==================== mdu_iter
[config.mk]
export PLATFORM = sky130hd
export DESIGN_NAME = mdu_iter
export DESIGN_NICKNAME = d
export VERILOG_FILES = /design/src/rtl/mdu_iter.sv
export SDC_FILE = /design/constraint.sdc
export NUM_CORES = 1
export LEC_CHECK = 0
export ABC_CLOCK_PERIOD_IN_PS = 11520
export CORE_MARGIN = 10
export CORE_UTILIZATION = 40
export CTS_CLUSTER_DIAMETER = 150
export DETAILED_ROUTE_END_ITERATION = 7
export PLACE_DENSITY = 0.62
export SETUP_SLACK_MARGIN = 0.2
export SLEW_MARGIN = 10
export SYNTH_ARGS = -nofsm -noshare
export SYNTH_HDL_FRONTEND = slang
export SYNTH_SLANG_ARGS = --single-unit
[constraint.sdc]
create_clock -name clock_i -period 11.52 [get_ports clock_i]
set_input_delay 2.304 -clock clock_i [delete_from_list [all_inputs] [get_ports clock_i]]
set_output_delay 2.304 -clock clock_i [all_outputs]
set_load 0.01 [all_outputs]
[src/rtl/mdu_iter.sv]
// Iterative radix-2 multiply/divide unit owning the HI/LO pair.
// One result bit per cycle, plus a single sign-fixup cycle before the write.
module mdu_iter #(
  parameter int unsigned WIDTH    = 32,
  parameter int unsigned CNT_BITS = 6
) (
  input  logic             clock_i,
  input  logic             reset_i,
  input  logic             start_i,
  input  logic [5:0]       op_i,
  input  logic [WIDTH-1:0] param_1_i,
  input  logic [WIDTH-1:0] param_2_i,
  input  logic             flush_i,
  output logic             ready_o,
  output logic             busy_o,
  output logic             done_o,
  output logic [WIDTH-1:0] hi_o,
  output logic [WIDTH-1:0] lo_o,
  output logic             div_zero_o
);

  localparam logic [5:0] FunctMthi = 6'h11;
  localparam logic [5:0] FunctMtlo = 6'h13;
  localparam logic [5:0] FunctMul  = 6'h18;
  localparam logic [5:0] FunctMulu = 6'h19;
  localparam logic [5:0] FunctDiv  = 6'h1a;
  localparam logic [5:0] FunctDivu = 6'h1b;

  typedef enum logic [1:0] {StIdle, StCalc, StFixup} state_e;

  state_e              state_q, state_d;
  logic [CNT_BITS-1:0] cnt_q, cnt_d;
  logic [2*WIDTH-1:0]  acc_q, acc_d;
  logic [WIDTH-1:0]    opnd_q, opnd_d;
  logic [WIDTH-1:0]    hi_q, hi_d;
  logic [WIDTH-1:0]    lo_q, lo_d;
  logic                is_div_q, is_div_d;
  logic                res_neg_q, res_neg_d;
  logic                rem_neg_q, rem_neg_d;
  logic                done_q, done_d;
  logic                dz_q, dz_d;

  logic               op_mt, op_mul, op_div, op_signed, accept;
  logic               sign_1, sign_2;
  logic [WIDTH-1:0]   abs_1, abs_2;
  logic [WIDTH:0]     mul_sum, div_rem, div_diff;
  logic [2*WIDTH-1:0] mul_step, div_step, mul_res;
  logic [WIDTH-1:0]   quo_res, rem_res;

  // Request decode and operand conditioning
  always_comb begin
    op_mt     = (op_i == FunctMthi) || (op_i == FunctMtlo);
    op_mul    = (op_i == FunctMul) || (op_i == FunctMulu);
    op_div    = (op_i == FunctDiv) || (op_i == FunctDivu);
    op_signed = (op_i == FunctMul) || (op_i == FunctDiv);
    accept    = (state_q == StIdle) && start_i && !flush_i && (op_mt || op_mul || op_div);
    sign_1    = op_signed && param_1_i[WIDTH-1];
    sign_2    = op_signed && param_2_i[WIDTH-1];
    abs_1     = sign_1 ? -param_1_i : param_1_i;
    abs_2     = sign_2 ? -param_2_i : param_2_i;
  end

  // One iteration step of each datapath, plus the sign fixup of the final accumulator
  always_comb begin
    mul_sum  = {1'b0, acc_q[2*WIDTH-1:WIDTH]} + (acc_q[0] ? {1'b0, opnd_q} : '0);
    mul_step = {mul_sum, acc_q[WIDTH-1:1]};
    // Shifted partial remainder needs WIDTH+1 bits; bit WIDTH of the difference is the borrow.
    div_rem  = acc_q[2*WIDTH-1:WIDTH-1];
    div_diff = div_rem - {1'b0, opnd_q};
    div_step = div_diff[WIDTH] ? {acc_q[2*WIDTH-2:0], 1'b0}
                               : {div_diff[WIDTH-1:0], acc_q[WIDTH-2:0], 1'b1};
    mul_res  = res_neg_q ? -acc_q : acc_q;
    quo_res  = res_neg_q ? -acc_q[WIDTH-1:0] : acc_q[WIDTH-1:0];
    rem_res  = rem_neg_q ? -acc_q[2*WIDTH-1:WIDTH] : acc_q[2*WIDTH-1:WIDTH];
  end

  always_comb begin
    state_d   = state_q;
    cnt_d     = cnt_q;
    acc_d     = acc_q;
    opnd_d    = opnd_q;
    hi_d      = hi_q;
    lo_d      = lo_q;
    is_div_d  = is_div_q;
    res_neg_d = res_neg_q;
    rem_neg_d = rem_neg_q;
    done_d    = 1'b0;
    dz_d      = dz_q;
    unique case (state_q)
      StIdle: begin
        if (accept) begin
          dz_d = 1'b0;
          if (op_mt) begin
            if (op_i == FunctMthi) begin
              hi_d = param_1_i;
            end else begin
              lo_d = param_1_i;
            end
          end else begin
            state_d   = StCalc;
            cnt_d     = '0;
            is_div_d  = op_div;
            res_neg_d = sign_1 ^ sign_2;
            rem_neg_d = sign_1;
            opnd_d    = op_div ? abs_2 : abs_1;
            acc_d     = {{WIDTH{1'b0}}, (op_div ? abs_1 : abs_2)};
          end
        end
      end
      StCalc: begin
        if (flush_i) begin
          state_d = StIdle;
        end else begin
          acc_d = is_div_q ? div_step : mul_step;
          cnt_d = cnt_q + CNT_BITS'(1);
          if (cnt_q == CNT_BITS'(WIDTH - 1)) begin
            state_d = StFixup;
          end
        end
      end
      StFixup: begin
        state_d = StIdle;
        if (!flush_i) begin
          done_d = 1'b1;
          if (is_div_q) begin
            hi_d = rem_res;
            lo_d = quo_res;
            // A zero divisor falls out of the restoring loop as quotient all-ones,
            // remainder |dividend|; the sign fixup then yields the required values.
            dz_d = (opnd_q == '0);
          end else begin
            {hi_d, lo_d} = mul_res;
          end
        end
      end
      default: state_d = StIdle;
    endcase
  end

  always_ff @(posedge clock_i or posedge reset_i) begin
    if (reset_i) begin
      state_q   <= StIdle;
      cnt_q     <= '0;
      acc_q     <= '0;
      opnd_q    <= '0;
      hi_q      <= '0;
      lo_q      <= '0;
      is_div_q  <= 1'b0;
      res_neg_q <= 1'b0;
      rem_neg_q <= 1'b0;
      done_q    <= 1'b0;
      dz_q      <= 1'b0;
    end else begin
      state_q   <= state_d;
      cnt_q     <= cnt_d;
      acc_q     <= acc_d;
      opnd_q    <= opnd_d;
      hi_q      <= hi_d;
      lo_q      <= lo_d;
      is_div_q  <= is_div_d;
      res_neg_q <= res_neg_d;
      rem_neg_q <= rem_neg_d;
      done_q    <= done_d;
      dz_q      <= dz_d;
    end
  end

  always_comb begin
    ready_o    = (state_q == StIdle);
    busy_o     = ~ready_o;
    done_o     = done_q;
    hi_o       = hi_q;
    lo_o       = lo_q;
    div_zero_o = dz_q;
  end

endmodule

==================== rgb_color_sequencer
File: config.mk
export PLATFORM = sky130hd
export DESIGN_NAME = rgb_color_sequencer
export DESIGN_NICKNAME = d
export VERILOG_FILES = /design/src/rtl/rgb_color_sequencer.sv
export SDC_FILE = /design/constraint.sdc
export NUM_CORES = 1
export LEC_CHECK = 0
export CORE_MARGIN = 2
export CORE_UTILIZATION = 53
export CTS_CLUSTER_DIAMETER = 50
export DETAILED_ROUTE_END_ITERATION = 10
export PLACE_DENSITY = 0.7
export SYNTH_ARGS = -nofsm -noshare
export SYNTH_HDL_FRONTEND = slang
export SYNTH_SLANG_ARGS = --single-unit
File: constraint.sdc
create_clock -name clk -period 6.3 [get_ports clk]
set_input_delay 1.26 -clock clk [delete_from_list [all_inputs] [get_ports clk]]
set_output_delay 1.26 -clock clk [all_outputs]
set_load 0.01 [all_outputs]
File: src/rtl/rgb_color_sequencer.sv
// Six-hue RGB wheel sequencer for a discrete RGB LED: hop mode hard-switches hues,
// fade mode cross-fades adjacent hues with per-channel PWM. All pins are registered.
module rgb_color_sequencer #(
    parameter int STEP_CYCLES      = 2000000,
    parameter int FADE_STEP_CYCLES = 7843,
    parameter int PWM_BITS         = 8,
    parameter int ACTIVE_LOW       = 1
) (
    input  logic       clk,
    input  logic       rst_n,
    input  logic       enable,
    input  logic       mode,
    output logic       RGB_R,
    output logic       RGB_G,
    output logic       RGB_B,
    output logic [2:0] hue_idx,
    output logic       seg_tick
);

    localparam int MAX_CYC = (STEP_CYCLES > FADE_STEP_CYCLES) ? STEP_CYCLES : FADE_STEP_CYCLES;
    localparam int PRE_W   = (MAX_CYC > 1) ? $clog2(MAX_CYC) : 1;

    localparam logic [PRE_W-1:0]    HOP_TERM  = PRE_W'(STEP_CYCLES - 1);
    localparam logic [PRE_W-1:0]    FADE_TERM = PRE_W'(FADE_STEP_CYCLES - 1);
    localparam logic [PWM_BITS-1:0] LVL_MAX   = '1;
    localparam logic                DARK      = (ACTIVE_LOW != 0);

    typedef enum logic [2:0] {
        HUE_RED     = 3'd0,
        HUE_YELLOW  = 3'd1,
        HUE_GREEN   = 3'd2,
        HUE_CYAN    = 3'd3,
        HUE_BLUE    = 3'd4,
        HUE_MAGENTA = 3'd5
    } hue_t;

    hue_t                      hue_reg, hue_next;
    logic [PRE_W-1:0]          pre_reg, pre_next;
    logic [PWM_BITS-1:0]       ramp_reg, ramp_next;
    logic [PWM_BITS-1:0]       pwm_reg;
    logic                      mode_reg;
    logic                      seg_tick_reg;
    logic [2:0]                pin_reg;

    logic [PRE_W-1:0]          term;
    logic                      mode_chg;
    logic                      tick;
    logic                      advance;
    logic [2:0][PWM_BITS-1:0]  level;
    logic [2:0]                lit;

    // Tick and advance qualification; a mode change suppresses both for one edge.
    always_comb begin
        term     = mode ? FADE_TERM : HOP_TERM;
        mode_chg = (mode != mode_reg);
        tick     = enable && !mode_chg && (pre_reg >= term);
        advance  = tick && (!mode || (ramp_reg == LVL_MAX));
    end

    always_comb begin
        pre_next = pre_reg;
        if (mode_chg) begin
            pre_next = '0;
        end else if (enable) begin
            pre_next = (pre_reg >= term) ? '0 : pre_reg + PRE_W'(1);
        end
    end

    always_comb begin
        ramp_next = ramp_reg;
        if (mode_chg) begin
            ramp_next = '0;
        end else if (tick && mode) begin
            ramp_next = ramp_reg + PWM_BITS'(1);
        end
    end

    always_comb begin
        hue_next = hue_reg;
        case (hue_reg)
            HUE_RED:     if (advance) hue_next = HUE_YELLOW;
            HUE_YELLOW:  if (advance) hue_next = HUE_GREEN;
            HUE_GREEN:   if (advance) hue_next = HUE_CYAN;
            HUE_CYAN:    if (advance) hue_next = HUE_BLUE;
            HUE_BLUE:    if (advance) hue_next = HUE_MAGENTA;
            HUE_MAGENTA: if (advance) hue_next = HUE_RED;
            default:     hue_next = HUE_RED;
        endcase
    end

    always_ff @(posedge clk or negedge rst_n) begin
        if (!rst_n) begin
            hue_reg      <= HUE_RED;
            pre_reg      <= '0;
            ramp_reg     <= '0;
            pwm_reg      <= '0;
            mode_reg     <= 1'b0;
            seg_tick_reg <= 1'b0;
        end else begin
            hue_reg      <= hue_next;
            pre_reg      <= pre_next;
            ramp_reg     <= ramp_next;
            pwm_reg      <= pwm_reg + PWM_BITS'(1);
            mode_reg     <= mode;
            seg_tick_reg <= advance;
        end
    end

    // Channel levels, index 0=R 1=G 2=B; fade overrides the one moving channel.
    always_comb begin
        level = '0;
        case (hue_reg)
            HUE_RED:     level[0] = LVL_MAX;
            HUE_YELLOW:  begin level[0] = LVL_MAX; level[1] = LVL_MAX; end
            HUE_GREEN:   level[1] = LVL_MAX;
            HUE_CYAN:    begin level[1] = LVL_MAX; level[2] = LVL_MAX; end
            HUE_BLUE:    level[2] = LVL_MAX;
            HUE_MAGENTA: begin level[0] = LVL_MAX; level[2] = LVL_MAX; end
            default:     level = '0;
        endcase
        if (mode) begin
            case (hue_reg)
                HUE_RED:     level[1] = ramp_reg;
                HUE_YELLOW:  level[0] = LVL_MAX - ramp_reg;
                HUE_GREEN:   level[2] = ramp_reg;
                HUE_CYAN:    level[1] = LVL_MAX - ramp_reg;
                HUE_BLUE:    level[0] = ramp_reg;
                HUE_MAGENTA: level[2] = LVL_MAX - ramp_reg;
                default:     level = '0;
            endcase
        end
    end

    genvar gi;
    generate
        for (gi = 0; gi < 3; gi++) begin : gen_ch
            assign lit[gi] = (level[gi] == LVL_MAX) || (pwm_reg < level[gi]);
        end
    endgenerate

    always_ff @(posedge clk or negedge rst_n) begin
        if (!rst_n) begin
            pin_reg <= {3{DARK}};
        end else begin
            pin_reg <= lit ^ {3{DARK}};
        end
    end

    assign RGB_R    = pin_reg[0];
    assign RGB_G    = pin_reg[1];
    assign RGB_B    = pin_reg[2];
    assign hue_idx  = hue_reg;
    assign seg_tick = seg_tick_reg;

endmodule

==================== deserializer_align
<file path="src/rtl/serdes_pkg.sv">
`default_nettype none
////////////////////////////////////////////////////////////////////////////////
// serdes_pkg: comma symbols, alignment states and default word width shared by
// the serializer and deserializer.                              Rev 1.0
////////////////////////////////////////////////////////////////////////////////
package serdes_pkg;

  localparam int         DEFAULT_WIDTH = 10;
  localparam logic [9:0] COMMA_P       = 10'b0011111010;
  localparam logic [9:0] COMMA_N       = 10'b1100000101;

  typedef enum logic [1:0] {
    ST_HUNT   = 2'd0,
    ST_VERIFY = 2'd1,
    ST_LOCKED = 2'd2
  } align_state_e;

endpackage
`default_nettype wire

</file>
<file path="src/rtl/comma_detect.sv">
`default_nettype none
////////////////////////////////////////////////////////////////////////////////
// comma_detect: flags a window equal to either comma polarity.
//                                                               Rev 1.0
////////////////////////////////////////////////////////////////////////////////
module comma_detect
  import serdes_pkg::*;
#(
  parameter int WIDTH = DEFAULT_WIDTH
) (
  input  logic [WIDTH-1:0] i_window,
  output logic             o_comma
);

  always_comb begin
    o_comma = (i_window == WIDTH'(COMMA_P)) || (i_window == WIDTH'(COMMA_N));
  end

endmodule
`default_nettype wire

</file>
<file path="src/rtl/deserializer_align.sv">
`default_nettype none
////////////////////////////////////////////////////////////////////////////////
// deserializer_align: serial-to-parallel conversion with comma-based word
// boundary acquisition, verification and loss-of-lock tracking. Rev 1.0
////////////////////////////////////////////////////////////////////////////////
module deserializer_align
  import serdes_pkg::*;
#(
  parameter int WIDTH    = DEFAULT_WIDTH,
  parameter int LOCK_CNT = 3,
  parameter int LOSS_CNT = 4
) (
  input  logic             clk,
  input  logic             rst_n,
  input  logic             enable,
  input  logic             data_in,
  output logic [WIDTH-1:0] data_out,
  output logic             valid,
  output logic             is_comma,
  output logic             locked
);

  localparam int PH_W   = $clog2(WIDTH);
  localparam int CNT_W  = $clog2(LOCK_CNT + 1);
  localparam int MISS_W = $clog2(LOSS_CNT + 1);

  logic [WIDTH-2:0]  sr_q, sr_d;
  logic [PH_W-1:0]   phase_q, phase_d;
  logic [CNT_W-1:0]  cnt_q, cnt_d;
  logic [MISS_W-1:0] miss_q, miss_d;
  align_state_e      state_q, state_d;
  logic [WIDTH-1:0]  data_out_q, data_out_d;
  logic              valid_q, valid_d;
  logic              is_comma_q, is_comma_d;
  logic              locked_q, locked_d;

  logic [WIDTH-1:0]  w_window;
  logic              w_comma;
  logic              w_boundary;

  assign w_window   = {sr_q, data_in};
  assign w_boundary = (phase_q == PH_W'(WIDTH - 1));

  comma_detect #(.WIDTH(WIDTH)) u_comma_detect (
    .i_window (w_window),
    .o_comma  (w_comma)
  );

  always_comb begin
    sr_d       = sr_q;
    phase_d    = phase_q;
    cnt_d      = cnt_q;
    miss_d     = miss_q;
    state_d    = state_q;
    data_out_d = data_out_q;
    is_comma_d = is_comma_q;
    valid_d    = 1'b0;

    if (enable) begin
      sr_d    = w_window[WIDTH-2:0];
      phase_d = w_boundary ? '0 : phase_q + PH_W'(1);

      case (state_q)
        ST_HUNT: begin
          if (w_comma) begin
            phase_d = '0;
            cnt_d   = CNT_W'(1);
            state_d = ST_VERIFY;
          end
        end

        ST_VERIFY: begin
          if (w_comma && w_boundary) begin
            cnt_d = cnt_q + CNT_W'(1);
            if (cnt_d == CNT_W'(LOCK_CNT)) begin
              state_d = ST_LOCKED;
              miss_d  = '0;
            end
          end else if (w_comma) begin
            // Off-boundary comma restarts verification at its own alignment
            phase_d = '0;
            cnt_d   = CNT_W'(1);
          end
        end

        ST_LOCKED: begin
          if (w_boundary) begin
            valid_d    = 1'b1;
            data_out_d = w_window;
            is_comma_d = w_comma;
          end
          if (w_comma && w_boundary) begin
            miss_d = '0;
          end else if (w_comma) begin
            miss_d = miss_q + MISS_W'(1);
            if (miss_d == MISS_W'(LOSS_CNT)) begin
              state_d = ST_HUNT;
              miss_d  = '0;
              cnt_d   = '0;
            end
          end
        end

        default: state_d = ST_HUNT;
      endcase
    end

    locked_d = (state_d == ST_LOCKED);
  end

  always_ff @(posedge clk or negedge rst_n) begin
    if (!rst_n) begin
      sr_q       <= '0;
      phase_q    <= '0;
      cnt_q      <= '0;
      miss_q     <= '0;
      state_q    <= ST_HUNT;
      data_out_q <= '0;
      valid_q    <= 1'b0;
      is_comma_q <= 1'b0;
      locked_q   <= 1'b0;
    end else begin
      sr_q       <= sr_d;
      phase_q    <= phase_d;
      cnt_q      <= cnt_d;
      miss_q     <= miss_d;
      state_q    <= state_d;
      data_out_q <= data_out_d;
      valid_q    <= valid_d;
      is_comma_q <= is_comma_d;
      locked_q   <= locked_d;
    end
  end

  assign data_out = data_out_q;
  assign valid    = valid_q;
  assign is_comma = is_comma_q;
  assign locked   = locked_q;

endmodule
`default_nettype wire
</file>
<file path="config.mk">
export PLATFORM = sky130hd
export DESIGN_NAME = deserializer_align
export DESIGN_NICKNAME = d
export VERILOG_FILES = /design/src/rtl/serdes_pkg.sv /design/src/rtl/comma_detect.sv /design/src/rtl/deserializer_align.sv
export SDC_FILE = /design/constraint.sdc
export NUM_CORES = 1
export LEC_CHECK = 0
export ABC_AREA = 1
export CAP_MARGIN = 5
export CELL_PAD_IN_SITES_DETAIL_PLACEMENT = 0
export CELL_PAD_IN_SITES_GLOBAL_PLACEMENT = 1
export CORE_ASPECT_RATIO = 1.2
export CORE_MARGIN = 2
export CORE_UTILIZATION = 42
export DETAILED_ROUTE_END_ITERATION = 6
export PLACE_DENSITY = 0.81
export SLEW_MARGIN = 20
export SYNTH_ARGS = -nofsm -noshare
export SYNTH_HDL_FRONTEND = slang
export SYNTH_SLANG_ARGS = --single-unit
</file>
<file path="constraint.sdc">
create_clock -name clk -period 2.2 [get_ports clk]
set_clock_uncertainty 0.2 [all_clocks]
set_input_delay 0.44 -clock clk [delete_from_list [all_inputs] [get_ports clk]]
set_output_delay 0.44 -clock clk [all_outputs]
set_load 0.02 [all_outputs]
</file>
mdu_iter, wiring by layer:
Bar = 50 µm.
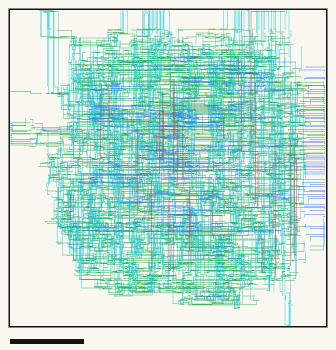
cyan -> met2  # wire length 25.3 mm
blue -> met3  # wire length 4590 µm
red -> met4  # wire length 1320 µm
green -> met1  # wire length 26.2 mm

==> flow report, mdu_iter <==
RUN STATUS
-----------------------------------------------------------------------------------------------
Status                                                                             complete, no violations

GRT
-----------------------------------------------------------------------------------------------
Aggregate global-route resource usage                                                     24.8%
Maximum number of pins on one net before global-route repair                                 68
Antenna violations before repair                                                              0

LAYOUT
-----------------------------------------------------------------------------------------------
Area used by multi-input combinational logic                                        0.00988 mm²
Most flops, register                                                                      acc_q
Signal buffers share of area                                                              9.09%
Clock Buffer Count                                                                           17

SYNTH
-----------------------------------------------------------------------------------------------
Most frequent cells after synthesis                                                209 x sky130_fd_sc_hd__nor2_1, 204 x sky130_fd_sc_hd__nand2_1, 198 x sky130_fd_sc_hd__a21oi_1, 173 x sky130_fd_sc_hd__dfrtp_1, 173 x sky130_fd_sc_hd__o21ai_0
Ys async rst share                                                                         100%
Number of synthesized flops with an enable pin                                                0
Count of different cell masters after synthesis                                              74
Dominant combinational cell family by area after synthesis                         AND-OR/OR-AND gates
Area figure in the yosys stat output                                                 0.0149 mm²
Synth Area in XOR/XNOR                                                                    9.95%

FLOORPLAN
-----------------------------------------------------------------------------------------------
Die span in y                                                                            213 µm
Horizontal extent of the die                                                             213 µm

DETAILED ROUTING
-----------------------------------------------------------------------------------------------
Drt initial violations                                                                     1465
Average wire per standard cell                                                          23.3 µm
DRT Pass-1 Iters                                                                              7

MIN PATH
-----------------------------------------------------------------------------------------------
Hold Crit Class                                                                      reg -> reg
Start point of the worst hold path                                                     cnt_q[5]

FINAL TIMING
-----------------------------------------------------------------------------------------------
Count of pins over their slew limit                                                           0

FLOW RUN
-----------------------------------------------------------------------------------------------
Number of maximum-capacitance constraint violations                                           0

CLOCKING
-----------------------------------------------------------------------------------------------
Clock input transition at the sequential cells of the worst setup and hold paths        0.08 ns

POWER
-----------------------------------------------------------------------------------------------
Power Total                                                                             2870 µW

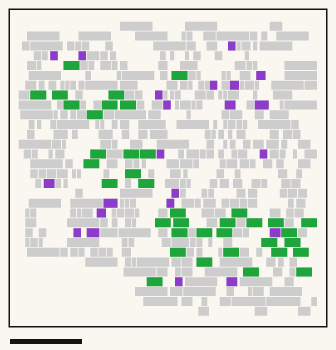
rgb_color_sequencer: logic cells by family
Bar = 20 µm.
purple -> AND and OR gates  # cells 22, most used and3_1
green -> adder and majority cells  # cells 38, most used ha_1
Commonest Layout Cell: sky130_fd_sc_hd__dfrtp_1
non-filler instance count after layout: 487

==> flow report, rgb_color_sequencer <==
LAYOUT
------------------------------------------------------------------------------
Non-clock buffer total of the final layout                                  11
Number of fill cells                                                       605
Net total in the final layout                                              448
Clock network area share                                                 2.25%
Ant diodes                                                                   0

WORST SETUP PATH
------------------------------------------------------------------------------
Crit path cell chain                                              buf_2, inv_1, ha_1, a31o_2, a211oi_2, nor3_1, or3_1, and4_4, mux2_4
Stages on the worst setup path                                               9
Kind of end point of the critical path                                register
Gate family responsible for the most delay along the worst path   simple AND/OR/NAND/NOR gates

GRT
------------------------------------------------------------------------------
Aggregate global-route resource usage                                    23.2%
M3 GR Usage                                                              3.03%

SYNTH
------------------------------------------------------------------------------
Library cell with the largest summed area after synthesis         sky130_fd_sc_hd__dfrtp_1
Yosys Warn Count                                                             0
Syn Inst Count                                                             421
Number of synthesized flops with an enable pin                               0

DETAILED ROUTING
------------------------------------------------------------------------------
DRT Pass-1 Iters                                                             4
Drt initial violations                                                     195
Routed wire length                                                     8.34 mm
Average wire per standard cell                                         17.1 µm
Post-route ant nets                                                          0

MIN PATH
------------------------------------------------------------------------------
Hold Path Stages                                                             1

PLACE
------------------------------------------------------------------------------
Cell Area, Placed                                                  0.00375 mm²

CLOCKING
------------------------------------------------------------------------------
Clock Tree Root                                                   sky130_fd_sc_hd__clkbuf_8
Clk Latency, worst-skew pair                                           0.31 ns
Post-cts resize count                                                        0

RUN STATUS
------------------------------------------------------------------------------
Status                                                            complete, no violations

POWER
------------------------------------------------------------------------------
Proportion of power drawn by combinational gates                         10.3%

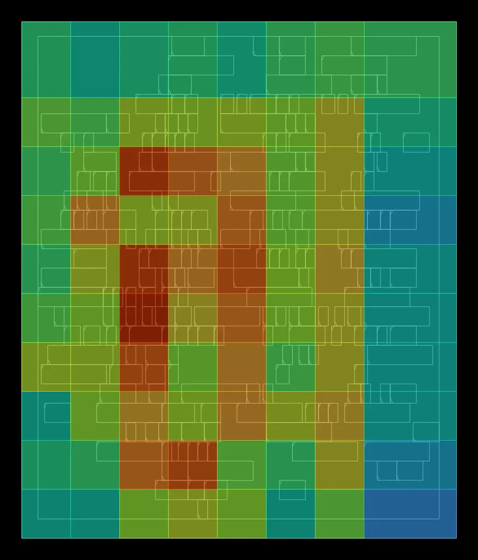
deserializer_align: routing congestion
most used routing layer in global routing: met2
average wire per standard cell: 11.7 µm
M3 GR Usage: 5.50%
aggregate global-route resource usage: 17.5%

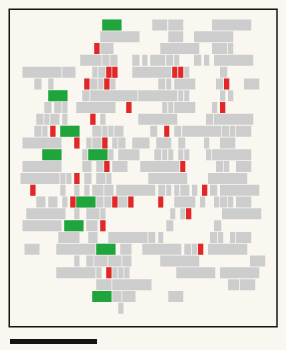
deserializer_align: logic cells by family
Bar = 20 µm.
red -> inverters  # cells 28, most used inv_1
green -> adder and majority cells  # cells 9, most used ha_1

==> flow report, deserializer_align <==
WORST SETUP PATH
------------------------------------------------------------------
Worst Setup EP                                            cnt_q[0]
Kind of end point of the critical path                    register
Top cell by count, worst path                         sky130_fd_sc_hd__nor2_1
WP buf/inv                                                       3

SYNTH
------------------------------------------------------------------
Syn Inst Count                                                 197
Ys cells                                                       197
Most frequent cells after synthesis                   48 x sky130_fd_sc_hd__nand2_1, 33 x sky130_fd_sc_hd__dfrtp_1, 25 x sky130_fd_sc_hd__inv_1, 18 x sky130_fd_sc_hd__o21ai_0, 14 x sky130_fd_sc_hd__nor2_1
Count of different cell masters after synthesis                 23

POWER
------------------------------------------------------------------
Power consumed by the clock network                         591 µW

DETAILED ROUTING
------------------------------------------------------------------
Routed wire length                                         3.22 mm

GRT
------------------------------------------------------------------
Antenna violations before repair                                 0
Overall overflow remaining after global route                    0

CLOCKING
------------------------------------------------------------------
Maximum level of the CTS H-tree                                  2

FLOORPLAN
------------------------------------------------------------------
Standard cell core area                                0.00385 mm²
Horizontal extent of the die                               61.3 µm

RUN STATUS
------------------------------------------------------------------
Status                                                complete, no violations

FLOW RUN
------------------------------------------------------------------
Number of maximum-capacitance constraint violations              0

FINAL TIMING
------------------------------------------------------------------
Count of pins over their slew limit                              0

LAYOUT
------------------------------------------------------------------
Ant diodes                                                       0
P&R area growth vs syn                                       21.1%


==================== lsu_wb_stage_flat
lsu_wb_stage_flat, zoomed window:
Bar = 5 µm. Region (64, 93) to (84, 113) µm. Cells in grey, sequential cells in the stronger grey; small squares are vias.
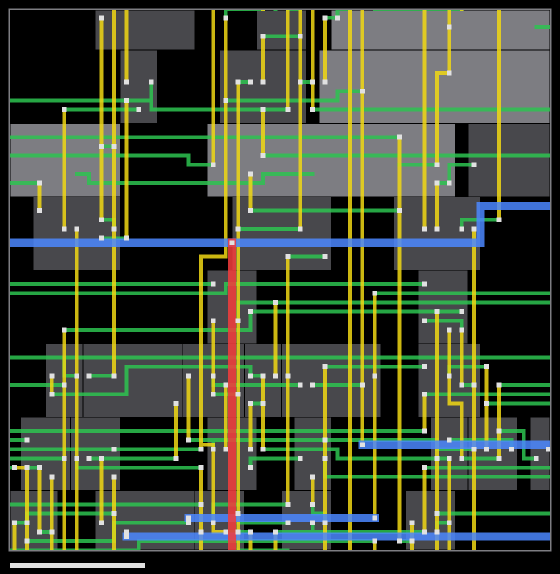

<file path="src/rtl/lsu_wb_stage_if.sv">
// lsu_wb_stage_if: execute-stage handshake, data-memory request and
// register-file write port of the load/store + writeback stage.
// master = the stage itself, slave = its surroundings (execute, memory, RF).
interface lsu_wb_stage_if;
    localparam int unsigned XLEN = 32;

    // execute stage -> stage
    logic              ex_valid;
    logic              ex_ready;
    logic [XLEN-1:0]   ex_alu_result;
    logic [XLEN-1:0]   ex_pc;
    logic [XLEN-1:0]   ex_store_data;
    logic [4:0]        ex_rd;
    logic [1:0]        ex_wb_sel;
    logic              ex_mem_read;
    logic              ex_mem_write;
    logic [2:0]        ex_funct3;

    // data-memory request
    logic              mem_req;
    logic              mem_we;
    logic [XLEN-1:0]   mem_addr;
    logic [XLEN-1:0]   mem_wdata;
    logic [3:0]        mem_wstrb;
    logic              mem_ack;
    logic [XLEN-1:0]   mem_rdata;

    // register-file write port
    logic              rf_en;
    logic [4:0]        rf_rd;
    logic [XLEN-1:0]   rf_wdata;
    logic              misalign;

    modport master (
        input  ex_valid, ex_alu_result, ex_pc, ex_store_data, ex_rd,
               ex_wb_sel, ex_mem_read, ex_mem_write, ex_funct3,
               mem_ack, mem_rdata,
        output ex_ready, mem_req, mem_we, mem_addr, mem_wdata, mem_wstrb,
               rf_en, rf_rd, rf_wdata, misalign
    );

    modport slave (
        output ex_valid, ex_alu_result, ex_pc, ex_store_data, ex_rd,
               ex_wb_sel, ex_mem_read, ex_mem_write, ex_funct3,
               mem_ack, mem_rdata,
        input  ex_ready, mem_req, mem_we, mem_addr, mem_wdata, mem_wstrb,
               rf_en, rf_rd, rf_wdata, misalign
    );
endinterface

</file>
<file path="src/rtl/lsu_wb_stage.sv">
// lsu_wb_stage: final RV32I pipeline stage. Accepts one executed instruction
// per handshake, performs loads/stores over a single-request memory
// handshake and drives the registered register-file write port.
// Optional macro LSU_MISALIGN_TRAP_EN: misaligned half/word accesses are not
// issued and raise a one-cycle misalign pulse instead of being force-aligned.
module lsu_wb_stage (
    input  logic                 clk,
    input  logic                 rst,
    lsu_wb_stage_if.master       bus
);
    localparam int unsigned XLEN = 32;

    typedef enum logic {
        IDLE = 1'b0,
        WAIT = 1'b1
    } state_e;

    localparam logic [1:0] WB_PC4  = 2'b10;
    localparam logic [1:0] WB_NONE = 2'b11;

    state_e            state_q, state_d;
    logic              mem_req_q, mem_req_d;
    logic              mem_we_q, mem_we_d;
    logic [XLEN-1:0]   mem_addr_q, mem_addr_d;
    logic [XLEN-1:0]   mem_wdata_q, mem_wdata_d;
    logic [3:0]        mem_wstrb_q, mem_wstrb_d;
    logic [1:0]        off_q, off_d;
    logic [2:0]        funct3_q, funct3_d;
    logic [4:0]        rd_q, rd_d;
    logic              rf_en_q, rf_en_d;
    logic [4:0]        rf_rd_q, rf_rd_d;
    logic [XLEN-1:0]   rf_wdata_q, rf_wdata_d;
    logic              misalign_q, misalign_d;

    logic              accept_c;
    logic              is_byte_c;
    logic              is_half_c;
    logic              trap_c;
    logic [1:0]        eff_off_c;
    logic [XLEN-1:0]   st_rep_c;
    logic [3:0]        st_strb_c;
    logic [XLEN-1:0]   ld_shift_c;
    logic [XLEN-1:0]   ld_val_c;

    assign accept_c     = bus.ex_valid && (state_q == IDLE);
    assign bus.ex_ready = (state_q == IDLE);

    // Decode access size, effective lane offset and the misalignment condition
    always_comb begin
        is_byte_c = (bus.ex_funct3[1:0] == 2'b00);
        is_half_c = (bus.ex_funct3[1:0] == 2'b01);
        if (is_byte_c) begin
            eff_off_c = bus.ex_alu_result[1:0];
        end else if (is_half_c) begin
            eff_off_c = {bus.ex_alu_result[1], 1'b0};
        end else begin
            eff_off_c = 2'b00;
        end
`ifdef LSU_MISALIGN_TRAP_EN
        trap_c = (is_half_c && bus.ex_alu_result[0])
              || (!is_byte_c && !is_half_c && (bus.ex_alu_result[1:0] != 2'b00));
`else
        trap_c = 1'b0;
`endif
    end

    // Replicate store data across lanes and build the byte strobes
    always_comb begin
        if (is_byte_c) begin
            st_rep_c  = {4{bus.ex_store_data[7:0]}};
            st_strb_c = 4'(4'b0001 << eff_off_c);
        end else if (is_half_c) begin
            st_rep_c  = {2{bus.ex_store_data[15:0]}};
            st_strb_c = 4'(4'b0011 << eff_off_c);
        end else begin
            st_rep_c  = bus.ex_store_data;
            st_strb_c = 4'b1111;
        end
    end

    // Extract the addressed lane of the read word and sign/zero extend it
    always_comb begin
        ld_shift_c = bus.mem_rdata >> {off_q, 3'b000};
        case (funct3_q)
            3'b000:  ld_val_c = {{24{ld_shift_c[7]}}, ld_shift_c[7:0]};
            3'b001:  ld_val_c = {{16{ld_shift_c[15]}}, ld_shift_c[15:0]};
            3'b100:  ld_val_c = {24'd0, ld_shift_c[7:0]};
            3'b101:  ld_val_c = {16'd0, ld_shift_c[15:0]};
            default: ld_val_c = bus.mem_rdata;
        endcase
    end

    // Next-state and registered-output logic
    always_comb begin
        state_d     = state_q;
        mem_req_d   = mem_req_q;
        mem_we_d    = mem_we_q;
        mem_addr_d  = mem_addr_q;
        mem_wdata_d = mem_wdata_q;
        mem_wstrb_d = mem_wstrb_q;
        off_d       = off_q;
        funct3_d    = funct3_q;
        rd_d        = rd_q;
        rf_en_d     = 1'b0;
        rf_rd_d     = rf_rd_q;
        rf_wdata_d  = rf_wdata_q;
        misalign_d  = 1'b0;

        case (state_q)
            IDLE: begin
                if (accept_c) begin
                    if (bus.ex_mem_read || bus.ex_mem_write) begin
                        if (trap_c) begin
                            misalign_d = 1'b1;
                        end else begin
                            state_d     = WAIT;
                            mem_req_d   = 1'b1;
                            mem_we_d    = bus.ex_mem_write;
                            mem_addr_d  = {bus.ex_alu_result[XLEN-1:2], 2'b00};
                            mem_wdata_d = st_rep_c;
                            mem_wstrb_d = st_strb_c;
                            off_d       = eff_off_c;
                            funct3_d    = bus.ex_funct3;
                            rd_d        = bus.ex_rd;
                        end
                    end else if ((bus.ex_wb_sel != WB_NONE) && (bus.ex_rd != 5'd0)) begin
                        rf_en_d    = 1'b1;
                        rf_rd_d    = bus.ex_rd;
                        rf_wdata_d = (bus.ex_wb_sel == WB_PC4) ? (bus.ex_pc + 32'd4)
                                                               : bus.ex_alu_result;
                    end
                end
            end
            WAIT: begin
                if (bus.mem_ack) begin
                    state_d   = IDLE;
                    mem_req_d = 1'b0;
                    mem_we_d  = 1'b0;
                    if (!mem_we_q && (rd_q != 5'd0)) begin
                        rf_en_d    = 1'b1;
                        rf_rd_d    = rd_q;
                        rf_wdata_d = ld_val_c;
                    end
                end
            end
            default: state_d = IDLE;
        endcase
    end

    // State and output registers; reset drops any outstanding request at once
    always_ff @(posedge clk or posedge rst) begin
        if (rst) begin
            state_q     <= IDLE;
            mem_req_q   <= 1'b0;
            mem_we_q    <= 1'b0;
            mem_addr_q  <= '0;
            mem_wdata_q <= '0;
            mem_wstrb_q <= '0;
            off_q       <= '0;
            funct3_q    <= '0;
            rd_q        <= '0;
            rf_en_q     <= 1'b0;
            rf_rd_q     <= '0;
            rf_wdata_q  <= '0;
            misalign_q  <= 1'b0;
        end else begin
            state_q     <= state_d;
            mem_req_q   <= mem_req_d;
            mem_we_q    <= mem_we_d;
            mem_addr_q  <= mem_addr_d;
            mem_wdata_q <= mem_wdata_d;
            mem_wstrb_q <= mem_wstrb_d;
            off_q       <= off_d;
            funct3_q    <= funct3_d;
            rd_q        <= rd_d;
            rf_en_q     <= rf_en_d;
            rf_rd_q     <= rf_rd_d;
            rf_wdata_q  <= rf_wdata_d;
            misalign_q  <= misalign_d;
        end
    end

    assign bus.mem_req   = mem_req_q;
    assign bus.mem_we    = mem_we_q;
    assign bus.mem_addr  = mem_addr_q;
    assign bus.mem_wdata = mem_wdata_q;
    assign bus.mem_wstrb = mem_wstrb_q;
    assign bus.rf_en     = rf_en_q;
    assign bus.rf_rd     = rf_rd_q;
    assign bus.rf_wdata  = rf_wdata_q;
    assign bus.misalign  = misalign_q;

endmodule

</file>
<file path="src/flat_wrapper.sv">
// flat-port wrapper written by rule: the top's interface ports become plain ports
module lsu_wb_stage_flat 
  (clk, rst, bus_ex_valid, bus_ex_alu_result, bus_ex_pc, bus_ex_store_data, bus_ex_rd, bus_ex_wb_sel, bus_ex_mem_read, bus_ex_mem_write, bus_ex_funct3, bus_mem_ack, bus_mem_rdata, bus_ex_ready, bus_mem_req, bus_mem_we, bus_mem_addr, bus_mem_wdata, bus_mem_wstrb, bus_rf_en, bus_rf_rd, bus_rf_wdata, bus_misalign);
  lsu_wb_stage_if bus_i ();
  input  logic clk;
  input  logic rst;
  input wire logic [$bits(bus_i.ex_valid)-1:0] bus_ex_valid;
  input wire logic [$bits(bus_i.ex_alu_result)-1:0] bus_ex_alu_result;
  input wire logic [$bits(bus_i.ex_pc)-1:0] bus_ex_pc;
  input wire logic [$bits(bus_i.ex_store_data)-1:0] bus_ex_store_data;
  input wire logic [$bits(bus_i.ex_rd)-1:0] bus_ex_rd;
  input wire logic [$bits(bus_i.ex_wb_sel)-1:0] bus_ex_wb_sel;
  input wire logic [$bits(bus_i.ex_mem_read)-1:0] bus_ex_mem_read;
  input wire logic [$bits(bus_i.ex_mem_write)-1:0] bus_ex_mem_write;
  input wire logic [$bits(bus_i.ex_funct3)-1:0] bus_ex_funct3;
  input wire logic [$bits(bus_i.mem_ack)-1:0] bus_mem_ack;
  input wire logic [$bits(bus_i.mem_rdata)-1:0] bus_mem_rdata;
  output wire logic [$bits(bus_i.ex_ready)-1:0] bus_ex_ready;
  output wire logic [$bits(bus_i.mem_req)-1:0] bus_mem_req;
  output wire logic [$bits(bus_i.mem_we)-1:0] bus_mem_we;
  output wire logic [$bits(bus_i.mem_addr)-1:0] bus_mem_addr;
  output wire logic [$bits(bus_i.mem_wdata)-1:0] bus_mem_wdata;
  output wire logic [$bits(bus_i.mem_wstrb)-1:0] bus_mem_wstrb;
  output wire logic [$bits(bus_i.rf_en)-1:0] bus_rf_en;
  output wire logic [$bits(bus_i.rf_rd)-1:0] bus_rf_rd;
  output wire logic [$bits(bus_i.rf_wdata)-1:0] bus_rf_wdata;
  output wire logic [$bits(bus_i.misalign)-1:0] bus_misalign;
  assign bus_i.ex_valid = bus_ex_valid;
  assign bus_i.ex_alu_result = bus_ex_alu_result;
  assign bus_i.ex_pc = bus_ex_pc;
  assign bus_i.ex_store_data = bus_ex_store_data;
  assign bus_i.ex_rd = bus_ex_rd;
  assign bus_i.ex_wb_sel = bus_ex_wb_sel;
  assign bus_i.ex_mem_read = bus_ex_mem_read;
  assign bus_i.ex_mem_write = bus_ex_mem_write;
  assign bus_i.ex_funct3 = bus_ex_funct3;
  assign bus_i.mem_ack = bus_mem_ack;
  assign bus_i.mem_rdata = bus_mem_rdata;
  assign bus_ex_ready = bus_i.ex_ready;
  assign bus_mem_req = bus_i.mem_req;
  assign bus_mem_we = bus_i.mem_we;
  assign bus_mem_addr = bus_i.mem_addr;
  assign bus_mem_wdata = bus_i.mem_wdata;
  assign bus_mem_wstrb = bus_i.mem_wstrb;
  assign bus_rf_en = bus_i.rf_en;
  assign bus_rf_rd = bus_i.rf_rd;
  assign bus_rf_wdata = bus_i.rf_wdata;
  assign bus_misalign = bus_i.misalign;
  lsu_wb_stage u_core (.clk(clk), .rst(rst), .bus(bus_i));
endmodule
</file>
<file path="config.mk">
export PLATFORM = sky130hd
export DESIGN_NAME = lsu_wb_stage_flat
export DESIGN_NICKNAME = d
export VERILOG_FILES = /design/src/rtl/lsu_wb_stage_if.sv /design/src/rtl/lsu_wb_stage.sv /design/src/flat_wrapper.sv
export SDC_FILE = /design/constraint.sdc
export NUM_CORES = 1
export LEC_CHECK = 0
export CAP_MARGIN = 0
export CORE_MARGIN = 1.5
export CORE_UTILIZATION = 31
export CTS_BUF_LIST = sky130_fd_sc_hd__clkbuf_2 sky130_fd_sc_hd__clkbuf_4 sky130_fd_sc_hd__clkbuf_8
export DETAILED_ROUTE_END_ITERATION = 10
export PLACE_DENSITY_LB_ADDON = 0.2
export SLEW_MARGIN = 40
export SYNTH_ARGS = -nofsm -noshare
export SYNTH_HDL_FRONTEND = slang
export SYNTH_SLANG_ARGS = --single-unit
</file>
<file path="constraint.sdc">
create_clock -name clk -period 10.2 [get_ports clk]
set_clock_uncertainty 0.15 [all_clocks]
set_input_delay 2.04 -clock clk [delete_from_list [all_inputs] [get_ports clk]]
set_output_delay 2.04 -clock clk [all_outputs]
set_load 0.05 [all_outputs]
</file>
==================== sap_ctrl_seq
--- src/rtl/sap_pkg.sv ---
// Shared types for the SAP-1 control sequencer: opcodes, T-state indices
// and the packed control word the sequencer decodes into.
package sap_pkg;

  typedef enum logic [3:0] {
    OP_NOP = 4'd0,
    OP_LDA = 4'd1,
    OP_ADD = 4'd2,
    OP_SUB = 4'd3,
    OP_STA = 4'd4,
    OP_LDI = 4'd5,
    OP_JMP = 4'd6,
    OP_JC  = 4'd7,
    OP_JZ  = 4'd8,
    OP_OUT = 4'd14,
    OP_HLT = 4'd15
  } opcode_e;

  // Bit positions of each T-state in the one-hot ring
  localparam int T1 = 0;
  localparam int T2 = 1;
  localparam int T3 = 2;
  localparam int T4 = 3;
  localparam int T5 = 4;
  localparam int T6 = 5;

  typedef struct packed {
    logic pc_oe;
    logic pc_inc;
    logic pc_load;
    logic mar_load;
    logic ram_oe;
    logic ram_we;
    logic ir_load;
    logic ir_oe;
    logic a_load;
    logic a_oe;
    logic b_load;
    logic alu_oe;
    logic alu_sub;
    logic flags_load;
    logic out_load;
  } ctrl_word_t;

endpackage

--- src/rtl/sap_ring_counter.sv ---
// One-hot T-state ring: synchronous active-low reset, advance enable and a
// synchronous restart that sends the ring back to its first state.
module sap_ring_counter #(
  parameter int NT = 6
) (
  input  logic          clk_i,
  input  logic          rst_n_i,
  input  logic          adv_i,
  input  logic          restart_i,
  output logic [NT-1:0] state_o
);

  localparam logic [NT-1:0] FIRST = {{(NT-1){1'b0}}, 1'b1};

  logic [NT-1:0] state_q, state_d;

  always_comb begin
    state_d = state_q;
    if (adv_i) begin
      state_d = restart_i ? FIRST : {state_q[NT-2:0], state_q[NT-1]};
    end
  end

  always_ff @(posedge clk_i) begin
    if (!rst_n_i) state_q <= FIRST;
    else          state_q <= state_d;
  end

  assign state_o = state_q;

endmodule

--- src/rtl/sap_ctrl_seq.sv ---
// SAP-1 control sequencer: decodes T-state, opcode and flags into datapath strobes.
// Define SAP_EARLY_FETCH_EN to end each instruction after its last active T-state.
module sap_ctrl_seq
  import sap_pkg::*;
#(
  parameter int OPW = 4,
  parameter int NT  = 6
) (
  input  logic           clk,
  input  logic           reset,
  input  logic [OPW-1:0] opcode,
  input  logic           flag_c,
  input  logic           flag_z,
  output logic [NT-1:0]  tstate,
  output logic           pc_oe,
  output logic           pc_inc,
  output logic           pc_load,
  output logic           mar_load,
  output logic           ram_oe,
  output logic           ram_we,
  output logic           ir_load,
  output logic           ir_oe,
  output logic           a_load,
  output logic           a_oe,
  output logic           b_load,
  output logic           alu_oe,
  output logic           alu_sub,
  output logic           flags_load,
  output logic           out_load,
  output logic           halt
);

  logic [NT-1:0] tstate_w;
  opcode_e       op;
  ctrl_word_t    cw;
  logic          halt_q, halt_d;
  logic          set_halt;
  logic          adv;
  logic          restart;

  assign op = opcode_e'(opcode);

  always_comb begin
    cw       = '0;
    set_halt = 1'b0;
    if (tstate_w[T1]) begin
      cw.pc_oe    = 1'b1;
      cw.mar_load = 1'b1;
    end
    if (tstate_w[T2]) cw.pc_inc = 1'b1;
    if (tstate_w[T3]) begin
      cw.ram_oe  = 1'b1;
      cw.ir_load = 1'b1;
    end
    case (op)
      OP_LDA: begin
        if (tstate_w[T4]) begin cw.ir_oe = 1'b1;  cw.mar_load = 1'b1; end
        if (tstate_w[T5]) begin cw.ram_oe = 1'b1; cw.a_load   = 1'b1; end
      end
      OP_ADD, OP_SUB: begin
        if (tstate_w[T4]) begin cw.ir_oe = 1'b1;  cw.mar_load = 1'b1; end
        if (tstate_w[T5]) begin cw.ram_oe = 1'b1; cw.b_load   = 1'b1; end
        if (tstate_w[T6]) begin
          cw.alu_oe     = 1'b1;
          cw.a_load     = 1'b1;
          cw.flags_load = 1'b1;
          cw.alu_sub    = (op == OP_SUB);
        end
      end
      OP_STA: begin
        if (tstate_w[T4]) begin cw.ir_oe = 1'b1; cw.mar_load = 1'b1; end
        if (tstate_w[T5]) begin cw.a_oe = 1'b1;  cw.ram_we   = 1'b1; end
      end
      OP_LDI: if (tstate_w[T4]) begin cw.ir_oe = 1'b1; cw.a_load = 1'b1; end
      OP_JMP: if (tstate_w[T4]) begin cw.ir_oe = 1'b1; cw.pc_load = 1'b1; end
      // Untaken branches leave the bus idle as well as the PC
      OP_JC:  if (tstate_w[T4] && flag_c) begin cw.ir_oe = 1'b1; cw.pc_load = 1'b1; end
      OP_JZ:  if (tstate_w[T4] && flag_z) begin cw.ir_oe = 1'b1; cw.pc_load = 1'b1; end
      OP_OUT: if (tstate_w[T4]) begin cw.a_oe = 1'b1; cw.out_load = 1'b1; end
      OP_HLT: set_halt = tstate_w[T4];
      default: ;
    endcase
    if (!reset || halt_q) begin
      cw       = '0;
      set_halt = 1'b0;
    end
  end

  assign halt_d = halt_q | set_halt;
  // Freeze the ring on the same edge that sets halt, so it parks at T4
  assign adv    = ~halt_d;

  always_ff @(posedge clk) begin
    if (!reset) halt_q <= 1'b0;
    else        halt_q <= halt_d;
  end

`ifdef SAP_EARLY_FETCH_EN
  logic last_step;

  always_comb begin
    last_step = 1'b0;
    case (op)
      OP_LDA, OP_STA:                         last_step = tstate_w[T5];
      OP_ADD, OP_SUB:                         last_step = tstate_w[T6];
      OP_LDI, OP_JMP, OP_JC, OP_JZ, OP_OUT,
      OP_HLT:                                 last_step = tstate_w[T4];
      default:                                last_step = tstate_w[T3];
    endcase
  end

  assign restart = last_step;
`else
  assign restart = 1'b0;
`endif

  sap_ring_counter #(.NT(NT)) u_ring (
    .clk_i     (clk),
    .rst_n_i   (reset),
    .adv_i     (adv),
    .restart_i (restart),
    .state_o   (tstate_w)
  );

  assign tstate     = tstate_w;
  assign pc_oe      = cw.pc_oe;
  assign pc_inc     = cw.pc_inc;
  assign pc_load    = cw.pc_load;
  assign mar_load   = cw.mar_load;
  assign ram_oe     = cw.ram_oe;
  assign ram_we     = cw.ram_we;
  assign ir_load    = cw.ir_load;
  assign ir_oe      = cw.ir_oe;
  assign a_load     = cw.a_load;
  assign a_oe       = cw.a_oe;
  assign b_load     = cw.b_load;
  assign alu_oe     = cw.alu_oe;
  assign alu_sub    = cw.alu_sub;
  assign flags_load = cw.flags_load;
  assign out_load   = cw.out_load;
  assign halt       = halt_q;

endmodule

--- config.mk ---
export PLATFORM = sky130hd
export DESIGN_NAME = sap_ctrl_seq
export DESIGN_NICKNAME = d
export VERILOG_FILES = /design/src/rtl/sap_pkg.sv /design/src/rtl/sap_ring_counter.sv /design/src/rtl/sap_ctrl_seq.sv
export SDC_FILE = /design/constraint.sdc
export NUM_CORES = 1
export LEC_CHECK = 0
export ABC_AREA = 0
export CAP_MARGIN = 10
export CORE_UTILIZATION = 43
export DETAILED_ROUTE_END_ITERATION = 16
export GPL_TIMING_DRIVEN = 0
export PLACE_DENSITY = 0.91
export SLEW_MARGIN = 20
export SYNTH_ARGS = -nofsm -noshare
export SYNTH_HDL_FRONTEND = slang
export SYNTH_SLANG_ARGS = --single-unit
--- constraint.sdc ---
create_clock -name clk -period 1.9 [get_ports clk]
set_input_delay 0.38 -clock clk [delete_from_list [all_inputs] [get_ports clk]]
set_output_delay 0.38 -clock clk [all_outputs]
set_load 0.1 [all_outputs]
==================== data_plane_tx
[config.mk]
export PLATFORM = sky130hd
export DESIGN_NAME = data_plane_tx
export DESIGN_NICKNAME = d
export VERILOG_FILES = /design/src/rtl/data_plane_tx.sv
export SDC_FILE = /design/constraint.sdc
export NUM_CORES = 1
export LEC_CHECK = 0
export ABC_AREA = 1
export CAP_MARGIN = 20
export CORE_ASPECT_RATIO = 0.6
export CORE_MARGIN = 10
export CORE_UTILIZATION = 40
export DETAILED_ROUTE_END_ITERATION = 7
export PLACE_DENSITY = 0.57
export SETUP_SLACK_MARGIN = 0.05
export SYNTH_ARGS = -nofsm -noshare
export SYNTH_HDL_FRONTEND = slang
export SYNTH_SLANG_ARGS = --single-unit
[constraint.sdc]
create_clock -name clk -period 5.66 [get_ports clk]
set_input_delay 0.566 -clock clk [delete_from_list [all_inputs] [get_ports clk]]
set_output_delay 0.566 -clock clk [all_outputs]
set_load 0.02 [all_outputs]
[src/rtl/data_plane_tx.sv]
// Transmit side of the data plane: GPP words are stacked in a LIFO and, on a
// control-plane grant, popped out as a fixed-length burst of {dest_id, data} packets.
module data_plane_tx #(
    parameter int unsigned DEPTH     = 16,
    parameter int unsigned BURST_LEN = 5,
    parameter logic [15:0] IDLE_ID   = 16'hFFFF
) (
    input  logic                       clk,
    input  logic                       rst,
    input  logic                       gpp_wr_en,
    input  logic [15:0]                gpp_wr_data,
    input  logic [15:0]                dest_id,
    input  logic                       tx_start,
    output logic [31:0]                data_tx_packet,
    output logic                       tx_busy,
    output logic                       tx_full,
    output logic                       tx_empty,
    output logic [$clog2(DEPTH+1)-1:0] tx_level,
    output logic                       data_tx_complete_flag,
    output logic                       tx_error
);

    localparam int unsigned LW = $clog2(DEPTH + 1);
    localparam int unsigned BW = $clog2(BURST_LEN + 1);
    localparam int unsigned AW = (DEPTH > 1) ? $clog2(DEPTH) : 1;

    typedef enum logic {IDLE, SEND} state_t;

    state_t         state, state_d;
    logic [LW-1:0]  sp, sp_d;
    logic [BW-1:0]  beat, beat_d;
    logic [15:0]    dest_q, dest_d;
    logic [31:0]    pkt_d;
    logic           cmpl_d;
    logic           err_d;
    logic           push_c;
    logic [15:0]    mem [DEPTH];
    logic [15:0]    rd_data;

    // Top of stack; only consumed when sp is non-zero.
    assign rd_data  = mem[AW'(sp - LW'(1))];

    assign tx_busy  = (state != IDLE);
    assign tx_full  = (sp == LW'(DEPTH));
    assign tx_empty = (sp == LW'(0));
    assign tx_level = sp;

    // Next-state and next-output logic.
    always_comb begin
        state_d = state;
        sp_d    = sp;
        beat_d  = beat;
        dest_d  = dest_q;
        pkt_d   = {IDLE_ID, 16'h0000};
        cmpl_d  = 1'b0;
        err_d   = 1'b0;
        push_c  = 1'b0;
        case (state)
            IDLE: begin
                if (tx_start && (sp >= LW'(BURST_LEN))) begin
                    dest_d  = dest_id;
                    pkt_d   = {dest_id, rd_data};
                    sp_d    = sp - LW'(1);
                    beat_d  = BW'(1);
                    state_d = SEND;
                    err_d   = gpp_wr_en;
                end else begin
                    // A rejected start still lets a concurrent push through.
                    if (tx_start) begin
                        err_d = 1'b1;
                    end
                    if (gpp_wr_en) begin
                        if (!tx_full) begin
                            push_c = 1'b1;
                            sp_d   = sp + LW'(1);
                        end else begin
                            err_d = 1'b1;
                        end
                    end
                end
            end
            SEND: begin
                err_d = gpp_wr_en;
                if (beat < BW'(BURST_LEN)) begin
                    pkt_d  = {dest_q, rd_data};
                    sp_d   = sp - LW'(1);
                    beat_d = beat + BW'(1);
                end else begin
                    cmpl_d  = 1'b1;
                    beat_d  = BW'(0);
                    state_d = IDLE;
                end
            end
            default: state_d = IDLE;
        endcase
    end

    always_ff @(posedge clk or posedge rst) begin
        if (rst) begin
            state                 <= IDLE;
            sp                    <= LW'(0);
            beat                  <= BW'(0);
            dest_q                <= IDLE_ID;
            data_tx_packet        <= {IDLE_ID, 16'h0000};
            data_tx_complete_flag <= 1'b0;
            tx_error              <= 1'b0;
        end else begin
            state                 <= state_d;
            sp                    <= sp_d;
            beat                  <= beat_d;
            dest_q                <= dest_d;
            data_tx_packet        <= pkt_d;
            data_tx_complete_flag <= cmpl_d;
            tx_error              <= err_d;
        end
    end

    // Stack storage is deliberately not reset.
    always_ff @(posedge clk) begin
        if (push_c) begin
            mem[AW'(sp)] <= gpp_wr_data;
        end
    end

endmodule

lsu_wb_stage_flat, wiring by layer:
Bar = 50 µm.
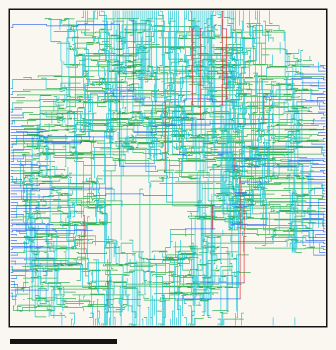
green -> met1  # wire length 10600 µm
cyan -> met2  # wire length 10500 µm
red -> met4  # wire length 438 µm
blue -> met3  # wire length 1710 µm

Notes on 'zoomed window' of lsu_wb_stage_flat above:
yellow -> met2
green -> met1
blue -> met3
red -> met4
cells with their middle in the window = 31
sequential cells in the window = 3
netlist names of flops here include = u_core.bus.rf_wdata (3)
most frequent = nand2_1 (6), a21oi_1 (5), o21ai_0 (5)

==> flow report, lsu_wb_stage_flat <==
RUN STATUS
---------------------------------------------------------------------------
Status                                                         complete, no violations

CLOCKING
---------------------------------------------------------------------------
Number of buffers created by CTS                                         17

LAYOUT
---------------------------------------------------------------------------
P&R area growth vs syn                                                48.0%
Clock Buffer Count                                                       17
Number of fill cells                                                   2024
Multi-input gate share of total cell area                             34.4%

POWER
---------------------------------------------------------------------------
Highest ir drop seen on vdd                                        0.143 mV
Net load switching power                                            1060 µW

DETAILED ROUTING
---------------------------------------------------------------------------
DRT Pass-1 Iters                                                          4
Metal2 WL                                                           10.5 mm

PLACE
---------------------------------------------------------------------------
Cell Area, Placed                                               0.00917 mm²

SYNTH
---------------------------------------------------------------------------
Register area share after synthesis                                   45.4%
Area fraction in and, or, nand and nor cells after synthesis          23.7%

WORST SETUP PATH
---------------------------------------------------------------------------
Crit path cell chain                                           clkdlybuf4s50_1, or4_1, o211ai_2, and2_1, buf_4, inv_4, o22ai_1, a31oi_1, o21a_1
Path depth of the worst reg2reg path                                      6
Kind of end point of the critical path                             register

GRT
---------------------------------------------------------------------------
Met2 usage in global routing                                          33.7%

FINAL TIMING
---------------------------------------------------------------------------
Final setup TNS                                                        0 ns

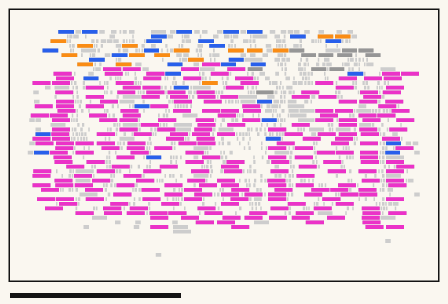
data_plane_tx: sequential cells coloured by netlist name
Bar = 100 µm. Other sequential cells in the stronger grey, the rest of the logic in the fainter grey.
magenta -> mem  # placed flops 256
orange -> dest_q  # placed flops 16
blue -> data_tx_packet  # placed flops 32
not coloured = 11
sequential share of cell area: 61.6%
flip-flop and latch power: 3070 µW
fin util: 47.8%
footprint of the flip-flops and latches: 0.00921 mm²

==> flow report, data_plane_tx <==
GRT
-------------------------------------------------------------------------
Antenna violations before repair                                        2

SYNTH
-------------------------------------------------------------------------
Syn Inst Count                                                       1079
Ys async rst share                                                  18.7%
Dominant combinational cell family by area after synthesis   simple AND/OR/NAND/NOR gates

DETAILED ROUTING
-------------------------------------------------------------------------
Number of remaining DRC errors                                          0
Post-route ant nets                                                     0
Routed metal-1 wirelength                                         16.8 mm

POWER
-------------------------------------------------------------------------
Sequential fraction of design power                                 33.1%
PwrDens                                                        621 mW/mm²

FINAL TIMING
-------------------------------------------------------------------------
Setup-violating endpoint count in the final report                      0
Final hold violation count                                              0

FLOORPLAN
-------------------------------------------------------------------------
Standard cell core area                                        0.0313 mm²
Number of tap cells added at floorplan                                416

CLOCKING
-------------------------------------------------------------------------
Clock Tree Root                                              sky130_fd_sc_hd__clkbuf_16

LAYOUT
-------------------------------------------------------------------------
Number of fill cells                                                 2793

FLOW RUN
-------------------------------------------------------------------------
Tally of OpenROAD warnings                                             29

RUN STATUS
-------------------------------------------------------------------------
Status                                                       complete, no violations

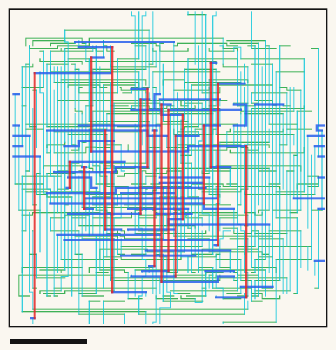
sap_ctrl_seq: wiring by layer
Bar = 10 µm.
blue -> met3  # wire length 402 µm
green -> met1  # wire length 1340 µm
cyan -> met2  # wire length 1880 µm
red -> met4  # wire length 282 µm

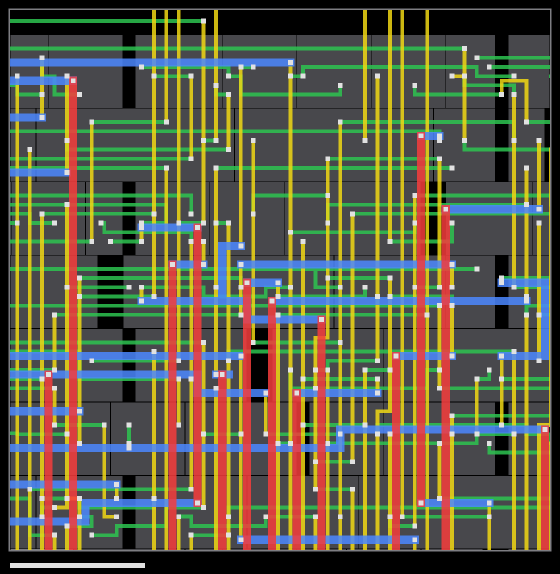
sap_ctrl_seq: zoomed window
Bar = 5 µm. Region (11, 19) to (31, 39) µm. Cells in grey, sequential cells in the stronger grey; small squares are vias.
blue -> met3
green -> met1
yellow -> met2
red -> met4
most frequent = buf_4 (6), buf_12 (4), buf_6 (3)
cells with their middle in the window = 36
sequential cells in the window = 0

==> flow report, sap_ctrl_seq <==
FINAL TIMING
------------------------------------------------------------------------------
Setup-violating endpoint count in the final report                          10
Peak Freq                                                            0.497 GHz
Post-route setup slack                                               -0.112 ns
Final hold slack                                                      0.489 ns

SYNTH
------------------------------------------------------------------------------
Area fraction of the dominant cell type after synthesis                  21.2%
Count of different cell masters after synthesis                             42
Ys async rst share                                                          0%
Syn Area/Cell                                                         8.07 µm²

GRT
------------------------------------------------------------------------------
Met2 usage in global routing                                             64.8%
Met1 track demand over resource in global routing                        47.3%
Most used routing layer in global routing                                 met2
First-pass GRT wire length                                             4.45 mm
Via count of the first global-routing pass                                 851

WORST SETUP PATH
------------------------------------------------------------------------------
Gate family responsible for the most delay along the worst path   buffers and inverters
WP buf/inv                                                                   2
Worst path required time                                               1.52 ns

DETAILED ROUTING
------------------------------------------------------------------------------
Via Count                                                                 1000

LAYOUT
------------------------------------------------------------------------------
Signal buffers share of area                                             37.0%
Footprint of the flip-flops and latches                                159 µm²
Area of all placed cells without fillers                           0.00133 mm²
Inverter tally of the final layout excluding the clock network               4
Number of flip-flops and latches                                             7

RUN STATUS
------------------------------------------------------------------------------
Violations in the final reports                                   setup timing
Status                                                            finished with violations

PLACE
------------------------------------------------------------------------------
Number of port buffers                                                      29
Cell Area, Placed                                                  0.00112 mm²
Final weighted congestion in routability-driven placement                0.878

FLOORPLAN
------------------------------------------------------------------------------
Die span in y                                                          41.2 µm
Standard cell core area                                            0.00137 mm²

POWER
------------------------------------------------------------------------------
Flip-flop and latch power                                               172 µW


==================== cab_led_sequencer_flat
### src/rtl/cab_led_sequencer_if.sv
// CPU write port and cabinet LED pin bundle for the LED sequencer.
// The slave side accepts writes and drives the board bus; the master side is the CPU/decode view.
interface cab_led_sequencer_if;
    logic       WR_EN;
    logic [1:0] WR_SEL;
    logic [7:0] WR_DATA;
    logic [7:0] LED_DATA;
    logic [2:0] LED_LATCH;
    logic       BUSY;
    logic       OVERWRITE;

    modport master (
        output WR_EN, WR_SEL, WR_DATA,
        input  LED_DATA, LED_LATCH, BUSY, OVERWRITE
    );

    modport slave (
        input  WR_EN, WR_SEL, WR_DATA,
        output LED_DATA, LED_LATCH, BUSY, OVERWRITE
    );
endinterface

### src/rtl/cab_led_sequencer.sv
// Serialises marquee/LED1/LED2 byte writes onto the shared LED bus with setup/strobe/hold timing.
// Selection one cycle after a write when idle; writes always accepted (one pending byte per target).
module cab_led_sequencer #(
    parameter int SETUP_CYC = 4,
    parameter int PULSE_CYC = 8,
    parameter int HOLD_CYC  = 4
) (
    input logic              CLK_24M,
    input logic              nRESET,
    cab_led_sequencer_if.slave bus
);
    typedef enum logic [1:0] {IDLE, SETUP, PULSE, HOLD} state_t;

    localparam logic [15:0] SETUP_LD = 16'(SETUP_CYC - 1);
    localparam logic [15:0] PULSE_LD = 16'(PULSE_CYC - 1);
    localparam logic [15:0] HOLD_LD  = 16'(HOLD_CYC - 1);

    state_t      state;
    logic [15:0] cnt;
    logic [1:0]  ptr;
    logic [1:0]  sel;
    logic [2:0]  pend;
    logic [7:0]  data [3];
    logic [7:0]  led_data;
    logic [2:0]  led_latch;
    logic        overwrite;

    logic [1:0]  c1, c2, c3;
    logic [1:0]  pick_ch;
    logic        pick_vld;
    logic        sel_now;
    logic [2:0]  sel_oh;
    logic [2:0]  wr_oh;
    logic [2:0]  pend_nx;
    logic [7:0]  pick_dat;

    function automatic logic [1:0] nxt(input logic [1:0] ch);
        return (ch == 2'd2) ? 2'd0 : ch + 2'd1;
    endfunction

    // Round-robin: the channel after the last one served gets first look.
    always_comb begin
        c1       = nxt(ptr);
        c2       = nxt(c1);
        c3       = nxt(c2);
        pick_vld = 1'b1;
        pick_ch  = c1;
        if (pend[c1])      pick_ch = c1;
        else if (pend[c2]) pick_ch = c2;
        else if (pend[c3]) pick_ch = c3;
        else               pick_vld = 1'b0;
    end

    always_comb begin
        sel_now  = (state == IDLE) && pick_vld;
        sel_oh   = sel_now ? (3'b001 << pick_ch) : 3'b000;
        // WR_SEL=3 shifts the bit out of the vector, so it touches nothing.
        wr_oh    = bus.WR_EN ? (3'b001 << bus.WR_SEL) : 3'b000;
        pend_nx  = (pend & ~sel_oh) | wr_oh;
        pick_dat = data[pick_ch] & ((pick_ch == 2'd0) ? 8'h3F : 8'hFF);
    end

    always_ff @(posedge CLK_24M or negedge nRESET) begin
        if (!nRESET) begin
            state     <= IDLE;
            cnt       <= '0;
            ptr       <= 2'd2;
            sel       <= 2'd0;
            pend      <= 3'b000;
            for (int i = 0; i < 3; i++) data[i] <= 8'h00;
            led_data  <= 8'h00;
            led_latch <= 3'b000;
            overwrite <= 1'b0;
        end else begin
            pend <= pend_nx;
            // A write landing on the channel being selected is a fresh byte, not a replacement.
            overwrite <= |(wr_oh & pend & ~sel_oh);
            for (int i = 0; i < 3; i++) begin
                if (wr_oh[i]) data[i] <= bus.WR_DATA;
            end

            case (state)
                IDLE: begin
                    if (pick_vld) begin
                        led_data <= pick_dat;
                        sel      <= pick_ch;
                        ptr      <= pick_ch;
                        cnt      <= SETUP_LD;
                        state    <= SETUP;
                    end
                end
                SETUP: begin
                    if (cnt == 16'd0) begin
                        led_latch <= 3'b001 << sel;
                        cnt       <= PULSE_LD;
                        state     <= PULSE;
                    end else begin
                        cnt <= cnt - 16'd1;
                    end
                end
                PULSE: begin
                    if (cnt == 16'd0) begin
                        led_latch <= 3'b000;
                        cnt       <= HOLD_LD;
                        state     <= HOLD;
                    end else begin
                        cnt <= cnt - 16'd1;
                    end
                end
                HOLD: begin
                    if (cnt == 16'd0) state <= IDLE;
                    else              cnt   <= cnt - 16'd1;
                end
                default: state <= IDLE;
            endcase
        end
    end

    assign bus.LED_DATA  = led_data;
    assign bus.LED_LATCH = led_latch;
    assign bus.OVERWRITE = overwrite;
    assign bus.BUSY      = (state != IDLE) | (|pend);
endmodule

### src/flat_wrapper.sv
// flat-port wrapper written by rule: the top's interface ports become plain ports
module cab_led_sequencer_flat 
#(
    parameter int SETUP_CYC = 4,
    parameter int PULSE_CYC = 8,
    parameter int HOLD_CYC  = 4
)
  (CLK_24M, nRESET, bus_WR_EN, bus_WR_SEL, bus_WR_DATA, bus_LED_DATA, bus_LED_LATCH, bus_BUSY, bus_OVERWRITE);
  cab_led_sequencer_if bus_i ();
  input logic CLK_24M;
  input logic nRESET;
  input wire logic [$bits(bus_i.WR_EN)-1:0] bus_WR_EN;
  input wire logic [$bits(bus_i.WR_SEL)-1:0] bus_WR_SEL;
  input wire logic [$bits(bus_i.WR_DATA)-1:0] bus_WR_DATA;
  output wire logic [$bits(bus_i.LED_DATA)-1:0] bus_LED_DATA;
  output wire logic [$bits(bus_i.LED_LATCH)-1:0] bus_LED_LATCH;
  output wire logic [$bits(bus_i.BUSY)-1:0] bus_BUSY;
  output wire logic [$bits(bus_i.OVERWRITE)-1:0] bus_OVERWRITE;
  assign bus_i.WR_EN = bus_WR_EN;
  assign bus_i.WR_SEL = bus_WR_SEL;
  assign bus_i.WR_DATA = bus_WR_DATA;
  assign bus_LED_DATA = bus_i.LED_DATA;
  assign bus_LED_LATCH = bus_i.LED_LATCH;
  assign bus_BUSY = bus_i.BUSY;
  assign bus_OVERWRITE = bus_i.OVERWRITE;
  cab_led_sequencer #(.SETUP_CYC(SETUP_CYC), .PULSE_CYC(PULSE_CYC), .HOLD_CYC(HOLD_CYC)) u_core (.CLK_24M(CLK_24M), .nRESET(nRESET), .bus(bus_i));
endmodule
### config.mk
export PLATFORM = sky130hd
export DESIGN_NAME = cab_led_sequencer_flat
export DESIGN_NICKNAME = d
export VERILOG_FILES = /design/src/rtl/cab_led_sequencer_if.sv /design/src/rtl/cab_led_sequencer.sv /design/src/flat_wrapper.sv
export SDC_FILE = /design/constraint.sdc
export NUM_CORES = 1
export LEC_CHECK = 0
export CORE_MARGIN = 2
export CORE_UTILIZATION = 40
export DETAILED_ROUTE_END_ITERATION = 8
export PLACE_DENSITY = 0.57
export SLEW_MARGIN = 20
export SYNTH_ARGS = -nofsm -noshare
export SYNTH_HDL_FRONTEND = slang
export SYNTH_SLANG_ARGS = --single-unit
### constraint.sdc
create_clock -name CLK_24M -period 2.35 [get_ports CLK_24M]
set_input_delay 0.3525 -clock CLK_24M [delete_from_list [all_inputs] [get_ports CLK_24M]]
set_output_delay 0.3525 -clock CLK_24M [all_outputs]
set_load 0.005 [all_outputs]
==================== ram_arbiter
### config.mk
export PLATFORM = sky130hd
export DESIGN_NAME = ram_arbiter
export DESIGN_NICKNAME = d
export VERILOG_FILES = /design/src/rtl/ram_arbiter.sv
export SDC_FILE = /design/constraint.sdc
export NUM_CORES = 1
export LEC_CHECK = 0
export ABC_CLOCK_PERIOD_IN_PS = 3000
export CORE_MARGIN = 3
export CORE_UTILIZATION = 40
export CTS_BUF_LIST = sky130_fd_sc_hd__clkbuf_4 sky130_fd_sc_hd__clkbuf_8 sky130_fd_sc_hd__clkbuf_16
export DETAILED_ROUTE_END_ITERATION = 12
export GPL_ROUTABILITY_DRIVEN = 0
export PLACE_DENSITY_LB_ADDON = 0.1
export SYNTH_ARGS = -nofsm -noshare
export SYNTH_HDL_FRONTEND = slang
export SYNTH_SLANG_ARGS = --single-unit
### constraint.sdc
create_clock -name clk -period 3 [get_ports clk]
set_clock_uncertainty 0.2 [all_clocks]
set_input_delay 0.75 -clock clk [delete_from_list [all_inputs] [get_ports clk]]
set_output_delay 0.75 -clock clk [all_outputs]
set_load 0.005 [all_outputs]
### src/rtl/ram_arbiter.sv
// Round-robin arbiter serialising two requesters onto the single-port data RAM.
// Define ARB_FIXED_PRIO_EN to make port 0 win every tie instead.
module ram_arbiter #(
    parameter int DATA_WIDTH    = 32,
    parameter int ADDRESS_WIDTH = 12
) (
    input  logic                     clk,
    input  logic                     reset,
    input  logic                     req0_valid,
    output logic                     req0_ready,
    input  logic                     req0_wen,
    input  logic [ADDRESS_WIDTH-1:0] req0_addr,
    input  logic [DATA_WIDTH-1:0]    req0_wdata,
    output logic                     rsp0_valid,
    output logic [DATA_WIDTH-1:0]    rsp0_rdata,
    input  logic                     req1_valid,
    output logic                     req1_ready,
    input  logic                     req1_wen,
    input  logic [ADDRESS_WIDTH-1:0] req1_addr,
    input  logic [DATA_WIDTH-1:0]    req1_wdata,
    output logic                     rsp1_valid,
    output logic [DATA_WIDTH-1:0]    rsp1_rdata,
    output logic                     ram_wEn,
    output logic [ADDRESS_WIDTH-1:0] ram_addr,
    output logic [DATA_WIDTH-1:0]    ram_dataIn,
    input  logic [DATA_WIDTH-1:0]    ram_dataOut
);

    typedef enum logic [1:0] {
        IDLE   = 2'd0,
        ACCESS = 2'd1,
        RESP   = 2'd2
    } state_t;

    state_t                   state_q;
    state_t                   state_d;
    logic                     take;
    logic                     pick;
    logic                     grant_q;
    logic                     lat_wen;
    logic [ADDRESS_WIDTH-1:0] lat_addr;
    logic [DATA_WIDTH-1:0]    lat_wdata;
`ifndef ARB_FIXED_PRIO_EN
    logic                     last_grant;
`endif

    // pick = 1 selects port 1
    always_comb begin
        pick = req1_valid;
        if (req0_valid && req1_valid) begin
`ifdef ARB_FIXED_PRIO_EN
            pick = 1'b0;
`else
            pick = ~last_grant;
`endif
        end
    end

    always_comb begin
        state_d = state_q;
        take    = 1'b0;
        unique case (state_q)
            IDLE: begin
                if (req0_valid || req1_valid) begin
                    take    = 1'b1;
                    state_d = ACCESS;
                end
            end
            ACCESS:  state_d = RESP;
            RESP:    state_d = IDLE;
            default: state_d = IDLE;
        endcase
    end

    assign req0_ready = take && !pick && !reset;
    assign req1_ready = take && pick && !reset;
    assign rsp0_valid = (state_q == RESP) && !grant_q;
    assign rsp1_valid = (state_q == RESP) && grant_q;
    assign ram_wEn    = (state_q == ACCESS) && lat_wen;
    assign ram_addr   = lat_addr;
    assign ram_dataIn = lat_wdata;

    always_ff @(posedge clk) begin
        if (reset) begin
            state_q    <= IDLE;
            grant_q    <= 1'b0;
            lat_wen    <= 1'b0;
            lat_addr   <= '0;
            lat_wdata  <= '0;
            rsp0_rdata <= '0;
            rsp1_rdata <= '0;
`ifndef ARB_FIXED_PRIO_EN
            last_grant <= 1'b1;
`endif
        end else begin
            state_q <= state_d;
            if (take) begin
                grant_q   <= pick;
                lat_wen   <= pick ? req1_wen : req0_wen;
                lat_addr  <= pick ? req1_addr : req0_addr;
                lat_wdata <= pick ? req1_wdata : req0_wdata;
`ifndef ARB_FIXED_PRIO_EN
                last_grant <= pick;
`endif
            end
            // RAM drove dataOut at the mid-cycle negedge of ACCESS
            if (state_q == ACCESS) begin
                if (grant_q)
                    rsp1_rdata <= lat_wen ? '0 : ram_dataOut;
                else
                    rsp0_rdata <= lat_wen ? '0 : ram_dataOut;
            end
        end
    end

endmodule
==================== apb_master
**config.mk**
```make
export PLATFORM = sky130hd
export DESIGN_NAME = apb_master
export DESIGN_NICKNAME = d
export VERILOG_FILES = /design/src/rtl/apb_master.sv
export SDC_FILE = /design/constraint.sdc
export NUM_CORES = 1
export LEC_CHECK = 0
export CAP_MARGIN = 25
export CORE_MARGIN = 1
export CORE_UTILIZATION = 30
export CTS_CLUSTER_SIZE = 12
export DETAILED_ROUTE_END_ITERATION = 6
export MAX_ROUTING_LAYER = met4
export PLACE_DENSITY = 0.66
export SETUP_SLACK_MARGIN = 0.3
export SYNTH_ARGS = -nofsm -noshare
export SYNTH_HDL_FRONTEND = slang
export SYNTH_SLANG_ARGS = --single-unit
```
**constraint.sdc**
```tcl
create_clock -name pclk -period 6.25 [get_ports pclk]
set_input_delay 0.9375 -clock pclk [delete_from_list [all_inputs] [get_ports pclk]]
set_output_delay 0.9375 -clock pclk [all_outputs]
set_load 0.005 [all_outputs]
```
**src/rtl/apb_master.sv**
```systemverilog
// apb_master: single-command APB requester with wait-state timeout and response hold
module apb_master #(
    parameter int ADDR_W  = 32,
    parameter int DATA_W  = 32,
    parameter int TIMEOUT = 16
) (
    input  logic              pclk,
    input  logic              preset,
    input  logic              cmd_valid,
    output logic              cmd_ready,
    input  logic              cmd_write,
    input  logic [ADDR_W-1:0] cmd_addr,
    input  logic [DATA_W-1:0] cmd_wdata,
    output logic              rsp_valid,
    input  logic              rsp_ready,
    output logic [DATA_W-1:0] rsp_rdata,
    output logic              rsp_err,
    output logic              rsp_timeout,
    output logic              psel,
    output logic              penable,
    output logic              pwrite,
    output logic [ADDR_W-1:0] paddr,
    output logic [DATA_W-1:0] pwdata,
    input  logic [DATA_W-1:0] prdata,
    input  logic              pready,
    input  logic              pslverr
);
    typedef enum logic [1:0] {IDLE, SETUP, ACCESS, RESP} state_t;
    localparam logic [7:0] LAST = 8'(TIMEOUT - 1);
    state_t     state, state_n;
    logic [7:0] cnt;
    logic       expire;
    // next-state decode; pready wins over an expiring wait count
    always_comb begin
        expire  = 1'b0;
        state_n = state;
        expire  = (state == ACCESS) && !pready && (cnt == LAST);
        state_n = state == IDLE   ? (cmd_valid ? SETUP : IDLE) :
                  state == SETUP  ? ACCESS :
                  state == ACCESS ? ((pready || expire) ? RESP : ACCESS) :
                                    (rsp_ready ? IDLE : RESP);
    end
    // state register
    always_ff @(posedge pclk or posedge preset) begin
        if (preset) state <= IDLE;
        else        state <= state_n;
    end
    // registered outputs, address/data capture, wait counter and response capture
    always_ff @(posedge pclk or posedge preset) begin
        if (preset) begin
            cmd_ready   <= 1'b1;
            psel        <= 1'b0;
            penable     <= 1'b0;
            rsp_valid   <= 1'b0;
            pwrite      <= 1'b0;
            paddr       <= '0;
            pwdata      <= '0;
            rsp_rdata   <= '0;
            rsp_err     <= 1'b0;
            rsp_timeout <= 1'b0;
            cnt         <= '0;
        end else begin
            cmd_ready <= state_n == IDLE;
            psel      <= state_n == SETUP || state_n == ACCESS;
            penable   <= state_n == ACCESS;
            rsp_valid <= state_n == RESP;
            if (state == IDLE && cmd_valid) begin
                paddr  <= cmd_addr;
                pwrite <= cmd_write;
                pwdata <= cmd_write ? cmd_wdata : '0;
            end
            if (state == SETUP) cnt <= '0;
            if (state == ACCESS) begin
                if (pready) begin
                    rsp_rdata   <= pwrite ? '0 : prdata;
                    rsp_err     <= pslverr;
                    rsp_timeout <= 1'b0;
                end else if (expire) begin
                    rsp_rdata   <= '0;
                    rsp_err     <= 1'b1;
                    rsp_timeout <= 1'b1;
                end else begin
                    cnt <= cnt + 8'd1;
                end
            end
        end
    end
endmodule

```
==================== fp_add_ctrl_module_flat
### src/rtl/fp_add_ctrl_module_if.sv
// Operand/result handshake bundle for fp_add_ctrl_module.
// master: operand producer / result consumer. slave: the adder controller.
interface fp_add_ctrl_module_if #(
  parameter int unsigned W = 32
);
  logic         in_valid;
  logic         in_ready;
  logic [W-1:0] a;
  logic [W-1:0] b;
  logic         out_valid;
  logic         out_ready;
  logic [W-1:0] result;
  logic         overflow;
  logic         busy;

  modport master (
    output in_valid, a, b, out_ready,
    input  in_ready, out_valid, result, overflow, busy
  );

  modport slave (
    input  in_valid, a, b, out_ready,
    output in_ready, out_valid, result, overflow, busy
  );
endinterface

### src/rtl/fp_add_ctrl_module.sv
// Multi-cycle IEEE-754 single-precision adder sequencer: unpack/swap, one-bit-per-cycle
// alignment, add/sub, one-bit-per-cycle normalization, truncating rounding.
// Optional FPADD_SPECIAL_EN: inf/NaN operands bypass the datapath and finish in one cycle.
module fp_add_ctrl_module #(
  parameter int unsigned W_EXP = 8,
  parameter int unsigned W_MAN = 23
) (
  input logic                 clk,
  input logic                 rst_n,
  fp_add_ctrl_module_if.slave bus
);
  localparam int unsigned W  = 1 + W_EXP + W_MAN;
  localparam int unsigned WM = W_MAN + 2;  // carry, hidden, fraction
  localparam int unsigned WE = W_EXP + 1;  // extra bit catches exponent overflow
  localparam logic [W_EXP-1:0] DMax = W_EXP'(W_MAN + 2);

  typedef enum logic [2:0] {StIdle, StAlign, StAdd, StNorm, StDone} state_e;

  state_e           state_q, state_d;
  logic             sign_l_q, sign_l_d, sign_s_q, sign_s_d;
  logic [WE-1:0]    exp_q, exp_d;
  logic [WM-1:0]    man_l_q, man_l_d, man_s_q, man_s_d, sum_q, sum_d;
  logic [W_EXP-1:0] d_q, d_d;
  logic [W-1:0]     result_q, result_d;
  logic             overflow_q, overflow_d;

  // Operand unpack; denormals (exponent 0) are flushed to a zero mantissa.
  logic             sign_a, sign_b, a_is_l;
  logic [W_EXP-1:0] exp_a, exp_b, exp_big, exp_small, exp_diff;
  logic [W_MAN-1:0] frac_a, frac_b;
  logic [WM-1:0]    man_a, man_b;

  assign sign_a    = bus.a[W-1];
  assign sign_b    = bus.b[W-1];
  assign exp_a     = bus.a[W-2:W_MAN];
  assign exp_b     = bus.b[W-2:W_MAN];
  assign frac_a    = bus.a[W_MAN-1:0];
  assign frac_b    = bus.b[W_MAN-1:0];
  assign man_a     = (exp_a != '0) ? {1'b0, 1'b1, frac_a} : '0;
  assign man_b     = (exp_b != '0) ? {1'b0, 1'b1, frac_b} : '0;
  // Magnitude order on {exp,frac}; ties keep A in the large slot.
  assign a_is_l    = bus.a[W-2:0] >= bus.b[W-2:0];
  assign exp_big   = a_is_l ? exp_a : exp_b;
  assign exp_small = a_is_l ? exp_b : exp_a;
  assign exp_diff  = exp_big - exp_small;

`ifdef FPADD_SPECIAL_EN
  logic         nan_a, nan_b, inf_a, inf_b, special;
  logic [W-1:0] special_res;

  assign nan_a       = (exp_a == '1) && (frac_a != '0);
  assign nan_b       = (exp_b == '1) && (frac_b != '0);
  assign inf_a       = (exp_a == '1) && (frac_a == '0);
  assign inf_b       = (exp_b == '1) && (frac_b == '0);
  assign special     = (exp_a == '1) || (exp_b == '1);
  assign special_res = (nan_a || nan_b || (inf_a && inf_b && (sign_a != sign_b)))
                     ? {1'b0, {W_EXP{1'b1}}, 1'b1, {(W_MAN-1){1'b0}}}
                     : {(inf_a ? sign_a : sign_b), {W_EXP{1'b1}}, {W_MAN{1'b0}}};
`endif

  // Normalization step helpers.
  logic [WE-1:0] exp_inc, exp_dec;
  logic [WM-1:0] sum_shr, sum_shl;

  assign exp_inc = exp_q + 1'b1;
  assign exp_dec = exp_q - 1'b1;
  assign sum_shr = sum_q >> 1;
  assign sum_shl = sum_q << 1;

  // Returns {overflow, packed result}; saturates to signed infinity when the exponent is full.
  function automatic logic [W:0] pack(input logic s, input logic [WE-1:0] e,
                                      input logic [WM-1:0] m);
    logic [WE-1:0] e_max;
    e_max = {1'b0, {W_EXP{1'b1}}};
    if (e >= e_max) pack = {1'b1, s, {W_EXP{1'b1}}, {W_MAN{1'b0}}};
    else            pack = {1'b0, s, e[W_EXP-1:0], m[W_MAN-1:0]};
  endfunction

  // Next-state and datapath sequencing.
  always_comb begin
    state_d    = state_q;
    sign_l_d   = sign_l_q;
    sign_s_d   = sign_s_q;
    exp_d      = exp_q;
    man_l_d    = man_l_q;
    man_s_d    = man_s_q;
    sum_d      = sum_q;
    d_d        = d_q;
    result_d   = result_q;
    overflow_d = overflow_q;
    unique case (state_q)
      StIdle: begin
        if (bus.in_valid) begin
          sign_l_d = a_is_l ? sign_a : sign_b;
          sign_s_d = a_is_l ? sign_b : sign_a;
          exp_d    = {1'b0, exp_big};
          man_l_d  = a_is_l ? man_a : man_b;
          man_s_d  = a_is_l ? man_b : man_a;
          d_d      = exp_diff;
          // Small operand shifts out entirely; skip the alignment walk.
          if (exp_diff > DMax) begin
            man_s_d = '0;
            d_d     = '0;
          end
          state_d = StAlign;
`ifdef FPADD_SPECIAL_EN
          if (special) begin
            state_d    = StDone;
            result_d   = special_res;
            overflow_d = 1'b0;
          end
`endif
        end
      end
      StAlign: begin
        if (d_q != '0) begin
          man_s_d = man_s_q >> 1;
          d_d     = d_q - 1'b1;
        end else begin
          state_d = StAdd;
        end
      end
      StAdd: begin
        // Ordering guarantees the difference is never negative.
        sum_d   = (sign_l_q == sign_s_q) ? man_l_q + man_s_q : man_l_q - man_s_q;
        state_d = StNorm;
      end
      StNorm: begin
        if (sum_q == '0) begin
          {overflow_d, result_d} = '0;
          state_d                = StDone;
        end else if (sum_q[WM-1]) begin
          {overflow_d, result_d} = pack(sign_l_q, exp_inc, sum_shr);
          state_d                = StDone;
        end else if (!sum_q[W_MAN]) begin
          sum_d = sum_shl;
          exp_d = exp_dec;
          // Exponent exhausted before the hidden bit came up: flush to +0.
          if (exp_dec == '0) begin
            {overflow_d, result_d} = '0;
            state_d                = StDone;
          end
        end else begin
          {overflow_d, result_d} = pack(sign_l_q, exp_q, sum_q);
          state_d                = StDone;
        end
      end
      StDone: begin
        if (bus.out_ready) state_d = StIdle;
      end
      default: state_d = StIdle;
    endcase
  end

  // State and datapath registers.
  always_ff @(posedge clk or negedge rst_n) begin
    if (!rst_n) begin
      state_q    <= StIdle;
      sign_l_q   <= 1'b0;
      sign_s_q   <= 1'b0;
      exp_q      <= '0;
      man_l_q    <= '0;
      man_s_q    <= '0;
      sum_q      <= '0;
      d_q        <= '0;
      result_q   <= '0;
      overflow_q <= 1'b0;
    end else begin
      state_q    <= state_d;
      sign_l_q   <= sign_l_d;
      sign_s_q   <= sign_s_d;
      exp_q      <= exp_d;
      man_l_q    <= man_l_d;
      man_s_q    <= man_s_d;
      sum_q      <= sum_d;
      d_q        <= d_d;
      result_q   <= result_d;
      overflow_q <= overflow_d;
    end
  end

  assign bus.in_ready  = (state_q == StIdle);
  assign bus.busy      = (state_q != StIdle);
  assign bus.out_valid = (state_q == StDone);
  assign bus.result    = result_q;
  assign bus.overflow  = overflow_q;
endmodule

### src/flat_wrapper.sv
// flat-port wrapper written by rule: the top's interface ports become plain ports
module fp_add_ctrl_module_flat 
#(
  parameter int unsigned W_EXP = 8,
  parameter int unsigned W_MAN = 23
)
  (clk, rst_n, bus_in_valid, bus_a, bus_b, bus_out_ready, bus_in_ready, bus_out_valid, bus_result, bus_overflow, bus_busy);
  fp_add_ctrl_module_if bus_i ();
  input logic clk;
  input logic rst_n;
  input wire logic [$bits(bus_i.in_valid)-1:0] bus_in_valid;
  input wire logic [$bits(bus_i.a)-1:0] bus_a;
  input wire logic [$bits(bus_i.b)-1:0] bus_b;
  input wire logic [$bits(bus_i.out_ready)-1:0] bus_out_ready;
  output wire logic [$bits(bus_i.in_ready)-1:0] bus_in_ready;
  output wire logic [$bits(bus_i.out_valid)-1:0] bus_out_valid;
  output wire logic [$bits(bus_i.result)-1:0] bus_result;
  output wire logic [$bits(bus_i.overflow)-1:0] bus_overflow;
  output wire logic [$bits(bus_i.busy)-1:0] bus_busy;
  assign bus_i.in_valid = bus_in_valid;
  assign bus_i.a = bus_a;
  assign bus_i.b = bus_b;
  assign bus_i.out_ready = bus_out_ready;
  assign bus_in_ready = bus_i.in_ready;
  assign bus_out_valid = bus_i.out_valid;
  assign bus_result = bus_i.result;
  assign bus_overflow = bus_i.overflow;
  assign bus_busy = bus_i.busy;
  fp_add_ctrl_module #(.W_EXP(W_EXP), .W_MAN(W_MAN)) u_core (.clk(clk), .rst_n(rst_n), .bus(bus_i));
endmodule
### config.mk
export PLATFORM = sky130hd
export DESIGN_NAME = fp_add_ctrl_module_flat
export DESIGN_NICKNAME = d
export VERILOG_FILES = /design/src/rtl/fp_add_ctrl_module_if.sv /design/src/rtl/fp_add_ctrl_module.sv /design/src/flat_wrapper.sv
export SDC_FILE = /design/constraint.sdc
export NUM_CORES = 1
export LEC_CHECK = 0
export CAP_MARGIN = 20
export CORE_UTILIZATION = 54
export CTS_BUF_LIST = sky130_fd_sc_hd__clkbuf_8
export CTS_CLUSTER_DIAMETER = 200
export DETAILED_ROUTE_END_ITERATION = 12
export GPL_TIMING_DRIVEN = 0
export HOLD_SLACK_MARGIN = 0.03
export PLACE_DENSITY = 0.91
export REMOVE_ABC_BUFFERS = 1
export SLEW_MARGIN = 20
export SYNTH_ARGS = -nofsm -noshare
export SYNTH_HDL_FRONTEND = slang
export SYNTH_SLANG_ARGS = --single-unit
### constraint.sdc
create_clock -name clk -period 4.1 [get_ports clk]
set_clock_uncertainty 0.05 [all_clocks]
set_input_delay 0.615 -clock clk [delete_from_list [all_inputs] [get_ports clk]]
set_output_delay 0.615 -clock clk [all_outputs]
set_load 0.01 [all_outputs]
==================== fetch_unit
File: src/rtl/fetch_unit.sv
// Instruction-fetch stage of the multicycle RV32I core: PC, previous PC and IR,
// plus the instruction-memory request/response sequencing.
package fetch_pkg;
  typedef logic [6:0] opcode_t;
  typedef enum logic [1:0] {
    S_IDLE = 2'd0,
    S_REQ  = 2'd1,
    S_WAIT = 2'd2
  } fetch_state_t;
endpackage

module fetch_unit
  import fetch_pkg::*;
#(
  parameter logic [31:0] RESET_PC    = 32'h0000_0000,
  parameter logic [31:0] RESET_INSTR = 32'h0000_0013
) (
  input  logic         clk,
  input  logic         reset,
  input  logic         ir_write,
  input  logic         pc_update,
  input  logic         branch,
  input  logic         pc_src,
  input  logic [31:0]  pc_target,
  output logic         imem_req_valid,
  output logic [31:0]  imem_req_addr,
  input  logic         imem_req_ready,
  input  logic         imem_rsp_valid,
  input  logic [31:0]  imem_rsp_data,
  output logic [31:0]  instr,
  output opcode_t      opcode,
  output logic [31:0]  pc,
  output logic [31:0]  old_pc,
  output logic         fetch_stall,
  output logic         fetch_done,
  output logic         misaligned,
  output fetch_state_t state_dbg
);

  fetch_state_t state_q, state_d;
  logic [31:0]  pc_q, old_pc_q, instr_q;
  logic         misaligned_q;
  logic         pc_take;
  logic         target_bad;

  // Handshake: a request transfers on a clock edge where imem_req_valid and
  // imem_req_ready are both high; valid and address stay stable until then.
  // A response transfers on any edge in S_WAIT with imem_rsp_valid high; the
  // memory has no back-pressure on responses and responses outside S_WAIT are dropped.
  assign imem_req_valid = (state_q == S_REQ);
  assign imem_req_addr  = pc_q;
  assign fetch_done     = (state_q == S_WAIT) && imem_rsp_valid;
  assign fetch_stall    = ir_write && !fetch_done;

  assign instr      = instr_q;
  assign opcode     = instr_q[6:0];
  assign pc         = pc_q;
  assign old_pc     = old_pc_q;
  assign misaligned = misaligned_q;
  assign state_dbg  = state_q;

  // Not-taken branches leave pc alone: PC+4 was already applied at fetch.
  assign pc_take    = (state_q == S_IDLE) && pc_update && (!branch || pc_src);
  assign target_bad = (pc_target[1:0] != 2'b00);

  always_comb begin
    state_d = state_q;
    case (state_q)
      S_IDLE:  if (ir_write) state_d = S_REQ;
      S_REQ:   if (imem_req_ready) state_d = S_WAIT;
      S_WAIT:  if (imem_rsp_valid) state_d = S_IDLE;
      default: state_d = S_IDLE;
    endcase
  end

  always_ff @(posedge clk) begin
    if (reset) begin
      state_q      <= S_IDLE;
      pc_q         <= RESET_PC;
      old_pc_q     <= RESET_PC;
      instr_q      <= RESET_INSTR;
      misaligned_q <= 1'b0;
    end else begin
      state_q <= state_d;
      if (fetch_done) begin
        instr_q  <= imem_rsp_data;
        old_pc_q <= pc_q;
        pc_q     <= pc_q + 32'd4;
      end else if (pc_take) begin
        if (target_bad) misaligned_q <= 1'b1;
        else            pc_q         <= pc_target;
      end
    end
  end

endmodule

File: config.mk
export PLATFORM = sky130hd
export DESIGN_NAME = fetch_unit
export DESIGN_NICKNAME = d
export VERILOG_FILES = /design/src/rtl/fetch_unit.sv
export SDC_FILE = /design/constraint.sdc
export NUM_CORES = 1
export LEC_CHECK = 0
export CAP_MARGIN = 10
export CORE_ASPECT_RATIO = 1.2
export CORE_MARGIN = 2
export CORE_UTILIZATION = 42
export CTS_BUF_LIST = sky130_fd_sc_hd__clkbuf_8
export DETAILED_ROUTE_END_ITERATION = 8
export PLACE_DENSITY_LB_ADDON = 0.08
export SLEW_MARGIN = 20
export SYNTH_ARGS = -nofsm -noshare
export SYNTH_HDL_FRONTEND = slang
export SYNTH_SLANG_ARGS = --single-unit
File: constraint.sdc
create_clock -name clk -period 2 [get_ports clk]
set_input_delay 0.2 -clock clk [delete_from_list [all_inputs] [get_ports clk]]
set_output_delay 0.2 -clock clk [all_outputs]
set_load 0.1 [all_outputs]

==> layout pictures side by side <==
Routing congestion.
(a)
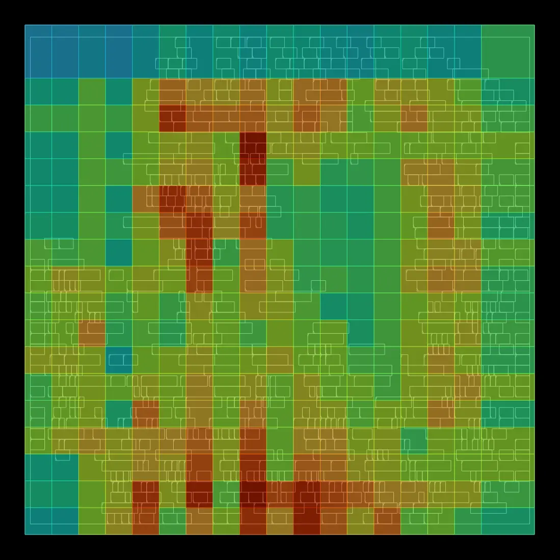
(b)
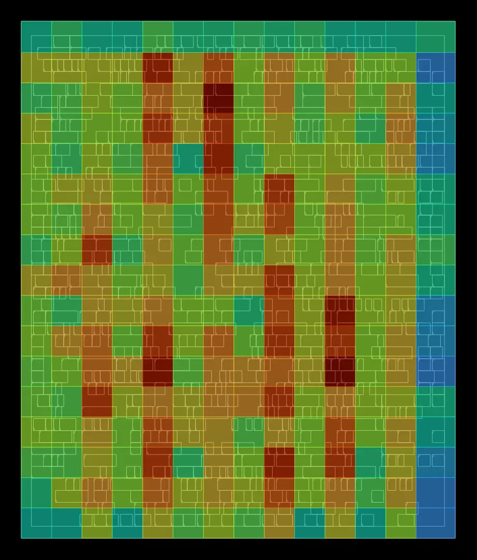
(c)
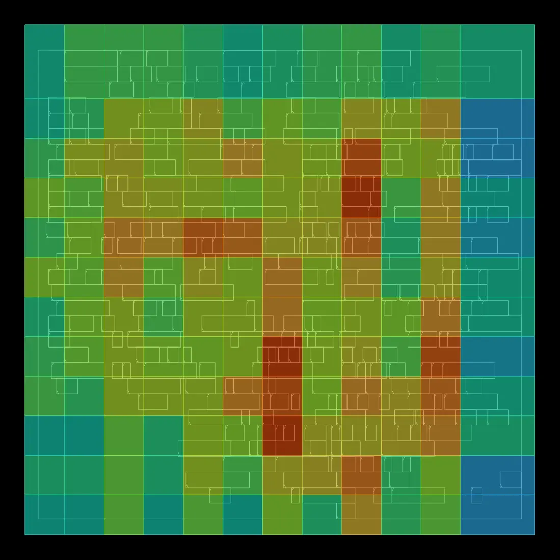
(d)
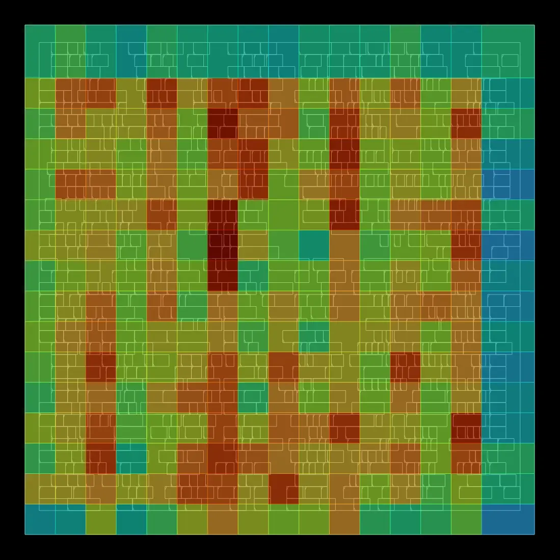
(e)
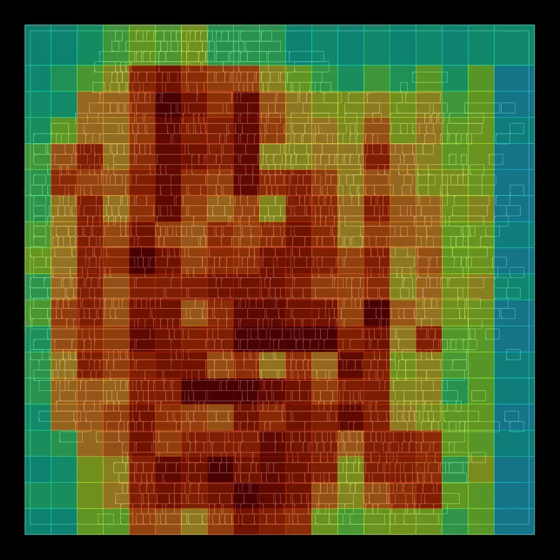
Of these, most wire per cell: (e)
- (a) = apb_master
- (c) = cab_led_sequencer_flat
- (e) = fp_add_ctrl_module_flat
- (b) = fetch_unit
- (d) = ram_arbiter

fp_add_ctrl_module_flat, logic cells by family:
Bar = 50 µm.
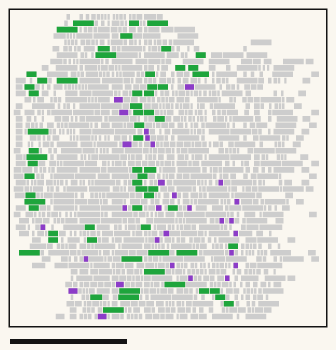
purple -> AND and OR gates  # cells 29, most used and2_1
green -> adder and majority cells  # cells 65, most used ha_1

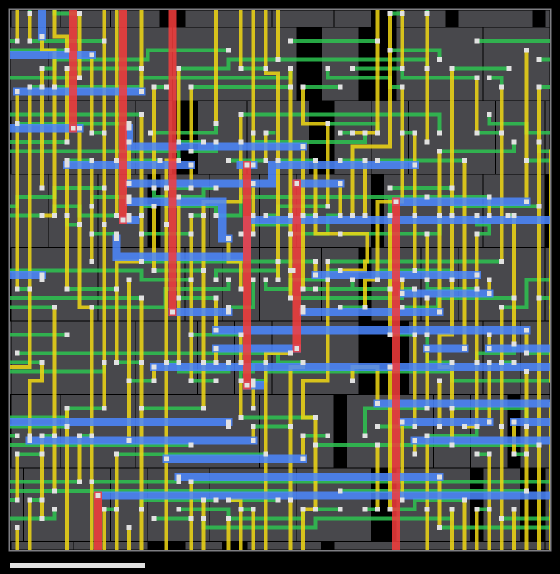
fp_add_ctrl_module_flat: zoomed window
Bar = 5 µm. Region (57, 84) to (77, 104) µm. Cells in grey, sequential cells in the stronger grey; small squares are vias.
red -> met4
yellow -> met2
blue -> met3
green -> met1
cells with their middle in the window = 52
sequential cells in the window = 0
most frequent = nor2_1 (9), xnor2_1 (7), nand2_1 (6)

==> flow report, fp_add_ctrl_module_flat <==
FINAL TIMING
------------------------------------------------------------------------------
Setup-violating endpoint count in the final report                          33
Post-route setup slack                                               -0.510 ns
Final setup TNS                                                       -7.74 ns

SYNTH
------------------------------------------------------------------------------
Library cell with the largest summed area after synthesis         sky130_fd_sc_hd__dfrtp_1
Area fraction in and, or, nand and nor cells after synthesis             22.0%
Ys cells                                                                  1229
Library cell with the highest instance count after synthesis      sky130_fd_sc_hd__nor2_1
Register area share after synthesis                                      33.6%

FLOORPLAN
------------------------------------------------------------------------------
Number of tap cells added at floorplan                                     225

LAYOUT
------------------------------------------------------------------------------
Signal buffers share of area                                             12.1%

GRT
------------------------------------------------------------------------------
First-pass GRT wire length                                             45.7 mm

MIN PATH
------------------------------------------------------------------------------
Hold Crit Class                                                    in -> async

RUN STATUS
------------------------------------------------------------------------------
Violations in the final reports                                   setup timing
Status                                                            finished with violations

DETAILED ROUTING
------------------------------------------------------------------------------
Routed metal-1 wirelength                                              12.3 mm
Via Count                                                                10800

POWER
------------------------------------------------------------------------------
Net load switching power                                               6680 µW

WORST SETUP PATH
------------------------------------------------------------------------------
Gate family responsible for the most delay along the worst path   simple AND/OR/NAND/NOR gates

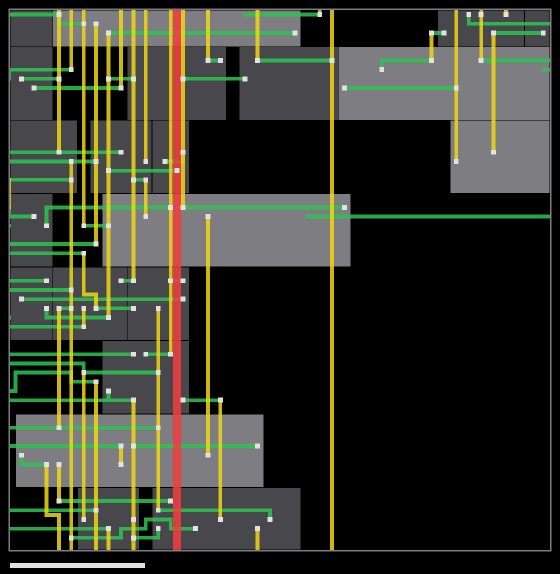
apb_master: zoomed window
Bar = 5 µm. Region (55, 82) to (75, 102) µm. Cells in grey, sequential cells in the stronger grey; small squares are vias.
red -> met4
green -> met1
yellow -> met2
cells with their middle in the window = 15
most frequent = a31oi_1 (3), dfrtp_1 (3), clkdlybuf4s50_1 (3)
sequential cells in the window = 3

==> flow report, apb_master <==
WORST SETUP PATH
-----------------------------------------------------------------
Worst reg-to-reg setup slack                              4.02 ns
WP buf/inv                                                      2
Worst Setup EP                                       rsp_rdata[1]
Worst path max stage delay                                0.70 ns
Class of the most critical setup path                   in -> reg
Worst flop-to-flop path endpoint                     rsp_rdata[1]

GRT
-----------------------------------------------------------------
M3 GR Usage                                                 4.11%

MIN PATH
-----------------------------------------------------------------
Worst Hold Endpoint                                     pwdata[8]

FINAL TIMING
-----------------------------------------------------------------
Count of pins over their slew limit                             0
Setup-violating endpoint count in the final report              0

PLACE
-----------------------------------------------------------------
Number of port buffers                                        205
Placed Cells incl. Taps                                       865

DETAILED ROUTING
-----------------------------------------------------------------
Metal3 WL                                                  732 µm

LAYOUT
-----------------------------------------------------------------
Clock network area share                                    8.49%
Number of flip-flops and latches                              113
Area used by multi-input combinational logic          0.00182 mm²
Non-clock buffer total of the final layout                    211

POWER
-----------------------------------------------------------------
Power consumed by the clock network                       1050 µW
Static Leak                                            0.00347 µW
Power group with the largest share                   combinational cells

SYNTH
-----------------------------------------------------------------
Number of synthesized flops with an enable pin                  0
Register area share after synthesis                         56.7%
Syn Area/Cell                                            10.4 µm²

CLOCKING
-----------------------------------------------------------------
Post-cts resize count                                           0

RUN STATUS
-----------------------------------------------------------------
Status                                               complete, no violations

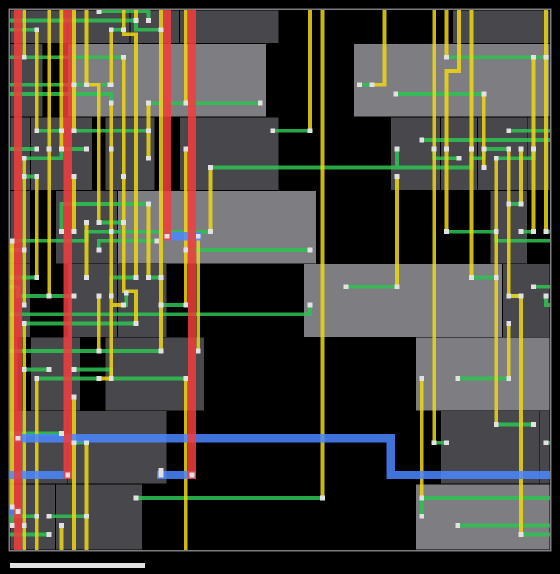
ram_arbiter: zoomed window
Bar = 5 µm. Region (48, 71) to (68, 91) µm. Cells in grey, sequential cells in the stronger grey; small squares are vias.
red -> met4
green -> met1
yellow -> met2
blue -> met3
most frequent = dfxtp_1 (6), clkdlybuf4s50_1 (5), o21ai_1 (4)
netlist names of flops here include = rsp0_rdata (4), ram_addr (2)
sequential cells in the window = 6
cells with their middle in the window = 24

==> flow report, ram_arbiter <==
RUN STATUS
--------------------------------------------------------------------
Status                                                  complete, no violations

DETAILED ROUTING
--------------------------------------------------------------------
Drt initial violations                                           330
Average wire per standard cell                               16.7 µm
Post-route ant nets                                                0

LAYOUT
--------------------------------------------------------------------
Number of logic gates                                            425
Ratio of cells with drive above 1 in the final layout          7.00%
Number of fill cells                                             978
Area used by multi-input combinational logic             0.00219 mm²
Commonest Layout Cell                                         sky130_fd_sc_hd__clkdlybuf4s50_1
Non-clock buffer total of the final layout                       258
Sequential share of cell area                                  28.9%

POWER
--------------------------------------------------------------------
PwrDens                                                   592 mW/mm²
Power Total                                                  4640 µW
Highest ir drop seen on vdd                                 0.339 mV

SYNTH
--------------------------------------------------------------------
Synth top area cells                                    sky130_fd_sc_hd__dfxtp_1 47%, sky130_fd_sc_hd__nand2_1 10%, sky130_fd_sc_hd__a21oi_1 6.8%
Yosys Warn Count                                                   0
Number of synthesized flops with an enable pin                     0

FLOORPLAN
--------------------------------------------------------------------
Die span in y                                                 115 µm

GRT
--------------------------------------------------------------------
Aggregate global-route resource usage                          24.3%

WORST SETUP PATH
--------------------------------------------------------------------
Arrival time worst endpoint                                  1.90 ns
Worst flop-to-flop path endpoint                        ram_dataIn[25]

PLACE
--------------------------------------------------------------------
Post-Place Worst Slack                                     -0.134 ns
Hpwl dp                                                      11.2 mm

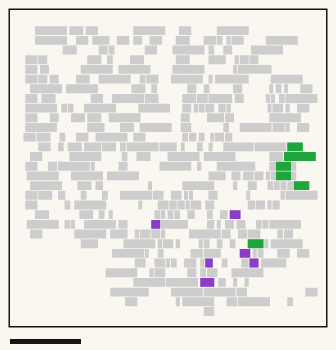
cab_led_sequencer_flat: logic cells by family
Bar = 20 µm.
purple -> AND and OR gates  # cells 6, most used or4_1
green -> adder and majority cells  # cells 6, most used ha_1, where right middle
non-filler instance count after layout: 401
multi-input gate share of total cell area: 38.5%
Commonest Layout Cell: sky130_fd_sc_hd__dfrtp_1

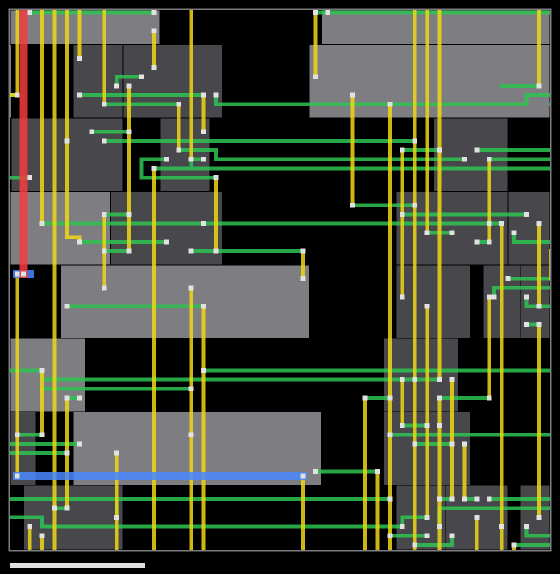
cab_led_sequencer_flat: zoomed window
Bar = 5 µm. Region (34, 52) to (54, 72) µm. Cells in grey, sequential cells in the stronger grey; small squares are vias.
red -> met4
blue -> met3
green -> met1
yellow -> met2
most frequent = mux2_2 (3), dfrtp_1 (3)
netlist names of flops here include = u_core.data (2), u_core.cnt (1)
sequential cells in the window = 3
cells with their middle in the window = 19

==> flow report, cab_led_sequencer_flat <==
RUN STATUS
------------------------------------------------------------------------
Status                                                      complete, no violations

WORST SETUP PATH
------------------------------------------------------------------------
Launch point of the critical path                           u_core.state[1]
Worst path required time                                         2.00 ns
WP buf/inv                                                             3

SYNTH
------------------------------------------------------------------------
Yosys Warn Count                                                       0
Post-synthesis mux area share                                      11.1%
Syn Area/Cell                                                   11.0 µm²
Syn Std Cell Area                                            0.00287 mm²
Library cell with the largest summed area after synthesis   sky130_fd_sc_hd__dfrtp_1
Most frequent cells after synthesis                         57 x sky130_fd_sc_hd__dfrtp_1, 23 x sky130_fd_sc_hd__mux2_2, 22 x sky130_fd_sc_hd__nor2_1, 19 x sky130_fd_sc_hd__o21ai_0, 16 x sky130_fd_sc_hd__nand2_1
Synth Area in XOR/XNOR                                             3.35%

POWER
------------------------------------------------------------------------
PwrDens                                                      1320 mW/mm²

FLOORPLAN
------------------------------------------------------------------------
Number of tap cells added at floorplan                                96

LAYOUT
------------------------------------------------------------------------
Ratio of cells with drive above 1 in the final layout              20.7%
Fin util                                                           51.4%

PLACE
------------------------------------------------------------------------
Post-Place Worst Slack                                          0.405 ns

CLOCKING
------------------------------------------------------------------------
Maximum level of the CTS H-tree                                        3
Clock Tree Root                                             sky130_fd_sc_hd__clkbuf_8

FINAL TIMING
------------------------------------------------------------------------
Final hold slack                                                0.425 ns

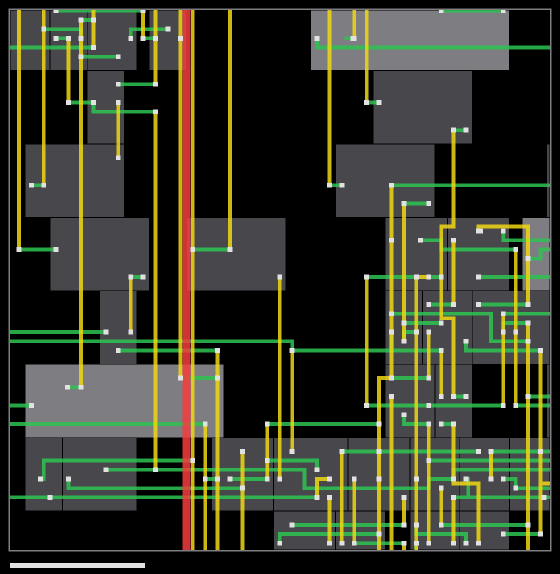
fetch_unit: zoomed window
Bar = 5 µm. Region (39, 72) to (59, 92) µm. Cells in grey, sequential cells in the stronger grey; small squares are vias.
red -> met4
yellow -> met2
green -> met1
cells with their middle in the window = 31
sequential cells in the window = 2
most frequent = clkdlybuf4s50_1 (5), nor3_1 (4)
netlist names of flops here include = instr (2)

==> flow report, fetch_unit <==
FLOORPLAN
---------------------------------------------------------------------------------
Starting utilization of the core area                                       43.1%
Die span in y                                                              118 µm
Die outline area                                                       0.0116 mm²
I/O pin count                                                                 213

SYNTH
---------------------------------------------------------------------------------
Adder and majority cell fraction of the synthesized area                   0.277%
Register area share after synthesis                                         44.0%
Share of synthesized cell area in and-or and or-and compound cells          17.0%
Count of different cell masters after synthesis                                46
Synth Area in XOR/XNOR                                                     0.388%

RUN STATUS
---------------------------------------------------------------------------------
Status                                                               complete, no violations

CLOCKING
---------------------------------------------------------------------------------
Post-cts resize count                                                           1
Post-CTS setup repair buffer count                                              0

FINAL TIMING
---------------------------------------------------------------------------------
Worst relative slew slack                                                   68.4%
Post-route setup slack                                                   0.120 ns

WORST SETUP PATH
---------------------------------------------------------------------------------
Kind of end point of the critical path                                   register
WP buf/inv                                                                      1
Worst path required time                                                  2.30 ns
Worst flop-to-flop path endpoint                                     imem_req_addr[28]
Maximum fanout along the worst path                                            14
Worst path max stage delay                                                0.41 ns

LAYOUT
---------------------------------------------------------------------------------
Net total in the final layout                                                 823
Fin util                                                                    61.6%
Number of logic gates                                                         396

PLACE
---------------------------------------------------------------------------------
Cell Area, Placed                                                     0.00624 mm²

DETAILED ROUTING
---------------------------------------------------------------------------------
Metal2 WL                                                                 6.61 mm
Routed wire length                                                        13.4 mm
DRT Pass-1 Iters                                                                4

POWER
---------------------------------------------------------------------------------
Power attributed to combinational cells                                    916 µW

GRT
---------------------------------------------------------------------------------
Met2 usage in global routing                                                36.6%


==================== wenneb_uart_tx_flat
wenneb_uart_tx_flat, sequential cells coloured by netlist name:
Bar = 20 µm. Other sequential cells in the stronger grey, the rest of the logic in the fainter grey.
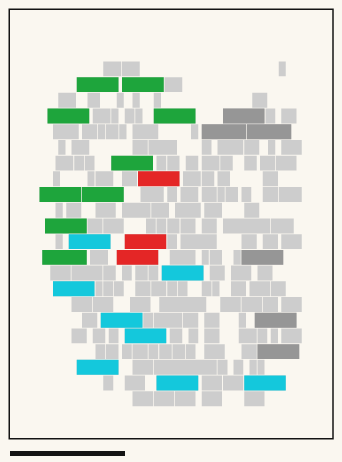

--- src/rtl/wenneb_uart_pkg.sv ---
// Shared types and line levels for the wenneb UART transmitter.
// The optional parity feature is enabled by defining WENNEB_UART_PARITY_EN.
package wenneb_uart_pkg;

  typedef enum logic [2:0] {
    IDLE,
    START,
    DATA,
    PARITY,
    STOP
  } tx_state_t;

  localparam logic UART_IDLE_LEVEL  = 1'b1;
  localparam logic UART_START_LEVEL = 1'b0;

  // Even parity: the parity bit makes the count of ones in data+parity even.
  function automatic logic even_parity(input logic [7:0] data);
    return ^data;
  endfunction

endpackage

--- src/rtl/wenneb_uart_if.sv ---
// Byte-in / serial-out port bundle between on-chip logic and the UART transmitter.
interface wenneb_uart_if;

  logic [7:0] tx_data;
  logic       tx_valid;
  logic       tx_ready;
  logic       tx_line;
  logic       tx_oe;
  logic       tx_busy;

  modport master (
    output tx_data, tx_valid,
    input  tx_ready, tx_line, tx_oe, tx_busy
  );

  modport slave (
    input  tx_data, tx_valid,
    output tx_ready, tx_line, tx_oe, tx_busy
  );

endinterface

--- src/rtl/wenneb_baud_gen.sv ---
// Bit-period timer: bit_done marks the last clk of every CLKS_PER_BIT-cycle bit.
// Held at zero while clr is high, so the first bit after a handshake is full length.
module wenneb_baud_gen #(
  parameter int CLKS_PER_BIT = 434
) (
  input  logic clk,
  input  logic rst,
  input  logic clr,
  output logic bit_done
);

  localparam int                CNT_W    = $clog2(CLKS_PER_BIT);
  localparam logic [CNT_W-1:0]  CNT_LAST = CNT_W'(CLKS_PER_BIT - 1);

  logic [CNT_W-1:0] cnt_q;

  // Wrapping to zero on the terminal count keeps every bit exactly N cycles.
  always_ff @(posedge clk) begin
    if (rst || clr) begin
      cnt_q <= '0;
    end else if (cnt_q == CNT_LAST) begin
      cnt_q <= '0;
    end else begin
      cnt_q <= cnt_q + 1'b1;
    end
  end

  assign bit_done = !clr && (cnt_q == CNT_LAST);

endmodule

--- src/rtl/wenneb_uart_tx.sv ---
// Byte-wide UART transmitter, 8N1 by default, 8E1 when WENNEB_UART_PARITY_EN is defined.
// All outputs are registered; tx_line maps to uio_out[0], tx_oe to uio_oe[0].
module wenneb_uart_tx
  import wenneb_uart_pkg::*;
#(
  parameter int CLKS_PER_BIT = 434,
  parameter int DATA_BITS    = 8
) (
  input  logic         clk,
  input  logic         rst,
  wenneb_uart_if.slave bus
);

  if (CLKS_PER_BIT < 2 || CLKS_PER_BIT > 65535 || DATA_BITS != 8) begin : g_bad_cfg
    $error("wenneb_uart_tx: CLKS_PER_BIT must be 2..65535 and DATA_BITS must be 8");
  end

  localparam logic [2:0] LAST_BIT = 3'(DATA_BITS - 1);

  tx_state_t            state_q, state_d;
  logic [DATA_BITS-1:0] shift_q, shift_d;
  logic [2:0]           bit_cnt_q, bit_cnt_d;
  logic                 line_q, line_d;
  logic                 ready_q, ready_d;
  logic                 busy_q, busy_d;
  logic                 oe_q;
  logic                 bit_done;
`ifdef WENNEB_UART_PARITY_EN
  logic                 parity_q, parity_d;
`endif

  wenneb_baud_gen #(
    .CLKS_PER_BIT(CLKS_PER_BIT)
  ) u_baud_gen (
    .clk     (clk),
    .rst     (rst),
    .clr     (state_q == IDLE),
    .bit_done(bit_done)
  );

  // NOTE: sequential state uses non-blocking <= so every flop samples pre-edge values.
  always_ff @(posedge clk) begin
    if (rst) begin
      state_q   <= IDLE;
      shift_q   <= '0;
      bit_cnt_q <= '0;
      line_q    <= UART_IDLE_LEVEL;
      ready_q   <= 1'b1;
      busy_q    <= 1'b0;
      oe_q      <= 1'b1;
`ifdef WENNEB_UART_PARITY_EN
      parity_q  <= 1'b0;
`endif
    end else begin
      state_q   <= state_d;
      shift_q   <= shift_d;
      bit_cnt_q <= bit_cnt_d;
      line_q    <= line_d;
      ready_q   <= ready_d;
      busy_q    <= busy_d;
      oe_q      <= 1'b1;
`ifdef WENNEB_UART_PARITY_EN
      parity_q  <= parity_d;
`endif
    end
  end

  always_comb begin
    // NOTE: every variable gets its hold value first so no latch can be inferred.
    state_d   = state_q;
    shift_d   = shift_q;
    bit_cnt_d = bit_cnt_q;
    line_d    = line_q;
    ready_d   = ready_q;
    busy_d    = busy_q;
`ifdef WENNEB_UART_PARITY_EN
    parity_d  = parity_q;
`endif

    case (state_q)
      IDLE: begin
        line_d  = UART_IDLE_LEVEL;
        ready_d = 1'b1;
        busy_d  = 1'b0;
        // The start bit is driven on the handshake edge itself.
        if (bus.tx_valid && ready_q) begin
          state_d   = START;
          shift_d   = bus.tx_data;
          bit_cnt_d = '0;
          line_d    = UART_START_LEVEL;
          ready_d   = 1'b0;
          busy_d    = 1'b1;
`ifdef WENNEB_UART_PARITY_EN
          parity_d  = even_parity(bus.tx_data);
`endif
        end
      end

      START: begin
        if (bit_done) begin
          state_d = DATA;
          line_d  = shift_q[0];
        end
      end

      DATA: begin
        if (bit_done) begin
          if (bit_cnt_q == LAST_BIT) begin
`ifdef WENNEB_UART_PARITY_EN
            state_d = PARITY;
            line_d  = parity_q;
`else
            state_d = STOP;
            line_d  = UART_IDLE_LEVEL;
`endif
          end else begin
            bit_cnt_d = bit_cnt_q + 3'd1;
            shift_d   = shift_q >> 1;
            line_d    = shift_q[1];
          end
        end
      end

`ifdef WENNEB_UART_PARITY_EN
      PARITY: begin
        if (bit_done) begin
          state_d = STOP;
          line_d  = UART_IDLE_LEVEL;
        end
      end
`endif

      STOP: begin
        if (bit_done) begin
          state_d = IDLE;
          line_d  = UART_IDLE_LEVEL;
          ready_d = 1'b1;
          busy_d  = 1'b0;
        end
      end

      default: begin
        state_d = IDLE;
        line_d  = UART_IDLE_LEVEL;
        ready_d = 1'b1;
        busy_d  = 1'b0;
      end
    endcase
  end

  assign bus.tx_line  = line_q;
  assign bus.tx_ready = ready_q;
  assign bus.tx_busy  = busy_q;
  assign bus.tx_oe    = oe_q;

endmodule

--- src/flat_wrapper.sv ---
// flat-port wrapper written by rule: the top's interface ports become plain ports
module wenneb_uart_tx_flat import wenneb_uart_pkg::*;
#(
  parameter int CLKS_PER_BIT = 434,
  parameter int DATA_BITS    = 8
)
  (clk, rst, bus_tx_data, bus_tx_valid, bus_tx_ready, bus_tx_line, bus_tx_oe, bus_tx_busy);
  wenneb_uart_if bus_i ();
  input  logic clk;
  input  logic rst;
  input wire logic [$bits(bus_i.tx_data)-1:0] bus_tx_data;
  input wire logic [$bits(bus_i.tx_valid)-1:0] bus_tx_valid;
  output wire logic [$bits(bus_i.tx_ready)-1:0] bus_tx_ready;
  output wire logic [$bits(bus_i.tx_line)-1:0] bus_tx_line;
  output wire logic [$bits(bus_i.tx_oe)-1:0] bus_tx_oe;
  output wire logic [$bits(bus_i.tx_busy)-1:0] bus_tx_busy;
  assign bus_i.tx_data = bus_tx_data;
  assign bus_i.tx_valid = bus_tx_valid;
  assign bus_tx_ready = bus_i.tx_ready;
  assign bus_tx_line = bus_i.tx_line;
  assign bus_tx_oe = bus_i.tx_oe;
  assign bus_tx_busy = bus_i.tx_busy;
  wenneb_uart_tx #(.CLKS_PER_BIT(CLKS_PER_BIT), .DATA_BITS(DATA_BITS)) u_core (.clk(clk), .rst(rst), .bus(bus_i));
endmodule
--- config.mk ---
export PLATFORM = sky130hd
export DESIGN_NAME = wenneb_uart_tx_flat
export DESIGN_NICKNAME = d
export VERILOG_FILES = /design/src/rtl/wenneb_uart_pkg.sv /design/src/rtl/wenneb_uart_if.sv /design/src/rtl/wenneb_baud_gen.sv /design/src/rtl/wenneb_uart_tx.sv /design/src/flat_wrapper.sv
export SDC_FILE = /design/constraint.sdc
export NUM_CORES = 1
export LEC_CHECK = 0
export CORE_ASPECT_RATIO = 1.4
export CORE_MARGIN = 5
export CORE_UTILIZATION = 45
export CTS_CLUSTER_DIAMETER = 80
export CTS_CLUSTER_SIZE = 30
export DETAILED_ROUTE_END_ITERATION = 6
export PLACE_DENSITY = 0.69
export SLEW_MARGIN = 20
export SYNTH_ARGS = -nofsm -noshare
export SYNTH_HDL_FRONTEND = slang
export SYNTH_SLANG_ARGS = --single-unit
--- constraint.sdc ---
create_clock -name clk -period 1.8 [get_ports clk]
set_clock_uncertainty 0.1 [all_clocks]
set_input_delay 0.36 -clock clk [delete_from_list [all_inputs] [get_ports clk]]
set_output_delay 0.36 -clock clk [all_outputs]
set_load 0.02 [all_outputs]
==================== lsu_mem_initiator
**config.mk**
```make
export PLATFORM = sky130hd
export DESIGN_NAME = lsu_mem_initiator
export DESIGN_NICKNAME = d
export VERILOG_FILES = /design/src/rtl/lsu_pkg.sv /design/src/rtl/lsu_load_assemble.sv /design/src/rtl/lsu_mem_initiator.sv
export SDC_FILE = /design/constraint.sdc
export NUM_CORES = 1
export LEC_CHECK = 0
export CAP_MARGIN = 20
export CORE_MARGIN = 4
export CORE_UTILIZATION = 34
export DETAILED_ROUTE_END_ITERATION = 16
export SYNTH_ARGS = -nofsm -noshare
export SYNTH_HDL_FRONTEND = slang
export SYNTH_HIERARCHICAL = 1
export SYNTH_SLANG_ARGS = --single-unit
```
**constraint.sdc**
```tcl
create_clock -name clk -period 5.15 [get_ports clk]
set_clock_uncertainty 0.05 [all_clocks]
set_input_delay 0.515 -clock clk [delete_from_list [all_inputs] [get_ports clk]]
set_output_delay 0.515 -clock clk [all_outputs]
set_load 0.01 [all_outputs]
```
**src/rtl/lsu_pkg.sv**
```systemverilog
// Shared encodings and helpers for the LSU data-memory initiator.
package lsu_pkg;

  typedef enum logic [1:0] {
    BYTE     = 2'b00,
    HALFWORD = 2'b01,
    WORD     = 2'b10
  } mem_size_e;

  typedef enum logic [1:0] {
    IDLE   = 2'b00,
    ACCESS = 2'b01,
    SPLIT  = 2'b10,
    RESP   = 2'b11
  } lsu_state_e;

  function automatic logic is_misaligned(input logic [1:0] size, input logic [1:0] a);
    case (size)
      HALFWORD: return a[0];
      WORD:     return a != 2'b00;
      default:  return 1'b0;
    endcase
  endfunction

  function automatic logic [2:0] byte_count(input logic [1:0] size);
    case (size)
      HALFWORD: return 3'd2;
      WORD:     return 3'd4;
      default:  return 3'd1;
    endcase
  endfunction

endpackage

```
**src/rtl/lsu_load_assemble.sv**
```systemverilog
// Load-data assembly register: whole-word capture for aligned loads,
// byte-lane insertion for split loads, then final sign/zero extension.
module lsu_load_assemble
  import lsu_pkg::*;
(
  input  logic        clk,
  input  logic        reset,
  input  logic        clear,
  input  logic        capture_word,
  input  logic        capture_byte,
  input  logic [1:0]  lane,
  input  logic [31:0] mem_rdata,
  input  logic        split,
  input  logic [1:0]  size,
  input  logic        zext,
  output logic [31:0] load_data
);

  logic [31:0] asm_q;

  always_ff @(posedge clk or posedge reset) begin
    if (reset) begin
      asm_q <= '0;
    end else if (clear) begin
      asm_q <= '0;
    end else if (capture_word) begin
      asm_q <= mem_rdata;
    end else if (capture_byte) begin
      asm_q[{lane, 3'b000} +: 8] <= mem_rdata[7:0];
    end
  end

  // Split words are already full width; only split halfwords need extending.
  always_comb begin
    load_data = asm_q;
    if (split && size == HALFWORD) begin
      load_data = zext ? {16'h0000, asm_q[15:0]} : {{16{asm_q[15]}}, asm_q[15:0]};
    end
  end

endmodule

```
**src/rtl/lsu_mem_initiator.sv**
```systemverilog
// Initiator for the byte-addressed data-memory port; splits misaligned accesses
// into byte accesses. Define MISALIGN_TRAP_EN to trap misaligned requests instead.
module lsu_mem_initiator
  import lsu_pkg::*;
#(
  parameter logic [31:0] START_ADDR = 32'h0100_0000
) (
  input  logic        clk,
  input  logic        reset,
  input  logic        req_valid,
  output logic        req_ready,
  input  logic        req_we,
  input  logic [31:0] req_addr,
  input  logic [1:0]  req_size,
  input  logic        req_unsigned,
  input  logic [31:0] req_wdata,
  output logic        resp_valid,
  output logic [31:0] resp_rdata,
  output logic        resp_misaligned,
  output logic [31:0] mem_addr,
  output logic [31:0] mem_wdata,
  output logic        mem_we,
  output logic [1:0]  mem_size,
  output logic        mem_rdun,
  input  logic [31:0] mem_rdata
);

`ifdef MISALIGN_TRAP_EN
  localparam logic TRAP_EN = 1'b1;
`else
  localparam logic TRAP_EN = 1'b0;
`endif

  lsu_state_e  state, state_nxt;
  logic        accept, mis, trap, split_last;
  logic        we_q, uns_q, split_q, trap_q;
  logic [31:0] addr_q, wdata_q, load_data;
  logic [1:0]  size_q, k_q, k_nxt;

  assign req_ready  = (state == IDLE) && !reset;
  assign accept     = req_valid && req_ready;
  assign mis        = is_misaligned(req_size, req_addr[1:0]);
  assign trap       = TRAP_EN && mis;
  assign k_nxt      = k_q + 2'd1;
  assign split_last = ({1'b0, k_q} == byte_count(size_q) - 3'd1);

  always_ff @(posedge clk or posedge reset) begin
    if (reset) state <= IDLE;
    else       state <= state_nxt;
  end

  always_comb begin
    state_nxt = state;
    case (state)
      IDLE:    if (accept) state_nxt = trap ? RESP : (mis ? SPLIT : ACCESS);
      ACCESS:  state_nxt = RESP;
      SPLIT:   if (split_last) state_nxt = RESP;
      RESP:    state_nxt = IDLE;
      default: state_nxt = IDLE;
    endcase
  end

  // Memory-side outputs are registered one cycle ahead of the state that
  // uses them, so they are stable for the whole ACCESS/SPLIT cycle.
  always_ff @(posedge clk or posedge reset) begin
    if (reset) begin
      we_q      <= 1'b0;
      uns_q     <= 1'b0;
      split_q   <= 1'b0;
      trap_q    <= 1'b0;
      addr_q    <= '0;
      wdata_q   <= '0;
      size_q    <= WORD;
      k_q       <= '0;
      mem_addr  <= START_ADDR;
      mem_wdata <= '0;
      mem_we    <= 1'b0;
      mem_size  <= WORD;
      mem_rdun  <= 1'b0;
    end else begin
      case (state)
        IDLE: if (accept) begin
          we_q    <= req_we;
          uns_q   <= req_unsigned;
          split_q <= mis && !trap;
          trap_q  <= trap;
          addr_q  <= req_addr;
          wdata_q <= req_wdata;
          size_q  <= req_size;
          k_q     <= '0;
          if (!trap) begin
            mem_addr <= req_addr;
            mem_we   <= req_we;
            if (mis) begin
              mem_size  <= BYTE;
              mem_rdun  <= 1'b1;
              mem_wdata <= {24'h0, req_wdata[7:0]};
            end else begin
              mem_size  <= req_size;
              mem_rdun  <= req_unsigned;
              mem_wdata <= req_wdata;
            end
          end
        end
        ACCESS: mem_we <= 1'b0;
        SPLIT: begin
          if (split_last) begin
            mem_we <= 1'b0;
          end else begin
            k_q       <= k_nxt;
            mem_addr  <= addr_q + {30'h0, k_q} + 32'd1;
            mem_wdata <= {24'h0, wdata_q[{k_nxt, 3'b000} +: 8]};
          end
        end
        default: ;
      endcase
    end
  end

  lsu_load_assemble u_assemble (
    .clk          (clk),
    .reset        (reset),
    .clear        (accept),
    .capture_word (state == ACCESS),
    .capture_byte (state == SPLIT),
    .lane         (k_q),
    .mem_rdata    (mem_rdata),
    .split        (split_q),
    .size         (size_q),
    .zext         (uns_q),
    .load_data    (load_data)
  );

  assign resp_valid = (state == RESP);
  assign resp_rdata = (resp_valid && !we_q && !trap_q) ? load_data : '0;

`ifdef MISALIGN_TRAP_EN
  assign resp_misaligned = resp_valid && trap_q;
`else
  assign resp_misaligned = 1'b0;
`endif

endmodule
```
==================== mod_boot_runner
`config.mk`:
```
export PLATFORM = sky130hd
export DESIGN_NAME = mod_boot_runner
export DESIGN_NICKNAME = d
export VERILOG_FILES = /design/src/rtl/mod_boot_runner_pkg.sv /design/src/rtl/mod_word_assembler.sv /design/src/rtl/mod_boot_runner.sv
export SDC_FILE = /design/constraint.sdc
export NUM_CORES = 1
export LEC_CHECK = 0
export CORE_UTILIZATION = 56
export CTS_BUF_LIST = sky130_fd_sc_hd__clkbuf_2
export DETAILED_ROUTE_END_ITERATION = 10
export PLACE_DENSITY = 0.82
export SYNTH_ARGS = -nofsm -noshare
export SYNTH_HDL_FRONTEND = slang
export SYNTH_SLANG_ARGS = --single-unit
```
`constraint.sdc`:
```
create_clock -name clk -period 2.9 [get_ports clk]
set_input_delay 0.435 -clock clk [delete_from_list [all_inputs] [get_ports clk]]
set_output_delay 0.435 -clock clk [all_outputs]
set_load 0.01 [all_outputs]
```
`src/rtl/mod_boot_runner_pkg.sv`:
```
// Shared definitions for the boot runner: FSM state encoding and header layout.
package mod_boot_runner_pkg;

    typedef enum logic [2:0] {
        S_IDLE = 3'd0,
        S_HDR  = 3'd1,
        S_LOAD = 3'd2,
        S_PAD  = 3'd3,
        S_RUN  = 3'd4,
        S_READ = 3'd5,
        S_DONE = 3'd6
    } state_t;

    localparam int HDR_BYTES = 2;

    function automatic int bytes_per_word(input int word_w);
        return word_w / 8;
    endfunction

endpackage

```
`src/rtl/mod_word_assembler.sv`:
```
// Packs a byte stream into WORD_W words, most significant byte first.
// word_valid_o pulses in the same cycle the final byte of a word is taken.
module mod_word_assembler
    import mod_boot_runner_pkg::*;
#(
    parameter int WORD_W = 16
) (
    input  logic              clk,
    input  logic              reset,
    input  logic              clr_i,
    input  logic [7:0]        byte_i,
    input  logic              byte_valid_i,
    output logic              byte_ready_o,
    output logic [WORD_W-1:0] word_o,
    output logic              word_valid_o
);
    localparam int BPW = bytes_per_word(WORD_W);
    localparam int CW  = (BPW > 1) ? $clog2(BPW) : 1;

    logic [CW-1:0] cnt_q;
    logic          take;

    assign byte_ready_o = ~clr_i;
    assign take         = byte_valid_i & byte_ready_o;
    assign word_valid_o = take && (cnt_q == CW'(BPW - 1));

    always_ff @(posedge clk) begin
        if (reset || clr_i) begin
            cnt_q <= '0;
        end else if (take) begin
            cnt_q <= word_valid_o ? '0 : cnt_q + 1'b1;
        end
    end

    generate
        if (BPW > 1) begin : g_multi
            // Earlier bytes of the current word; stale contents are fully shifted out.
            logic [WORD_W-9:0] acc_q;
            always_ff @(posedge clk) begin
                if (take) acc_q <= word_o[WORD_W-9:0];
            end
            assign word_o = {acc_q, byte_i};
        end else begin : g_single
            assign word_o = byte_i;
        end
    endgenerate

endmodule

```
`src/rtl/mod_boot_runner.sv`:
```
// Program load/run harness: byte-stream image -> CPU ROM, run to halt or timeout, read result.
// Build option BOOT_RUNNER_PAD_EN zero-fills ROM above the image before the run.
module mod_boot_runner
    import mod_boot_runner_pkg::*;
#(
    parameter int ADDR_W      = 8,
    parameter int WORD_W      = 16,
    parameter int RUN_CYCLES  = 500,
    parameter int RESULT_ADDR = 0
) (
    input  logic              clk,
    input  logic              reset,
    input  logic [7:0]        rx_data,
    input  logic              rx_valid,
    output logic              rx_ready,
    output logic              rom_we,
    output logic [ADDR_W-1:0] rom_addr,
    output logic [WORD_W-1:0] rom_wdata,
    output logic              cpu_reset,
    input  logic              cpu_halt,
    output logic [ADDR_W-1:0] ram_addr,
    input  logic [WORD_W-1:0] ram_rdata,
    output logic [WORD_W-1:0] result,
    output logic              result_valid,
    output logic              timeout,
    output logic              overflow
);
    localparam int RCW = $clog2(RUN_CYCLES + 1);

    state_t            state_q;
    logic              hdr_hi_q;
    logic [7:0]        n_lo_q;
    logic [15:0]       n_q;
    logic [15:0]       wcnt_q;
    logic [ADDR_W:0]   addr_q;
    logic [RCW-1:0]    run_q;
    logic              read_ph_q;
    logic              rx_ready_q, rom_we_q, cpu_reset_q;
    logic              result_valid_q, timeout_q, overflow_q;
    logic [ADDR_W-1:0] rom_addr_q, ram_addr_q;
    logic [WORD_W-1:0] rom_wdata_q, result_q;

    logic              accept;
    logic [15:0]       n_d;
    logic              asm_ready, asm_valid;
    logic [WORD_W-1:0] asm_word;

    assign accept = rx_valid & rx_ready_q;
    assign n_d    = {rx_data, n_lo_q};

    mod_word_assembler #(.WORD_W(WORD_W)) u_asm (
        .clk          (clk),
        .reset        (reset),
        .clr_i        (state_q != S_LOAD),
        .byte_i       (rx_data),
        .byte_valid_i (accept && (state_q == S_LOAD)),
        .byte_ready_o (asm_ready),
        .word_o       (asm_word),
        .word_valid_o (asm_valid)
    );

    always_ff @(posedge clk) begin
        if (reset) begin
            state_q        <= S_IDLE;
            hdr_hi_q       <= 1'b0;
            n_lo_q         <= '0;
            n_q            <= '0;
            wcnt_q         <= '0;
            addr_q         <= '0;
            run_q          <= '0;
            read_ph_q      <= 1'b0;
            rx_ready_q     <= 1'b0;
            rom_we_q       <= 1'b0;
            rom_addr_q     <= '0;
            rom_wdata_q    <= '0;
            cpu_reset_q    <= 1'b1;
            ram_addr_q     <= '0;
            result_q       <= '0;
            result_valid_q <= 1'b0;
            timeout_q      <= 1'b0;
            overflow_q     <= 1'b0;
        end else begin
            rom_we_q <= 1'b0;
            case (state_q)
                S_IDLE: begin
                    state_q    <= S_HDR;
                    rx_ready_q <= 1'b1;
                    hdr_hi_q   <= 1'b0;
                end
                S_HDR: begin
                    if (accept && !hdr_hi_q) begin
                        n_lo_q     <= rx_data;
                        hdr_hi_q   <= 1'b1;
                        overflow_q <= 1'b0;
                    end else if (accept) begin
                        hdr_hi_q <= 1'b0;
                        n_q      <= n_d;
                        wcnt_q   <= '0;
                        addr_q   <= '0;
                        if (n_d == 16'd0) begin
                            state_q    <= S_PAD;
                            rx_ready_q <= 1'b0;
                        end else begin
                            state_q <= S_LOAD;
                        end
                    end
                end
                S_LOAD: begin
                    if (asm_valid && asm_ready) begin
                        // Words past the ROM end are swallowed; addr_q saturates at depth.
                        if (!addr_q[ADDR_W]) begin
                            rom_we_q    <= 1'b1;
                            rom_addr_q  <= addr_q[ADDR_W-1:0];
                            rom_wdata_q <= asm_word;
                            addr_q      <= addr_q + 1'b1;
                        end else begin
                            overflow_q <= 1'b1;
                        end
                        wcnt_q <= wcnt_q + 16'd1;
                        if (wcnt_q == n_q - 16'd1) begin
                            state_q    <= S_PAD;
                            rx_ready_q <= 1'b0;
                        end
                    end
                end
                S_PAD: begin
                    // CPU reset is released only once the final ROM write has retired.
`ifdef BOOT_RUNNER_PAD_EN
                    if (!addr_q[ADDR_W]) begin
                        rom_we_q    <= 1'b1;
                        rom_addr_q  <= addr_q[ADDR_W-1:0];
                        rom_wdata_q <= '0;
                        addr_q      <= addr_q + 1'b1;
                    end else begin
                        state_q     <= S_RUN;
                        cpu_reset_q <= 1'b0;
                        run_q       <= '0;
                    end
`else
                    state_q     <= S_RUN;
                    cpu_reset_q <= 1'b0;
                    run_q       <= '0;
`endif
                end
                S_RUN: begin
                    if (cpu_halt || (run_q == RCW'(RUN_CYCLES - 1))) begin
                        state_q     <= S_READ;
                        timeout_q   <= ~cpu_halt;
                        cpu_reset_q <= 1'b1;
                        ram_addr_q  <= ADDR_W'(RESULT_ADDR);
                        read_ph_q   <= 1'b0;
                    end else begin
                        run_q <= run_q + 1'b1;
                    end
                end
                S_READ: begin
                    // First cycle presents the address; RAM data is valid in the second.
                    if (!read_ph_q) begin
                        read_ph_q <= 1'b1;
                    end else begin
                        result_q       <= ram_rdata;
                        result_valid_q <= 1'b1;
                        rx_ready_q     <= 1'b1;
                        state_q        <= S_DONE;
                    end
                end
                S_DONE: begin
                    if (accept) begin
                        result_valid_q <= 1'b0;
                        timeout_q      <= 1'b0;
                        overflow_q     <= 1'b0;
                        n_lo_q         <= rx_data;
                        hdr_hi_q       <= 1'b1;
                        state_q        <= S_HDR;
                    end
                end
                default: begin
                    state_q <= S_IDLE;
                end
            endcase
        end
    end

    assign rx_ready     = rx_ready_q;
    assign rom_we       = rom_we_q;
    assign rom_addr     = rom_addr_q;
    assign rom_wdata    = rom_wdata_q;
    assign cpu_reset    = cpu_reset_q;
    assign ram_addr     = ram_addr_q;
    assign result       = result_q;
    assign result_valid = result_valid_q;
    assign timeout      = timeout_q;
    assign overflow     = overflow_q;

endmodule

```
==================== cordic_gain_comp
==> src/rtl/cordic_gain_comp.sv <==
// Purpose : removes the CORDIC vectoring gain from a raw magnitude by multiplying
//           it with K = 1/An (Q1.15), using a 16-step shift-add multiplier.
// Latency : 16 cycles from the acceptance edge to out_valid; 18 cycles per result minimum.
// Backpressure: one operand in flight; in_ready is low from acceptance until the
//           result has been taken. The result is held in DONE for as long as out_ready is low.
//
// Ports:
//   clk, rst_n             rising-edge clock, asynchronous active-low reset
//   in_valid/in_ready/x_in       operand handshake, signed WIDTH-bit raw magnitude
//   out_valid/out_ready/mag_out  result handshake, signed WIDTH-bit compensated magnitude
module cordic_gain_comp #(
    parameter int WIDTH = 32,
    parameter int K_Q15 = 19898,
    parameter int FRAC  = 15
) (
    input  logic                    clk,
    input  logic                    rst_n,
    input  logic                    in_valid,
    output logic                    in_ready,
    input  logic signed [WIDTH-1:0] x_in,
    output logic                    out_valid,
    input  logic                    out_ready,
    output logic signed [WIDTH-1:0] mag_out
);

    // 16 guard bits: |x * K| < |x| * 2^16, so the accumulator can never overflow.
    localparam int AW = WIDTH + 16;
    localparam logic [15:0] K_BITS = 16'(K_Q15);
    // Half an output LSB, added before the final shift for round-half-up.
    localparam logic signed [AW-1:0] RND = {{(AW-1){1'b0}}, 1'b1} << (FRAC - 1);

    typedef enum logic [1:0] {
        IDLE = 2'd0,
        CALC = 2'd1,
        DONE = 2'd2
    } state_t;

    state_t state_q, state_d;

    logic signed [AW-1:0]    x_q;
    logic signed [AW-1:0]    acc_q;
    logic [3:0]              cnt_q;
    logic signed [WIDTH-1:0] mag_q;

    logic signed [AW-1:0]    addend;
    logic signed [AW-1:0]    acc_sum;
    logic signed [AW-1:0]    rnd_sum;
    logic signed [WIDTH-1:0] mag_d;
    logic                    accept;
    logic                    unused_bits;

    // ---------------- state register ----------------
    always_ff @(posedge clk or negedge rst_n) begin
        if (!rst_n) begin
            state_q <= IDLE;
        end else begin
            state_q <= state_d;
        end
    end

    // ---------------- next-state logic ----------------
    always_comb begin
        state_d = state_q;
        case (state_q)
            IDLE:    if (accept)          state_d = CALC;
            CALC:    if (cnt_q == 4'd15)  state_d = DONE;
            DONE:    if (out_ready)       state_d = IDLE;
            default:                      state_d = IDLE;
        endcase
    end

    // ---------------- output logic ----------------
    // in_ready is gated by rst_n so it reads 0 while reset is held even though
    // the state register already sits in IDLE.
    always_comb begin
        in_ready  = rst_n && (state_q == IDLE);
        out_valid = (state_q == DONE);
    end

    assign accept  = in_valid && in_ready;
    assign mag_out = mag_q;

    // ---------------- shift-add datapath ----------------
    always_comb begin
        addend  = K_BITS[cnt_q] ? (x_q <<< cnt_q) : '0;
        acc_sum = acc_q + addend;
        rnd_sum = acc_sum + RND;
        // Taking bits [FRAC +: WIDTH] of the rounded sum is the arithmetic shift
        // right by FRAC followed by truncation to WIDTH.
        mag_d   = rnd_sum[FRAC +: WIDTH];
    end

    // Bits below the output LSB and the top guard bit are only needed for carries.
    assign unused_bits = ^{rnd_sum[FRAC-1:0], rnd_sum[AW-1]};

    always_ff @(posedge clk or negedge rst_n) begin
        if (!rst_n) begin
            x_q   <= '0;
            acc_q <= '0;
            cnt_q <= '0;
            mag_q <= '0;
        end else begin
            case (state_q)
                IDLE: begin
                    if (accept) begin
                        x_q   <= {{(AW-WIDTH){x_in[WIDTH-1]}}, x_in};
                        acc_q <= '0;
                        cnt_q <= '0;
                    end
                end
                CALC: begin
                    acc_q <= acc_sum;
                    cnt_q <= cnt_q + 4'd1;
                    // The last step registers the result using the sum that
                    // already includes the bit-15 term.
                    if (cnt_q == 4'd15) begin
                        mag_q <= mag_d;
                    end
                end
                default: ;
            endcase
        end
    end

endmodule

==> config.mk <==
export PLATFORM = sky130hd
export DESIGN_NAME = cordic_gain_comp
export DESIGN_NICKNAME = d
export VERILOG_FILES = /design/src/rtl/cordic_gain_comp.sv
export SDC_FILE = /design/constraint.sdc
export NUM_CORES = 1
export LEC_CHECK = 0
export CAP_MARGIN = 20
export CORE_UTILIZATION = 35
export CTS_CLUSTER_SIZE = 24
export DETAILED_ROUTE_END_ITERATION = 8
export SLEW_MARGIN = 25
export SYNTH_ARGS = -nofsm -noshare
export SYNTH_HDL_FRONTEND = slang
export SYNTH_SLANG_ARGS = --single-unit
==> constraint.sdc <==
create_clock -name clk -period 7.3 [get_ports clk]
set_input_delay 0.73 -clock clk [delete_from_list [all_inputs] [get_ports clk]]
set_output_delay 0.73 -clock clk [all_outputs]
set_load 0.02 [all_outputs]
cordic_gain_comp, zoomed window:
Bar = 5 µm. Region (75, 109) to (95, 129) µm. Cells in grey, sequential cells in the stronger grey; small squares are vias.
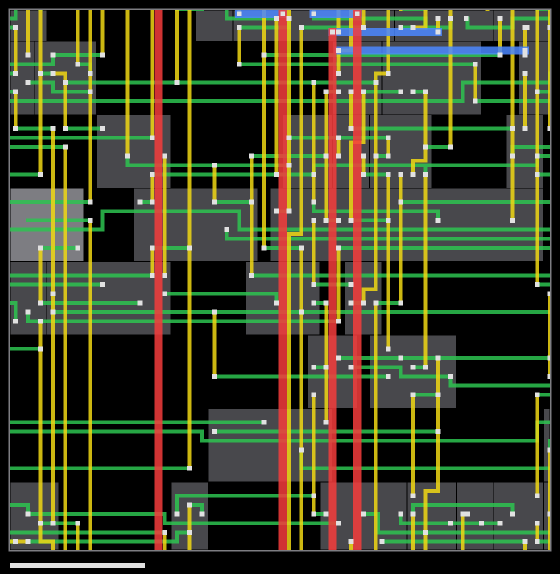
red -> met4
blue -> met3
yellow -> met2
green -> met1
most frequent = nand2_1 (3), nor3_1 (3), ha_1 (3)
sequential cells in the window = 0
cells with their middle in the window = 24

==> flow report, cordic_gain_comp <==
DETAILED ROUTING
---------------------------------------------------------------------------
Top sig layer                                                          met4
Mean number of vias per cell                                           5.67

CLOCKING
---------------------------------------------------------------------------
Clock Tree Root                                                sky130_fd_sc_hd__clkbuf_16
Post-CTS setup repair buffer count                                        0

FINAL TIMING
---------------------------------------------------------------------------
Clock skew after layout                                           0.0109 ns
Post-layout minimum cycle time                                      6.36 ns
Setup-violating endpoint count in the final report                        0

WORST SETUP PATH
---------------------------------------------------------------------------
Crit path cell chain                                           inv_1, ha_1, o21ai_0, nand2_1, o22ai_1, ha_1, nand4_1, nor4_1, a32oi_2, mux2i_1, a2111oi_4, or2b_4, nor4_4, nand3_2, or3_1, a31oi_1
Worst flop-to-flop path endpoint                                mag_out[30]
Kind of end point of the critical path                             register

LAYOUT
---------------------------------------------------------------------------
Signal buffers share of area                                          6.86%
Clock Buffer Count                                                       17
Net total in the final layout                                          1278
Area of all placed cells without fillers                         0.0114 mm²
Max-area cell class                                             logic gates

GRT
---------------------------------------------------------------------------
First-pass GRT wire length                                          46.9 mm
Via count of the first global-routing pass                             8255
Maximum number of pins on one net before global-route repair             71

PLACE
---------------------------------------------------------------------------
Final weighted congestion in routability-driven placement             0.976

FLOW RUN
---------------------------------------------------------------------------
Number of maximum-capacitance constraint violations                       0

FLOORPLAN
---------------------------------------------------------------------------
Number of tap cells added at floorplan                                  378
Number of rows created at floorplan                                      61

SYNTH
---------------------------------------------------------------------------
Area fraction in and, or, nand and nor cells after synthesis          21.9%
Count of different cell masters after synthesis                          90

RUN STATUS
---------------------------------------------------------------------------
Status                                                         complete, no violations

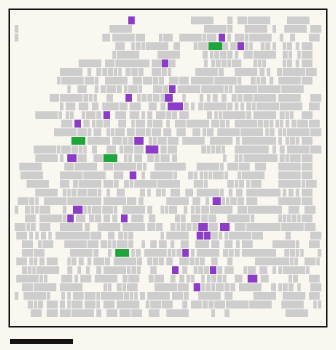
mod_boot_runner: logic cells by family
Bar = 20 µm.
green -> adder and majority cells  # cells 4, most used ha_1
purple -> AND and OR gates  # cells 27, most used and3_1

==> flow report, mod_boot_runner <==
RUN STATUS
------------------------------------------------------------
Status                                          complete, no violations

WORST SETUP PATH
------------------------------------------------------------
Worst path max stage delay                           0.63 ns
Kind of end point of the critical path              register
Worst Setup EP                                      rx_ready
Class of the most critical setup path             reg -> reg
Crit path cell chain                            or4_1, or4b_4, nor3_2, a31o_1, nand4b_1, o31a_1

SYNTH
------------------------------------------------------------
Most frequent cells after synthesis             141 x sky130_fd_sc_hd__nand2_1, 110 x sky130_fd_sc_hd__dfxtp_1, 78 x sky130_fd_sc_hd__a21oi_1, 64 x sky130_fd_sc_hd__nor2_1, 29 x sky130_fd_sc_hd__clkbuf_1

LAYOUT
------------------------------------------------------------
Most frequent cells in the layout               141 x sky130_fd_sc_hd__nand2_1, 110 x sky130_fd_sc_hd__dfxtp_1, 78 x sky130_fd_sc_hd__a21oi_1
Clock network area share                               4.10%
Number of flip-flops and latches                         118
Number of fill cells                                     733

FINAL TIMING
------------------------------------------------------------
Worst relative slew slack                              35.1%
Peak Freq                                          0.424 GHz
Slew at the pin closest to its max-slew limit       0.970 ns

GRT
------------------------------------------------------------
Aggregate global-route resource usage                  26.3%
First-pass GRT wire length                           20.6 mm
Overall overflow remaining after global route              0

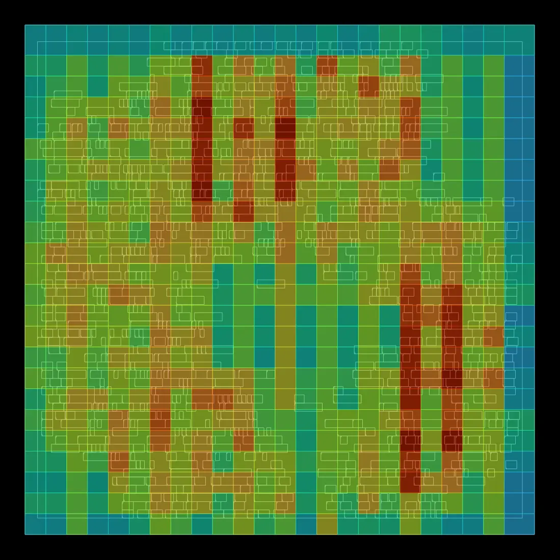
lsu_mem_initiator: routing congestion
fin util: 45.4%
met2 usage in global routing: 26.3%
average wire per standard cell: 17.6 µm

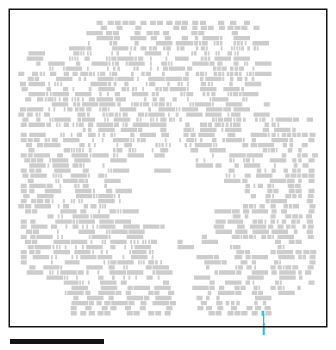
lsu_mem_initiator: wires at chosen ports, followed through buffers
Bar = 50 µm.
cyan -> resp_misaligned  # direction output, end cells 1, buffers 0, wire 6.30 µm

==> flow report, lsu_mem_initiator <==
SYNTH
---------------------------------------------------------------------------------
Share of synthesized cell area in and-or and or-and compound cells          16.9%
Synth Area in XOR/XNOR                                                      2.79%
Ys async rst share                                                           100%
Area figure in the yosys stat output                                  0.00878 mm²
Area fraction of the dominant cell type after synthesis                     48.4%

GRT
---------------------------------------------------------------------------------
Aggregate global-route resource usage                                       17.4%
Maximum number of pins on one net before global-route repair                  100
Most used routing layer in global routing                                    met2
Via count of the first global-routing pass                                   7191

FINAL TIMING
---------------------------------------------------------------------------------
Slew at the pin closest to its max-slew limit                             1.12 ns

FLOORPLAN
---------------------------------------------------------------------------------
Number of tap cells added at floorplan                                        330

LAYOUT
---------------------------------------------------------------------------------
Net total in the final layout                                                1193
Commonest Layout Cell                                                      sky130_fd_sc_hd__nand2_1
Clock network area share                                                    4.99%
Footprint of the flip-flops and latches                               0.00433 mm²
Max-area cell class                                                  flip-flops and latches

FLOW RUN
---------------------------------------------------------------------------------
Number of maximum-capacitance constraint violations                             0

CLOCKING
---------------------------------------------------------------------------------
Clock Sink Count                                                              173
Number of buffers created by CTS                                               17
Clk Latency, worst-skew pair                                              0.42 ns

MIN PATH
---------------------------------------------------------------------------------
Hold Path Stages                                                                2

WORST SETUP PATH
---------------------------------------------------------------------------------
WP buf/inv                                                                      1
Launch point of the critical path                                       size_q[1]

RUN STATUS
---------------------------------------------------------------------------------
Status                                                               complete, no violations

PLACE
---------------------------------------------------------------------------------
Cell Area, Placed                                                      0.0109 mm²

DETAILED ROUTING
---------------------------------------------------------------------------------
Metal2 WL                                                                 11.3 mm
Number of remaining DRC errors                                                  0

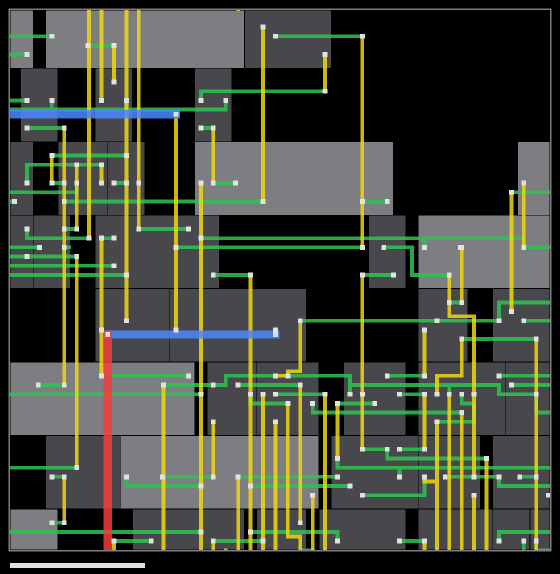
wenneb_uart_tx_flat: zoomed window
Bar = 5 µm. Region (18, 42) to (38, 62) µm. Cells in grey, sequential cells in the stronger grey; small squares are vias.
yellow -> met2
red -> met4
blue -> met3
green -> met1
most frequent = nor2_1 (5), dfxtp_1 (4), buf_4 (3)
netlist names of flops here include = u_core.u_baud_gen.cnt_q (3)
cells with their middle in the window = 32
sequential cells in the window = 5

Notes on 'sequential cells coloured by netlist name' of wenneb_uart_tx_flat above:
cyan -> u_core.shift_q  # placed flops 8
red -> u_core.bit_cnt_q  # placed flops 3
green -> u_core.u_baud_gen.cnt_q  # placed flops 9
fin util: 62.4%
sequential share of cell area: 29.5%
footprint of the flip-flops and latches: 524 µm²

==> flow report, wenneb_uart_tx_flat <==
RUN STATUS
-----------------------------------------------------------------
Status                                               finished with violations
Violations in the final reports                      setup timing

LAYOUT
-----------------------------------------------------------------
Clock Buffer Count                                              3
Max-area cell class                                   logic gates

FINAL TIMING
-----------------------------------------------------------------
Post-layout minimum cycle time                            1.85 ns
Post-route setup slack                                 -0.0473 ns
Setup-violating endpoint count in the final report              2

MIN PATH
-----------------------------------------------------------------
Worst Hold Endpoint                                  u_core.shift_q[0]

SYNTH
-----------------------------------------------------------------
Post-synthesis mux area share                               6.06%

FLOORPLAN
-----------------------------------------------------------------
Horizontal extent of the die                              55.8 µm

DETAILED ROUTING
-----------------------------------------------------------------
Mean number of vias per cell                                 5.54


==> screenshots <==
Wiring by layer.
Plate I
Bar = 50 µm.
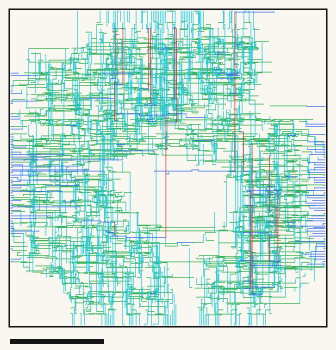
Plate II
Bar = 20 µm.
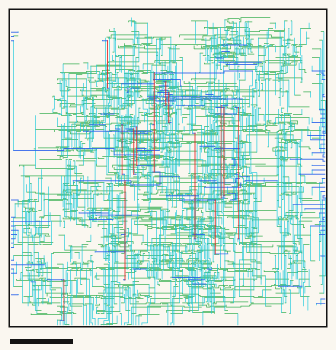
Plate III
Bar = 50 µm.
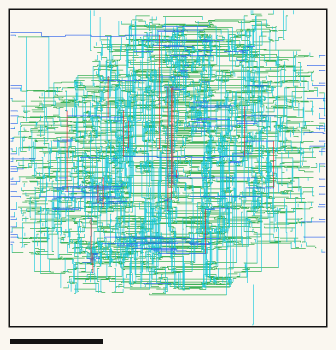
Plate IV
Bar = 20 µm.
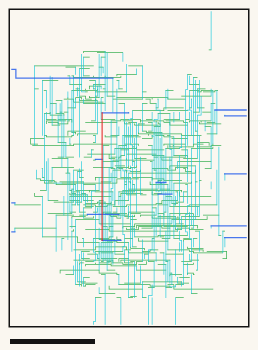
Plate II is mod_boot_runner.
Plate IV is wenneb_uart_tx_flat.
Plate I is lsu_mem_initiator.
Plate III is cordic_gain_comp.



## Gallery

Sequential cells coloured by netlist name.
shot_01.png
Bar = 20 µm. Other sequential cells in the stronger grey, the rest of the logic in the fainter grey.
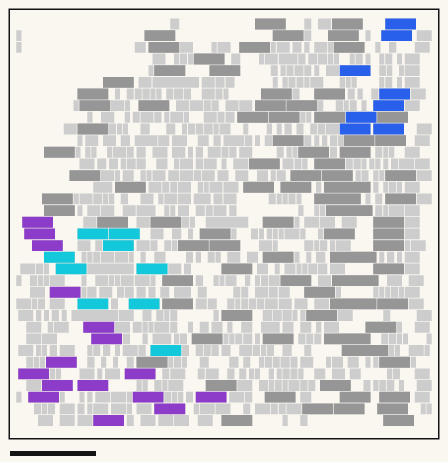
shot_02.png
Bar = 20 µm. Other sequential cells in the stronger grey, the rest of the logic in the fainter grey.
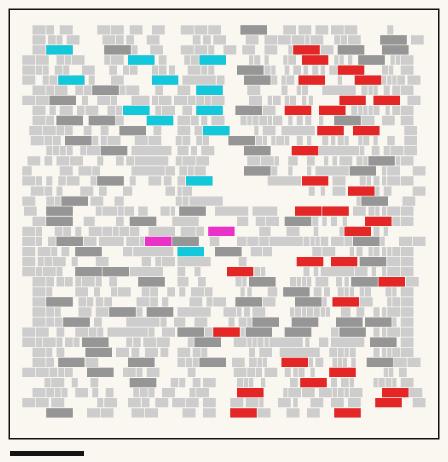
shot_03.png
Bar = 50 µm. Other sequential cells in the stronger grey, the rest of the logic in the fainter grey.
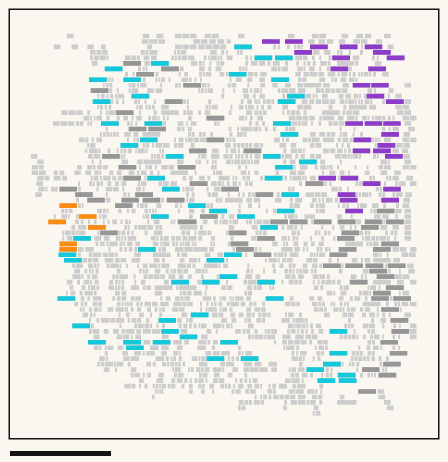
shot_04.png
Bar = 20 µm. Other sequential cells in the stronger grey, the rest of the logic in the fainter grey.
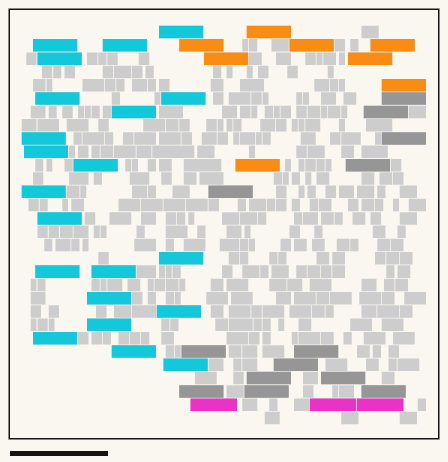
shot_05.png
Bar = 50 µm. Other sequential cells in the stronger grey, the rest of the logic in the fainter grey.
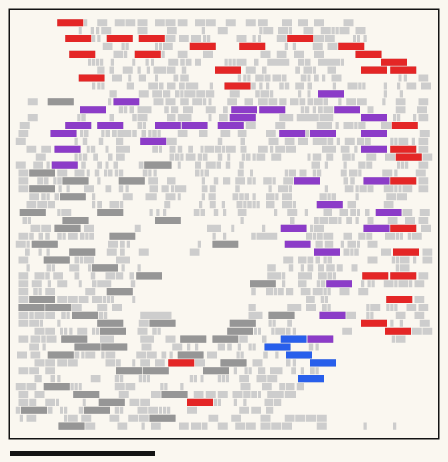
shot_06.png
Bar = 50 µm. Other sequential cells in the stronger grey, the rest of the logic in the fainter grey.
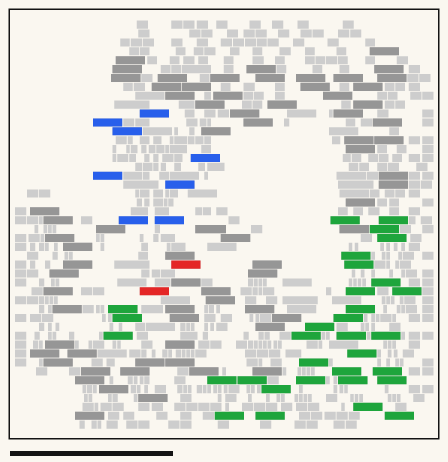
shot_06.png: apb_master
shot_02.png: ram_arbiter
shot_01.png: mod_boot_runner
shot_03.png: mdu_iter
shot_04.png: rgb_color_sequencer
shot_05.png: lsu_wb_stage_flat


## Gallery

Logic cells by family.
picture 1
Bar = 20 µm.
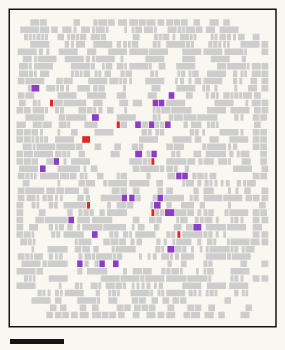
picture 2
Bar = 20 µm.
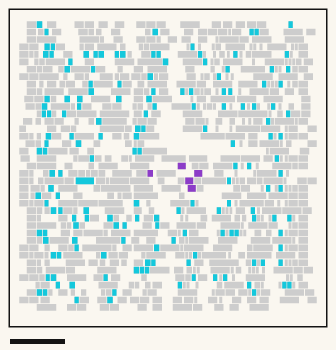
picture 3
Bar = 50 µm.
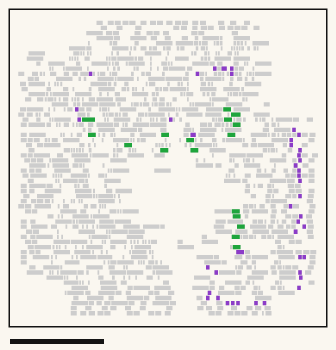
picture 4
Bar = 50 µm.
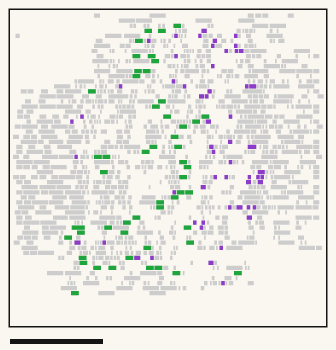
picture 5
Bar = 10 µm.
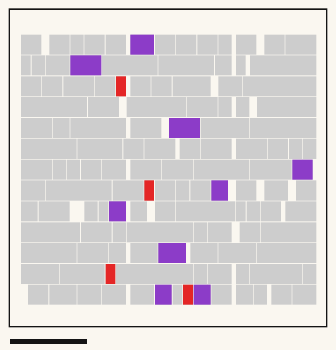
picture 6
Bar = 50 µm.
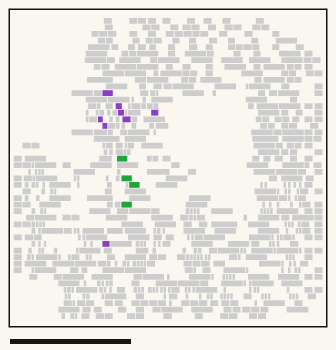
- lsu_mem_initiator = picture 3
- fetch_unit = picture 1
- ram_arbiter = picture 2
- cordic_gain_comp = picture 4
- sap_ctrl_seq = picture 5
- apb_master = picture 6

Key to picture 6:
green -> adder and majority cells  # cells 4, most used ha_1
purple -> AND and OR gates  # cells 8, most used and3_2

No activity file was given, so power comes from the tool's default toggle rates.
